######## block 1 ########
File: config.mk
export PLATFORM = sky130hd
export DESIGN_NAME = spi_vertex_rx
export DESIGN_NICKNAME = d
export VERILOG_FILES = /design/src/rtl/spi_vertex_rx.sv
export SDC_FILE = /design/constraint.sdc
export NUM_CORES = 1
export LEC_CHECK = 0
export ABC_AREA = 1
export CAP_MARGIN = 20
export CORE_MARGIN = 2
export CORE_UTILIZATION = 55
export DETAILED_ROUTE_END_ITERATION = 8
export GPL_TIMING_DRIVEN = 0
export PLACE_DENSITY_LB_ADDON = 0.12
export SLEW_MARGIN = 0
export SYNTH_ARGS = -nofsm -noshare
export SYNTH_HDL_FRONTEND = slang
export SYNTH_SLANG_ARGS = --single-unit
File: constraint.sdc
create_clock -name clock -period 13.1 [get_ports clock]
set_input_delay 2.62 -clock clock [delete_from_list [all_inputs] [get_ports clock]]
set_output_delay 2.62 -clock clock [all_outputs]
set_load 0.1 [all_outputs]
File: src/rtl/spi_vertex_rx.sv
// SPI mode-0 slave that assembles COMPONENTS x WORD_W-bit vertices from a serial
// stream and hands them to the pipeline through a first-word-fall-through FIFO.
module spi_vertex_rx #(
  parameter int WORD_W     = 16,
  parameter int COMPONENTS = 4,
  parameter int FIFO_DEPTH = 8,
  parameter bit MSB_FIRST  = 1'b1
) (
  input  logic                         clock,
  input  logic                         io_aresetn,
  input  logic                         io_spi_sclk,
  input  logic                         io_spi_cs,
  input  logic                         io_spi_mosi,
  output logic                         io_spi_miso,
  output logic                         io_vtx_valid,
  input  logic                         io_vtx_ready,
  output logic [COMPONENTS*WORD_W-1:0] io_vtx_data,
  output logic [15:0]                  io_vtx_count,
  output logic                         io_frame_err,
  output logic                         io_overflow,
  input  logic                         io_clear
);

  localparam int VTX_W = COMPONENTS * WORD_W;
  localparam int BC_W  = (WORD_W > 1) ? $clog2(WORD_W) : 1;
  localparam int WC_W  = (COMPONENTS > 1) ? $clog2(COMPONENTS) : 1;
  localparam int AW    = $clog2(FIFO_DEPTH);

  typedef enum logic [1:0] {
    IDLE,
    SHIFT,
    DRAIN
  } state_e;

  state_e            state_q;
  logic [2:0]        sclk_sync_q;   // {delay, stage2, stage1}
  logic [2:0]        cs_sync_q;
  logic [1:0]        mosi_sync_q;
  logic [WORD_W-1:0] shift_q;
  logic [BC_W-1:0]   bit_cnt_q;
  logic [WC_W-1:0]   word_cnt_q;
  logic [VTX_W-1:0]  vertex_q;
  logic [15:0]       vtx_count_q;
  logic              frame_err_q;
  logic              overflow_q;

  logic [VTX_W-1:0]  mem_q [FIFO_DEPTH];
  logic [AW-1:0]     wr_ptr_q, rd_ptr_q;
  logic [AW:0]       count_q, count_d;
  logic              full_q;

  logic              sclk_rise, cs_rise, cs_fall, mosi_s;
  logic [WORD_W-1:0] word_next;
  logic              drain, push, pop, drop;

  assign sclk_rise = sclk_sync_q[1] & ~sclk_sync_q[2];
  assign cs_rise   = cs_sync_q[1] & ~cs_sync_q[2];
  assign cs_fall   = ~cs_sync_q[1] & cs_sync_q[2];
  assign mosi_s    = mosi_sync_q[1];

  assign word_next = MSB_FIRST ? {shift_q[WORD_W-2:0], mosi_s}
                               : {mosi_s, shift_q[WORD_W-1:1]};

  assign drain = (state_q == DRAIN);
  assign pop   = io_vtx_valid & io_vtx_ready;
  // A full FIFO still accepts the vertex when the head leaves in the same cycle.
  assign push  = drain & (~full_q | pop);
  assign drop  = drain & ~push;

  // NOTE: every variable assigned in always_comb gets a default first so no latch is inferred.
  always_comb begin
    count_d = count_q;
    case ({push, pop})
      2'b10:   count_d = count_q + (AW+1)'(1);
      2'b01:   count_d = count_q - (AW+1)'(1);
      default: count_d = count_q;
    endcase
  end

  // NOTE: sequential state uses non-blocking assignments so every flop samples pre-edge values.
  always_ff @(posedge clock) begin
    if (!io_aresetn) begin
      state_q     <= IDLE;
      sclk_sync_q <= '0;
      cs_sync_q   <= '0;
      mosi_sync_q <= '0;
      shift_q     <= '0;
      bit_cnt_q   <= '0;
      word_cnt_q  <= '0;
      vertex_q    <= '0;
      vtx_count_q <= '0;
      frame_err_q <= 1'b0;
      overflow_q  <= 1'b0;
    end else begin
      sclk_sync_q <= {sclk_sync_q[1:0], io_spi_sclk};
      cs_sync_q   <= {cs_sync_q[1:0], io_spi_cs};
      mosi_sync_q <= {mosi_sync_q[0], io_spi_mosi};
      frame_err_q <= 1'b0;

      if (drop)          overflow_q <= 1'b1;
      else if (io_clear) overflow_q <= 1'b0;

      case (state_q)
        IDLE: begin
          bit_cnt_q  <= '0;
          word_cnt_q <= '0;
          if (cs_fall) begin
            state_q     <= SHIFT;
            vtx_count_q <= '0;
          end
        end

        SHIFT: begin
          if (cs_rise) begin
            state_q     <= IDLE;
            frame_err_q <= (bit_cnt_q != '0) || (word_cnt_q != '0);
            bit_cnt_q   <= '0;
            word_cnt_q  <= '0;
          end else if (sclk_rise) begin
            shift_q <= word_next;
            if (bit_cnt_q == BC_W'(WORD_W-1)) begin
              bit_cnt_q <= '0;
              for (int c = 0; c < COMPONENTS; c++) begin
                if (word_cnt_q == WC_W'(c)) vertex_q[c*WORD_W +: WORD_W] <= word_next;
              end
              if (word_cnt_q == WC_W'(COMPONENTS-1)) state_q <= DRAIN;
              else                                   word_cnt_q <= word_cnt_q + WC_W'(1);
            end else begin
              bit_cnt_q <= bit_cnt_q + BC_W'(1);
            end
          end
        end

        DRAIN: begin
          if (vtx_count_q != 16'hFFFF) vtx_count_q <= vtx_count_q + 16'd1;
          word_cnt_q <= '0;
          if (cs_rise) begin
            state_q   <= IDLE;
            bit_cnt_q <= '0;
          end else begin
            state_q <= SHIFT;
            // The first bit of the next vertex may arrive while draining.
            if (sclk_rise) begin
              shift_q   <= word_next;
              bit_cnt_q <= bit_cnt_q + BC_W'(1);
            end
          end
        end

        default: state_q <= IDLE;
      endcase
    end
  end

  always_ff @(posedge clock) begin
    if (!io_aresetn) begin
      wr_ptr_q <= '0;
      rd_ptr_q <= '0;
      count_q  <= '0;
      full_q   <= 1'b0;
    end else begin
      if (push) wr_ptr_q <= wr_ptr_q + AW'(1);
      if (pop)  rd_ptr_q <= rd_ptr_q + AW'(1);
      count_q <= count_d;
      full_q  <= (count_d == (AW+1)'(FIFO_DEPTH));
    end
  end

  // NOTE: FIFO storage is not reset; the occupancy counter alone decides what is valid.
  always_ff @(posedge clock) begin
    if (push) mem_q[wr_ptr_q] <= vertex_q;
  end

  assign io_vtx_valid = (count_q != '0);
  assign io_vtx_data  = io_vtx_valid ? mem_q[rd_ptr_q] : '0;
  assign io_spi_miso  = full_q;
  assign io_vtx_count = vtx_count_q;
  assign io_frame_err = frame_err_q;
  assign io_overflow  = overflow_q;

endmodule
Fig. 1: block 1, placed cells, one colour a class
The bar under the picture is 50 um long. Fill, decap, tap and diode cells in grey.
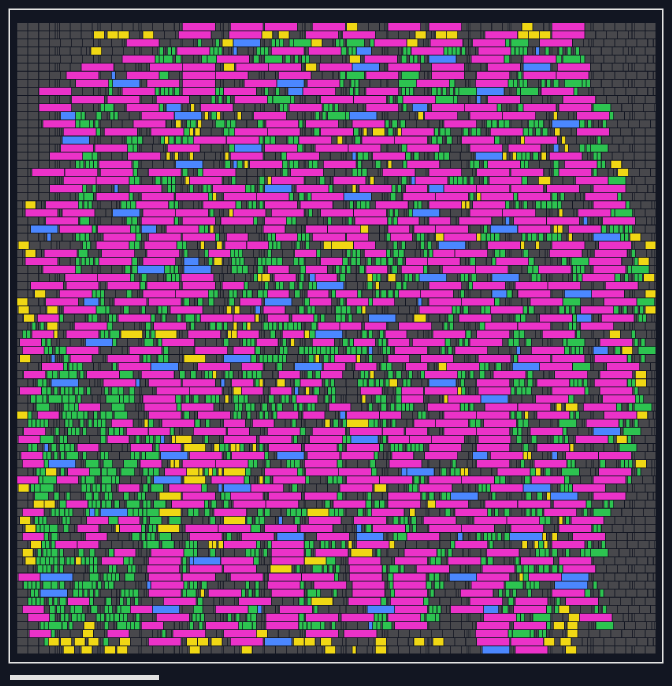
Key: clock drivers and dummy loads = blue [cells 113, share of their area 6.8%]; all other logic = green [cells 1464, share of their area 24%]; flip-flops = magenta [cells 639, share of their area 62%]; other buffers and delay cells = yellow [cells 233, share of their area 6.4%]

Fig. 2: block 1, metal 2
The bar under the picture is 50 um long.
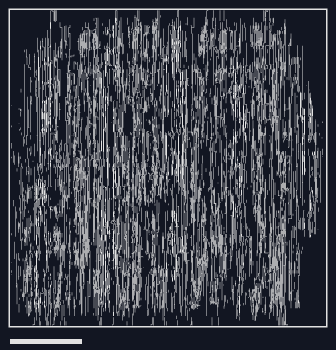
1884 nets have wire on it. The longest straight run is 93.9 um. The wires run mostly vertical. The layer carries 30.1 mm of wire. The layer holds 49% of the routed length.

Fig. 3: block 1, placed standard cells
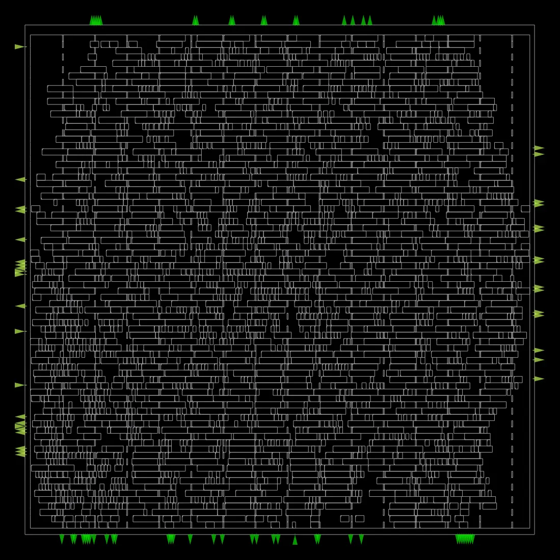
Rows: 78
# Taps: 600

==> impl_metrics.toml <==
# flow metrics
[status]
status = "completed"

[finish]
clk_share_pct = 6.63
flop-count = 639

[global_route]
grt_pass1_vias = 16868
track_usage_pct = 25.8
top_usage_layer = "met2"

[synth]
syn-cell-area_sq_um = 25500
synth-edff-count = 512
ys_sh_simple_pct = 13.1
common_cells = "nor2_1 (736), edfxtp_1 (512), o21ai_0 (380), dfxtp_1 (127), nand2_1 (88)"

[clocking]
cts_resized = 0
root_buffer = "clkbuf_16"
htree_levels = 2
clk_latency_ps = 620

[final_timing]
finalCritPeriodShare_pct = 50.5
final_max_slew_viol_count = 0
fin_crit_ps = 6620

[setup_path]
worstPathRequired_ps = 10480
setup.worst_path.class = "reg -> out"
crit_path_end = "io_vtx_data[13]"
regToRegStartpoint = "state_q[0]"
cp.buffers_inverters = 5
arrival_ps = 4000
crit_slowest_cell = "clkdlybuf4s50_1"

[power]
power_clock_mw = 1.72
power_frac_comb_pct = 28.6

[place]
place_congestion = 0.828

[floorplan]
initial_core_util_pct = 55.9
fp.dieW_um = 219

[drt]
antenna_left = 0

######## block 2 ########
Fig. 4: block 2, metal 2
The bar under the picture is 20 um long.
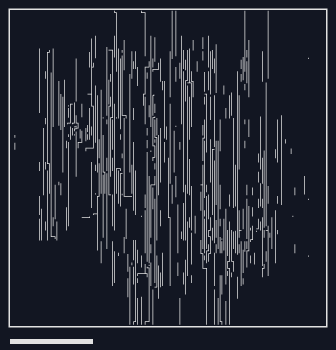
Fig. 5: block 2, PDN straps and rails
Pins as bars on the die edge. Tap cells in grey.
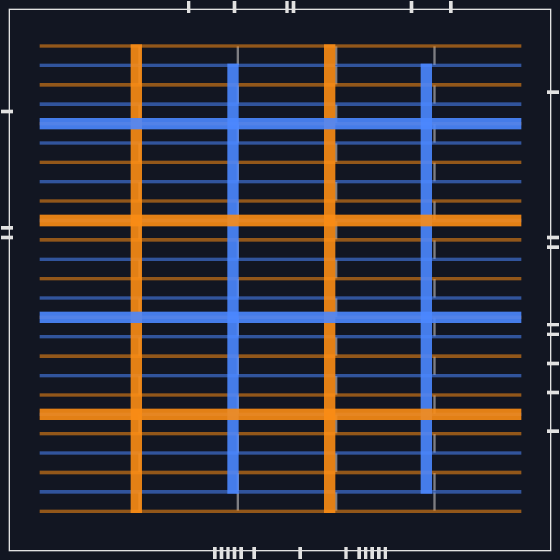
[config.mk]
export PLATFORM = sky130hd
export DESIGN_NAME = pic10_w_ctx_reg
export DESIGN_NICKNAME = d
export VERILOG_FILES = /design/src/rtl/pic10_pkg.sv /design/src/rtl/pic10_ctx_lifo.sv /design/src/rtl/pic10_w_ctx_reg.sv
export SDC_FILE = /design/constraint.sdc
export NUM_CORES = 1
export LEC_CHECK = 0
export CAP_MARGIN = 20
export CORE_MARGIN = 4
export CORE_UTILIZATION = 49
export DETAILED_ROUTE_END_ITERATION = 6
export PLACE_DENSITY = 0.8
export SYNTH_ARGS = -nofsm -noshare
export SYNTH_HDL_FRONTEND = slang
export SYNTH_SLANG_ARGS = --single-unit
[constraint.sdc]
create_clock -name clk -period 2.2 [get_ports clk]
set_clock_uncertainty 0.1 [all_clocks]
set_input_delay 0.22 -clock clk [delete_from_list [all_inputs] [get_ports clk]]
set_output_delay 0.22 -clock clk [all_outputs]
set_load 0.02 [all_outputs]
[src/rtl/pic10_pkg.sv]
// pic10_pkg: shared PIC10 constants and the W-register operation type.
package pic10_pkg;
    localparam int PIC10_WIDTH = 8;
    typedef enum logic [2:0] {W_NOP, W_LOAD, W_PUSH, W_POP, W_SWAP} w_op_t;
endpackage

[src/rtl/pic10_ctx_lifo.sv]
// pic10_ctx_lifo: shadow-copy LIFO with occupancy counter and top-of-stack read port.
// The caller only issues push when not full and pop/swap when not empty.
module pic10_ctx_lifo
    import pic10_pkg::*;
#(
    parameter int WIDTH = PIC10_WIDTH,
    parameter int DEPTH = 4
) (
    input  logic                       clk,
    input  logic                       reset,
    input  logic                       push,
    input  logic                       pop,
    input  logic                       swap,
    input  logic [WIDTH-1:0]           wdata,
    output logic [WIDTH-1:0]           top,
    output logic [$clog2(DEPTH+1)-1:0] sp,
    output logic                       full,
    output logic                       empty
);
    localparam int SPW = $clog2(DEPTH + 1);
    localparam int AW  = (DEPTH > 1) ? $clog2(DEPTH) : 1;

    logic [WIDTH-1:0] r_mem [DEPTH];
    logic [SPW-1:0]   r_sp;
    logic [AW-1:0]    w_rd;
    logic [AW-1:0]    w_wa;

    // Swap overwrites the current top in place; push writes the slot above it.
    always_comb begin
        w_rd = AW'(r_sp - 1'b1);
        w_wa = swap ? w_rd : AW'(r_sp);
    end

    always_ff @(posedge clk) begin
        if (reset) begin
            r_sp <= '0;
            for (int i = 0; i < DEPTH; i++) r_mem[i] <= '0;
        end else begin
            if (push | swap) r_mem[w_wa] <= wdata;
            if (push) r_sp <= r_sp + 1'b1;
            else if (pop) r_sp <= r_sp - 1'b1;
        end
    end

    assign top   = r_mem[w_rd];
    assign sp    = r_sp;
    assign full  = (r_sp == SPW'(DEPTH));
    assign empty = (r_sp == '0);
endmodule

[src/rtl/pic10_w_ctx_reg.sv]
// pic10_w_ctx_reg: PIC10 W register with a shadow LIFO for interrupt context save/restore.
// Optional PIC10_W_ZFLAG_EN adds a registered W==0 flag; otherwise z_flag is tied low.
module pic10_w_ctx_reg
    import pic10_pkg::*;
#(
    parameter int WIDTH = PIC10_WIDTH,
    parameter int DEPTH = 4
) (
    input  logic                       clk,
    input  logic                       reset,
    input  logic [WIDTH-1:0]           alu_bus,
    input  logic                       load_w_reg,
    input  logic                       push,
    input  logic                       pop,
    input  logic                       err_clr,
    output logic [WIDTH-1:0]           w_reg_bus,
    output logic [$clog2(DEPTH+1)-1:0] sp,
    output logic                       full,
    output logic                       empty,
    output logic                       ovf_err,
    output logic                       unf_err,
    output logic                       z_flag
);
    w_op_t            w_op;
    logic [WIDTH-1:0] r_w;
    logic [WIDTH-1:0] w_next;
    logic [WIDTH-1:0] w_top;
    logic             w_full;
    logic             w_empty;
    logic             w_ovf_set;
    logic             w_unf_set;
    logic             r_ovf;
    logic             r_unf;

    // A full push degrades to a plain load (or nop); pop-side requests on empty do nothing.
    always_comb begin
        w_op = (push & pop) ? (w_empty ? W_NOP : W_SWAP) :
               pop ? (w_empty ? W_NOP : W_POP) :
               (push & ~w_full) ? W_PUSH :
               load_w_reg ? W_LOAD : W_NOP;
        w_next = (w_op == W_SWAP || w_op == W_POP) ? w_top :
                 (w_op == W_LOAD || (w_op == W_PUSH && load_w_reg)) ? alu_bus : r_w;
        w_ovf_set = push & ~pop & w_full;
        w_unf_set = pop & w_empty;
    end

    pic10_ctx_lifo #(.WIDTH(WIDTH), .DEPTH(DEPTH)) u_lifo (
        .clk   (clk),
        .reset (reset),
        .push  (w_op == W_PUSH),
        .pop   (w_op == W_POP),
        .swap  (w_op == W_SWAP),
        .wdata (r_w),
        .top   (w_top),
        .sp    (sp),
        .full  (w_full),
        .empty (w_empty)
    );

    always_ff @(posedge clk) begin
        if (reset) begin
            r_w   <= '0;
            r_ovf <= 1'b0;
            r_unf <= 1'b0;
        end else begin
            r_w   <= w_next;
            r_ovf <= w_ovf_set | (r_ovf & ~err_clr);
            r_unf <= w_unf_set | (r_unf & ~err_clr);
        end
    end

`ifdef PIC10_W_ZFLAG_EN
    logic r_z;
    always_ff @(posedge clk) begin
        if (reset) r_z <= 1'b1;
        else r_z <= (w_next == '0);
    end
    assign z_flag = r_z;
`else
    assign z_flag = 1'b0;
`endif

    assign w_reg_bus = r_w;
    assign full      = w_full;
    assign empty     = w_empty;
    assign ovf_err   = r_ovf;
    assign unf_err   = r_unf;
endmodule

==> impl_metrics.toml <==
# flow metrics
[status]
status = "completed"

[setup_path]
reg2reg_to = "u_lifo.r_mem[2][4]"
cpPeakStageDelay_ps = 330
worstPathRequired_ps = 2150
start_kind = "flop"

[synth]
synth_cells = 173
syn-cell-area_sq_um = 2250

[finish]
nFillCells = 327
nonClkBufAreaFrac_pct = 13.3
syn_to_final_growth_pct = 25.2
utilization_pct = 63.9

[floorplan]
nWellTaps = 52
num_io_pins = 30

[drt]
antenna_left = 0
vias_per_cell = 5.68
maxUsedRoutingLayer = "met4"

[min_path]
hold_path_end = "unf_err"

[final_timing]
hold_violations = 0

[clocking]
cts_resized = 2
About Fig. 4:
The longest straight run is 43.9 um. The wires run mostly vertical.
Vias: 1504
M2 GR Usage: 32.2%
Post-Route WL: 4910 um

About Fig. 5:
Key: VDD = blue; VSS = orange
52 tap cells. 25 met1 rails follow the rows. 4 straps on met5. 4 straps on met4. The core has 24 rows.
chip width: 75.8 um
chip height: 75.8 um
core area: 4410 sq um
maximum VDD drop: 629 uV


######## block 3 ########
[src/rtl/eth_tx_framer_if.sv]
// rtl/eth_tx_framer_if.sv - payload input, frame status and byte output of eth_tx_framer
`timescale 1ns/1ps
interface eth_tx_framer_if;
    logic [7:0] data;
    logic       tx_enable;
    logic       tx_ready;
    logic       active;
    logic       dropped;
    logic [7:0] tx_data;
    logic       tx_en;

    modport master (input data, tx_enable, output tx_ready, active, dropped, tx_data, tx_en);
    modport slave  (output data, tx_enable, input tx_ready, active, dropped, tx_data, tx_en);
endinterface

[src/rtl/eth_tx_framer.sv]
// rtl/eth_tx_framer.sv - byte-wide Ethernet TX framer: preamble/SFD, zero pad, IFG; CRC-32 FCS when ETH_TX_FCS_EN is defined
`timescale 1ns/1ps
module eth_tx_framer #(
    parameter int PREAMBLE_LEN   = 8,
    parameter int IFG_BYTES      = 12,
    parameter int MIN_DATA_BYTES = 60
) (
    input  logic            clock,
    input  logic            reset,
    eth_tx_framer_if.master bus
);
    localparam int CW = (MIN_DATA_BYTES > 0) ? $clog2(MIN_DATA_BYTES + 1) : 1;
    localparam int GW = $clog2(IFG_BYTES + 1);
    localparam logic [CW-1:0] MIN_C     = CW'(MIN_DATA_BYTES);
    localparam logic [CW-1:0] CNT_START = (MIN_DATA_BYTES > 0) ? CW'(1) : '0;
    localparam logic [GW-1:0] IFG_C     = GW'(IFG_BYTES);
    localparam logic [3:0]    DRAIN_C   = 4'(PREAMBLE_LEN - 1);

`ifdef ETH_TX_FCS_EN
    typedef enum logic [2:0] {S_IDLE, S_SEND, S_PAD, S_FCS, S_GAP} state_t;
    localparam state_t S_TAIL = S_FCS;

    logic [31:0]             r_crc;
    logic [1:0]              r_fidx;
    logic [PREAMBLE_LEN-1:0] r_sv;

    function automatic logic [31:0] crc_byte(input logic [31:0] c, input logic [7:0] d);
        logic [31:0] x;
        x = c ^ {24'h0, d};
        for (int b = 0; b < 8; b++)
            x = x[0] ? ((x >> 1) ^ 32'hEDB88320) : (x >> 1);
        return x;
    endfunction
`else
    typedef enum logic [2:0] {S_IDLE, S_SEND, S_PAD, S_GAP} state_t;
    localparam state_t S_TAIL = S_GAP;
`endif

    state_t        r_state;
    logic [7:0]    r_sr [PREAMBLE_LEN];
    logic          r_closed;
    logic [3:0]    r_drain;
    logic [CW-1:0] r_cnt;
    logic [GW-1:0] r_gap;
    logic          r_en_d;
    logic          r_block;
    logic [7:0]    r_tx_data;
    logic          r_tx_en;
    logic          r_active;
    logic          r_dropped;
    logic          r_ready;

    logic w_busy;
    logic w_start;
    logic w_take;

    assign w_busy  = (r_state != S_IDLE) && (r_state != S_SEND);
    assign w_start = (r_state == S_IDLE) && bus.tx_enable && !r_block;
    assign w_take  = !r_closed && bus.tx_enable;

    always_ff @(posedge clock) begin
        if (reset) begin
            r_state   <= S_IDLE;
            r_closed  <= 1'b0;
            r_drain   <= '0;
            r_cnt     <= '0;
            r_gap     <= '0;
            r_en_d    <= 1'b0;
            r_block   <= 1'b0;
            r_tx_data <= '0;
            r_tx_en   <= 1'b0;
            r_active  <= 1'b0;
            r_dropped <= 1'b0;
            r_ready   <= 1'b1;
            for (int i = 0; i < PREAMBLE_LEN; i++) r_sr[i] <= '0;
`ifdef ETH_TX_FCS_EN
            r_crc  <= '1;
            r_fidx <= '0;
            r_sv   <= '0;
`endif
        end else begin
            r_en_d    <= bus.tx_enable;
            r_dropped <= w_busy && bus.tx_enable && !r_en_d;
            // A start refused during PAD/FCS/GAP stays refused until tx_enable is seen low in IDLE
            if (w_busy && bus.tx_enable)
                r_block <= 1'b1;
            else if (r_state == S_IDLE && !bus.tx_enable)
                r_block <= 1'b0;

            case (r_state)
                S_IDLE: begin
                    r_tx_en   <= 1'b0;
                    r_tx_data <= 8'h00;
                    if (w_start) begin
                        // First preamble byte goes straight out; the rest queue ahead of D0
                        for (int i = 0; i < PREAMBLE_LEN - 1; i++)
                            r_sr[i] <= (i == PREAMBLE_LEN - 2) ? 8'hD5 : 8'h55;
                        r_sr[PREAMBLE_LEN-1] <= bus.data;
                        r_tx_en   <= 1'b1;
                        r_tx_data <= 8'h55;
                        r_active  <= 1'b1;
                        r_cnt     <= CNT_START;
                        r_closed  <= 1'b0;
                        r_drain   <= '0;
                        r_gap     <= '0;
                        r_state   <= S_SEND;
`ifdef ETH_TX_FCS_EN
                        r_sv   <= {1'b1, {(PREAMBLE_LEN-1){1'b0}}};
                        r_crc  <= '1;
                        r_fidx <= '0;
`endif
                    end
                end
                S_SEND: begin
                    r_tx_en   <= 1'b1;
                    r_tx_data <= r_sr[0];
                    for (int i = 0; i < PREAMBLE_LEN - 1; i++) r_sr[i] <= r_sr[i+1];
                    r_sr[PREAMBLE_LEN-1] <= w_take ? bus.data : 8'h00;
`ifdef ETH_TX_FCS_EN
                    if (r_sv[0]) r_crc <= crc_byte(r_crc, r_sr[0]);
                    r_sv <= {w_take, r_sv[PREAMBLE_LEN-1:1]};
`endif
                    if (!r_closed) begin
                        if (bus.tx_enable) begin
                            if (r_cnt < MIN_C) r_cnt <= r_cnt + 1'b1;
                        end else begin
                            r_closed <= 1'b1;
                            r_drain  <= DRAIN_C;
                        end
                    end else begin
                        r_drain <= r_drain - 1'b1;
                        if (r_drain == 4'd1) begin
                            r_ready <= 1'b0;
                            r_state <= (r_cnt < MIN_C) ? S_PAD : S_TAIL;
                        end
                    end
                end
                S_PAD: begin
                    r_tx_en   <= 1'b1;
                    r_tx_data <= 8'h00;
                    r_cnt     <= r_cnt + 1'b1;
`ifdef ETH_TX_FCS_EN
                    r_crc <= crc_byte(r_crc, 8'h00);
`endif
                    if (r_cnt == MIN_C - 1'b1) r_state <= S_TAIL;
                end
`ifdef ETH_TX_FCS_EN
                S_FCS: begin
                    r_tx_en   <= 1'b1;
                    r_tx_data <= ~r_crc[7:0];
                    r_crc     <= {8'h00, r_crc[31:8]};
                    r_fidx    <= r_fidx + 1'b1;
                    if (r_fidx == 2'd3) r_state <= S_GAP;
                end
`endif
                S_GAP: begin
                    r_tx_en   <= 1'b0;
                    r_tx_data <= 8'h00;
                    if (r_gap == IFG_C) begin
                        r_state  <= S_IDLE;
                        r_active <= 1'b0;
                        r_ready  <= 1'b1;
                        r_gap    <= '0;
                    end else begin
                        r_gap <= r_gap + 1'b1;
                    end
                end
                default: r_state <= S_IDLE;
            endcase
        end
    end

    assign bus.tx_data  = r_tx_data;
    assign bus.tx_en    = r_tx_en;
    assign bus.active   = r_active;
    assign bus.dropped  = r_dropped;
    assign bus.tx_ready = r_ready;
endmodule

[src/flat_wrapper.sv]
// flat-port wrapper written by rule: the top's interface ports become plain ports
module eth_tx_framer_flat 
#(
    parameter int PREAMBLE_LEN   = 8,
    parameter int IFG_BYTES      = 12,
    parameter int MIN_DATA_BYTES = 60
)
  (clock, reset, bus_data, bus_tx_enable, bus_tx_ready, bus_active, bus_dropped, bus_tx_data, bus_tx_en);
  eth_tx_framer_if bus_i ();
  input  logic clock;
  input  logic reset;
  input wire logic [$bits(bus_i.data)-1:0] bus_data;
  input wire logic [$bits(bus_i.tx_enable)-1:0] bus_tx_enable;
  output wire logic [$bits(bus_i.tx_ready)-1:0] bus_tx_ready;
  output wire logic [$bits(bus_i.active)-1:0] bus_active;
  output wire logic [$bits(bus_i.dropped)-1:0] bus_dropped;
  output wire logic [$bits(bus_i.tx_data)-1:0] bus_tx_data;
  output wire logic [$bits(bus_i.tx_en)-1:0] bus_tx_en;
  assign bus_i.data = bus_data;
  assign bus_i.tx_enable = bus_tx_enable;
  assign bus_tx_ready = bus_i.tx_ready;
  assign bus_active = bus_i.active;
  assign bus_dropped = bus_i.dropped;
  assign bus_tx_data = bus_i.tx_data;
  assign bus_tx_en = bus_i.tx_en;
  eth_tx_framer #(.PREAMBLE_LEN(PREAMBLE_LEN), .IFG_BYTES(IFG_BYTES), .MIN_DATA_BYTES(MIN_DATA_BYTES)) u_core (.clock(clock), .reset(reset), .bus(bus_i));
endmodule
[config.mk]
export PLATFORM = sky130hd
export DESIGN_NAME = eth_tx_framer_flat
export DESIGN_NICKNAME = d
export VERILOG_FILES = /design/src/rtl/eth_tx_framer_if.sv /design/src/rtl/eth_tx_framer.sv /design/src/flat_wrapper.sv
export SDC_FILE = /design/constraint.sdc
export NUM_CORES = 1
export LEC_CHECK = 0
export CORE_ASPECT_RATIO = 1.2
export CORE_MARGIN = 1.5
export CORE_UTILIZATION = 61
export CTS_BUF_LIST = sky130_fd_sc_hd__clkbuf_4
export DETAILED_ROUTE_END_ITERATION = 8
export PLACE_DENSITY = 0.81
export SLEW_MARGIN = 20
export SYNTH_ARGS = -nofsm -noshare
export SYNTH_HDL_FRONTEND = slang
export SYNTH_SLANG_ARGS = --single-unit
[constraint.sdc]
create_clock -name clock -period 2.7 [get_ports clock]
set_input_delay 0.81 -clock clock [delete_from_list [all_inputs] [get_ports clock]]
set_output_delay 0.81 -clock clock [all_outputs]
set_load 0.01 [all_outputs]
Fig. 6: block 3, metal 2
The bar under the picture is 20 um long.
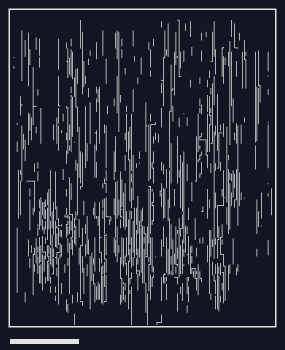
The longest straight run is 36.7 um. 328 nets have wire on it. The layer carries 3340 um of wire. The wires run mostly vertical.

Fig. 7: block 3, placed standard cells
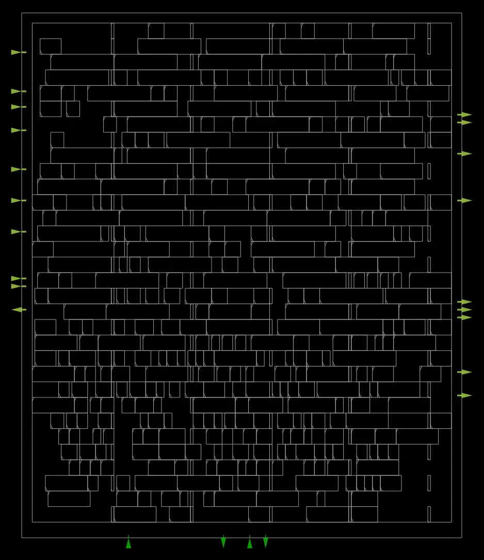
fin util: 71.4%
core area: 6370 sq um
register share of the cell area: 54.2%

Fig. 8: block 3, clock network drawn from the DEF
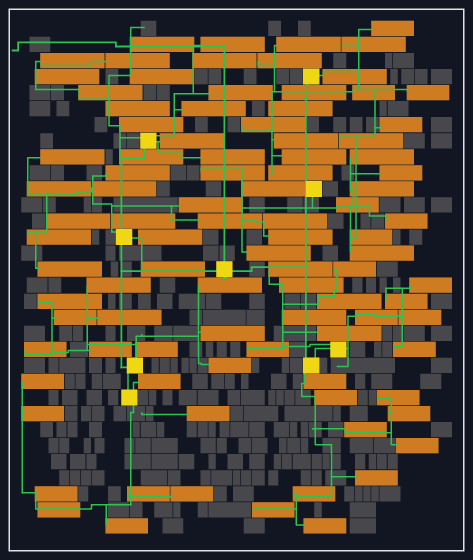
Key: flip-flops = orange [count 95]; clock wires = green [length 938 um]; cells driving clock nets = yellow [count 9]
There are 10 routed clock nets. Position of the flops: widely spread.
worst skew pair latency: 420 ps
Clk pwr share: 20.2%
worst clock skew: 10.6 ps

==> impl_metrics.toml <==
# flow metrics
[status]
status = "completed"

[power]
p_per_area_nw_per_um2 = 927
swShare_pct = 30.3
power_frac_comb_pct = 28.1

[global_route]
grt_util_met2_pct = 33.9
grt.met1_usage_pct = 24.9

[clocking]
cts.sinks = 95
cts_buffer_depth = 2
clk_pin_slew_ps = 130

[place]
dp_hpwl_um = 4220

[finish]
nFillCells = 450
comb.multi_input.count = 212
final_cell_mix = "edfxtp_1 (56), dfxtp_1 (39), and2_1 (36)"
max_flop_register = "u_core.r_sr"

[synth]
synth_nets = 364
async_reset_ff_share_pct = 0
postSynthSeqShare_pct = 61.8
flop_cell = "edfxtp_1"

[min_path]
holdCritStartpoint = "u_core.r_en_d"

[setup_path]
cp_cell_sequence = "clkdlybuf4s50_1 -> nand3b_2 -> buf_4 -> o32a_4 -> or4b_1 -> a21oi_1"

[drt]
maxUsedRoutingLayer = "met4"

[floorplan]
dieArea_sq_um = 7030

######## block 4 ########
File: config.mk
export PLATFORM = sky130hd
export DESIGN_NAME = store_size_handler_flat
export DESIGN_NICKNAME = d
export VERILOG_FILES = /design/src/rtl/store_size_handler_if.sv /design/src/rtl/store_size_handler.sv /design/src/flat_wrapper.sv
export SDC_FILE = /design/constraint.sdc
export NUM_CORES = 1
export LEC_CHECK = 0
export ABC_AREA = 0
export CORE_UTILIZATION = 45
export CTS_CLUSTER_DIAMETER = 80
export DETAILED_ROUTE_END_ITERATION = 16
export PLACE_DENSITY = 0.8
export SLEW_MARGIN = 10
export SYNTH_ARGS = -nofsm -noshare
export SYNTH_HDL_FRONTEND = slang
export SYNTH_SLANG_ARGS = --single-unit
File: constraint.sdc
create_clock -name clk -period 6.2 [get_ports clk]
set_input_delay 1.24 -clock clk [delete_from_list [all_inputs] [get_ports clk]]
set_output_delay 1.24 -clock clk [all_outputs]
set_load 0.005 [all_outputs]
File: src/rtl/store_size_handler_if.sv
// Store request / data-memory bundle for store_size_handler.
//   slave  : the store handler (receives the request and memory read data,
//            drives the memory address/write side and the status pulses).
//   master : the requester plus memory model on the other side.
// Signals:
//   start, size[1:0], addr[31:0], store_data[31:0]  request
//   mem_rdata[31:0]                                   memory read data
//   mem_addr[31:0], mem_wdata[31:0], mem_wr           memory access
//   busy, done, error                                 status
// Handshake: start is a level sampled only while the handler is idle (busy=0);
// a request is accepted on the rising edge where start=1 and busy=0, and
// exactly one of done/error pulses for one cycle when it completes.
interface store_size_handler_if;
  logic        start;
  logic [1:0]  size;
  logic [31:0] addr;
  logic [31:0] store_data;
  logic [31:0] mem_rdata;
  logic [31:0] mem_addr;
  logic [31:0] mem_wdata;
  logic        mem_wr;
  logic        busy;
  logic        done;
  logic        error;

  modport slave (
    input  start, size, addr, store_data, mem_rdata,
    output mem_addr, mem_wdata, mem_wr, busy, done, error
  );

  modport master (
    output start, size, addr, store_data, mem_rdata,
    input  mem_addr, mem_wdata, mem_wr, busy, done, error
  );
endinterface

File: src/rtl/store_size_handler.sv
// store_size_handler: performs SW/SH/SB on a 32-bit word-addressed memory.
// Word stores are written directly; halfword and byte stores read the
// target word, merge the new lane(s) in and write the whole word back.
// Misaligned or illegal-size requests pulse error without touching memory.
// Ports:
//   clk        rising-edge clock
//   reset      asynchronous active-high reset
//   bus        store_size_handler_if.slave (request, memory, status)
//   dbg_state  current FSM state encoding (0 idle, 1 read, 2 capture,
//              3 write, 4 done, 5 err)
// Parameter MEM_LATENCY (1..7): cycles from mem_addr to valid mem_rdata.
module store_size_handler #(
  parameter int MEM_LATENCY = 1
) (
  input  logic                  clk,
  input  logic                  reset,
  store_size_handler_if.slave   bus,
  output logic [2:0]            dbg_state
);

  typedef enum logic [2:0] {
    s_idle    = 3'd0,
    s_read    = 3'd1,
    s_capture = 3'd2,
    s_write   = 3'd3,
    s_done    = 3'd4,
    s_err     = 3'd5
  } state_t;

  localparam logic [1:0] size_word = 2'b00;
  localparam logic [1:0] size_half = 2'b01;
  localparam logic [1:0] size_byte = 2'b10;
  localparam logic [2:0] wait_last = 3'(MEM_LATENCY - 1);

  state_t      state_q, state_d;
  logic [31:0] addr_q;
  logic [1:0]  size_q;
  logic [15:0] data_q;   // only the low halfword is ever stored by sub-word ops
  logic [31:0] merge_q;
  logic [2:0]  wait_q;
  logic        accept;
  logic        legal;
  logic [31:0] merged;

  assign accept = (state_q == s_idle) && bus.start;

  // Legality is judged on the live inputs because it steers the accept edge.
  always_comb begin
    legal = 1'b0;
    case (bus.size)
      size_word: legal = (bus.addr[1:0] == 2'b00);
      size_half: legal = (bus.addr[0] == 1'b0);
      size_byte: legal = 1'b1;
      default:   legal = 1'b0;
    endcase
  end

  // Lane replacement on the word just read back from memory.
  always_comb begin
    merged = bus.mem_rdata;
    if (size_q == size_half) begin
      if (addr_q[1]) merged[31:16] = data_q;
      else           merged[15:0]  = data_q;
    end else if (size_q == size_byte) begin
      case (addr_q[1:0])
        2'd0:    merged[7:0]   = data_q[7:0];
        2'd1:    merged[15:8]  = data_q[7:0];
        2'd2:    merged[23:16] = data_q[7:0];
        default: merged[31:24] = data_q[7:0];
      endcase
    end
  end

  always_ff @(posedge clk or posedge reset) begin
    if (reset) state_q <= s_idle;
    else       state_q <= state_d;
  end

  always_comb begin
    state_d = state_q;
    case (state_q)
      s_idle: begin
        if (bus.start) begin
          if (!legal)                  state_d = s_err;
          else if (bus.size == size_word) state_d = s_write;
          else                         state_d = s_read;
        end
      end
      s_read:    if (wait_q == wait_last) state_d = s_capture;
      s_capture: state_d = s_write;
      s_write:   state_d = s_done;
      s_done:    state_d = s_idle;
      s_err:     state_d = s_idle;
      default:   state_d = s_idle;
    endcase
  end

  always_ff @(posedge clk or posedge reset) begin
    if (reset) begin
      addr_q  <= '0;
      size_q  <= '0;
      data_q  <= '0;
      merge_q <= '0;
      wait_q  <= '0;
    end else if (accept) begin
      addr_q  <= bus.addr;
      size_q  <= bus.size;
      data_q  <= bus.store_data[15:0];
      // A word store writes straight from here; sub-word stores overwrite
      // this in CAPTURE.
      merge_q <= bus.store_data;
      wait_q  <= '0;
    end else if (state_q == s_read) begin
      wait_q  <= wait_q + 3'd1;
    end else if (state_q == s_capture) begin
      merge_q <= merged;
    end
  end

  // Every output is a decode of registered state, so reset clears them
  // without waiting for an edge.
  always_comb begin
    bus.busy      = (state_q != s_idle);
    bus.mem_wr    = (state_q == s_write);
    bus.done      = (state_q == s_done);
    bus.error     = (state_q == s_err);
    bus.mem_wdata = (state_q == s_write) ? merge_q : 32'd0;
    bus.mem_addr  = ((state_q == s_read) || (state_q == s_capture) ||
                     (state_q == s_write)) ? {addr_q[31:2], 2'b00} : 32'd0;
  end

  assign dbg_state = state_q;

endmodule

File: src/flat_wrapper.sv
// flat-port wrapper written by rule: the top's interface ports become plain ports
module store_size_handler_flat 
#(
  parameter int MEM_LATENCY = 1
)
  (clk, reset, dbg_state, bus_start, bus_size, bus_addr, bus_store_data, bus_mem_rdata, bus_mem_addr, bus_mem_wdata, bus_mem_wr, bus_busy, bus_done, bus_error);
  store_size_handler_if bus_i ();
  input  logic clk;
  input  logic reset;
  output logic [2:0] dbg_state;
  input wire logic [$bits(bus_i.start)-1:0] bus_start;
  input wire logic [$bits(bus_i.size)-1:0] bus_size;
  input wire logic [$bits(bus_i.addr)-1:0] bus_addr;
  input wire logic [$bits(bus_i.store_data)-1:0] bus_store_data;
  input wire logic [$bits(bus_i.mem_rdata)-1:0] bus_mem_rdata;
  output wire logic [$bits(bus_i.mem_addr)-1:0] bus_mem_addr;
  output wire logic [$bits(bus_i.mem_wdata)-1:0] bus_mem_wdata;
  output wire logic [$bits(bus_i.mem_wr)-1:0] bus_mem_wr;
  output wire logic [$bits(bus_i.busy)-1:0] bus_busy;
  output wire logic [$bits(bus_i.done)-1:0] bus_done;
  output wire logic [$bits(bus_i.error)-1:0] bus_error;
  assign bus_i.start = bus_start;
  assign bus_i.size = bus_size;
  assign bus_i.addr = bus_addr;
  assign bus_i.store_data = bus_store_data;
  assign bus_i.mem_rdata = bus_mem_rdata;
  assign bus_mem_addr = bus_i.mem_addr;
  assign bus_mem_wdata = bus_i.mem_wdata;
  assign bus_mem_wr = bus_i.mem_wr;
  assign bus_busy = bus_i.busy;
  assign bus_done = bus_i.done;
  assign bus_error = bus_i.error;
  store_size_handler #(.MEM_LATENCY(MEM_LATENCY)) u_core (.clk(clk), .reset(reset), .bus(bus_i), .dbg_state(dbg_state));
endmodule
Fig. 9: block 4, placed cells, one colour a class
The bar under the picture is 20 um long. Fill, decap, tap and diode cells in grey.
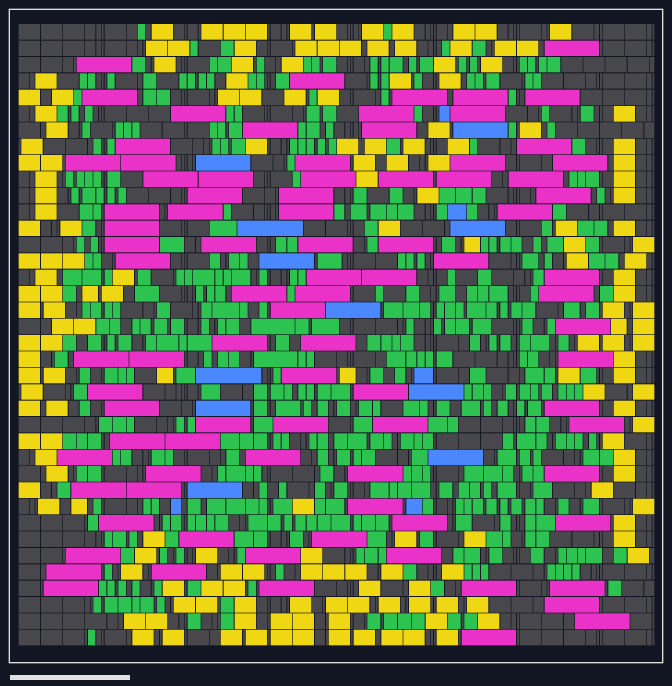
Key: all other logic = green [cells 487, share of their area 38%]; other buffers and delay cells = yellow [cells 175, share of their area 25%]; clock drivers and dummy loads = blue [cells 16, share of their area 4.7%]; flip-flops = magenta [cells 88, share of their area 32%]
fin util: 64.5%
register share of the cell area: 31.2%
fin area: 7050 sq um
Rows: 38
core area: 10900 sq um

Fig. 10: block 4, metal 2
The bar under the picture is 20 um long.
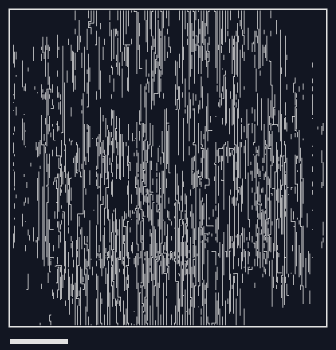
706 nets have wire on it. The layer carries 7250 um of wire. The wires run mostly vertical. The longest straight run is 48.8 um. The layer holds 48% of the routed length.

==> impl_metrics.toml <==
# flow metrics
[setup_path]
regToRegStartpoint = "u_core.addr_q[1]"
reg2reg_to = "u_core.merge_q[20]"
reg2regPathDepth = 4
arrival_ps = 2720
cpPeakStageDelay_ps = 600

[min_path]
min_path_cells = 2
min-delay-path-class = "reg -> reg"

[synth]
synthDistinctLibCells = 41
synth_cells = 621

[finish]
syn_to_final_growth_pct = 38.5
num-clock-buffers = 9
layout.nets = 864

[place]
placed_area_sq_um = 6730
place_congestion = 0.908

[drt]
drc = 0
avgRoutedWirePerCell_um = 16.7

[power]
swShare_pct = 40.2

[global_route]
grt_pass1_vias = 4734
grt_util_met2_pct = 43.0

[job]
maxCapViolations = 0

[final_timing]
tightest_slew_ps = 1210
rsz0062_at_grt = "false"

[status]
status = "completed"

######## block 5 ########
--- config.mk ---
export PLATFORM = sky130hd
export DESIGN_NAME = alu_op_sequencer_flat
export DESIGN_NICKNAME = d
export VERILOG_FILES = /design/src/rtl/alu_ctrl_pkg.sv /design/src/rtl/alu_op_sequencer_if.sv /design/src/rtl/alu_ctrl_decode.sv /design/src/rtl/alu_op_sequencer.sv /design/src/flat_wrapper.sv
export SDC_FILE = /design/constraint.sdc
export NUM_CORES = 1
export LEC_CHECK = 0
export ABC_AREA = 1
export CORE_MARGIN = 4
export CORE_UTILIZATION = 45
export CTS_BUF_LIST = sky130_fd_sc_hd__clkbuf_16
export DETAILED_ROUTE_END_ITERATION = 7
export GPL_TIMING_DRIVEN = 0
export PLACE_DENSITY = 0.75
export SLEW_MARGIN = 0
export SYNTH_ARGS = -nofsm -noshare
export SYNTH_HDL_FRONTEND = slang
export SYNTH_SLANG_ARGS = --single-unit
--- constraint.sdc ---
create_clock -name clk -period 2.7 [get_ports clk]
set_clock_uncertainty 0.2 [all_clocks]
set_input_delay 0.54 -clock clk [delete_from_list [all_inputs] [get_ports clk]]
set_output_delay 0.54 -clock clk [all_outputs]
set_load 0.1 [all_outputs]
--- src/rtl/alu_ctrl_pkg.sv ---
// ALU control codes, select constants and sequencer states.
// Shared by the decoder and the op sequencer.
package alu_ctrl_pkg;

  localparam logic [1:0] ALUOP_R    = 2'b00;
  localparam logic [1:0] ALUOP_BEQ  = 2'b01;
  localparam logic [1:0] ALUOP_MEM  = 2'b10;
  localparam logic [1:0] ALUOP_XORI = 2'b11;

  localparam int FUNCT_ADD = 0;
  localparam int FUNCT_SLL = 1;
  localparam int FUNCT_SUB = 2;
  localparam int FUNCT_MUL = 4;
  localparam int FUNCT_SLT = 5;

  localparam logic [3:0] SEL_ADD = 4'd0;
  localparam logic [3:0] SEL_SUB = 4'd1;
  localparam logic [3:0] SEL_MUL = 4'd2;
  localparam logic [3:0] SEL_SLT = 4'd3;
  localparam logic [3:0] SEL_SLL = 4'd4;
  localparam logic [3:0] SEL_XOR = 4'd6;
  localparam logic [3:0] SEL_NOP = 4'hF;

  typedef enum logic [1:0] {
    ST_IDLE = 2'd0,
    ST_EXEC = 2'd1,
    ST_HOLD = 2'd2
  } state_e;

endpackage

--- src/rtl/alu_op_sequencer_if.sv ---
// Decode-to-EX handshake bundle for the op sequencer.
// master drives ops and out_ready; slave is the sequencer.
interface alu_op_sequencer_if #(
  parameter int FUNCT_W = 6,
  parameter int SEL_W   = 4
);

  logic               in_valid;
  logic               in_ready;
  logic [1:0]         alu_op;
  logic [FUNCT_W-1:0] funct;
  logic               out_valid;
  logic               out_ready;
  logic [SEL_W-1:0]   sel_signal;
  logic               illegal;
  logic               busy;

  modport master (
    output in_valid,
    output alu_op,
    output funct,
    output out_ready,
    input  in_ready,
    input  out_valid,
    input  sel_signal,
    input  illegal,
    input  busy
  );

  modport slave (
    input  in_valid,
    input  alu_op,
    input  funct,
    input  out_ready,
    output in_ready,
    output out_valid,
    output sel_signal,
    output illegal,
    output busy
  );

endinterface

--- src/rtl/alu_ctrl_decode.sv ---
// Combinational {alu_op, funct} to ALU select decode.
// Unknown encodings map to the all-ones NOP select, never X.
module alu_ctrl_decode
  import alu_ctrl_pkg::*;
#(
  parameter int FUNCT_W    = 6,
  parameter int SEL_W      = 4,
  parameter bit ENABLE_MUL = 1'b1
) (
  input  logic [1:0]         i_alu_op,
  input  logic [FUNCT_W-1:0] i_funct,
  output logic [SEL_W-1:0]   o_sel,
  output logic               o_illegal,
  output logic               o_is_multi
);

  logic w_rtype;
  logic w_add;
  logic w_sub;
  logic w_mul;
  logic w_slt;
  logic w_sll;

  assign w_rtype = (i_alu_op == ALUOP_R);
  assign w_add = w_rtype && (i_funct == FUNCT_W'(FUNCT_ADD));
  assign w_sub = w_rtype && (i_funct == FUNCT_W'(FUNCT_SUB));
  assign w_slt = w_rtype && (i_funct == FUNCT_W'(FUNCT_SLT));
  assign w_sll = w_rtype && (i_funct == FUNCT_W'(FUNCT_SLL));
  assign w_mul = w_rtype && ENABLE_MUL
              && (i_funct == FUNCT_W'(FUNCT_MUL));

  // One-hot select of the op class; fallthrough is illegal.
  always_comb begin
    o_sel      = '1;
    o_illegal  = 1'b1;
    o_is_multi = 1'b0;
    unique case (1'b1)
      (i_alu_op == ALUOP_BEQ): begin
        o_sel     = SEL_W'(SEL_SUB);
        o_illegal = 1'b0;
      end
      (i_alu_op == ALUOP_MEM): begin
        o_sel     = SEL_W'(SEL_ADD);
        o_illegal = 1'b0;
      end
      (i_alu_op == ALUOP_XORI): begin
        o_sel     = SEL_W'(SEL_XOR);
        o_illegal = 1'b0;
      end
      w_add: begin
        o_sel     = SEL_W'(SEL_ADD);
        o_illegal = 1'b0;
      end
      w_sub: begin
        o_sel     = SEL_W'(SEL_SUB);
        o_illegal = 1'b0;
      end
      w_mul: begin
        o_sel      = SEL_W'(SEL_MUL);
        o_illegal  = 1'b0;
        o_is_multi = 1'b1;
      end
      w_slt: begin
        o_sel     = SEL_W'(SEL_SLT);
        o_illegal = 1'b0;
      end
      w_sll: begin
        o_sel     = SEL_W'(SEL_SLL);
        o_illegal = 1'b0;
      end
      default: begin
        o_sel      = '1;
        o_illegal  = 1'b1;
        o_is_multi = 1'b0;
      end
    endcase
  end

endmodule

--- src/rtl/alu_op_sequencer.sv ---
// Registered, handshaked ALU control: decode, MUL sequencing,
// and output hold under EX backpressure.
module alu_op_sequencer
  import alu_ctrl_pkg::*;
#(
  parameter int FUNCT_W    = 6,
  parameter int SEL_W      = 4,
  parameter int MUL_CYCLES = 4,
  parameter bit ENABLE_MUL = 1'b1
) (
  input  logic           clk,
  input  logic           rst_n,
  alu_op_sequencer_if.slave bus
);

  localparam int CNT_W    = $clog2(MUL_CYCLES) + 1;
  localparam int CNT_INIT = (MUL_CYCLES > 1) ? MUL_CYCLES - 2 : 0;
  localparam bit MULTI_EN = (MUL_CYCLES > 1);

  state_e           r_state;
  logic [CNT_W-1:0] r_cnt;
  logic [SEL_W-1:0] r_sel;
  logic             r_illegal;
  logic             r_out_valid;
  logic             r_busy;

  logic [SEL_W-1:0] w_dec_sel;
  logic             w_dec_illegal;
  logic             w_dec_multi;
  logic             w_in_ready;
  logic             w_accept;
  logic             w_go_exec;

  alu_ctrl_decode #(
    .FUNCT_W    (FUNCT_W),
    .SEL_W      (SEL_W),
    .ENABLE_MUL (ENABLE_MUL)
  ) u_decode (
    .i_alu_op   (bus.alu_op),
    .i_funct    (bus.funct),
    .o_sel      (w_dec_sel),
    .o_illegal  (w_dec_illegal),
    .o_is_multi (w_dec_multi)
  );

  // HOLD accepts only when EX drains the current result this cycle.
  assign w_in_ready = rst_n
                   && ((r_state == ST_IDLE)
                   || ((r_state == ST_HOLD) && bus.out_ready));
  assign w_accept   = bus.in_valid && w_in_ready;
  assign w_go_exec  = w_dec_multi && MULTI_EN;

  // Sequencer FSM with registered select, flags and counter.
  always_ff @(posedge clk) begin
    if (!rst_n) begin
      r_state     <= ST_IDLE;
      r_cnt       <= '0;
      r_sel       <= '0;
      r_illegal   <= 1'b0;
      r_out_valid <= 1'b0;
      r_busy      <= 1'b0;
    end else begin
      case (r_state)
        ST_IDLE, ST_HOLD: begin
          if (w_accept) begin
            r_sel     <= w_dec_sel;
            r_illegal <= w_dec_illegal;
            if (w_go_exec) begin
              r_state     <= ST_EXEC;
              r_cnt       <= CNT_W'(CNT_INIT);
              r_out_valid <= 1'b0;
              r_busy      <= 1'b1;
            end else begin
              r_state     <= ST_HOLD;
              r_out_valid <= 1'b1;
              r_busy      <= 1'b0;
            end
          end else if ((r_state == ST_HOLD) && bus.out_ready) begin
            r_state     <= ST_IDLE;
            r_out_valid <= 1'b0;
          end
        end
        ST_EXEC: begin
          if (r_cnt == '0) begin
            r_state     <= ST_HOLD;
            r_out_valid <= 1'b1;
            r_busy      <= 1'b0;
          end else begin
            r_cnt <= r_cnt - CNT_W'(1);
          end
        end
        default: begin
          r_state     <= ST_IDLE;
          r_out_valid <= 1'b0;
          r_busy      <= 1'b0;
        end
      endcase
    end
  end

  assign bus.in_ready   = w_in_ready;
  assign bus.out_valid  = r_out_valid;
  assign bus.sel_signal = r_sel;
  assign bus.illegal    = r_illegal;
  assign bus.busy       = r_busy;

endmodule

--- src/flat_wrapper.sv ---
// flat-port wrapper written by rule: the top's interface ports become plain ports
module alu_op_sequencer_flat import alu_ctrl_pkg::*;
#(
  parameter int FUNCT_W    = 6,
  parameter int SEL_W      = 4,
  parameter int MUL_CYCLES = 4,
  parameter bit ENABLE_MUL = 1'b1
)
  (clk, rst_n, bus_in_valid, bus_alu_op, bus_funct, bus_out_ready, bus_in_ready, bus_out_valid, bus_sel_signal, bus_illegal, bus_busy);
  alu_op_sequencer_if #(.FUNCT_W(FUNCT_W), .SEL_W(SEL_W)) bus_i ();
  input  logic clk;
  input  logic rst_n;
  input wire logic [$bits(bus_i.in_valid)-1:0] bus_in_valid;
  input wire logic [$bits(bus_i.alu_op)-1:0] bus_alu_op;
  input wire logic [$bits(bus_i.funct)-1:0] bus_funct;
  input wire logic [$bits(bus_i.out_ready)-1:0] bus_out_ready;
  output wire logic [$bits(bus_i.in_ready)-1:0] bus_in_ready;
  output wire logic [$bits(bus_i.out_valid)-1:0] bus_out_valid;
  output wire logic [$bits(bus_i.sel_signal)-1:0] bus_sel_signal;
  output wire logic [$bits(bus_i.illegal)-1:0] bus_illegal;
  output wire logic [$bits(bus_i.busy)-1:0] bus_busy;
  assign bus_i.in_valid = bus_in_valid;
  assign bus_i.alu_op = bus_alu_op;
  assign bus_i.funct = bus_funct;
  assign bus_i.out_ready = bus_out_ready;
  assign bus_in_ready = bus_i.in_ready;
  assign bus_out_valid = bus_i.out_valid;
  assign bus_sel_signal = bus_i.sel_signal;
  assign bus_illegal = bus_i.illegal;
  assign bus_busy = bus_i.busy;
  alu_op_sequencer #(.FUNCT_W(FUNCT_W), .SEL_W(SEL_W), .MUL_CYCLES(MUL_CYCLES), .ENABLE_MUL(ENABLE_MUL)) u_core (.clk(clk), .rst_n(rst_n), .bus(bus_i));
endmodule
Fig. 11: block 5, PDN straps and rails
Pins as bars on the die edge. Tap cells in grey.
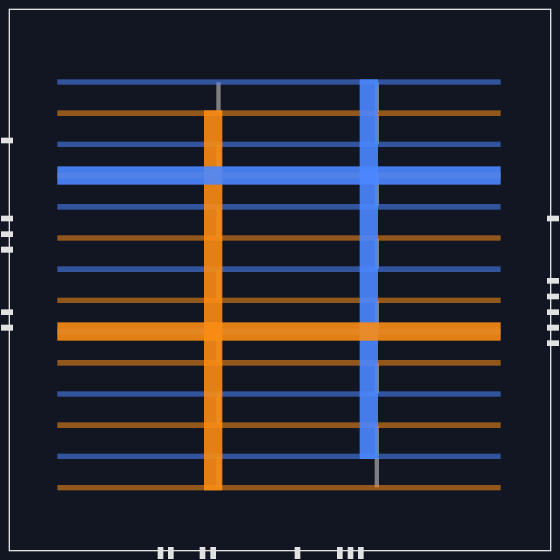
Key: VDD = blue; VSS = orange
The core has 13 rows. 2 straps on met4. 14 met1 rails follow the rows. 2 straps on met5. 20 signal pins sit on the boundary.
maximum VDD drop: 531 uV
chip height: 47.1 um
chip width: 47.1 um
core area: 1370 sq um

==> impl_metrics.toml <==
# flow metrics
[power]
comb_cell_power_uw = 106
p_leak_nw = 0.446
p_per_area_nw_per_um2 = 557

[finish]
comb_area_sq_um = 382
flop-count = 11
num-clock-buffers = 3

[clocking]
cts_buffers = 3
clk_latency_ps = 240
cts_resized = 3

[global_route]
top_usage_layer = "met2"
grt_pass1_vias = 720

[synth]
synth_cells = 110
ys_sh_simple_pct = 34.4
syn_area_per_cell_sq_um = 6.24
ys_top_logic_family = "simple AND/OR/NAND/NOR gates"

[floorplan]
initial_core_util_pct = 50.3

[final_timing]
fin_crit_ps = 2640

[place]
dp_cells = 144

[setup_path]
reg2reg_to = "u_core.r_cnt[0]"

[status]
status = "completed"
Fig. 12: block 5, metal 2
The bar under the picture is 10 um long.
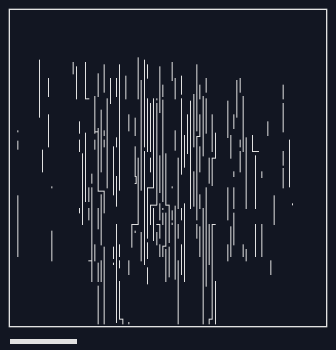
The layer carries 826 um of wire. 112 nets have wire on it. The layer holds 49% of the routed length. The longest straight run is 18.7 um.
Post-Route WL: 1690 um
Vias: 734


######## block 6 ########
Fig. 13: block 6, clock network drawn from the DEF
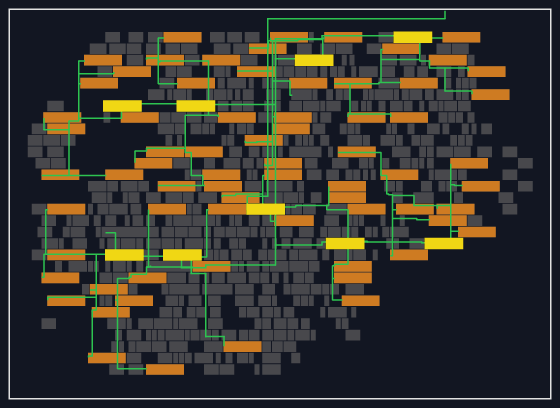
==> src/rtl/nco_sweep_ctrl.sv <==
// Frequency-sweep sequencer driving the nco freq_res/phase tuning inputs.
// Optional phase hop on every frequency change: define NCO_SWEEP_PHASE_HOP_EN.
module nco_sweep_ctrl #(
  parameter int FREQ_W  = 6,
  parameter int PHASE_W = 8,
  parameter int DWELL_W = 16
) (
  input  logic               clk,
  input  logic               rst,
  input  logic               start,
  input  logic               abort,
  input  logic [FREQ_W-1:0]  cfg_start_freq,
  input  logic [FREQ_W-1:0]  cfg_stop_freq,
  input  logic [FREQ_W-1:0]  cfg_step,
  input  logic [DWELL_W-1:0] cfg_dwell,
  input  logic               cfg_cont,
  input  logic [PHASE_W-1:0] cfg_phase,
  input  logic [PHASE_W-1:0] cfg_phase_step,
  output logic [FREQ_W-1:0]  freq_res,
  output logic [PHASE_W-1:0] phase,
  output logic               busy,
  output logic               done
);

  typedef enum logic [1:0] {S_IDLE, S_RUN, S_DONE} state_t;

  state_t               r_state, w_state_nx;
  logic [FREQ_W-1:0]    r_freq, w_freq_nx;
  logic [PHASE_W-1:0]   r_phase, w_phase_nx;
  logic                 r_busy, w_busy_nx;
  logic                 r_done, w_done_nx;
  logic [DWELL_W-1:0]   r_cnt, w_cnt_nx;
  logic [FREQ_W-1:0]    r_start, w_start_nx;
  logic [FREQ_W-1:0]    r_stop, w_stop_nx;
  logic [FREQ_W-1:0]    r_step, w_step_nx;
  logic [DWELL_W-1:0]   r_dwell, w_dwell_nx;
  logic                 r_cont, w_cont_nx;
  logic                 r_up, w_up_nx;
  logic [PHASE_W-1:0]   w_phase_hop;

  // One extra bit catches both overshoot past the top and underflow below 0.
  logic [FREQ_W:0]      w_sum, w_diff;
  logic [FREQ_W-1:0]    w_step_val;

  assign w_sum  = {1'b0, r_freq} + {1'b0, r_step};
  assign w_diff = {1'b0, r_freq} - {1'b0, r_step};

  always_comb begin
    if (r_up)
      w_step_val = (w_sum > {1'b0, r_stop}) ? r_stop : w_sum[FREQ_W-1:0];
    else
      w_step_val = (w_diff[FREQ_W] || (w_diff[FREQ_W-1:0] < r_stop)) ? r_stop
                                                                    : w_diff[FREQ_W-1:0];
  end

`ifdef NCO_SWEEP_PHASE_HOP_EN
  logic [PHASE_W-1:0] r_pstep, w_pstep_nx;
  assign w_phase_hop = r_phase + r_pstep;
  assign w_pstep_nx  = (r_state == S_IDLE && start && !abort) ? cfg_phase_step : r_pstep;
  always_ff @(posedge clk or negedge rst)
    if (!rst) r_pstep <= '0;
    else      r_pstep <= w_pstep_nx;
`else
  // Port kept for interface compatibility; phase never moves after start.
  logic w_unused_pstep;
  assign w_unused_pstep = ^cfg_phase_step;
  assign w_phase_hop    = r_phase;
`endif

  always_comb begin
    w_state_nx = r_state;
    w_freq_nx  = r_freq;
    w_phase_nx = r_phase;
    w_busy_nx  = r_busy;
    w_done_nx  = 1'b0;
    w_cnt_nx   = r_cnt;
    w_start_nx = r_start;
    w_stop_nx  = r_stop;
    w_step_nx  = r_step;
    w_dwell_nx = r_dwell;
    w_cont_nx  = r_cont;
    w_up_nx    = r_up;
    case (r_state)
      S_IDLE: begin
        if (start && !abort) begin
          w_start_nx = cfg_start_freq;
          w_stop_nx  = cfg_stop_freq;
          w_step_nx  = (cfg_step == '0) ? FREQ_W'(1) : cfg_step;
          w_dwell_nx = cfg_dwell;
          w_cont_nx  = cfg_cont;
          w_up_nx    = (cfg_stop_freq >= cfg_start_freq);
          w_freq_nx  = cfg_start_freq;
          w_phase_nx = cfg_phase;
          w_cnt_nx   = cfg_dwell;
          w_busy_nx  = 1'b1;
          w_state_nx = S_RUN;
        end
      end
      S_RUN: begin
        if (abort) begin
          w_busy_nx  = 1'b0;
          w_state_nx = S_IDLE;
        end else if (r_cnt != '0) begin
          w_cnt_nx = r_cnt - 1'b1;
        end else if (r_freq != r_stop) begin
          w_freq_nx  = w_step_val;
          w_cnt_nx   = r_dwell;
          w_phase_nx = w_phase_hop;
        end else if (r_cont) begin
          w_freq_nx  = r_start;
          w_cnt_nx   = r_dwell;
          w_phase_nx = w_phase_hop;
        end else begin
          w_busy_nx  = 1'b0;
          w_done_nx  = 1'b1;
          w_state_nx = S_DONE;
        end
      end
      default: begin
        w_busy_nx  = 1'b0;
        w_state_nx = S_IDLE;
      end
    endcase
  end

  always_ff @(posedge clk or negedge rst) begin
    if (!rst) begin
      r_state <= S_IDLE;
      r_freq  <= FREQ_W'(1);
      r_phase <= '0;
      r_busy  <= 1'b0;
      r_done  <= 1'b0;
      r_cnt   <= '0;
      r_start <= '0;
      r_stop  <= '0;
      r_step  <= '0;
      r_dwell <= '0;
      r_cont  <= 1'b0;
      r_up    <= 1'b0;
    end else begin
      r_state <= w_state_nx;
      r_freq  <= w_freq_nx;
      r_phase <= w_phase_nx;
      r_busy  <= w_busy_nx;
      r_done  <= w_done_nx;
      r_cnt   <= w_cnt_nx;
      r_start <= w_start_nx;
      r_stop  <= w_stop_nx;
      r_step  <= w_step_nx;
      r_dwell <= w_dwell_nx;
      r_cont  <= w_cont_nx;
      r_up    <= w_up_nx;
    end
  end

  assign freq_res = r_freq;
  assign phase    = r_phase;
  assign busy     = r_busy;
  assign done     = r_done;

endmodule

==> config.mk <==
export PLATFORM = sky130hd
export DESIGN_NAME = nco_sweep_ctrl
export DESIGN_NICKNAME = d
export VERILOG_FILES = /design/src/rtl/nco_sweep_ctrl.sv
export SDC_FILE = /design/constraint.sdc
export NUM_CORES = 1
export LEC_CHECK = 0
export ABC_CLOCK_PERIOD_IN_PS = 4200
export CORE_ASPECT_RATIO = 0.7
export CORE_MARGIN = 4
export CORE_UTILIZATION = 45
export CTS_BUF_LIST = sky130_fd_sc_hd__clkbuf_4 sky130_fd_sc_hd__clkbuf_8 sky130_fd_sc_hd__clkbuf_16
export CTS_CLUSTER_DIAMETER = 80
export DETAILED_ROUTE_END_ITERATION = 16
export GPL_ROUTABILITY_DRIVEN = 0
export PLACE_DENSITY = 0.8
export SLEW_MARGIN = 10
export SYNTH_ARGS = -nofsm -noshare
export SYNTH_HDL_FRONTEND = slang
export SYNTH_SLANG_ARGS = --single-unit
==> constraint.sdc <==
create_clock -name clk -period 4.2 [get_ports clk]
set_clock_uncertainty 0.1 [all_clocks]
set_input_delay 0.84 -clock clk [delete_from_list [all_inputs] [get_ports clk]]
set_output_delay 0.84 -clock clk [all_outputs]
set_load 0.02 [all_outputs]
==> impl_metrics.toml <==
# flow metrics
[status]
status = "completed"

[finish]
syn_to_final_growth_pct = 23.7
clk_share_pct = 6.13
nFillCells = 847

[place]
placed_area_sq_um = 5290
dp_cells = 662

[drt]
avgRoutedWirePerCell_um = 17.4
wl_met2_um = 5340

[global_route]
grt_pass1_vias = 3997
grt_overflow = 0

[setup_path]
end_kind = "flop"

[power]
switching_power_mw = 1.46
p_per_area_nw_per_um2 = 645

[final_timing]
tns_ps = 0
fmax_ghz = 0.274

[floorplan]
initial_core_util_pct = 46.5
die_height_um = 92.2

[synth]
postSynthSeqShare_pct = 37.9
ys_top_logic_family = "AND-OR/OR-AND gates"
## Picture notes: Fig. 13
Key: clock wires = green [length 1030 um]; cells driving clock nets = yellow [count 9]; flip-flops = orange [count 69]
There are 10 routed clock nets.


######## block 7 ########
## config.mk

```make
export PLATFORM = sky130hd
export DESIGN_NAME = text_cursor_writer_flat
export DESIGN_NICKNAME = d
export VERILOG_FILES = /design/src/rtl/text_cursor_writer_if.sv /design/src/rtl/text_cursor_writer.sv /design/src/flat_wrapper.sv
export SDC_FILE = /design/constraint.sdc
export NUM_CORES = 1
export LEC_CHECK = 0
export CAP_MARGIN = 20
export CORE_ASPECT_RATIO = 0.75
export CORE_MARGIN = 10
export CORE_UTILIZATION = 45
export CTS_CLUSTER_DIAMETER = 120
export DETAILED_ROUTE_END_ITERATION = 16
export GPL_ROUTABILITY_DRIVEN = 0
export GPL_TIMING_DRIVEN = 1
export PLACE_DENSITY = 0.66
export SKIP_LAST_GASP = 1
export SYNTH_ARGS = -nofsm -noshare
export SYNTH_HDL_FRONTEND = slang
export SYNTH_SLANG_ARGS = --single-unit
```

## constraint.sdc

```tcl
create_clock -name clk -period 8.6 [get_ports clk]
set_input_delay 1.72 -clock clk [delete_from_list [all_inputs] [get_ports clk]]
set_output_delay 1.72 -clock clk [all_outputs]
set_load 0.02 [all_outputs]
```

## src/rtl/text_cursor_writer_if.sv

```systemverilog
// Keyboard-to-text-RAM bundle: scan-code input side, RAM write port, cursor and busy status.
interface text_cursor_writer_if #(
  parameter int COLS = 64,
  parameter int ROWS = 16
);
  localparam int CW = $clog2(COLS);
  localparam int RW = $clog2(ROWS);

  logic [7:0]    scan_code;
  logic          scan_valid;
  logic          clr;
  logic          wr_en;
  logic [9:0]    wr_addr;
  logic [9:0]    wr_data;
  logic [CW-1:0] cursor_col;
  logic [RW-1:0] cursor_row;
  logic          busy;

  modport master (
    output scan_code, scan_valid, clr,
    input  wr_en, wr_addr, wr_data, cursor_col, cursor_row, busy
  );

  modport slave (
    input  scan_code, scan_valid, clr,
    output wr_en, wr_addr, wr_data, cursor_col, cursor_row, busy
  );
endinterface

```

## src/rtl/text_cursor_writer.sv

```systemverilog
// PS/2 set-2 scan codes -> text RAM writes with a wrapping cursor; all outputs one cycle after input.
// Never stalls the keyboard side: bytes arriving during a clear sweep are dropped, clr always wins.
module text_cursor_writer #(
  parameter int          COLS  = 64,
  parameter int          ROWS  = 16,
  parameter logic [9:0]  BLANK = 10'h020
) (
  input  logic                 clk,
  input  logic                 rst,
  text_cursor_writer_if.slave  kb
);
  localparam int CW    = $clog2(COLS);
  localparam int RW    = $clog2(ROWS);
  localparam int PW    = CW + RW;
  localparam int CNT_W = PW + 1;

  localparam logic [7:0] SC_BRK   = 8'hF0;
  localparam logic [7:0] SC_EXT   = 8'hE0;
  localparam logic [7:0] SC_LSHFT = 8'h12;
  localparam logic [7:0] SC_RSHFT = 8'h59;
  localparam logic [7:0] SC_SPACE = 8'h29;
  localparam logic [7:0] SC_ENTER = 8'h5A;
  localparam logic [7:0] SC_BKSP  = 8'h66;
  localparam logic [7:0] SC_LEFT  = 8'h6B;
  localparam logic [7:0] SC_RIGHT = 8'h74;

  typedef enum logic [2:0] {S_IDLE, S_BRK, S_EXT, S_EXT_BRK, S_CLEAR} state_t;

  state_t           state_q, state_d;
  logic [PW-1:0]    pos_q, pos_d;     // {row, col}: carries out of col roll straight into row
  logic [CNT_W-1:0] cnt_q, cnt_d;
  logic             shift_q, shift_d;
  logic             wr_en_q, wr_en_d;
  logic [9:0]       wr_addr_q, wr_addr_d;
  logic [9:0]       wr_data_q, wr_data_d;
  logic             busy_q, busy_d;

  logic [PW-1:0]    adv_pos, back_pos;
  logic [8:0]       lc, dg;
  logic             glyph_hit;
  logic [9:0]       glyph;

  function automatic logic [8:0] letter_lc(input logic [7:0] c);
    case (c)
      8'h1C: return 9'h161;  8'h32: return 9'h162;  8'h21: return 9'h163;  8'h23: return 9'h164;
      8'h24: return 9'h165;  8'h2B: return 9'h166;  8'h34: return 9'h167;  8'h33: return 9'h168;
      8'h43: return 9'h169;  8'h3B: return 9'h16A;  8'h42: return 9'h16B;  8'h4B: return 9'h16C;
      8'h3A: return 9'h16D;  8'h31: return 9'h16E;  8'h44: return 9'h16F;  8'h4D: return 9'h170;
      8'h15: return 9'h171;  8'h2D: return 9'h172;  8'h1B: return 9'h173;  8'h2C: return 9'h174;
      8'h3C: return 9'h175;  8'h2A: return 9'h176;  8'h1D: return 9'h177;  8'h22: return 9'h178;
      8'h35: return 9'h179;  8'h1A: return 9'h17A;
      default: return 9'h000;
    endcase
  endfunction

  function automatic logic [8:0] digit_ascii(input logic [7:0] c);
    case (c)
      8'h45: return 9'h130;  8'h16: return 9'h131;  8'h1E: return 9'h132;  8'h26: return 9'h133;
      8'h25: return 9'h134;  8'h2E: return 9'h135;  8'h36: return 9'h136;  8'h3D: return 9'h137;
      8'h3E: return 9'h138;  8'h46: return 9'h139;
      default: return 9'h000;
    endcase
  endfunction

  assign adv_pos  = pos_q + PW'(1);
  assign back_pos = (pos_q == '0) ? pos_q : pos_q - PW'(1);
  assign lc       = letter_lc(kb.scan_code);
  assign dg       = digit_ascii(kb.scan_code);

  always_comb begin
    glyph_hit = 1'b0;
    glyph     = BLANK;
    if (lc[8]) begin
      glyph_hit = 1'b1;
      glyph     = {2'b00, shift_q ? (lc[7:0] - 8'h20) : lc[7:0]};
    end else if (dg[8]) begin
      glyph_hit = 1'b1;
      glyph     = {2'b00, dg[7:0]};
    end else if (kb.scan_code == SC_SPACE) begin
      glyph_hit = 1'b1;
    end
  end

  always_comb begin
    state_d   = state_q;
    pos_d     = pos_q;
    cnt_d     = cnt_q;
    shift_d   = shift_q;
    wr_en_d   = 1'b0;
    wr_addr_d = wr_addr_q;
    wr_data_d = wr_data_q;

    if (kb.clr) begin
      state_d   = S_CLEAR;
      wr_en_d   = 1'b1;
      wr_addr_d = '0;
      wr_data_d = BLANK;
      cnt_d     = CNT_W'(1);
    end else begin
      case (state_q)
        S_IDLE: if (kb.scan_valid) begin
          if (kb.scan_code == SC_BRK) begin
            state_d = S_BRK;
          end else if (kb.scan_code == SC_EXT) begin
            state_d = S_EXT;
          end else if (kb.scan_code == SC_LSHFT || kb.scan_code == SC_RSHFT) begin
            shift_d = 1'b1;
          end else if (glyph_hit) begin
            wr_en_d   = 1'b1;
            wr_addr_d = 10'(pos_q);
            wr_data_d = glyph;
            pos_d     = adv_pos;
          end else if (kb.scan_code == SC_ENTER) begin
            pos_d = {pos_q[PW-1:CW] + RW'(1), {CW{1'b0}}};
          end else if (kb.scan_code == SC_BKSP) begin
            wr_en_d   = 1'b1;
            wr_addr_d = 10'(back_pos);
            wr_data_d = BLANK;
            pos_d     = back_pos;
          end
        end
        S_BRK: if (kb.scan_valid) begin
          if (kb.scan_code == SC_LSHFT || kb.scan_code == SC_RSHFT) shift_d = 1'b0;
          state_d = S_IDLE;
        end
        S_EXT: if (kb.scan_valid) begin
          state_d = (kb.scan_code == SC_BRK) ? S_EXT_BRK : S_IDLE;
          if (kb.scan_code == SC_LEFT)  pos_d = pos_q - PW'(1);
          if (kb.scan_code == SC_RIGHT) pos_d = adv_pos;
        end
        S_EXT_BRK: if (kb.scan_valid) state_d = S_IDLE;
        S_CLEAR: begin
          // cnt runs one past the last cell so busy drops the cycle after the final write
          if (cnt_q[PW]) begin
            state_d = S_IDLE;
            pos_d   = '0;
            shift_d = 1'b0;
          end else begin
            wr_en_d   = 1'b1;
            wr_addr_d = 10'(cnt_q[PW-1:0]);
            wr_data_d = BLANK;
            cnt_d     = cnt_q + CNT_W'(1);
          end
        end
        default: state_d = S_IDLE;
      endcase
    end
    busy_d = (state_d == S_CLEAR);
  end

  always_ff @(posedge clk) begin
    if (rst) begin
      state_q   <= S_IDLE;
      pos_q     <= '0;
      cnt_q     <= '0;
      shift_q   <= 1'b0;
      wr_en_q   <= 1'b0;
      wr_addr_q <= '0;
      wr_data_q <= '0;
      busy_q    <= 1'b0;
    end else begin
      state_q   <= state_d;
      pos_q     <= pos_d;
      cnt_q     <= cnt_d;
      shift_q   <= shift_d;
      wr_en_q   <= wr_en_d;
      wr_addr_q <= wr_addr_d;
      wr_data_q <= wr_data_d;
      busy_q    <= busy_d;
    end
  end

  assign kb.wr_en      = wr_en_q;
  assign kb.wr_addr    = wr_addr_q;
  assign kb.wr_data    = wr_data_q;
  assign kb.cursor_col = pos_q[CW-1:0];
  assign kb.cursor_row = pos_q[PW-1:CW];
  assign kb.busy       = busy_q;
endmodule

```

## src/flat_wrapper.sv

```systemverilog
// flat-port wrapper written by rule: the top's interface ports become plain ports
module text_cursor_writer_flat 
#(
  parameter int          COLS  = 64,
  parameter int          ROWS  = 16,
  parameter logic [9:0]  BLANK = 10'h020
)
  (clk, rst, kb_scan_code, kb_scan_valid, kb_clr, kb_wr_en, kb_wr_addr, kb_wr_data, kb_cursor_col, kb_cursor_row, kb_busy);
  text_cursor_writer_if #(.COLS(COLS), .ROWS(ROWS)) kb_i ();
  input  logic clk;
  input  logic rst;
  input wire logic [$bits(kb_i.scan_code)-1:0] kb_scan_code;
  input wire logic [$bits(kb_i.scan_valid)-1:0] kb_scan_valid;
  input wire logic [$bits(kb_i.clr)-1:0] kb_clr;
  output wire logic [$bits(kb_i.wr_en)-1:0] kb_wr_en;
  output wire logic [$bits(kb_i.wr_addr)-1:0] kb_wr_addr;
  output wire logic [$bits(kb_i.wr_data)-1:0] kb_wr_data;
  output wire logic [$bits(kb_i.cursor_col)-1:0] kb_cursor_col;
  output wire logic [$bits(kb_i.cursor_row)-1:0] kb_cursor_row;
  output wire logic [$bits(kb_i.busy)-1:0] kb_busy;
  assign kb_i.scan_code = kb_scan_code;
  assign kb_i.scan_valid = kb_scan_valid;
  assign kb_i.clr = kb_clr;
  assign kb_wr_en = kb_i.wr_en;
  assign kb_wr_addr = kb_i.wr_addr;
  assign kb_wr_data = kb_i.wr_data;
  assign kb_cursor_col = kb_i.cursor_col;
  assign kb_cursor_row = kb_i.cursor_row;
  assign kb_busy = kb_i.busy;
  text_cursor_writer #(.COLS(COLS), .ROWS(ROWS), .BLANK(BLANK)) u_core (.clk(clk), .rst(rst), .kb(kb_i));
endmodule
```

Fig. 14: block 7, placed cells, one colour a class
The bar under the picture is 50 um long. Fill, decap, tap and diode cells in grey.
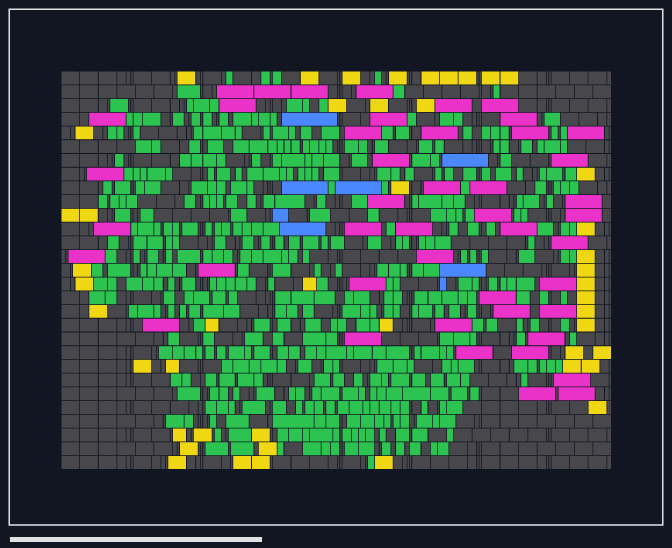
Key: clock drivers and dummy loads = blue [cells 8, share of their area 3.8%]; flip-flops = magenta [cells 45, share of their area 20%]; other buffers and delay cells = yellow [cells 46, share of their area 10%]; all other logic = green [cells 469, share of their area 66%]

Fig. 15: block 7, clock network drawn from the DEF
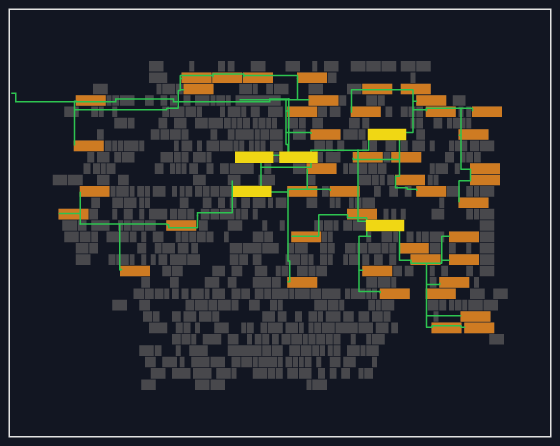
Key: flip-flops = orange [count 45]; cells driving clock nets = yellow [count 5]; clock wires = green [length 638 um]
There are 6 routed clock nets.

Fig. 16: block 7, placed standard cells
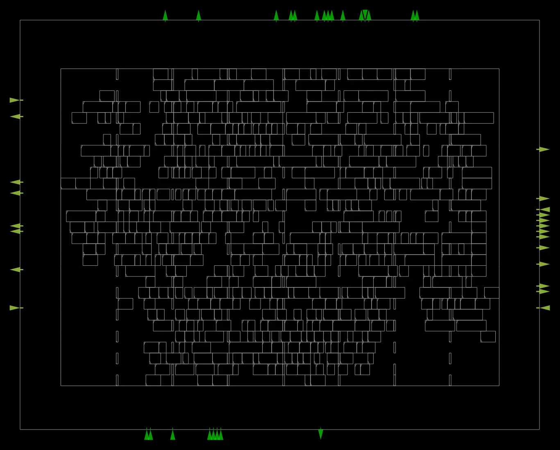
fin util: 52.9%
register share of the cell area: 19.8%
# Taps: 108
Cell Count, Final, Fillers Out: 676
FILL cells: 829

==> impl_metrics.toml <==
# flow metrics
[status]
status = "completed"

[drt]
firstDrtPassIters = 7

[synth]
xor_area_share_pct = 2.83
synth-edff-count = 0
synth_cells = 565
top_area_share_pct = 22.4
synth.most_common_cell = "nand2_1"
postSynthSeqShare_pct = 22.4

[finish]
largest_register_ff_count = 11
comb_share_pct = 62.3
max_flop_register = "u_core.cnt_q"

[clocking]
root_buffer = "clkbuf_16"

[global_route]
track_usage_pct = 18.1

[final_timing]
hold_violations = 0

[setup_path]
reg2reg_to = "u_core.pos_q[2]"

[power]
clkPwrFrac_pct = 36.3

[floorplan]
row_count = 29

######## block 8 ########
Fig. 17: block 8, metal 2
The bar under the picture is 20 um long.
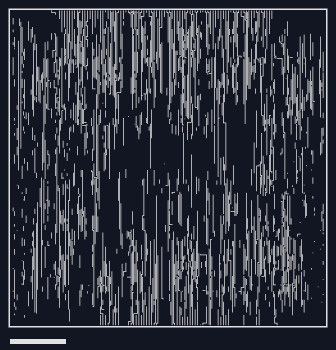
### config.mk
export PLATFORM = sky130hd
export DESIGN_NAME = dual_core_mem_arb
export DESIGN_NICKNAME = d
export VERILOG_FILES = /design/src/rtl/dual_core_mem_arb_pkg.sv /design/src/rtl/dual_core_mem_arb_rr.sv /design/src/rtl/dual_core_mem_arb.sv
export SDC_FILE = /design/constraint.sdc
export NUM_CORES = 1
export LEC_CHECK = 0
export CAP_MARGIN = 20
export CORE_MARGIN = 1
export CORE_UTILIZATION = 38
export CTS_BUF_LIST = sky130_fd_sc_hd__clkbuf_16
export CTS_CLUSTER_SIZE = 12
export DETAILED_ROUTE_END_ITERATION = 8
export GPL_TIMING_DRIVEN = 0
export PLACE_DENSITY_LB_ADDON = 0.3
export SKIP_CTS_REPAIR_TIMING = 1
export SLEW_MARGIN = 15
export SYNTH_ARGS = -nofsm -noshare
export SYNTH_HDL_FRONTEND = slang
export SYNTH_HIERARCHICAL = 1
export SYNTH_SLANG_ARGS = --single-unit
### constraint.sdc
create_clock -name clk -period 2 [get_ports clk]
set_input_delay 0.6 -clock clk [delete_from_list [all_inputs] [get_ports clk]]
set_output_delay 0.6 -clock clk [all_outputs]
set_load 0.01 [all_outputs]
### src/rtl/dual_core_mem_arb_pkg.sv
// Shared types and width defaults for the dual-core memory arbiter.
// Included by the top and by the round-robin grant sub-module.
package dual_core_mem_arb_pkg;

    localparam int unsigned DefAddrW  = 8;
    localparam int unsigned DefWdataW = 64;
    localparam int unsigned DefRdataW = 16;

    typedef enum logic [1:0] {
        StIdle,
        StIssue,
        StWait
    } state_e;

    typedef enum logic {
        OwnerC0 = 1'b0,
        OwnerC1 = 1'b1
    } owner_e;

endpackage

### src/rtl/dual_core_mem_arb_rr.sv
// Two-requester round-robin grant. On contention, the core that was not granted
// last wins. The last-grant pointer resets to core1, so core0 wins the first contention.
module rr_arb2
    import dual_core_mem_arb_pkg::*;
(
    input  logic clk,
    input  logic rst_n,
    input  logic req0,
    input  logic req1,
    input  logic advance,
    output logic winner
);

    owner_e last_q;
    owner_e win;

    always_comb begin
        win = OwnerC0;
        if (req0 && req1) begin
            if (last_q == OwnerC0) begin
                win = OwnerC1;
            end else begin
                win = OwnerC0;
            end
        end else if (req1) begin
            win = OwnerC1;
        end
    end

    assign winner = win;

    // A lone requester also moves the pointer, so fairness tracks actual grants.
    always_ff @(posedge clk) begin
        if (!rst_n) begin
            last_q <= OwnerC1;
        end else if (advance) begin
            last_q <= win;
        end
    end

endmodule

### src/rtl/dual_core_mem_arb.sv
// Arbitrates two cores onto one registered data memory with an IDLE/ISSUE/WAIT sequence.
// This gives one access every three cycles, and a new request is accepted in the IDLE cycle that carries rvalid.
module dual_core_mem_arb
    import dual_core_mem_arb_pkg::*;
#(
    parameter int unsigned ADDR_W  = DefAddrW,
    parameter int unsigned WDATA_W = DefWdataW,
    parameter int unsigned RDATA_W = DefRdataW
) (
    input  logic               clk,
    input  logic               rst_n,
    input  logic               c0_req,
    input  logic               c0_we,
    input  logic [ADDR_W-1:0]  c0_addr,
    input  logic [WDATA_W-1:0] c0_wdata,
    input  logic               c1_req,
    input  logic               c1_we,
    input  logic [ADDR_W-1:0]  c1_addr,
    input  logic [WDATA_W-1:0] c1_wdata,
    output logic               c0_gnt,
    output logic               c1_gnt,
    output logic               c0_rvalid,
    output logic               c1_rvalid,
    output logic [RDATA_W-1:0] c0_rdata,
    output logic [RDATA_W-1:0] c1_rdata,
    output logic               mem_wd,
    output logic [ADDR_W-1:0]  mem_addr,
    output logic [WDATA_W-1:0] mem_din,
    input  logic [RDATA_W-1:0] mem_dout
);

    state_e state_q, state_d;
    owner_e owner_q;
    logic   we_q;
    logic   [ADDR_W-1:0]  addr_q;
    logic   [WDATA_W-1:0] wdata_q;
    logic   rvalid0_q, rvalid1_q;
    logic   [RDATA_W-1:0] rdata0_q, rdata1_q;
    logic   accept;
    logic   win_id;
    logic   issue_live;
    logic   wait_c0, wait_c1;

    assign accept  = (state_q == StIdle) && (c0_req || c1_req);
    assign wait_c0 = (state_q == StWait) && (owner_q == OwnerC0);
    assign wait_c1 = (state_q == StWait) && (owner_q == OwnerC1);

    rr_arb2 u_rr_arb2 (
        .clk     (clk),
        .rst_n   (rst_n),
        .req0    (c0_req),
        .req1    (c1_req),
        .advance (accept),
        .winner  (win_id)
    );

    always_ff @(posedge clk) begin
        if (!rst_n) begin
            state_q <= StIdle;
        end else begin
            state_q <= state_d;
        end
    end

    always_comb begin
        state_d = state_q;
        unique case (state_q)
            StIdle:  if (c0_req || c1_req) state_d = StIssue;
            StIssue: state_d = StWait;
            StWait:  state_d = StIdle;
            default: state_d = StIdle;
        endcase
    end

    always_ff @(posedge clk) begin
        if (!rst_n) begin
            owner_q   <= OwnerC0;
            we_q      <= 1'b0;
            addr_q    <= '0;
            wdata_q   <= '0;
            rvalid0_q <= 1'b0;
            rvalid1_q <= 1'b0;
            rdata0_q  <= '0;
            rdata1_q  <= '0;
        end else begin
            if (accept) begin
                owner_q <= owner_e'(win_id);
                if (win_id) begin
                    we_q    <= c1_we;
                    addr_q  <= c1_addr;
                    wdata_q <= c1_wdata;
                end else begin
                    we_q    <= c0_we;
                    addr_q  <= c0_addr;
                    wdata_q <= c0_wdata;
                end
            end
            rvalid0_q <= wait_c0;
            rvalid1_q <= wait_c1;
            if (wait_c0) rdata0_q <= mem_dout;
            if (wait_c1) rdata1_q <= mem_dout;
        end
    end

    // Gated by rst_n so a reset landing on the ISSUE cycle never commits a write.
    assign issue_live = rst_n && (state_q == StIssue);

    always_comb begin
        c0_gnt    = issue_live && (owner_q == OwnerC0);
        c1_gnt    = issue_live && (owner_q == OwnerC1);
        mem_wd    = issue_live && we_q;
        mem_addr  = addr_q;
        mem_din   = wdata_q;
        c0_rvalid = rvalid0_q;
        c1_rvalid = rvalid1_q;
        c0_rdata  = rdata0_q;
        c1_rdata  = rdata1_q;
    end

endmodule
==> impl_metrics.toml <==
# flow metrics
[status]
status = "completed"

[clocking]
root_buffer = "clkbuf_16"

[drt]
drt-initial-drc-count = 314
wl_met1_um = 6070

[power]
p_seq_mw = 2.51

[global_route]
grt_pass1_vias = 4648
grt.met3_usage_pct = 6.80

[final_timing]
tightest_slew_ps = 537
fmax_ghz = 0.518

[synth]
ys_area_sq_um = 4720
top_area_share_pct = 47.1
synth.most_common_cell = "dfxtp_1"

[finish]
comb_share_pct = 27.5
comb_area_sq_um = 2200

[setup_path]
worstPathRequired_ps = 2200
## Picture notes: Fig. 17
The layer carries 7720 um of wire. The longest straight run is 46.4 um.


######## block 9 ########
Fig. 18: block 9, placed standard cells
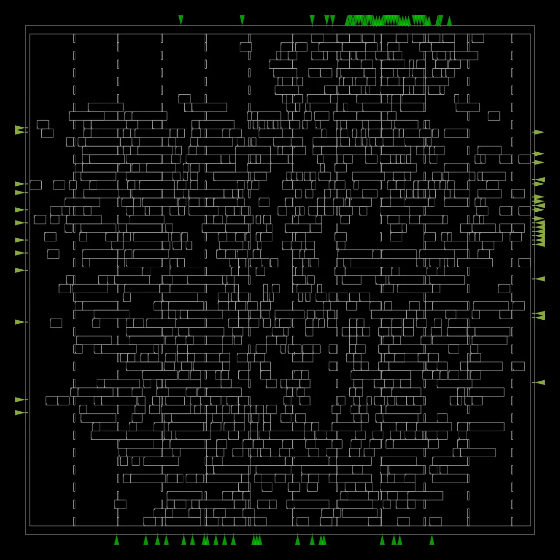
Fig. 19: block 9, clock network drawn from the DEF
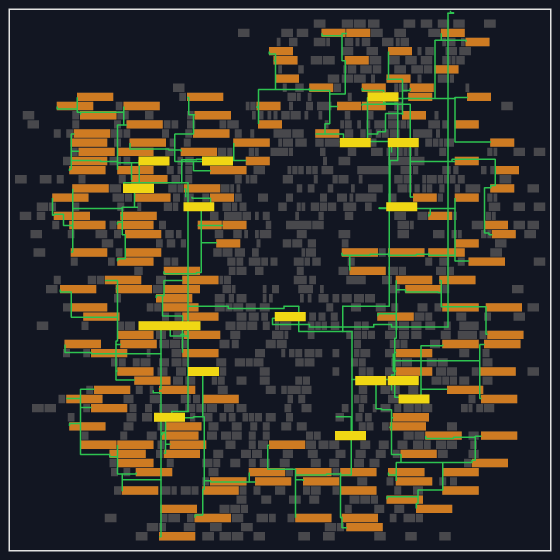
Fig. 20: block 9, PDN straps and rails
Pins as bars on the die edge. Tap cells in grey.
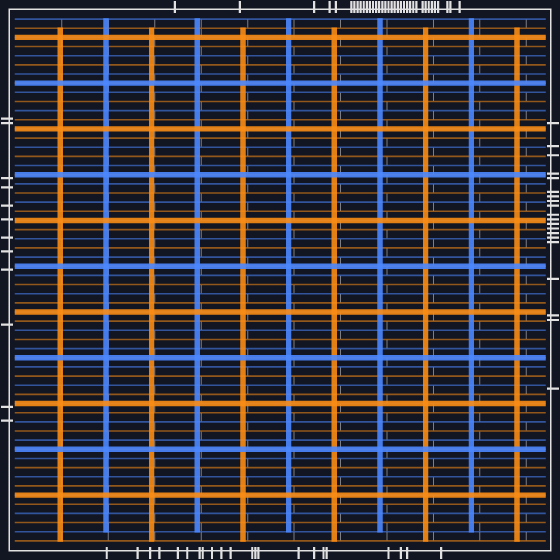
File: src/rtl/itlb_assoc.sv
// Fully associative instruction TLB with true-LRU replacement, duplicate-free refill,
// per-page user permission and a registered one-cycle lookup response.
module itlb_assoc #(
  parameter int unsigned ENTRIES   = 4,
  parameter int unsigned VA_WIDTH  = 32,
  parameter int unsigned PAGE_BITS = 12,
  parameter int unsigned PPN_WIDTH = 8
) (
  input  logic                               clk,
  input  logic                               reset,
  input  logic                               flush,
  input  logic                               req_valid,
  input  logic [VA_WIDTH-1:0]                VirtualAddress,
  input  logic                               supervisor_mode,
  input  logic                               tlb_write,
  input  logic [VA_WIDTH-PAGE_BITS-1:0]      reg_logic_page,
  input  logic [PPN_WIDTH-1:0]               reg_physical_page,
  input  logic                               reg_user_ok,
  output logic                               resp_valid,
  output logic [PPN_WIDTH+PAGE_BITS-1:0]     PhysicalAddress,
  output logic                               tlb_miss,
  output logic                               tlb_fault
);
  localparam int unsigned VPN_W = VA_WIDTH - PAGE_BITS;
  localparam int unsigned PA_W  = PPN_WIDTH + PAGE_BITS;
  localparam int unsigned IDX_W = (ENTRIES > 1) ? $clog2(ENTRIES) : 1;

  logic                 valid_q   [ENTRIES];
  logic [VPN_W-1:0]     vpn_q     [ENTRIES];
  logic [PPN_WIDTH-1:0] ppn_q     [ENTRIES];
  logic                 user_ok_q [ENTRIES];
  logic [IDX_W-1:0]     age_q     [ENTRIES];
  logic [IDX_W-1:0]     age_d     [ENTRIES];

  logic [VPN_W-1:0] req_vpn;
  logic             hit_c;
  logic [IDX_W-1:0] hit_idx;
  logic             wr_match, free_found;
  logic [IDX_W-1:0] wr_match_idx, free_idx, lru_idx, tgt_idx;
  logic             touch_en;
  logic [IDX_W-1:0] touch_idx;
  logic [PA_W-1:0]  pa_d;
  logic             miss_d, fault_d;

  assign req_vpn = VirtualAddress[VA_WIDTH-1:PAGE_BITS];

  // Lookup and refill target selection; lowest index wins every search.
  always_comb begin
    hit_c        = 1'b0;
    hit_idx      = '0;
    wr_match     = 1'b0;
    wr_match_idx = '0;
    free_found   = 1'b0;
    free_idx     = '0;
    lru_idx      = '0;
    for (int i = 0; i < int'(ENTRIES); i++) begin
      if (!hit_c && valid_q[i] && vpn_q[i] == req_vpn) begin
        hit_c   = 1'b1;
        hit_idx = IDX_W'(i);
      end
      if (!wr_match && valid_q[i] && vpn_q[i] == reg_logic_page) begin
        wr_match     = 1'b1;
        wr_match_idx = IDX_W'(i);
      end
      if (!free_found && !valid_q[i]) begin
        free_found = 1'b1;
        free_idx   = IDX_W'(i);
      end
      if (age_q[i] == IDX_W'(ENTRIES - 1)) lru_idx = IDX_W'(i);
    end
    tgt_idx = wr_match ? wr_match_idx : (free_found ? free_idx : lru_idx);
  end

  // LRU touch: a refill's touch takes precedence over a lookup's; flush touches nothing.
  always_comb begin
    touch_en  = 1'b0;
    touch_idx = '0;
    if (!flush) begin
      if (tlb_write) begin
        touch_en  = 1'b1;
        touch_idx = tgt_idx;
      end else if (req_valid && !supervisor_mode && hit_c && user_ok_q[hit_idx]) begin
        touch_en  = 1'b1;
        touch_idx = hit_idx;
      end
    end
    for (int i = 0; i < int'(ENTRIES); i++) begin
      age_d[i] = age_q[i];
      if (touch_en && age_q[i] < age_q[touch_idx]) age_d[i] = age_q[i] + IDX_W'(1);
    end
    if (touch_en) age_d[touch_idx] = '0;
  end

  // Response payload computed from pre-edge contents.
  always_comb begin
    pa_d    = '0;
    miss_d  = 1'b0;
    fault_d = 1'b0;
    if (supervisor_mode) begin
      pa_d   = VirtualAddress[PA_W-1:0];
      miss_d = flush;
    end else if (flush || !hit_c) begin
      miss_d = 1'b1;
    end else if (user_ok_q[hit_idx]) begin
      pa_d = {ppn_q[hit_idx], VirtualAddress[PAGE_BITS-1:0]};
    end else begin
      fault_d = 1'b1;
    end
  end

  always_ff @(posedge clk) begin
    if (!reset) begin
      for (int i = 0; i < int'(ENTRIES); i++) begin
        valid_q[i]   <= 1'b0;
        vpn_q[i]     <= '0;
        ppn_q[i]     <= '0;
        user_ok_q[i] <= 1'b0;
        age_q[i]     <= IDX_W'(i);
      end
      resp_valid      <= 1'b0;
      PhysicalAddress <= '0;
      tlb_miss        <= 1'b0;
      tlb_fault       <= 1'b0;
    end else begin
      resp_valid <= req_valid;
      if (req_valid) begin
        PhysicalAddress <= pa_d;
        tlb_miss        <= miss_d;
        tlb_fault       <= fault_d;
      end
      if (flush) begin
        for (int i = 0; i < int'(ENTRIES); i++) valid_q[i] <= 1'b0;
      end else if (tlb_write) begin
        valid_q[tgt_idx]   <= 1'b1;
        vpn_q[tgt_idx]     <= reg_logic_page;
        ppn_q[tgt_idx]     <= reg_physical_page;
        user_ok_q[tgt_idx] <= reg_user_ok;
      end
      age_q <= age_d;
    end
  end
endmodule

File: config.mk
export PLATFORM = sky130hd
export DESIGN_NAME = itlb_assoc
export DESIGN_NICKNAME = d
export VERILOG_FILES = /design/src/rtl/itlb_assoc.sv
export SDC_FILE = /design/constraint.sdc
export NUM_CORES = 1
export LEC_CHECK = 0
export CAP_MARGIN = 20
export CORE_UTILIZATION = 35
export DETAILED_ROUTE_END_ITERATION = 16
export SLEW_MARGIN = 20
export SYNTH_ARGS = -nofsm -noshare
export SYNTH_HDL_FRONTEND = slang
export SYNTH_SLANG_ARGS = --single-unit
File: constraint.sdc
create_clock -name clk -period 10.3 [get_ports clk]
set_clock_uncertainty 0.05 [all_clocks]
set_input_delay 2.06 -clock clk [delete_from_list [all_inputs] [get_ports clk]]
set_output_delay 2.06 -clock clk [all_outputs]
set_load 0.05 [all_outputs]
==> impl_metrics.toml <==
# flow metrics
[status]
status = "completed"

[clocking]
htree_levels = 4
clk_pin_slew_ps = 60

[finish]
clk_share_pct = 5.19
final_cell_mix = "xnor2_1 (119), edfxtp_1 (113), and2_1 (90)"
nFillCells = 2345
layout.nets = 955
num-clock-buffers = 20

[synth]
ys_cells = 839
syn_area_per_cell_sq_um = 10.5
synth_nets = 909
xor_area_share_pct = 16.3

[place]
placed_area_sq_um = 9860
dp_cells = 1189
place_congestion = 0.993

[drt]
via_count = 6573

[power]
p_leak_nw = 3.66
irDropWorstVdd_uv = 79.5

[global_route]
antenna_found_initial = 0
grt.met1_usage_pct = 31.3
track_usage_pct = 21.7

[final_timing]
finalCritPeriodShare_pct = 61.3
setup_viol = 0

[setup_path]
crit_path_end = "age_q[0]"
end_kind = "flop"

[floorplan]
die_height_um = 160
dieArea_sq_um = 25700
## Picture notes: Fig. 18
core area: 24500 sq um
Cell Count, Final, Fillers Out: 1223

## Picture notes: Fig. 19
Key: flip-flops = orange [count 151]; cells driving clock nets = yellow [count 17]; clock wires = green [length 2060 um]
There are 18 routed clock nets.
worst skew pair latency: 430 ps
Clk power: 585 uW
Clk pwr share: 38.5%

## Picture notes: Fig. 20
Key: VDD = blue; VSS = orange
58 met1 rails follow the rows. The core has 57 rows.


######## block 10 ########
Fig. 21: block 10, placed cells, one colour a class
The bar under the picture is 20 um long. Fill, decap, tap and diode cells in grey.
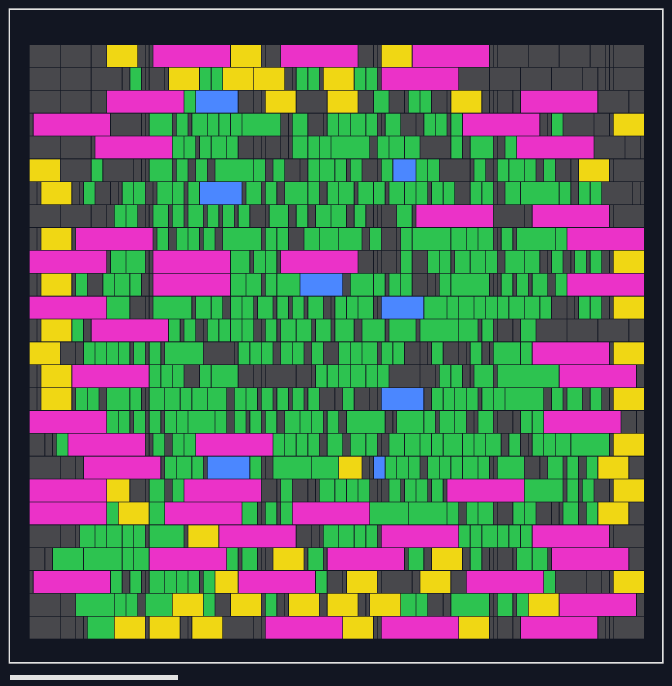
Fig. 22: block 10, metal 2
The bar under the picture is 20 um long.
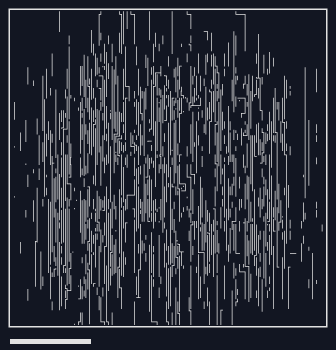
Fig. 23: block 10, clock network drawn from the DEF
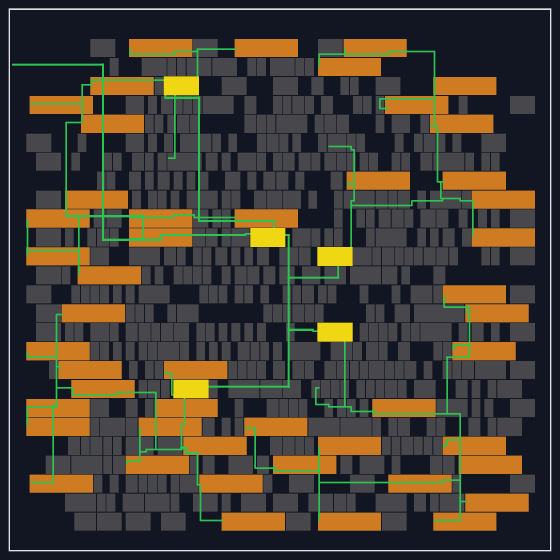
$ cat src/rtl/conv_pkg.sv
// ---------------------------------------------------------------------------
// conv_pkg
// Shared definitions for the convolution accumulator slice:
//   TAPS_DEFAULT  - default number of products summed per window
//   ACC_W_DEFAULT - default accumulator width (signed two's complement)
//   PIX_W         - width of the clipped pixel output
//   state_t       - accumulator FSM state encoding
// ---------------------------------------------------------------------------
package conv_pkg;

    localparam int TAPS_DEFAULT  = 9;
    localparam int ACC_W_DEFAULT = 20;
    localparam int PIX_W         = 8;

    typedef enum logic {
        IDLE  = 1'b0,
        ACCUM = 1'b1
    } state_t;

endpackage : conv_pkg

$ cat src/rtl/conv_sat_clip.sv
// ---------------------------------------------------------------------------
// conv_sat_clip
// Converts a signed window sum into an unsigned pixel: arithmetic right shift
// by SHIFT, then clamp to [0, 2**PIX_W - 1]. Purely combinational; the caller
// registers the result alongside the sum it was derived from.
// Only instantiated when CONV_ACC_SAT_OUT_EN is defined.
//
// Ports:
//   din  in  IN_W   signed window sum
//   pix  out PIX_W  clipped pixel value
// ---------------------------------------------------------------------------
module conv_sat_clip
    import conv_pkg::*;
#(
    parameter int IN_W  = ACC_W_DEFAULT,
    parameter int SHIFT = 0
) (
    input  logic [IN_W-1:0]  din,
    output logic [PIX_W-1:0] pix
);

    localparam logic signed [IN_W-1:0] PIX_MAX = IN_W'((1 << PIX_W) - 1);

    logic signed [IN_W-1:0] shifted;

    // NOTE: every output of a combinational block is assigned on every path
    // (here via the if/else chain after a default); a path that skips an
    // assignment would infer a latch.
    always_comb begin
        shifted = $signed(din) >>> SHIFT;
        pix     = '0;
        if (shifted[IN_W-1]) begin
            pix = '0;
        end else if (shifted > PIX_MAX) begin
            pix = '1;
        end else begin
            pix = shifted[PIX_W-1:0];
        end
    end

endmodule : conv_sat_clip

$ cat src/rtl/conv_accumulator.sv
// ---------------------------------------------------------------------------
// conv_accumulator
// Sums TAPS signed 16-bit products (one per prod_vld strobe, any gap between
// them) into a wrapping ACC_W-bit accumulator. On the edge that accepts the
// last product the sum is published on acc_out with a one-cycle acc_vld pulse
// and a sticky-per-window signed overflow flag on ovf. clear aborts the
// window without publishing; acc_out/ovf keep their last reported values.
//
// Optional feature (macro CONV_ACC_SAT_OUT_EN): adds pix_out, the reported
// sum shifted right by SHIFT and clamped to 0..255, updated with acc_out.
//
// Ports:
//   clk       in   clock, rising edge
//   rst       in   asynchronous active-high reset
//   prod_in   in   16  signed product
//   prod_vld  in   product strobe
//   clear     in   synchronous window abort (wins over prod_vld)
//   acc_out   out  ACC_W signed window sum, held between windows
//   acc_vld   out  one-cycle pulse when acc_out updates
//   tap_cnt   out  4   products accepted in the current window
//   busy      out  high while a window is open (state ACCUM)
//   ovf       out  signed overflow seen in the reported window
//   pix_out   out  8   clipped pixel (CONV_ACC_SAT_OUT_EN only)
// ---------------------------------------------------------------------------
module conv_accumulator
    import conv_pkg::*;
#(
    parameter int TAPS  = TAPS_DEFAULT,
    parameter int ACC_W = ACC_W_DEFAULT,
    parameter int SHIFT = 0
) (
    input  logic             clk,
    input  logic             rst,
    input  logic [15:0]      prod_in,
    input  logic             prod_vld,
    input  logic             clear,
    output logic [ACC_W-1:0] acc_out,
    output logic             acc_vld,
    output logic [3:0]       tap_cnt,
    output logic             busy,
    output logic             ovf
`ifdef CONV_ACC_SAT_OUT_EN
    ,
    output logic [PIX_W-1:0] pix_out
`endif
);

    // Products are sign-extended into the accumulator, so it must be at least
    // as wide as a product; tap_cnt is 4 bits wide.
    if (TAPS < 1 || TAPS > 15 || ACC_W < 16 || SHIFT < 0) begin : g_bad_params
        $error("conv_accumulator: illegal TAPS/ACC_W/SHIFT combination");
    end

    state_t           state;
    logic [ACC_W-1:0] acc;
    logic             ovf_int;

    logic [ACC_W-1:0] prod_ext;
    logic [ACC_W-1:0] addend;
    logic [ACC_W-1:0] sum;
    logic             add_ovf;
    logic [3:0]       next_cnt;
    logic             last_tap;

    // The first product of a window is added to zero rather than to acc, so
    // one adder serves both the load and the accumulate case, and the load
    // can never flag an overflow.
    always_comb begin
        prod_ext = ACC_W'($signed(prod_in));
        addend   = (state == ACCUM) ? acc : '0;
        sum      = addend + prod_ext;
        // Signed overflow: operands share a sign that the result does not.
        add_ovf  = (addend[ACC_W-1] == prod_ext[ACC_W-1]) &&
                   (sum[ACC_W-1] != addend[ACC_W-1]);
        next_cnt = tap_cnt + 4'd1;
        last_tap = (next_cnt == 4'(TAPS));
    end

`ifdef CONV_ACC_SAT_OUT_EN
    logic [PIX_W-1:0] pix_next;

    conv_sat_clip #(
        .IN_W  (ACC_W),
        .SHIFT (SHIFT)
    ) u_clip (
        .din (sum),
        .pix (pix_next)
    );
`endif

    // NOTE: state is updated with non-blocking assignments so every register
    // samples the pre-edge values; blocking assignments here would let later
    // statements see already-updated state and break the one-cycle timing.
    always_ff @(posedge clk or posedge rst) begin
        if (rst) begin
            state   <= IDLE;
            acc     <= '0;
            ovf_int <= 1'b0;
            acc_out <= '0;
            acc_vld <= 1'b0;
            tap_cnt <= 4'd0;
            busy    <= 1'b0;
            ovf     <= 1'b0;
`ifdef CONV_ACC_SAT_OUT_EN
            pix_out <= '0;
`endif
        end else begin
            acc_vld <= 1'b0;
            if (clear) begin
                // Abort: drop any product this cycle; reported outputs hold.
                state   <= IDLE;
                acc     <= '0;
                ovf_int <= 1'b0;
                tap_cnt <= 4'd0;
                busy    <= 1'b0;
            end else if (prod_vld) begin
                if (last_tap) begin
                    state   <= IDLE;
                    acc     <= '0;
                    ovf_int <= 1'b0;
                    tap_cnt <= 4'd0;
                    busy    <= 1'b0;
                    acc_out <= sum;
                    acc_vld <= 1'b1;
                    ovf     <= ovf_int | add_ovf;
`ifdef CONV_ACC_SAT_OUT_EN
                    pix_out <= pix_next;
`endif
                end else begin
                    state   <= ACCUM;
                    acc     <= sum;
                    ovf_int <= ovf_int | add_ovf;
                    tap_cnt <= next_cnt;
                    busy    <= 1'b1;
                end
            end
        end
    end

endmodule : conv_accumulator

$ cat config.mk
export PLATFORM = sky130hd
export DESIGN_NAME = conv_accumulator
export DESIGN_NICKNAME = d
export VERILOG_FILES = /design/src/rtl/conv_pkg.sv /design/src/rtl/conv_sat_clip.sv /design/src/rtl/conv_accumulator.sv
export SDC_FILE = /design/constraint.sdc
export NUM_CORES = 1
export LEC_CHECK = 0
export ABC_AREA = 1
export CAP_MARGIN = 10
export CORE_MARGIN = 2
export CORE_UTILIZATION = 59
export DETAILED_ROUTE_END_ITERATION = 12
export PLACE_DENSITY = 0.94
export SETUP_SLACK_MARGIN = 0.3
export SYNTH_ARGS = -nofsm -noshare
export SYNTH_HDL_FRONTEND = slang
export SYNTH_SLANG_ARGS = --single-unit
$ cat constraint.sdc
create_clock -name clk -period 3.7 [get_ports clk]
set_input_delay 0.555 -clock clk [delete_from_list [all_inputs] [get_ports clk]]
set_output_delay 0.555 -clock clk [all_outputs]
set_load 0.02 [all_outputs]
==> impl_metrics.toml <==
# flow metrics
[power]
p_leak_nw = 2.15
power_clock_uw = 337
power_frac_comb_pct = 23.3

[setup_path]
cp_cell_sequence = "buf_4 -> nand2_1 -> inv_1 -> ha_1 -> a21oi_1 -> inv_1 -> nor2_1 -> nor2_1 -> nor2_1 -> nand3b_1 -> nand3_1 -> nand2_1"
cpMostUsedCell = "nor2_1"

[clocking]
root_buffer = "clkbuf_8"
cts_resized = 0
postCtsSetupBuffers = 0

[min_path]
min-delay-path-class = "reg -> reg"
holdCritStartpoint = "acc_out[17]"

[final_timing]
tns_ps = 0
fmax_ghz = 0.392

[global_route]
grt.met3_usage_pct = 3.84
grt_pass1_vias = 3011
grt_overflow = 0
grt_max_degree = 49

[drt]
vias_per_cell = 5.46
antenna_left = 0

[finish]
antenna_cells = 0
flop-count = 48
stdcell_area_sq_um = 3800

[synth]
top_area_cell = "dfrtp_1"
synth-edff-count = 0

[status]
status = "completed"

[floorplan]
coreArea_sq_um = 5170
row_count = 26
## Picture notes: Fig. 21
Key: clock drivers and dummy loads = blue [cells 8, share of their area 2.5%]; all other logic = green [cells 401, share of their area 52%]; other buffers and delay cells = yellow [cells 49, share of their area 13%]; flip-flops = magenta [cells 48, share of their area 32%]

## Picture notes: Fig. 22
The longest straight run is 32.0 um. The layer carries 3890 um of wire.
M2 GR Usage: 49.1%
Vias: 3146
Post-Route WL: 7860 um

## Picture notes: Fig. 23
Key: cells driving clock nets = yellow [count 5]; flip-flops = orange [count 48]; clock wires = green [length 634 um]
Position of the flops: widely spread. There are 6 routed clock nets.


######## block 11 ########
Fig. 24: block 11, PDN straps and rails
Pins as bars on the die edge. Tap cells in grey.
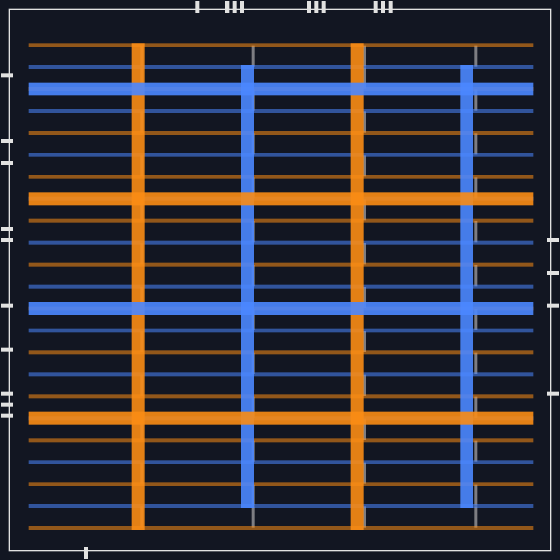
**config.mk**
```make
export PLATFORM = sky130hd
export DESIGN_NAME = spi_controller
export DESIGN_NICKNAME = d
export VERILOG_FILES = /design/src/rtl/spi_pkg.sv /design/src/rtl/spi_timer.sv /design/src/rtl/spi_controller.sv
export SDC_FILE = /design/constraint.sdc
export NUM_CORES = 1
export LEC_CHECK = 0
export ABC_AREA = 1
export CORE_MARGIN = 2
export CORE_UTILIZATION = 49
export DETAILED_ROUTE_END_ITERATION = 7
export PLACE_DENSITY = 0.77
export RECOVER_POWER = 100
export SYNTH_ARGS = -nofsm -noshare
export SYNTH_HDL_FRONTEND = slang
export SYNTH_SLANG_ARGS = --single-unit
```
**constraint.sdc**
```tcl
create_clock -name clk -period 3.47 [get_ports clk]
set_clock_uncertainty 0.05 [all_clocks]
set_input_delay 0.694 -clock clk [delete_from_list [all_inputs] [get_ports clk]]
set_output_delay 0.694 -clock clk [all_outputs]
set_load 0.01 [all_outputs]
```
**src/rtl/spi_pkg.sv**
```systemverilog
// Shared types and constants for the write-only SPI initiator.
package spi_pkg;

  localparam int FRAME_W = 16;
  localparam int ADDR_W  = 7;
  localparam int DATA_W  = 8;

  // Register map of the on-chip peripheral
  localparam logic [ADDR_W-1:0] REG_OUT_7_0  = 7'd0;
  localparam logic [ADDR_W-1:0] REG_OUT_15_8 = 7'd1;
  localparam logic [ADDR_W-1:0] REG_PWM_7_0  = 7'd2;
  localparam logic [ADDR_W-1:0] REG_PWM_15_8 = 7'd3;
  localparam logic [ADDR_W-1:0] REG_PWM_DUTY = 7'd4;

  typedef enum logic [2:0] {
    IDLE  = 3'd0,
    SETUP = 3'd1,
    SHIFT = 3'd2,
    HOLD  = 3'd3,
    GAP   = 3'd4
  } state_e;

  // Frame layout, MSB first on the wire: command, address, data
  function automatic logic [FRAME_W-1:0] build_frame(
    input logic              cmd,
    input logic [ADDR_W-1:0] addr,
    input logic [DATA_W-1:0] data
  );
    return {cmd, addr, data};
  endfunction

endpackage

```
**src/rtl/spi_timer.sv**
```systemverilog
// Loadable down-counter; tc is high while the count sits at zero.
// Loading N-1 makes tc appear in the Nth cycle after the load edge.
module spi_timer
  import spi_pkg::*;
#(
  parameter int W = 4
) (
  input  logic         clk,
  input  logic         rst_n,
  input  logic         load,
  input  logic [W-1:0] load_val,
  output logic         tc
);

  logic [W-1:0] cnt_r;

  // Count down to zero and park there until the next load
  always_ff @(posedge clk or negedge rst_n) begin
    if (!rst_n) begin
      cnt_r <= '0;
    end else if (load) begin
      cnt_r <= load_val;
    end else if (cnt_r != '0) begin
      cnt_r <= cnt_r - {{(W-1){1'b0}}, 1'b1};
    end
  end

  assign tc = (cnt_r == '0);

endmodule

```
**src/rtl/spi_controller.sv**
```systemverilog
// Write-only SPI mode-0 initiator: one 16-bit frame per accepted request.
// All pins and status flags come straight from flops; next values are
// computed together with the next state so they change on the same edge.
module spi_controller
  import spi_pkg::*;
#(
  parameter int   CLK_DIV   = 4,
  parameter int   CS_SETUP  = 4,
  parameter int   CS_HOLD   = 4,
  parameter int   CS_GAP    = 8,
  parameter int   MAX_ADDR  = 4,
  parameter logic WRITE_CMD = 1'b0
) (
  input  logic              clk,
  input  logic              rst_n,
  input  logic              req_valid,
  input  logic [ADDR_W-1:0] req_addr,
  input  logic [DATA_W-1:0] req_data,
  output logic              req_ready,
  output logic              busy,
  output logic              done,
  output logic              err,
  output logic              SCLK,
  output logic              nCS,
  output logic              COPI
);

  // One timer serves every delay, so size it for the longest one
  localparam int M1      = (CLK_DIV > CS_SETUP) ? CLK_DIV : CS_SETUP;
  localparam int M2      = (CS_HOLD > CS_GAP) ? CS_HOLD : CS_GAP;
  localparam int MAX_DLY = (M1 > M2) ? M1 : M2;
  localparam int TW      = $clog2(MAX_DLY) + 1;

  localparam logic [TW-1:0]     DIV_LD   = TW'(CLK_DIV - 1);
  localparam logic [TW-1:0]     SETUP_LD = TW'(CS_SETUP - 1);
  localparam logic [TW-1:0]     HOLD_LD  = TW'(CS_HOLD - 1);
  localparam logic [TW-1:0]     GAP_LD   = TW'(CS_GAP - 1);
  localparam logic [ADDR_W-1:0] MAX_A    = ADDR_W'(MAX_ADDR);

  state_e             state_r, state_n;
  logic [FRAME_W-1:0] shreg_r, shreg_n;
  logic [4:0]         bit_cnt_r, bit_cnt_n;
  logic               sclk_r, sclk_n;
  logic               ncs_r, ncs_n;
  logic               copi_r, copi_n;
  logic               done_r, done_n;
  logic               err_r, err_n;
  logic               busy_r;
  logic               ready_r;
  logic [FRAME_W-1:0] frame_s;
  logic               tmr_load_s;
  logic [TW-1:0]      tmr_val_s;
  logic               tmr_tc_s;

  spi_timer #(.W(TW)) u_timer (
    .clk      (clk),
    .rst_n    (rst_n),
    .load     (tmr_load_s),
    .load_val (tmr_val_s),
    .tc       (tmr_tc_s)
  );

  // Next-state and next-output decode
  always_comb begin
    state_n    = state_r;
    shreg_n    = shreg_r;
    bit_cnt_n  = bit_cnt_r;
    sclk_n     = sclk_r;
    ncs_n      = ncs_r;
    copi_n     = copi_r;
    done_n     = 1'b0;
    err_n      = 1'b0;
    tmr_load_s = 1'b0;
    tmr_val_s  = '0;
    frame_s    = build_frame(WRITE_CMD, req_addr, req_data);
    case (state_r)
      IDLE: begin
        if (req_valid && ready_r) begin
          if (req_addr > MAX_A) begin
            // Accepted but rejected: flag it and stay put
            err_n = 1'b1;
          end else begin
            shreg_n    = frame_s;
            copi_n     = frame_s[FRAME_W-1];
            ncs_n      = 1'b0;
            sclk_n     = 1'b0;
            state_n    = SETUP;
            tmr_load_s = 1'b1;
            tmr_val_s  = SETUP_LD;
          end
        end else begin
          state_n = IDLE;
        end
      end
      SETUP: begin
        if (tmr_tc_s) begin
          state_n    = SHIFT;
          bit_cnt_n  = 5'd0;
          tmr_load_s = 1'b1;
          tmr_val_s  = DIV_LD;
        end else begin
          state_n = SETUP;
        end
      end
      SHIFT: begin
        if (tmr_tc_s) begin
          tmr_load_s = 1'b1;
          tmr_val_s  = DIV_LD;
          if (!sclk_r) begin
            // End of low phase: rise, data already stable
            sclk_n = 1'b1;
          end else if (bit_cnt_r == 5'd15) begin
            // Last falling edge; COPI keeps bit 0 through HOLD
            sclk_n    = 1'b0;
            state_n   = HOLD;
            tmr_val_s = HOLD_LD;
          end else begin
            // Falling edge is the only place data moves
            sclk_n    = 1'b0;
            shreg_n   = {shreg_r[FRAME_W-2:0], 1'b0};
            copi_n    = shreg_r[FRAME_W-2];
            bit_cnt_n = bit_cnt_r + 5'd1;
          end
        end else begin
          state_n = SHIFT;
        end
      end
      HOLD: begin
        if (tmr_tc_s) begin
          ncs_n      = 1'b1;
          copi_n     = 1'b0;
          state_n    = GAP;
          tmr_load_s = 1'b1;
          tmr_val_s  = GAP_LD;
        end else begin
          state_n = HOLD;
        end
      end
      GAP: begin
        if (tmr_tc_s) begin
          state_n = IDLE;
          done_n  = 1'b1;
        end else begin
          state_n = GAP;
        end
      end
      default: begin
        state_n = IDLE;
        sclk_n  = 1'b0;
        ncs_n   = 1'b1;
        copi_n  = 1'b0;
      end
    endcase
  end

  // State, shift register and all output flops
  always_ff @(posedge clk or negedge rst_n) begin
    if (!rst_n) begin
      state_r   <= IDLE;
      shreg_r   <= '0;
      bit_cnt_r <= 5'd0;
      sclk_r    <= 1'b0;
      ncs_r     <= 1'b1;
      copi_r    <= 1'b0;
      done_r    <= 1'b0;
      err_r     <= 1'b0;
      busy_r    <= 1'b0;
      ready_r   <= 1'b1;
    end else begin
      state_r   <= state_n;
      shreg_r   <= shreg_n;
      bit_cnt_r <= bit_cnt_n;
      sclk_r    <= sclk_n;
      ncs_r     <= ncs_n;
      copi_r    <= copi_n;
      done_r    <= done_n;
      err_r     <= err_n;
      busy_r    <= (state_n != IDLE);
      ready_r   <= (state_n == IDLE);
    end
  end

  assign req_ready = ready_r;
  assign busy      = busy_r;
  assign done      = done_r;
  assign err       = err_r;
  assign SCLK      = sclk_r;
  assign nCS       = ncs_r;
  assign COPI      = copi_r;

endmodule

```
==> impl_metrics.toml <==
# flow metrics
[status]
status = "completed"

[global_route]
top_usage_layer = "met2"
grt_util_met2_pct = 33.3
grt_pass1_vias = 1627

[finish]
largest_class = "combinational gates"
layout_top_cell = "nand2_1"
comb_area_sq_um = 900
layout-drive-gt1-share_pct = 6.71

[place]
place_congestion = 0.863
dp_cells = 324

[final_timing]
tns_ps = 0

[clocking]
postCtsSetupBuffers = 0
cts_resized = 0

[power]
seqPwrFrac_pct = 56.7

[min_path]
hold_path_end = "shreg_r[3]"

[drt]
met3_length_um = 168
About Fig. 24:
Key: VDD = blue; VSS = orange
The core has 22 rows. 4 straps on met5. 48 tap cells. 25 signal pins sit on the boundary.
core area: 3740 sq um
maximum VDD drop: 226 uV
chip width: 66.9 um
chip height: 66.9 um


######## block 12 ########
Fig. 25: block 12, metal 2
The bar under the picture is 200 um long.
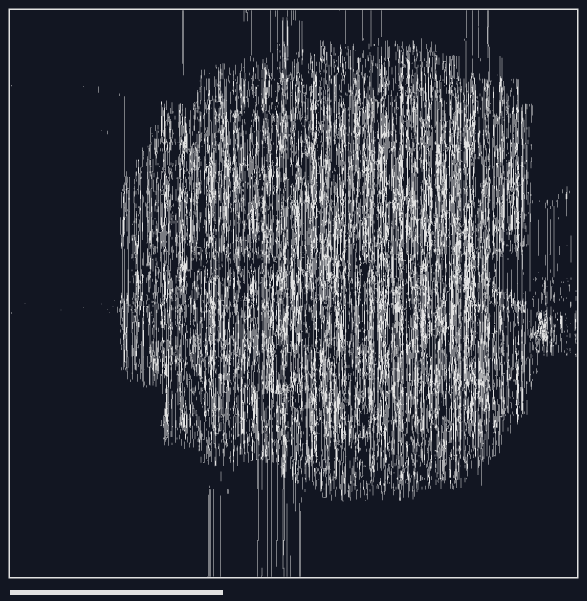
--- config.mk ---
export PLATFORM = sky130hd
export DESIGN_NAME = fifo_fwft
export DESIGN_NICKNAME = d
export VERILOG_FILES = /design/src/rtl/fifo_pkg.sv /design/src/rtl/ram_tp.sv /design/src/rtl/fifo_fwft.sv
export SDC_FILE = /design/constraint.sdc
export NUM_CORES = 2
export LEC_CHECK = 0
export CAP_MARGIN = 10
export CORE_MARGIN = 5
export CORE_UTILIZATION = 30
export DETAILED_ROUTE_END_ITERATION = 12
export SLEW_MARGIN = 15
export SYNTH_ARGS = -nofsm -noshare
export SYNTH_HDL_FRONTEND = slang
export SYNTH_SLANG_ARGS = --single-unit
export TNS_END_PERCENT = 10
--- constraint.sdc ---
create_clock -name clk_i -period 4.4 [get_ports clk_i]
set_input_delay 0.44 -clock clk_i [delete_from_list [all_inputs] [get_ports clk_i]]
set_output_delay 0.44 -clock clk_i [all_outputs]
set_load 0.1 [all_outputs]
--- src/rtl/fifo_pkg.sv ---
// ============================================================================
// Module  : fifo_pkg
// Shared read-mode encodings and level-width helper for the FIFO family.
// Revision: 1.0
// ============================================================================
`default_nettype none

package fifo_pkg;

   localparam int FIFO_MODE_STD  = 0;
   localparam int FIFO_MODE_FWFT = 1;

   // Level/pointer width: one extra bit so that a full FIFO is representable.
   function automatic int fifo_lvl_w(input int depth);
      return $clog2(depth) + 1;
   endfunction

endpackage

`default_nettype wire

--- src/rtl/ram_tp.sv ---
// ============================================================================
// Module  : ram_tp
// Two-port RAM, one write port and one read port with 1-cycle read latency.
// Revision: 1.0
// ============================================================================
`default_nettype none

module ram_tp
   import fifo_pkg::*;
#(
   parameter int WIDTH = 8,
   parameter int DEPTH = 8,
   parameter int AW    = $clog2(DEPTH)
)(
   input  logic             clk_i,
   input  logic             rst_i,
   input  logic             we_i,
   input  logic [AW-1:0]    waddr_i,
   input  logic [WIDTH-1:0] wdata_i,
   input  logic             re_i,
   input  logic [AW-1:0]    raddr_i,
   output logic [WIDTH-1:0] rdata_o
);

   logic [WIDTH-1:0] r_mem [DEPTH];
   logic [WIDTH-1:0] r_rdata;

   always_ff @(posedge clk_i) begin
      if (we_i) begin
         r_mem[waddr_i] <= wdata_i;
      end
   end

   // Read register holds its value between reads; the FIFO relies on that.
   always_ff @(posedge clk_i or posedge rst_i) begin
      if (rst_i) begin
         r_rdata <= '0;
      end else if (re_i) begin
         r_rdata <= r_mem[raddr_i];
      end
   end

   assign rdata_o = r_rdata;

endmodule

`default_nettype wire

--- src/rtl/fifo_fwft.sv ---
// ============================================================================
// Module  : fifo_fwft
// Single-clock FIFO: show-ahead or standard read, level flags, flush, sticky errors.
// Revision: 1.0
// ============================================================================
`default_nettype none

module fifo_fwft
   import fifo_pkg::*;
#(
   parameter int WIDTH    = 32,
   parameter int DEPTH    = 64,
   parameter int FWFT     = FIFO_MODE_FWFT,
   parameter int AF_LEVEL = DEPTH - 4,
   parameter int AE_LEVEL = 4
)(
   input  logic                         clk_i,
   input  logic                         rst_i,
   input  logic                         flush_i,
   input  logic                         err_clr_i,
   input  logic                         wr_en_i,
   input  logic [WIDTH-1:0]             wr_data_i,
   output logic                         wr_full_o,
   output logic                         wr_afull_o,
   output logic [fifo_lvl_w(DEPTH)-1:0] wr_free_o,
   input  logic                         rd_en_i,
   output logic [WIDTH-1:0]             rd_data_o,
   output logic                         rd_valid_o,
   output logic                         rd_empty_o,
   output logic                         rd_aempty_o,
   output logic [fifo_lvl_w(DEPTH)-1:0] rd_avail_o,
   output logic                         ovf_o,
   output logic                         udf_o
);

   localparam int AW = $clog2(DEPTH);
   localparam int LW = fifo_lvl_w(DEPTH);
   localparam logic [LW-1:0] c_DEPTH = LW'(DEPTH);
   localparam logic [LW-1:0] c_AF    = LW'(AF_LEVEL);
   localparam logic [LW-1:0] c_AE    = LW'(AE_LEVEL);

   logic [LW-1:0]    r_wr_ptr;
   logic [LW-1:0]    r_rd_ptr;
   logic [LW-1:0]    r_level;
   logic             r_valid;
   logic             r_s1_vld;
   logic             r_ovf;
   logic             r_udf;
   logic [WIDTH-1:0] r_data;
   logic [WIDTH-1:0] w_ram_q;

   logic w_full;
   logic w_empty;
   logic w_wr;
   logic w_pop;
   logic w_load;
   logic w_fetch;
   logic w_unfetched;
   logic w_valid_nxt;

   assign w_full = (r_level == c_DEPTH);
   assign w_wr   = wr_en_i & ~w_full & ~flush_i;

   // r_rd_ptr is the RAM fetch pointer; r_s1_vld marks a fetched word waiting in the RAM read register.
   always_comb begin
      w_unfetched = (r_wr_ptr != r_rd_ptr);
      if (FWFT == FIFO_MODE_FWFT) begin
         w_empty     = ~r_valid;
         w_pop       = rd_en_i & r_valid & ~flush_i;
         w_load      = r_s1_vld & (~r_valid | w_pop) & ~flush_i;
         w_fetch     = w_unfetched & (~r_s1_vld | w_load) & ~flush_i;
         w_valid_nxt = w_load | (r_valid & ~w_pop);
      end else begin
         w_empty     = (r_level == '0);
         w_pop       = rd_en_i & ~w_empty & ~flush_i;
         w_load      = 1'b0;
         w_fetch     = w_pop;
         w_valid_nxt = w_pop;
      end
   end

   always_ff @(posedge clk_i or posedge rst_i) begin
      if (rst_i) begin
         r_wr_ptr <= '0;
         r_rd_ptr <= '0;
         r_level  <= '0;
         r_valid  <= 1'b0;
         r_s1_vld <= 1'b0;
         r_data   <= '0;
         r_ovf    <= 1'b0;
         r_udf    <= 1'b0;
      end else begin
         if (flush_i) begin
            r_wr_ptr <= '0;
            r_rd_ptr <= '0;
            r_level  <= '0;
            r_valid  <= 1'b0;
            r_s1_vld <= 1'b0;
         end else begin
            if (w_wr) begin
               r_wr_ptr <= r_wr_ptr + LW'(1);
            end
            if (w_fetch) begin
               r_rd_ptr <= r_rd_ptr + LW'(1);
            end
            case ({w_wr, w_pop})
               2'b10:   r_level <= r_level + LW'(1);
               2'b01:   r_level <= r_level - LW'(1);
               default: r_level <= r_level;
            endcase
            r_valid  <= w_valid_nxt;
            r_s1_vld <= w_fetch | (r_s1_vld & ~w_load);
         end
         if (w_load) begin
            r_data <= w_ram_q;
         end
         // Setting an error wins over clearing it in the same cycle.
         r_ovf <= (wr_en_i & w_full & ~flush_i) | (r_ovf & ~err_clr_i);
         r_udf <= (rd_en_i & w_empty & ~flush_i) | (r_udf & ~err_clr_i);
      end
   end

   ram_tp #(
      .WIDTH (WIDTH),
      .DEPTH (DEPTH),
      .AW    (AW)
   ) u_ram (
      .clk_i   (clk_i),
      .rst_i   (rst_i),
      .we_i    (w_wr),
      .waddr_i (r_wr_ptr[AW-1:0]),
      .wdata_i (wr_data_i),
      .re_i    (w_fetch),
      .raddr_i (r_rd_ptr[AW-1:0]),
      .rdata_o (w_ram_q)
   );

   assign wr_full_o   = w_full;
   assign wr_afull_o  = (r_level >= c_AF);
   assign wr_free_o   = c_DEPTH - r_level;
   assign rd_data_o   = (FWFT == FIFO_MODE_FWFT) ? r_data : w_ram_q;
   assign rd_valid_o  = r_valid;
   assign rd_empty_o  = w_empty;
   assign rd_aempty_o = (r_level <= c_AE);
   assign rd_avail_o  = r_level;
   assign ovf_o       = r_ovf;
   assign udf_o       = r_udf;

endmodule

`default_nettype wire

==> impl_metrics.toml <==
# flow metrics
[setup_path]
crit_path_end = "wr_full_o"
path_delay_family = "buffers and inverters"
cp_max_fo = 11
arrival_ps = 3500

[floorplan]
dieArea_sq_um = 285000
coreArea_sq_um = 273000
die_height_um = 533

[power]
switching_power_mw = 14.0
comb_cell_power_mw = 9.76
clkPwrFrac_pct = 34.9
seqPwrFrac_pct = 45.8

[synth]
synth-edff-count = 2048
async_reset_ff_share_pct = 4.16
flop_cell = "edfxtp_1"
syn-cell-area_sq_um = 82200

[status]
status = "completed"

[finish]
stdcell_area_sq_um = 96200
clk_share_pct = 7.06
utilization_pct = 35.2
nFillCells = 24920
layout.nets = 4255
largest_register_ff_count = 2048

[final_timing]
holdWs_ps = 33.2
tns_ps = 0

[clocking]
clk_pin_slew_ps = 60

[place]
port-buffer-count = 90

[job]
warning_count = 28

[drt]
drc = 0
Notes on Fig. 25 above:
The layer holds 47% of the routed length. 3798 nets have wire on it. The longest straight run is 170 um. The layer carries 113 mm of wire.
Post-Route WL: 242000 um
M2 GR Usage: 26.1%
Vias: 42745


######## block 13 ########
**src/rtl/osc_cal_if.sv**
```systemverilog
// osc_cal_if: handshake/bus bundle between the oscillator calibration sequencer
// and its surroundings (config registers, osc_core and the count-measurement block).
//
// Signals:
//   cal_start      start a calibration run
//   cal_abort      abort the current run, return to IDLE
//   target_cnt     desired oscillator count per measurement window
//   meas_cnt       measured oscillator count, qualified by meas_valid
//   meas_valid     one-cycle strobe, measurement complete
//   meas_req       one-cycle strobe, start a measurement window
//   glob_en        oscillator global enable
//   delay_con_msb  coarse delay code (code[12:5])
//   delay_con_lsb  fine delay code (code[4:0])
//   inj_en         reference injection enable
//   busy           calibration in progress
//   cal_done       calibration finished successfully
//   cal_err        calibration stopped on a measurement timeout
//
// Modports:
//   master  host/environment side (drives commands and measurement results)
//   slave   the calibration sequencer
interface osc_cal_if #(
    parameter int CNT_W = 16
);
    logic             cal_start;
    logic             cal_abort;
    logic [CNT_W-1:0] target_cnt;
    logic [CNT_W-1:0] meas_cnt;
    logic             meas_valid;
    logic             meas_req;
    logic             glob_en;
    logic [7:0]       delay_con_msb;
    logic [4:0]       delay_con_lsb;
    logic             inj_en;
    logic             busy;
    logic             cal_done;
    logic             cal_err;

    modport master (
        output cal_start, cal_abort, target_cnt, meas_cnt, meas_valid,
        input  meas_req, glob_en, delay_con_msb, delay_con_lsb, inj_en,
               busy, cal_done, cal_err
    );

    modport slave (
        input  cal_start, cal_abort, target_cnt, meas_cnt, meas_valid,
        output meas_req, glob_en, delay_con_msb, delay_con_lsb, inj_en,
               busy, cal_done, cal_err
    );
endinterface

```
**src/rtl/osc_cal_ctrl.sv**
```systemverilog
// osc_cal_ctrl: frequency-calibration sequencer for the multiphase ring oscillator.
// Powers up the oscillator, runs a 13-bit MSB-first successive-approximation
// search on the delay code against an external per-window oscillator count,
// then enables reference injection. Runs entirely on ref_clk.
//
// Ports:
//   ref_clk   clock
//   rst       asynchronous reset, active-high
//   bus       osc_cal_if slave modport (commands, measurement handshake,
//             oscillator controls and status flags)
//
// Parameters:
//   SETTLE_CYC   cycles waited after every code/enable change (>=1)
//   TIMEOUT_CYC  cycles allowed in MEAS before giving up with cal_err
//   CNT_W        width of measured/target oscillator counts
module osc_cal_ctrl #(
    parameter int SETTLE_CYC  = 64,
    parameter int TIMEOUT_CYC = 4096,
    parameter int CNT_W       = 16
) (
    input  logic     ref_clk,
    input  logic     rst,
    osc_cal_if.slave bus
);

    localparam int MAX_WAIT = (SETTLE_CYC > TIMEOUT_CYC) ? SETTLE_CYC : TIMEOUT_CYC;
    localparam int CW       = $clog2(MAX_WAIT + 1);

    localparam logic [CW-1:0] SETTLE_LAST  = CW'(SETTLE_CYC - 1);
    localparam logic [CW-1:0] TIMEOUT_LAST = CW'(TIMEOUT_CYC - 1);
    localparam logic [CW-1:0] CNT_MAX      = '1;

    typedef enum logic [3:0] {
        S_IDLE,
        S_PWRUP,
        S_TRIAL,
        S_SETTLE,
        S_MEAS,
        S_DECIDE,
        S_INJ,
        S_DONE,
        S_ERR
    } state_t;

    state_t           r_state;
    state_t           w_next_state;

    logic [12:0]      r_code;
    logic [3:0]       r_bit_idx;
    logic [CW-1:0]    r_cnt;
    logic [CNT_W-1:0] r_meas_cnt;
    logic             r_glob_en;
    logic             r_inj_en;
    logic             r_meas_req;
    logic             r_busy;
    logic             r_done;
    logic             r_err;

    logic [12:0]      w_code;
    logic [3:0]       w_bit_idx;
    logic [CW-1:0]    w_cnt;
    logic [CNT_W-1:0] w_meas_cnt;
    logic             w_glob_en;
    logic             w_inj_en;
    logic             w_meas_req;
    logic             w_busy;
    logic             w_done;
    logic             w_err;

    logic             w_settle_done;
    logic             w_timeout;
    logic             w_valid_ok;
    logic [12:0]      w_bit_mask;

    assign w_settle_done = (r_cnt == SETTLE_LAST);
    assign w_timeout     = (r_cnt == TIMEOUT_LAST);
    // r_cnt is 0 on the meas_req cycle, so a strobe coinciding with the request is ignored.
    assign w_valid_ok    = bus.meas_valid && (r_cnt != '0);
    assign w_bit_mask    = 13'd1 << r_bit_idx;

    // State register plus registered outputs and datapath.
    always_ff @(posedge ref_clk or posedge rst) begin
        if (rst) begin
            r_state    <= S_IDLE;
            r_code     <= '0;
            r_bit_idx  <= 4'd12;
            r_cnt      <= '0;
            r_meas_cnt <= '0;
            r_glob_en  <= 1'b0;
            r_inj_en   <= 1'b0;
            r_meas_req <= 1'b0;
            r_busy     <= 1'b0;
            r_done     <= 1'b0;
            r_err      <= 1'b0;
        end else begin
            r_state    <= w_next_state;
            r_code     <= w_code;
            r_bit_idx  <= w_bit_idx;
            r_cnt      <= w_cnt;
            r_meas_cnt <= w_meas_cnt;
            r_glob_en  <= w_glob_en;
            r_inj_en   <= w_inj_en;
            r_meas_req <= w_meas_req;
            r_busy     <= w_busy;
            r_done     <= w_done;
            r_err      <= w_err;
        end
    end

    // Next-state logic; abort overrides every other transition.
    always_comb begin
        w_next_state = r_state;
        if (bus.cal_abort) begin
            w_next_state = S_IDLE;
        end else begin
            case (r_state)
                S_IDLE, S_DONE, S_ERR: if (bus.cal_start) w_next_state = S_PWRUP;
                S_PWRUP:               if (w_settle_done) w_next_state = S_TRIAL;
                S_TRIAL:               w_next_state = S_SETTLE;
                S_SETTLE:              if (w_settle_done) w_next_state = S_MEAS;
                S_MEAS: begin
                    if (w_valid_ok)     w_next_state = S_DECIDE;
                    else if (w_timeout) w_next_state = S_ERR;
                end
                S_DECIDE:              w_next_state = (r_bit_idx == 4'd0) ? S_INJ : S_TRIAL;
                S_INJ:                 if (w_settle_done) w_next_state = S_DONE;
                default:               w_next_state = S_IDLE;
            endcase
        end
    end

    // Next values of the registered outputs and datapath.
    always_comb begin
        w_code     = r_code;
        w_bit_idx  = r_bit_idx;
        w_meas_cnt = r_meas_cnt;
        w_glob_en  = r_glob_en;
        w_inj_en   = r_inj_en;
        w_meas_req = 1'b0;

        // Wait counter restarts on every state change and saturates instead of wrapping.
        if (w_next_state != r_state)
            w_cnt = '0;
        else if (r_cnt != CNT_MAX)
            w_cnt = r_cnt + CW'(1);
        else
            w_cnt = r_cnt;

        if (bus.cal_abort) begin
            w_glob_en = 1'b0;
            w_inj_en  = 1'b0;
        end else begin
            case (r_state)
                S_IDLE, S_DONE, S_ERR: begin
                    if (bus.cal_start) begin
                        w_code    = '0;
                        w_bit_idx = 4'd12;
                        w_glob_en = 1'b1;
                        w_inj_en  = 1'b0;
                    end
                end
                S_TRIAL: w_code = r_code | w_bit_mask;
                S_SETTLE: begin
                    if (w_settle_done) w_meas_req = 1'b1;
                end
                S_MEAS: begin
                    if (w_valid_ok) begin
                        w_meas_cnt = bus.meas_cnt;
                    end else if (w_timeout) begin
                        w_glob_en = 1'b0;
                        w_inj_en  = 1'b0;
                    end
                end
                S_DECIDE: begin
                    // Keep the trial bit only while the oscillator is still too fast.
                    if (!(r_meas_cnt > bus.target_cnt))
                        w_code = r_code & ~w_bit_mask;
                    if (r_bit_idx == 4'd0)
                        w_inj_en = 1'b1;
                    else
                        w_bit_idx = r_bit_idx - 4'd1;
                end
                default: ;
            endcase
        end
    end

    // Status flags follow the state being entered so they line up with it.
    always_comb begin
        w_busy = (w_next_state == S_PWRUP)  || (w_next_state == S_TRIAL) ||
                 (w_next_state == S_SETTLE) || (w_next_state == S_MEAS)  ||
                 (w_next_state == S_DECIDE) || (w_next_state == S_INJ);
        w_done = (w_next_state == S_DONE);
        w_err  = (w_next_state == S_ERR);
    end

    assign bus.meas_req      = r_meas_req;
    assign bus.glob_en       = r_glob_en;
    assign bus.delay_con_msb = r_code[12:5];
    assign bus.delay_con_lsb = r_code[4:0];
    assign bus.inj_en        = r_inj_en;
    assign bus.busy          = r_busy;
    assign bus.cal_done      = r_done;
    assign bus.cal_err       = r_err;

endmodule
```
**src/flat_wrapper.sv**
```systemverilog
// flat-port wrapper written by rule: the top's interface ports become plain ports
module osc_cal_ctrl_flat 
#(
    parameter int SETTLE_CYC  = 64,
    parameter int TIMEOUT_CYC = 4096,
    parameter int CNT_W       = 16
)
  (ref_clk, rst, bus_cal_start, bus_cal_abort, bus_target_cnt, bus_meas_cnt, bus_meas_valid, bus_meas_req, bus_glob_en, bus_delay_con_msb, bus_delay_con_lsb, bus_inj_en, bus_busy, bus_cal_done, bus_cal_err);
  osc_cal_if #(.CNT_W(CNT_W)) bus_i ();
  input  logic ref_clk;
  input  logic rst;
  input wire logic [$bits(bus_i.cal_start)-1:0] bus_cal_start;
  input wire logic [$bits(bus_i.cal_abort)-1:0] bus_cal_abort;
  input wire logic [$bits(bus_i.target_cnt)-1:0] bus_target_cnt;
  input wire logic [$bits(bus_i.meas_cnt)-1:0] bus_meas_cnt;
  input wire logic [$bits(bus_i.meas_valid)-1:0] bus_meas_valid;
  output wire logic [$bits(bus_i.meas_req)-1:0] bus_meas_req;
  output wire logic [$bits(bus_i.glob_en)-1:0] bus_glob_en;
  output wire logic [$bits(bus_i.delay_con_msb)-1:0] bus_delay_con_msb;
  output wire logic [$bits(bus_i.delay_con_lsb)-1:0] bus_delay_con_lsb;
  output wire logic [$bits(bus_i.inj_en)-1:0] bus_inj_en;
  output wire logic [$bits(bus_i.busy)-1:0] bus_busy;
  output wire logic [$bits(bus_i.cal_done)-1:0] bus_cal_done;
  output wire logic [$bits(bus_i.cal_err)-1:0] bus_cal_err;
  assign bus_i.cal_start = bus_cal_start;
  assign bus_i.cal_abort = bus_cal_abort;
  assign bus_i.target_cnt = bus_target_cnt;
  assign bus_i.meas_cnt = bus_meas_cnt;
  assign bus_i.meas_valid = bus_meas_valid;
  assign bus_meas_req = bus_i.meas_req;
  assign bus_glob_en = bus_i.glob_en;
  assign bus_delay_con_msb = bus_i.delay_con_msb;
  assign bus_delay_con_lsb = bus_i.delay_con_lsb;
  assign bus_inj_en = bus_i.inj_en;
  assign bus_busy = bus_i.busy;
  assign bus_cal_done = bus_i.cal_done;
  assign bus_cal_err = bus_i.cal_err;
  osc_cal_ctrl #(.SETTLE_CYC(SETTLE_CYC), .TIMEOUT_CYC(TIMEOUT_CYC), .CNT_W(CNT_W)) u_core (.ref_clk(ref_clk), .rst(rst), .bus(bus_i));
endmodule
```
**config.mk**
```make
export PLATFORM = sky130hd
export DESIGN_NAME = osc_cal_ctrl_flat
export DESIGN_NICKNAME = d
export VERILOG_FILES = /design/src/rtl/osc_cal_if.sv /design/src/rtl/osc_cal_ctrl.sv /design/src/flat_wrapper.sv
export SDC_FILE = /design/constraint.sdc
export NUM_CORES = 1
export LEC_CHECK = 0
export CAP_MARGIN = 20
export CORE_MARGIN = 8
export CORE_UTILIZATION = 30
export CTS_BUF_LIST = sky130_fd_sc_hd__clkbuf_4 sky130_fd_sc_hd__clkbuf_8
export DETAILED_ROUTE_END_ITERATION = 16
export GPL_TIMING_DRIVEN = 0
export HOLD_SLACK_MARGIN = 0.1
export MAX_ROUTING_LAYER = met4
export PLACE_DENSITY = 0.63
export SYNTH_ARGS = -nofsm -noshare
export SYNTH_HDL_FRONTEND = slang
export SYNTH_SLANG_ARGS = --single-unit
```
**constraint.sdc**
```tcl
create_clock -name ref_clk -period 2.29 [get_ports ref_clk]
set_clock_uncertainty 0.05 [all_clocks]
set_input_delay 0.229 -clock ref_clk [delete_from_list [all_inputs] [get_ports ref_clk]]
set_output_delay 0.229 -clock ref_clk [all_outputs]
set_load 0.01 [all_outputs]
```
Fig. 26: block 13, PDN straps and rails
Pins as bars on the die edge. Tap cells in grey.
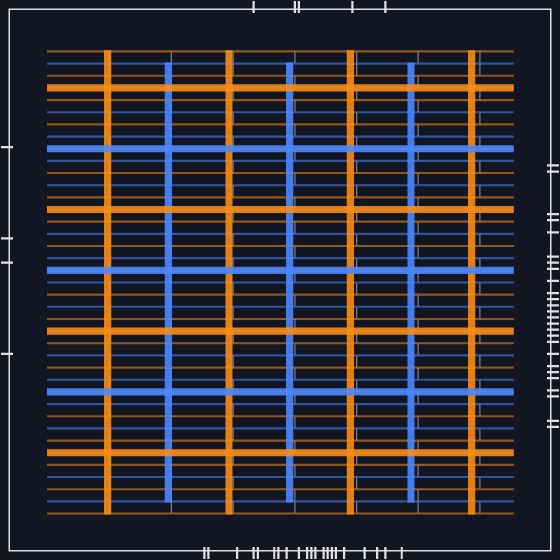
Key: VDD = blue; VSS = orange
7 straps on met4. 56 signal pins sit on the boundary. 7 straps on met5.

Fig. 27: block 13, clock network drawn from the DEF
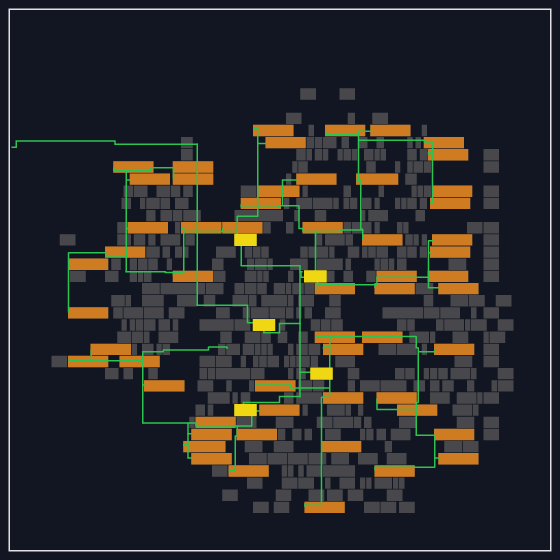
Key: flip-flops = orange [count 56]; cells driving clock nets = yellow [count 5]; clock wires = green [length 752 um]
There are 6 routed clock nets.
Clk pwr share: 33.2%
Clk power: 686 uW
worst skew pair latency: 320 ps

==> impl_metrics.toml <==
# flow metrics
[final_timing]
layout_setup_ws_ps = -271
rsz0062_at_grt = "true"
setup_viol = 24
tightest_slew_ps = 576

[clocking]
cts.sinks = 56
cts_buffers = 5
cts_buffer_depth = 2

[floorplan]
die_height_um = 121

[power]
comb_cell_power_uw = 336
p_seq_mw = 1.04

[synth]
ys_warn_count = 0
ys_sh_simple_pct = 19.3

[finish]
largest_register_ff_count = 16
seqCellArea_sq_um = 1410
layout-drive-gt1-share_pct = 19.7

[drt]
avgRoutedWirePerCell_um = 14.9
antenna_left = 0

[setup_path]
arrival_ps = 2760
ff2ff_setup_slack_ps = -270

[min_path]
min-delay-path-class = "in -> async"

[place]
pre_cts_ws_ps = -740
dp_hpwl_um = 6100

[status]
status = "complete, but fails checks"
violations = "setup timing"

[global_route]
antenna_found_initial = 0
Fig. 28: block 13, placed cells, one colour a class
The bar under the picture is 20 um long. Fill, decap, tap and diode cells in grey.
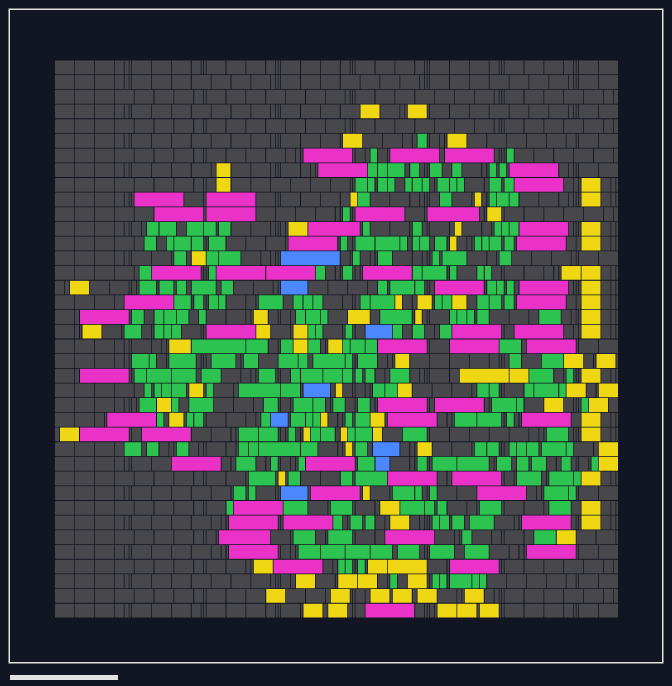
Key: other buffers and delay cells = yellow [cells 89, share of their area 19%]; all other logic = green [cells 278, share of their area 46%]; flip-flops = magenta [cells 56, share of their area 33%]; clock drivers and dummy loads = blue [cells 8, share of their area 2.7%]


######## block 14 ########
Fig. 29: block 14, clock network drawn from the DEF
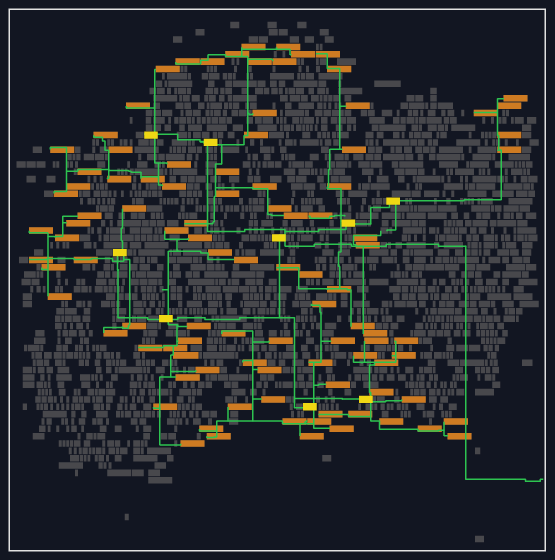
Fig. 30: block 14, PDN straps and rails
Pins as bars on the die edge. Tap cells in grey.
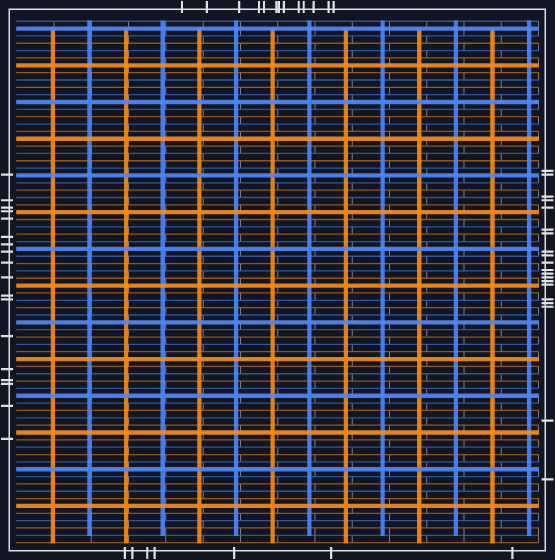
File: src/rtl/ofm_addr_controller_pkg.sv
// Shared types and helpers for the OFM write-address path and its IFM read-side twin.
package ofm_addr_controller_pkg;

    localparam int unsigned DEFAULT_SYSTOLIC_SIZE = 16;
    localparam int unsigned DEFAULT_OFM_RAM_SIZE  = 2076672;

    typedef enum logic [1:0] {
        IDLE      = 2'd0,
        WRITE     = 2'd1,
        NEXT_TILE = 2'd2
    } state_e;

    function automatic int unsigned min_u(input int unsigned a, input int unsigned b);
        return (a < b) ? a : b;
    endfunction

    function automatic int unsigned addr_width(input int unsigned depth);
        return $clog2(depth);
    endfunction

endpackage

File: src/rtl/ofm_tile_counter.sv
// Tile walker: row, then column strip, then filter group; keeps a running tile base address.
module ofm_tile_counter
    import ofm_addr_controller_pkg::*;
#(
    parameter int unsigned SYSTOLIC_SIZE = DEFAULT_SYSTOLIC_SIZE,
    parameter int unsigned ADDR_W        = 21
) (
    input  logic              clk,
    input  logic              rst,
    input  logic [8:0]        ofm_size,
    input  logic [10:0]       num_filter,
    input  logic [ADDR_W-1:0] plane,
    input  logic              advance,
    output logic [4:0]        lanes_c,
    output logic [4:0]        seg_c,
    output logic [ADDR_W-1:0] tile_base,
    output logic              last_tile_c
);

    localparam logic [8:0]  S_COL = 9'(SYSTOLIC_SIZE);
    localparam logic [10:0] S_FG  = 11'(SYSTOLIC_SIZE);

    logic [8:0]        row;
    logic [8:0]        col_base;
    logic [10:0]       fg_base;
    logic [ADDR_W-1:0] fg_off;

    logic [10:0]       f_left;
    logic [8:0]        px_left;
    logic [8:0]        col_next;
    logic [ADDR_W-1:0] fg_step;
    logic              row_last;
    logic              col_last;
    logic              fg_last;

    always_comb begin
        f_left      = num_filter - fg_base;
        px_left     = ofm_size - col_base;
        lanes_c     = 5'(min_u(32'(f_left), SYSTOLIC_SIZE));
        seg_c       = 5'(min_u(32'(px_left), SYSTOLIC_SIZE));
        col_next    = col_base + S_COL;
        fg_step     = plane * ADDR_W'(SYSTOLIC_SIZE);
        row_last    = (row == ofm_size - 9'd1);
        col_last    = (col_base + 9'(seg_c) == ofm_size);
        fg_last     = (fg_base + 11'(lanes_c) == num_filter);
        last_tile_c = row_last && col_last && fg_last;
    end

    // fg_off tracks fg_base*plane so tile_base never needs a multiply per step
    always_ff @(posedge clk or posedge rst) begin
        if (rst) begin
            row       <= '0;
            col_base  <= '0;
            fg_base   <= '0;
            fg_off    <= '0;
            tile_base <= '0;
        end else if (advance) begin
            if (!row_last) begin
                row       <= row + 9'd1;
                tile_base <= tile_base + ADDR_W'(ofm_size);
            end else if (!col_last) begin
                row       <= '0;
                col_base  <= col_next;
                tile_base <= fg_off + ADDR_W'(col_next);
            end else if (!fg_last) begin
                row       <= '0;
                col_base  <= '0;
                fg_base   <= fg_base + S_FG;
                fg_off    <= fg_off + fg_step;
                tile_base <= fg_off + fg_step;
            end else begin
                row       <= '0;
                col_base  <= '0;
                fg_base   <= '0;
                fg_off    <= '0;
                tile_base <= '0;
            end
        end
    end

endmodule

File: src/rtl/ofm_addr_controller.sv
// OFM write-address generator: drains one filter row per write for each output tile.
module ofm_addr_controller
    import ofm_addr_controller_pkg::*;
#(
    parameter int unsigned SYSTOLIC_SIZE = DEFAULT_SYSTOLIC_SIZE,
    parameter int unsigned OFM_RAM_SIZE  = DEFAULT_OFM_RAM_SIZE,
    localparam int unsigned ADDR_W       = addr_width(OFM_RAM_SIZE),
    localparam int unsigned SEL_W        = $clog2(SYSTOLIC_SIZE)
) (
    input  logic              clk,
    input  logic              rst,
    input  logic              start,
    input  logic              wr_ready,
    input  logic [8:0]        ofm_size,
    input  logic [10:0]       num_filter,
    output logic [ADDR_W-1:0] ofm_addr,
    output logic              write_en,
    output logic [4:0]        write_ofm_size,
    output logic [SEL_W-1:0]  filter_sel,
    output logic              busy,
    output logic              tile_done,
    output logic              layer_done
);

    state_e            state_q;
    state_e            state_d;
    logic [ADDR_W-1:0] addr_d;
    logic [SEL_W-1:0]  sel_d;
    logic [4:0]        size_d;

    logic [ADDR_W-1:0] plane;
    logic [ADDR_W-1:0] tile_base;
    logic [4:0]        lanes_c;
    logic [4:0]        seg_c;
    logic              last_tile_c;
    logic              advance_c;

    assign plane     = ADDR_W'(ofm_size) * ADDR_W'(ofm_size);
    assign advance_c = (state_q == NEXT_TILE);

    ofm_tile_counter #(
        .SYSTOLIC_SIZE (SYSTOLIC_SIZE),
        .ADDR_W        (ADDR_W)
    ) u_tile_counter (
        .clk         (clk),
        .rst         (rst),
        .ofm_size    (ofm_size),
        .num_filter  (num_filter),
        .plane       (plane),
        .advance     (advance_c),
        .lanes_c     (lanes_c),
        .seg_c       (seg_c),
        .tile_base   (tile_base),
        .last_tile_c (last_tile_c)
    );

    // Next state and next write descriptor; a stall simply leaves everything held
    always_comb begin
        state_d = state_q;
        addr_d  = ofm_addr;
        sel_d   = filter_sel;
        size_d  = write_ofm_size;
        case (state_q)
            IDLE: begin
                if (start) begin
                    state_d = WRITE;
                    addr_d  = tile_base;
                    sel_d   = '0;
                    size_d  = seg_c;
                end
            end
            WRITE: begin
                if (wr_ready) begin
                    if (5'(filter_sel) == lanes_c - 5'd1) begin
                        state_d = NEXT_TILE;
                    end else begin
                        sel_d  = filter_sel + SEL_W'(1);
                        addr_d = ofm_addr + plane;
                    end
                end
            end
            NEXT_TILE: state_d = IDLE;
            default:   state_d = IDLE;
        endcase
    end

    always_ff @(posedge clk or posedge rst) begin
        if (rst) begin
            state_q        <= IDLE;
            ofm_addr       <= '0;
            filter_sel     <= '0;
            write_ofm_size <= '0;
            write_en       <= 1'b0;
            busy           <= 1'b0;
            tile_done      <= 1'b0;
            layer_done     <= 1'b0;
        end else begin
            state_q        <= state_d;
            ofm_addr       <= addr_d;
            filter_sel     <= sel_d;
            write_ofm_size <= size_d;
            write_en       <= (state_d == WRITE);
            busy           <= (state_d != IDLE);
            tile_done      <= (state_d == NEXT_TILE);
            layer_done     <= (state_d == NEXT_TILE) && last_tile_c;
        end
    end

endmodule

File: config.mk
export PLATFORM = sky130hd
export DESIGN_NAME = ofm_addr_controller
export DESIGN_NICKNAME = d
export VERILOG_FILES = /design/src/rtl/ofm_addr_controller_pkg.sv /design/src/rtl/ofm_tile_counter.sv /design/src/rtl/ofm_addr_controller.sv
export SDC_FILE = /design/constraint.sdc
export NUM_CORES = 1
export LEC_CHECK = 0
export ABC_AREA = 1
export ABC_CLOCK_PERIOD_IN_PS = 4300
export CORE_AREA = 2 2 196 198
export CTS_BUF_LIST = sky130_fd_sc_hd__clkbuf_2 sky130_fd_sc_hd__clkbuf_4 sky130_fd_sc_hd__clkbuf_8
export DETAILED_ROUTE_END_ITERATION = 10
export DIE_AREA = 0 0 198 200
export SYNTH_ARGS = -nofsm -noshare
export SYNTH_HDL_FRONTEND = slang
export SYNTH_SLANG_ARGS = --single-unit
File: constraint.sdc
create_clock -name clk -period 4.3 [get_ports clk]
set_clock_uncertainty 0.15 [all_clocks]
set_input_delay 0.86 -clock clk [delete_from_list [all_inputs] [get_ports clk]]
set_output_delay 0.86 -clock clk [all_outputs]
set_load 0.01 [all_outputs]
==> impl_metrics.toml <==
# flow metrics
[power]
p_seq_mw = 1.32
power_frac_comb_pct = 85.6
power.total_mw = 13.8
switching_power_mw = 6.07

[global_route]
grt.met3_usage_pct = 3.07

[final_timing]
layout_setup_ws_ps = -1650
max-slew-margin-rel_pct = 55.3
setup_viol = 40

[setup_path]
end_kind = "flop"

[status]
status = "complete, but fails checks"
violations = "setup timing"

[finish]
comb_share_pct = 53.6
layout.nets = 2124
top_regs = "ofm_addr x21, u_tile_counter.fg_off x21, u_tile_counter.tile_base x21"

[clocking]
htree_levels = 3
postCtsSetupBuffers = 36

[synth]
topCellsByArea = "dfrtp_1 (22%), nand2_1 (14%), ha_1 (12%)"

[job]
maxCapViolations = 0

[place]
placed_area_sq_um = 14500
Notes on Fig. 29 above:
Key: cells driving clock nets = yellow [count 9]; flip-flops = orange [count 99]; clock wires = green [length 1860 um]
There are 10 routed clock nets.
worst skew pair latency: 420 ps
Clk pwr share: 4.8%
Clk power: 663 uW

Notes on Fig. 30 above:
Key: VSS = orange; VDD = blue
58 signal pins sit on the boundary. 72 met1 rails follow the rows. The core has 71 rows. 511 tap cells.


######## block 15 ########
Fig. 31: block 15, placed cells, one colour a class
The bar under the picture is 20 um long. Fill, decap, tap and diode cells in grey.
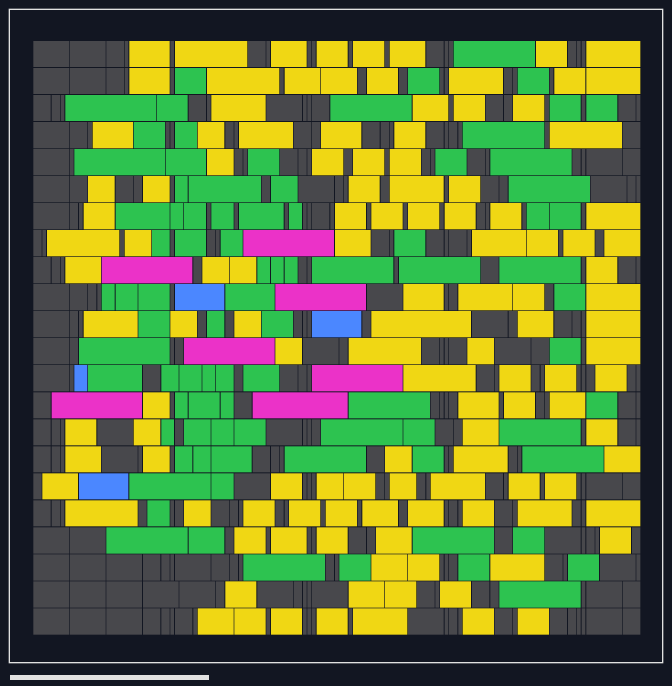
## config.mk

```make
export PLATFORM = sky130hd
export DESIGN_NAME = fifo_wr_arbiter
export DESIGN_NICKNAME = d
export VERILOG_FILES = /design/src/rtl/fifo_arb_pkg.sv /design/src/rtl/fifo_arb_rr_pick.sv /design/src/rtl/fifo_wr_arbiter.sv
export SDC_FILE = /design/constraint.sdc
export NUM_CORES = 1
export LEC_CHECK = 0
export ABC_CLOCK_PERIOD_IN_PS = 2050
export CAP_MARGIN = 20
export CORE_MARGIN = 2
export CORE_UTILIZATION = 28
export DETAILED_ROUTE_END_ITERATION = 16
export HOLD_SLACK_MARGIN = 0.02
export PLACE_DENSITY = 0.76
export SLEW_MARGIN = 40
export SYNTH_ARGS = -nofsm -noshare
export SYNTH_HDL_FRONTEND = slang
export SYNTH_SLANG_ARGS = --single-unit
```

## constraint.sdc

```tcl
create_clock -name wr_clk -period 2.05 [get_ports wr_clk]
set_input_delay 0.615 -clock wr_clk [delete_from_list [all_inputs] [get_ports wr_clk]]
set_output_delay 0.615 -clock wr_clk [all_outputs]
set_load 0.05 [all_outputs]
```

## src/rtl/fifo_arb_pkg.sv

```systemverilog
// Shared types for the FIFO write-port arbiter.
// Used by fifo_arb_rr_pick and fifo_wr_arbiter.
package fifo_arb_pkg;
  typedef enum logic {ARB_IDLE, ARB_BURST} arb_state_t;
  localparam int STATS_W = 16;
endpackage

```

## src/rtl/fifo_arb_rr_pick.sv

```systemverilog
// Round-robin picker: first set request at or above rr_ptr, with wrap.
// Purely combinational.
module fifo_arb_rr_pick
  import fifo_arb_pkg::*;
#(
  parameter int NUM_REQ = 4,
  parameter int IDX_W   = $clog2(NUM_REQ)
) (
  input  logic [NUM_REQ-1:0] req,
  input  logic [IDX_W-1:0]   rr_ptr,
  output logic               found,
  output logic [IDX_W-1:0]   idx
);

  int j;

  // Walk downward so the closest match to rr_ptr is written last.
  always_comb begin
    found = |req;
    idx   = '0;
    j     = 0;
    for (int k = NUM_REQ - 1; k >= 0; k--) begin
      j = int'(rr_ptr) + k;
      if (j >= NUM_REQ) j = j - NUM_REQ;
      if (req[j]) idx = IDX_W'(j);
    end
  end

endmodule

```

## src/rtl/fifo_wr_arbiter.sv

```systemverilog
// Round-robin, burst-bounded arbiter for an async FIFO write port.
// Define FIFO_ARB_STATS_EN to add per-producer grant_count counters.
module fifo_wr_arbiter
  import fifo_arb_pkg::*;
#(
  parameter int DATA_WIDTH = 16,
  parameter int NUM_REQ    = 4,
  parameter int MAX_BURST  = 4
) (
  input  logic                          wr_clk,
  input  logic                          wr_rst,
  input  logic [NUM_REQ-1:0]            req_valid,
  input  logic [NUM_REQ*DATA_WIDTH-1:0] req_data,
  output logic [NUM_REQ-1:0]            req_ready,
  input  logic                          full,
  output logic                          wr_en,
  output logic [DATA_WIDTH-1:0]         wr_data,
  output logic [$clog2(NUM_REQ)-1:0]    grant_id,
  output logic                          busy
`ifdef FIFO_ARB_STATS_EN
  ,
  output logic [NUM_REQ*STATS_W-1:0]    grant_count
`endif
);

  localparam int IDX_W = $clog2(NUM_REQ);
  localparam int CNT_W = (MAX_BURST > 1) ? $clog2(MAX_BURST) : 1;
  localparam logic [CNT_W-1:0] LAST = CNT_W'(MAX_BURST - 1);
  localparam logic [IDX_W-1:0] TOP  = IDX_W'(NUM_REQ - 1);

  arb_state_t       state_q, state_d;
  logic [IDX_W-1:0] owner_q, owner_d;
  logic [IDX_W-1:0] rr_q, rr_d;
  logic [CNT_W-1:0] cnt_q, cnt_d;
  logic [IDX_W-1:0] pick_idx;
  logic             pick_found;
  logic             own_valid;

  fifo_arb_rr_pick #(
    .NUM_REQ (NUM_REQ),
    .IDX_W   (IDX_W)
  ) u_pick (
    .req    (req_valid),
    .rr_ptr (rr_q),
    .found  (pick_found),
    .idx    (pick_idx)
  );

  assign own_valid = req_valid[owner_q];

  always_ff @(posedge wr_clk or posedge wr_rst) begin
    if (wr_rst) begin
      state_q <= ARB_IDLE;
      owner_q <= '0;
      rr_q    <= '0;
      cnt_q   <= '0;
    end else begin
      state_q <= state_d;
      owner_q <= owner_d;
      rr_q    <= rr_d;
      cnt_q   <= cnt_d;
    end
  end

  always_comb begin
    state_d   = state_q;
    owner_d   = owner_q;
    rr_d      = rr_q;
    cnt_d     = cnt_q;
    req_ready = '0;
    wr_en     = 1'b0;
    wr_data   = '0;
    unique case (state_q)
      ARB_IDLE: begin
        if (pick_found) begin
          owner_d = pick_idx;
          cnt_d   = '0;
          state_d = ARB_BURST;
        end
      end
      ARB_BURST: begin
        req_ready[owner_q] = !full;
        wr_en   = own_valid && !full;
        wr_data = req_data[int'(owner_q)*DATA_WIDTH +: DATA_WIDTH];
        // A full stall never ends the burst, even if valid drops.
        if ((wr_en && cnt_q == LAST) || (!own_valid && !full)) begin
          state_d = ARB_IDLE;
          rr_d    = (owner_q == TOP) ? '0 : owner_q + 1'b1;
        end else if (wr_en) begin
          cnt_d = cnt_q + 1'b1;
        end
      end
      default: ;
    endcase
  end

  assign busy     = (state_q == ARB_BURST);
  assign grant_id = busy ? owner_q : '0;

`ifdef FIFO_ARB_STATS_EN
  for (genvar i = 0; i < NUM_REQ; i++) begin : g_stats
    logic [STATS_W-1:0] cnt;
    always_ff @(posedge wr_clk or posedge wr_rst) begin
      if (wr_rst)
        cnt <= '0;
      else if (wr_en && owner_q == IDX_W'(i) && cnt != '1)
        cnt <= cnt + 1'b1;
    end
    assign grant_count[i*STATS_W +: STATS_W] = cnt;
  end
`endif

endmodule

```

==> impl_metrics.toml <==
# flow metrics
[synth]
numSynthFlops = 7
synth.most_common_cell = "and2_1"
top_area_cell = "mux4_2"
ys_cells = 98
top_area_share_pct = 23.3
common_cells = "and2_1 (22), mux4_2 (11), dfrtp_1 (7)"
flop_cell = "dfrtp_1"

[clocking]
postCtsSetupBuffers = 9

[final_timing]
finalClockSkew_ps = 1.83
setup_viol = 17
holdWs_ps = 540
layout_setup_ws_ps = -197

[finish]
final_cell_mix = "dlygate4sd2_1 (49), and2_4 (20), clkdlybuf4s15_1 (20)"

[global_route]
grt.met3_usage_pct = 4.28
grt_pass1_wl_um = 6960

[power]
switching_power_mw = 1.87

[setup_path]
cp_cell_sequence = "dlygate4sd2_1 -> mux4_2 -> and2_4 -> buf_8"
start_kind = "input port"
setup.worst_path.class = "in -> out"
cpPeakStageDelay_ps = 470
path_depth = 4

[status]
status = "complete, but fails checks"
violations = "setup timing"
About Fig. 31:
Key: clock drivers and dummy loads = blue [cells 4, share of their area 1.8%]; other buffers and delay cells = yellow [cells 121, share of their area 52%]; flip-flops = magenta [cells 7, share of their area 7.1%]; all other logic = green [cells 85, share of their area 39%]
core area: 3660 sq um
Rows: 22
register share of the cell area: 6.91%


######## block 16 ########
Fig. 32: block 16, placed standard cells
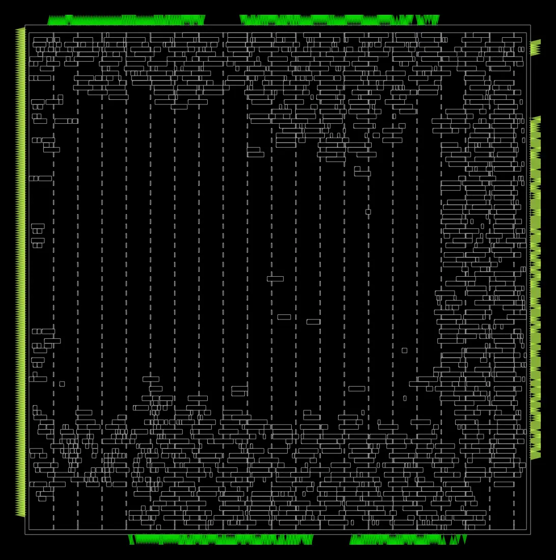
Fig. 33: block 16, placed cells, one colour a class
The bar under the picture is 100 um long. Fill, decap, tap and diode cells in grey.
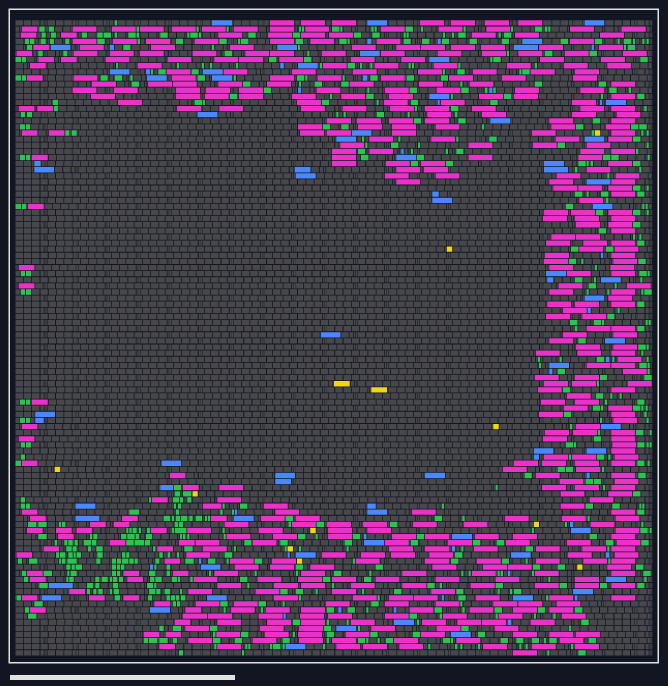
==> config.mk <==
export PLATFORM = sky130hd
export DESIGN_NAME = fc_buffer_reader
export DESIGN_NICKNAME = d
export VERILOG_FILES = /design/src/rtl/fc_pkg.sv /design/src/rtl/fc_reader_skid_fifo.sv /design/src/rtl/fc_buffer_reader.sv
export SDC_FILE = /design/constraint.sdc
export NUM_CORES = 1
export LEC_CHECK = 0
export CAP_MARGIN = 10
export CORE_AREA = 2 2 286 288
export CTS_CLUSTER_SIZE = 24
export DETAILED_ROUTE_END_ITERATION = 10
export DIE_AREA = 0 0 288 290
export DONT_BUFFER_PORTS = 1
export PLACE_DENSITY = 0.51
export SYNTH_ARGS = -nofsm -noshare
export SYNTH_HDL_FRONTEND = slang
export SYNTH_HIERARCHICAL = 1
export SYNTH_SLANG_ARGS = --single-unit
==> constraint.sdc <==
create_clock -name clk -period 29.8 [get_ports clk]
set_input_delay 4.47 -clock clk [delete_from_list [all_inputs] [get_ports clk]]
set_output_delay 4.47 -clock clk [all_outputs]
set_load 0.02 [all_outputs]
==> src/rtl/fc_pkg.sv <==
// Shared types and helpers for the FC buffer reader and its skid FIFO.
package fc_pkg;

  localparam int FC_AF_DEFAULT         = 3;
  localparam int FC_DATA_WIDTH_DEFAULT = 8;

  typedef logic [FC_AF_DEFAULT-1:0][FC_DATA_WIDTH_DEFAULT-1:0] fc_word_t;

  typedef enum logic [1:0] {
    IDLE  = 2'd0,
    READ  = 2'd1,
    DRAIN = 2'd2
  } fc_rd_state_e;

  function automatic int ceil_div(input int num, input int den);
    return (num + den - 1) / den;
  endfunction

endpackage

==> src/rtl/fc_reader_skid_fifo.sv <==
// Two-entry FIFO holding one word per lane plus byte mask and last flags.
// Supports push and pop in the same cycle; outputs read as zero when empty.
module fc_reader_skid_fifo
  import fc_pkg::*;
#(
  parameter int BATCH      = 9,
  parameter int AF         = FC_AF_DEFAULT,
  parameter int WORD_WIDTH = FC_AF_DEFAULT * FC_DATA_WIDTH_DEFAULT
) (
  input  logic                  clk,
  input  logic                  rst,
  input  logic                  push,
  input  logic                  pop,
  input  logic [WORD_WIDTH-1:0] in_data [BATCH],
  input  logic [AF-1:0]         in_mask,
  input  logic                  in_last,
  input  logic                  in_job_last,
  output logic [WORD_WIDTH-1:0] out_data [BATCH],
  output logic [AF-1:0]         out_mask,
  output logic                  out_last,
  output logic                  out_job_last,
  output logic [1:0]            count,
  output logic                  full,
  output logic                  empty
);

  logic [AF-1:0] mask_mem [2];
  logic [1:0]    last_mem;
  logic [1:0]    job_last_mem;
  logic          wr_ptr_reg;
  logic          rd_ptr_reg;
  logic [1:0]    count_reg;
  logic          push_ok;
  logic          pop_ok;

  assign count   = count_reg;
  assign empty   = (count_reg == 2'd0);
  assign full    = (count_reg == 2'd2);
  assign pop_ok  = pop && !empty;
  assign push_ok = push && (!full || pop_ok);

  always_ff @(posedge clk) begin
    if (rst) begin
      wr_ptr_reg <= 1'b0;
      rd_ptr_reg <= 1'b0;
      count_reg  <= 2'd0;
    end else begin
      if (push_ok) wr_ptr_reg <= !wr_ptr_reg;
      if (pop_ok)  rd_ptr_reg <= !rd_ptr_reg;
      case ({push_ok, pop_ok})
        2'b10:   count_reg <= count_reg + 2'd1;
        2'b01:   count_reg <= count_reg - 2'd1;
        default: count_reg <= count_reg;
      endcase
    end
  end

  // Payload is not reset; it is only observed through the empty gate.
  always_ff @(posedge clk) begin
    if (push_ok) begin
      mask_mem[wr_ptr_reg]     <= in_mask;
      last_mem[wr_ptr_reg]     <= in_last;
      job_last_mem[wr_ptr_reg] <= in_job_last;
    end
  end

  for (genvar gi = 0; gi < BATCH; gi++) begin : g_lane
    logic [WORD_WIDTH-1:0] lane_mem [2];

    always_ff @(posedge clk) begin
      if (push_ok) lane_mem[wr_ptr_reg] <= in_data[gi];
    end

    assign out_data[gi] = empty ? '0 : lane_mem[rd_ptr_reg];
  end

  assign out_mask     = empty ? '0   : mask_mem[rd_ptr_reg];
  assign out_last     = empty ? 1'b0 : last_mem[rd_ptr_reg];
  assign out_job_last = empty ? 1'b0 : job_last_mem[rd_ptr_reg];

endmodule

==> src/rtl/fc_buffer_reader.sv <==
// Replays the FC activation vector from the BATCH buffer RAMs to the PE array,
// FC_PASSES times, with tail-byte masking and per-pass / per-job last flags.
module fc_buffer_reader
  import fc_pkg::*;
#(
  parameter int AF         = FC_AF_DEFAULT,
  parameter int BATCH      = 9,
  parameter int DATA_WIDTH = FC_DATA_WIDTH_DEFAULT,
  parameter int ADDR_WIDTH = 32,
  parameter int FC_IN_LEN  = 4608,
  parameter int FC_PASSES  = 4
) (
  input  logic                       clk,
  input  logic                       rst,
  input  logic                       start,
  output logic                       busy,
  output logic                       done,
  output logic [ADDR_WIDTH-1:0]      RAM_reader_rd_ADDR [BATCH],
  input  logic [AF*DATA_WIDTH-1:0]   RAM_reader_rd_data [BATCH],
  output logic [AF*DATA_WIDTH-1:0]   fc_data_out [BATCH],
  output logic [AF-1:0]              fc_byte_valid,
  output logic                       fc_data_valid,
  input  logic                       fc_data_ready,
  output logic                       fc_data_last,
  output logic                       fc_job_last
);

  localparam int WORD_WIDTH = AF * DATA_WIDTH;
  localparam int FC_WORDS   = ceil_div(FC_IN_LEN, AF);
  localparam int WC_W       = (FC_WORDS > 1) ? $clog2(FC_WORDS) : 1;
  localparam int PC_W       = $clog2(FC_PASSES + 1);
  localparam int TAIL_BYTES = FC_IN_LEN - (FC_WORDS - 1) * AF;
  localparam logic [WC_W-1:0] WC_LAST = WC_W'(FC_WORDS - 1);
  localparam logic [PC_W-1:0] PC_LAST = PC_W'(FC_PASSES - 1);

  fc_rd_state_e          state_reg;
  logic [WC_W-1:0]       wc_reg;
  logic [PC_W-1:0]       pc_reg;
  logic [ADDR_WIDTH-1:0] addr_hold_reg;
  logic [ADDR_WIDTH-1:0] addr_now;
  logic                  inflight_reg;
  logic                  inflight_last_reg;
  logic                  inflight_job_last_reg;
  logic                  busy_reg;
  logic                  done_reg;

  logic [1:0]            fifo_count;
  logic                  fifo_full;
  logic                  fifo_empty;
  logic                  pop;
  logic                  issue;
  logic                  slot_free;
  logic                  word_last;
  logic                  word_job_last;
  logic [AF-1:0]         tail_mask;
  logic [AF-1:0]         push_mask;
  logic [WORD_WIDTH-1:0] push_data [BATCH];
  logic                  out_job_last;

  assign pop = !fifo_empty && fc_data_ready;

  // FIFO entries plus the outstanding read never exceed two; a word leaving
  // this cycle frees its slot immediately so the stream runs at one word/cycle.
  assign slot_free = (({1'b0, fifo_count} + {2'b00, inflight_reg}) < 3'd2);
  assign issue     = (state_reg == READ) && (!fifo_full || pop) && (slot_free || pop);

  assign word_last     = (wc_reg == WC_LAST);
  assign word_job_last = word_last && (pc_reg == PC_LAST);

  assign addr_now = issue ? ADDR_WIDTH'(wc_reg) : addr_hold_reg;

  for (genvar gi = 0; gi < BATCH; gi++) begin : g_addr
    assign RAM_reader_rd_ADDR[gi] = addr_now;
  end

  for (genvar gi = 0; gi < AF; gi++) begin : g_tail
    assign tail_mask[gi] = (gi < TAIL_BYTES);
  end

  assign push_mask = inflight_last_reg ? tail_mask : '1;

  always_comb begin
    for (int l = 0; l < BATCH; l++) begin
      push_data[l] = '0;
      for (int b = 0; b < AF; b++) begin
        if (push_mask[b]) begin
          push_data[l][b*DATA_WIDTH +: DATA_WIDTH] = RAM_reader_rd_data[l][b*DATA_WIDTH +: DATA_WIDTH];
        end
      end
    end
  end

  always_ff @(posedge clk) begin
    if (rst) begin
      state_reg             <= IDLE;
      wc_reg                <= '0;
      pc_reg                <= '0;
      addr_hold_reg         <= '0;
      inflight_reg          <= 1'b0;
      inflight_last_reg     <= 1'b0;
      inflight_job_last_reg <= 1'b0;
      busy_reg              <= 1'b0;
      done_reg              <= 1'b0;
    end else begin
      done_reg     <= 1'b0;
      inflight_reg <= issue;
      if (issue) begin
        addr_hold_reg         <= addr_now;
        inflight_last_reg     <= word_last;
        inflight_job_last_reg <= word_job_last;
      end
      case (state_reg)
        IDLE: begin
          if (start) begin
            state_reg <= READ;
            wc_reg    <= '0;
            pc_reg    <= '0;
            busy_reg  <= 1'b1;
          end
        end
        READ: begin
          if (issue) begin
            if (!word_last) begin
              wc_reg <= wc_reg + 1'b1;
            end else begin
              wc_reg <= '0;
              if (pc_reg != PC_LAST) pc_reg <= pc_reg + 1'b1;
              else                   state_reg <= DRAIN;
            end
          end
        end
        DRAIN: begin
          // The job-last word is the final one, so its handshake empties the pipe.
          if (pop && out_job_last) begin
            state_reg <= IDLE;
            busy_reg  <= 1'b0;
            done_reg  <= 1'b1;
          end
        end
        default: state_reg <= IDLE;
      endcase
    end
  end

  fc_reader_skid_fifo #(
    .BATCH      (BATCH),
    .AF         (AF),
    .WORD_WIDTH (WORD_WIDTH)
  ) u_fifo (
    .clk          (clk),
    .rst          (rst),
    .push         (inflight_reg),
    .pop          (pop),
    .in_data      (push_data),
    .in_mask      (push_mask),
    .in_last      (inflight_last_reg),
    .in_job_last  (inflight_job_last_reg),
    .out_data     (fc_data_out),
    .out_mask     (fc_byte_valid),
    .out_last     (fc_data_last),
    .out_job_last (out_job_last),
    .count        (fifo_count),
    .full         (fifo_full),
    .empty        (fifo_empty)
  );

  assign fc_job_last   = out_job_last;
  assign fc_data_valid = !fifo_empty;
  assign busy          = busy_reg;
  assign done          = done_reg;

endmodule

==> impl_metrics.toml <==
# flow metrics
[power]
comb_cell_power_uw = 74.4
power_leader = "sequential cells"

[synth]
syn-cell-area_sq_um = 21100
async_reset_ff_share_pct = 0

[finish]
nonClkBufAreaFrac_pct = 0.522

[clocking]
holdBufCountCts = 0
cts_resized = 0

[drt]
drt-total-wl_um = 47100
firstDrtPassIters = 4

[final_timing]
final_max_slew_viol_count = 0

[setup_path]
cp_max_fo = 40

[min_path]
min_path_cells = 1

[status]
status = "completed"

[global_route]
grt_max_degree = 136
track_usage_pct = 10.6
## Picture notes: Fig. 32
core area: 80200 sq um
fin util: 27.5%
# Taps: 1060
FILL cells: 8159

## Picture notes: Fig. 33
Key: flip-flops = magenta [cells 500, share of their area 70%]; other buffers and delay cells = yellow [cells 12, share of their area 0.55%]; all other logic = green [cells 638, share of their area 21%]; clock drivers and dummy loads = blue [cells 104, share of their area 9.0%]
register share of the cell area: 65.4%
Rows: 104
fin area: 22100 sq um


######## block 17 ########
<file path="src/rtl/core_pkg.sv">
// rtl/core_pkg.sv - shared types for the decode hazard controller
package core_pkg;

   localparam int REG_ADDR_W = 5;

   // One in-flight instruction as seen by the scoreboard
   typedef struct packed {
      logic                  v;
      logic [REG_ADDR_W-1:0] rd;
      logic                  wr;
      logic                  ld;
   } sb_entry_t;

   localparam sb_entry_t SB_EMPTY = '0;

   typedef enum logic [1:0] {
      ST_START = 2'd0,
      ST_IDLE  = 2'd1,
      ST_FLUSH = 2'd2
   } hz_state_e;

endpackage

</file>
<file path="src/rtl/hazard_scoreboard.sv">
// rtl/hazard_scoreboard.sv - EX/MEM/WB write-tracking pipe and RAW match; HAZARD_FORWARD_EN limits stalls to load-use
import core_pkg::*;

module hazard_scoreboard (
   input  logic                  clk,
   input  logic                  rst,
   input  sb_entry_t             dec_entry,
   input  logic [REG_ADDR_W-1:0] rs1,
   input  logic [REG_ADDR_W-1:0] rs2,
   input  logic                  use_rs1,
   input  logic                  use_rs2,
   output logic                  hazard
);

   // Index 0 = EX, 1 = MEM, 2 = WB. WB is never in the stall mask because the
   // register file writes through on the same edge decode advances.
`ifdef HAZARD_FORWARD_EN
   localparam logic [2:0] STALL_STAGES = 3'b001;
   localparam logic       LOAD_ONLY    = 1'b1;
`else
   localparam logic [2:0] STALL_STAGES = 3'b011;
   localparam logic       LOAD_ONLY    = 1'b0;
`endif

   sb_entry_t pipe_q [3];
   sb_entry_t pipe_d [3];

   function automatic logic src_match(input sb_entry_t e, input logic [REG_ADDR_W-1:0] r,
                                      input logic use_r);
      return e.v & e.wr & (e.rd == r) & (r != '0) & use_r;
   endfunction

   // Advance the pipe one stage per clock
   always_comb begin
      pipe_d[0] = dec_entry;
      pipe_d[1] = pipe_q[0];
      pipe_d[2] = pipe_q[1];
   end

   // Pipe registers; reset empties every stage
   always_ff @(posedge clk or negedge rst) begin
      if (!rst) begin
         for (int s = 0; s < 3; s++) pipe_q[s] <= SB_EMPTY;
      end else begin
         pipe_q <= pipe_d;
      end
   end

   // Any producer in a stalling stage whose result decode needs
   always_comb begin
      hazard = 1'b0;
      for (int s = 0; s < 3; s++) begin
         if (STALL_STAGES[s] && (pipe_q[s].ld || !LOAD_ONLY) &&
             (src_match(pipe_q[s], rs1, use_rs1) || src_match(pipe_q[s], rs2, use_rs2)))
            hazard = 1'b1;
      end
   end

endmodule

</file>
<file path="src/rtl/hazard_controller.sv">
// rtl/hazard_controller.sv - decode stall/flush/redirect sequencer; HAZARD_FORWARD_EN selects load-use-only stalls
import core_pkg::*;

module hazard_controller #(
   parameter int STALL_CNT_W = 16
) (
   input  logic                   clk,
   input  logic                   rst,
   input  logic [REG_ADDR_W-1:0]  id_rs1,
   input  logic [REG_ADDR_W-1:0]  id_rs2,
   input  logic [REG_ADDR_W-1:0]  id_rd,
   input  logic                   id_use_rs1,
   input  logic                   id_use_rs2,
   input  logic                   id_reg_write,
   input  logic                   id_load,
   input  logic                   id_jal,
   input  logic                   id_jalr,
   input  logic                   id_branch_on,
   input  logic                   id_branch_result,
   output logic                   pc_en,
   output logic                   ifid_en,
   output logic                   ifid_flush,
   output logic                   id_valid,
   output logic                   redirect,
   output logic [STALL_CNT_W-1:0] stall_cnt
);

   hz_state_e              state_q, state_d;
   logic [STALL_CNT_W-1:0] stall_cnt_q, stall_cnt_d;
   logic                   hazard;
   logic                   dec_live;
   logic                   stall;
   logic                   take;
   sb_entry_t              dec_entry;

   hazard_scoreboard u_sb (
      .clk       (clk),
      .rst       (rst),
      .dec_entry (dec_entry),
      .rs1       (id_rs1),
      .rs2       (id_rs2),
      .use_rs1   (id_use_rs1),
      .use_rs2   (id_use_rs2),
      .hazard    (hazard)
   );

   // Only a real instruction in decode (not the fill slot or a squashed NOP) can stall or redirect
   always_comb begin
      dec_live = (state_q == ST_IDLE);
      stall    = dec_live & hazard;
      take     = dec_live & ~stall & (id_jal | id_jalr | (id_branch_on & id_branch_result));
   end

   // Next-state and output decode; reset forces the quiescent output pattern immediately
   always_comb begin
      state_d    = state_q;
      pc_en      = 1'b1;
      ifid_en    = 1'b1;
      ifid_flush = 1'b0;
      id_valid   = 1'b0;
      redirect   = 1'b0;
      case (state_q)
         ST_START: state_d = ST_IDLE;
         ST_IDLE: begin
            if (stall) begin
               pc_en   = 1'b0;
               ifid_en = 1'b0;
            end else begin
               id_valid = 1'b1;
               if (take) begin
                  redirect   = 1'b1;
                  ifid_flush = 1'b1;
                  state_d    = ST_FLUSH;
               end
            end
         end
         ST_FLUSH: state_d = ST_IDLE;
         default:  state_d = ST_IDLE;
      endcase
      if (!rst) begin
         pc_en      = 1'b0;
         ifid_en    = 1'b0;
         ifid_flush = 1'b1;
         id_valid   = 1'b0;
         redirect   = 1'b0;
      end
   end

   // Entry pushed into EX: a bubble whenever decode does not issue
   always_comb begin
      dec_entry.v  = id_valid;
      dec_entry.rd = id_rd;
      dec_entry.wr = id_reg_write;
      dec_entry.ld = id_load;
   end

   // Saturating stall-cycle counter
   always_comb begin
      stall_cnt_d = stall_cnt_q;
      if (stall && (stall_cnt_q != '1))
         stall_cnt_d = stall_cnt_q + {{(STALL_CNT_W-1){1'b0}}, 1'b1};
   end

   // State and counter registers
   always_ff @(posedge clk or negedge rst) begin
      if (!rst) begin
         state_q     <= ST_START;
         stall_cnt_q <= '0;
      end else begin
         state_q     <= state_d;
         stall_cnt_q <= stall_cnt_d;
      end
   end

   assign stall_cnt = stall_cnt_q;

endmodule
</file>
<file path="config.mk">
export PLATFORM = sky130hd
export DESIGN_NAME = hazard_controller
export DESIGN_NICKNAME = d
export VERILOG_FILES = /design/src/rtl/core_pkg.sv /design/src/rtl/hazard_scoreboard.sv /design/src/rtl/hazard_controller.sv
export SDC_FILE = /design/constraint.sdc
export NUM_CORES = 1
export LEC_CHECK = 0
export ABC_AREA = 1
export CORE_MARGIN = 10
export CORE_UTILIZATION = 50
export CTS_CLUSTER_SIZE = 14
export DETAILED_ROUTE_END_ITERATION = 6
export GPL_TIMING_DRIVEN = 1
export PLACE_DENSITY = 0.85
export SYNTH_ARGS = -nofsm -noshare
export SYNTH_HDL_FRONTEND = slang
export SYNTH_SLANG_ARGS = --single-unit
</file>
<file path="constraint.sdc">
create_clock -name clk -period 2.1 [get_ports clk]
set_clock_uncertainty 0.2 [all_clocks]
set_input_delay 0.315 -clock clk [delete_from_list [all_inputs] [get_ports clk]]
set_output_delay 0.315 -clock clk [all_outputs]
set_load 0.01 [all_outputs]
</file>
Fig. 34: block 17, clock network drawn from the DEF
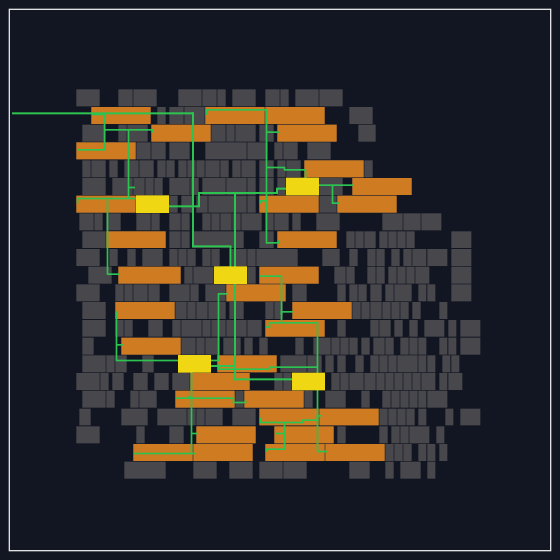
Key: flip-flops = orange [count 32]; cells driving clock nets = yellow [count 5]; clock wires = green [length 401 um]
There are 6 routed clock nets.

==> impl_metrics.toml <==
# flow metrics
[setup_path]
arrival_ps = 1700
regToRegStartpoint = "u_sb.pipe_d[2]"
cpPeakStageDelay_ps = 410

[final_timing]
setup_viol = 5
layout_setup_ws_ps = -116

[job]
warning_count = 30

[global_route]
grt_pass1_vias = 1931
track_usage_pct = 15.1
grt_overflow = 0

[finish]
nonClkBufAreaFrac_pct = 18.8
stdcell_count = 381
antenna_cells = 0
layout-drive-gt1-share_pct = 21.3
comb_area_sq_um = 1050

[synth]
flop_cell = "dfrtp_1"
top_area_cell = "dfrtp_1"
ys_top_logic_family = "simple AND/OR/NAND/NOR gates"
synth-edff-count = 0

[status]
violations = "setup timing"
status = "complete, but fails checks"

[floorplan]
initial_core_util_pct = 52.7

[place]
placed_area_sq_um = 2510

[power]
power_frac_comb_pct = 18.1
p_seq_uw = 681


==> screenshots <==
Clock network drawn from the DEF.
shot_01.png
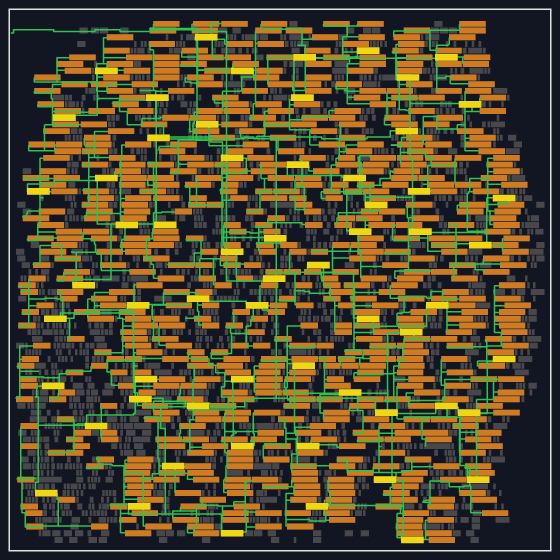
shot_02.png
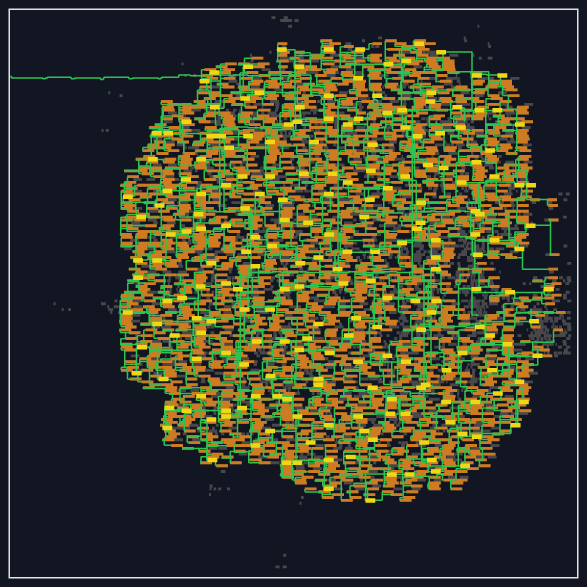
shot_03.png
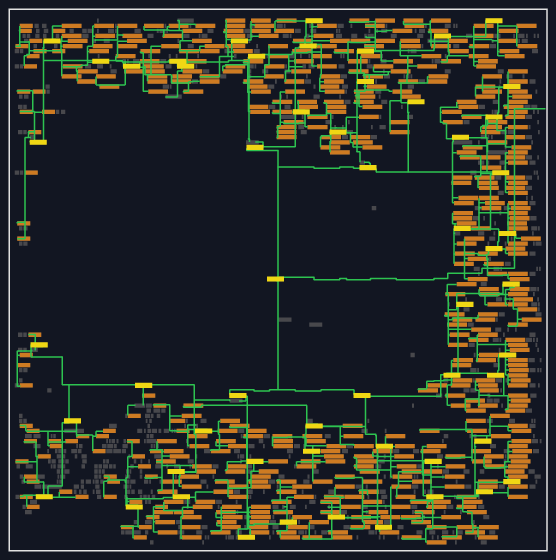
shot_04.png
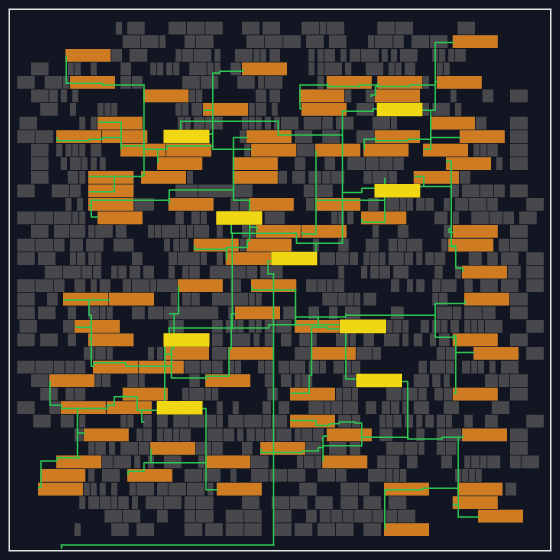
shot_05.png
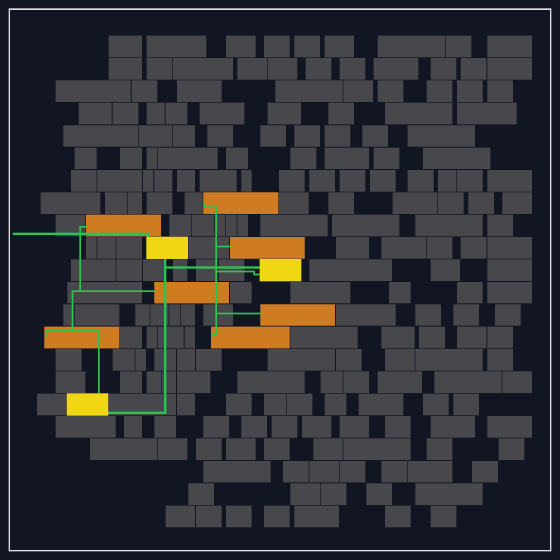
shot_06.png
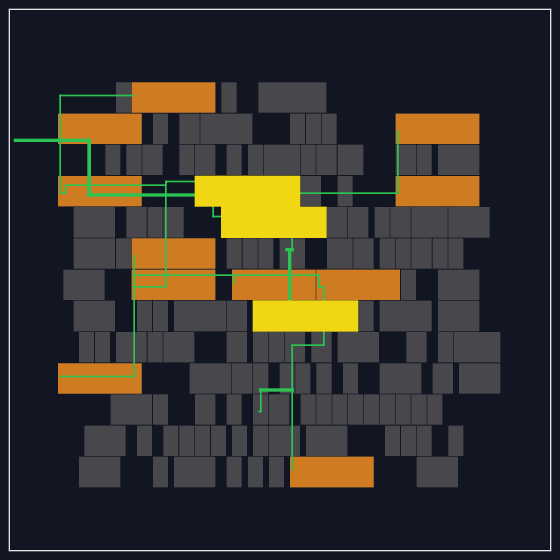
The one with the most sequential cells is shot_02.png.
The one with the fewest sequential cells is shot_05.png.
For block 1, see shot_01.png.
For block 15, see shot_05.png.
For block 4, see shot_04.png.
For block 5, see shot_06.png.
For block 16, see shot_03.png.
For block 12, see shot_02.png.


==> layout pictures side by side <==
Metal 2.
image #1
The bar under the picture is 20 um long.
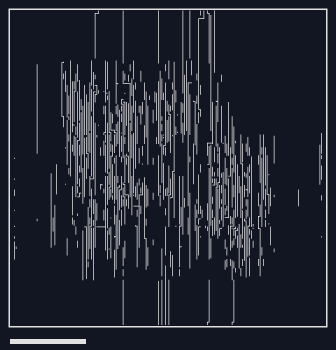
image #2
The bar under the picture is 50 um long.
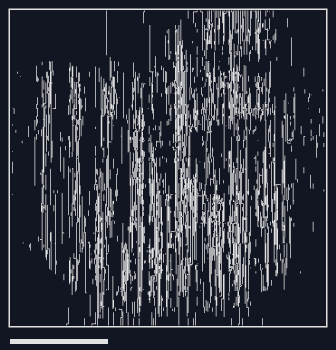
image #3
The bar under the picture is 20 um long.
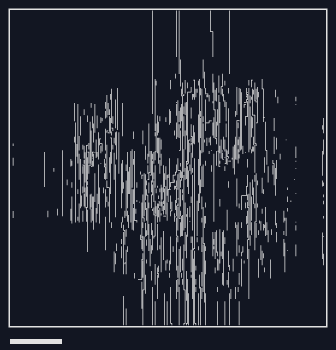
image #4
The bar under the picture is 20 um long.
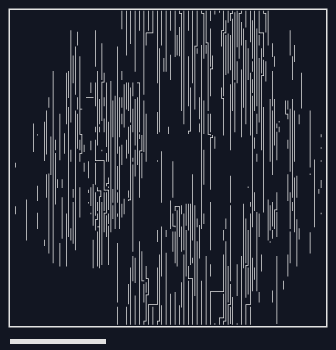
image #5
The bar under the picture is 20 um long.
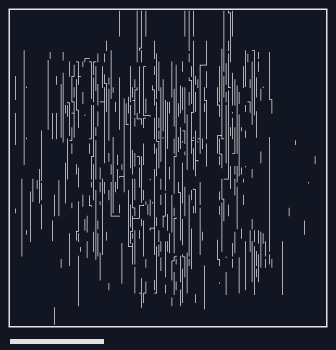
image #6
The bar under the picture is 50 um long.
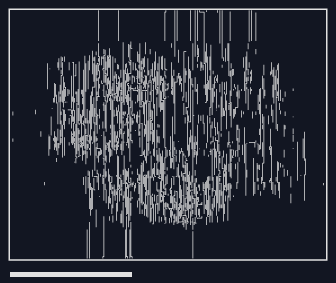
Block 11 is image #5.
Block 9 is image #2.
Block 7 is image #6.
Block 17 is image #1.
Block 15 is image #4.
Block 13 is image #3.
Of these, largest die: image #2

Key to image #3:
The layer carries 4240 um of wire. The layer holds 50% of the routed length.

Power is estimated from default activity; no workload was simulated.
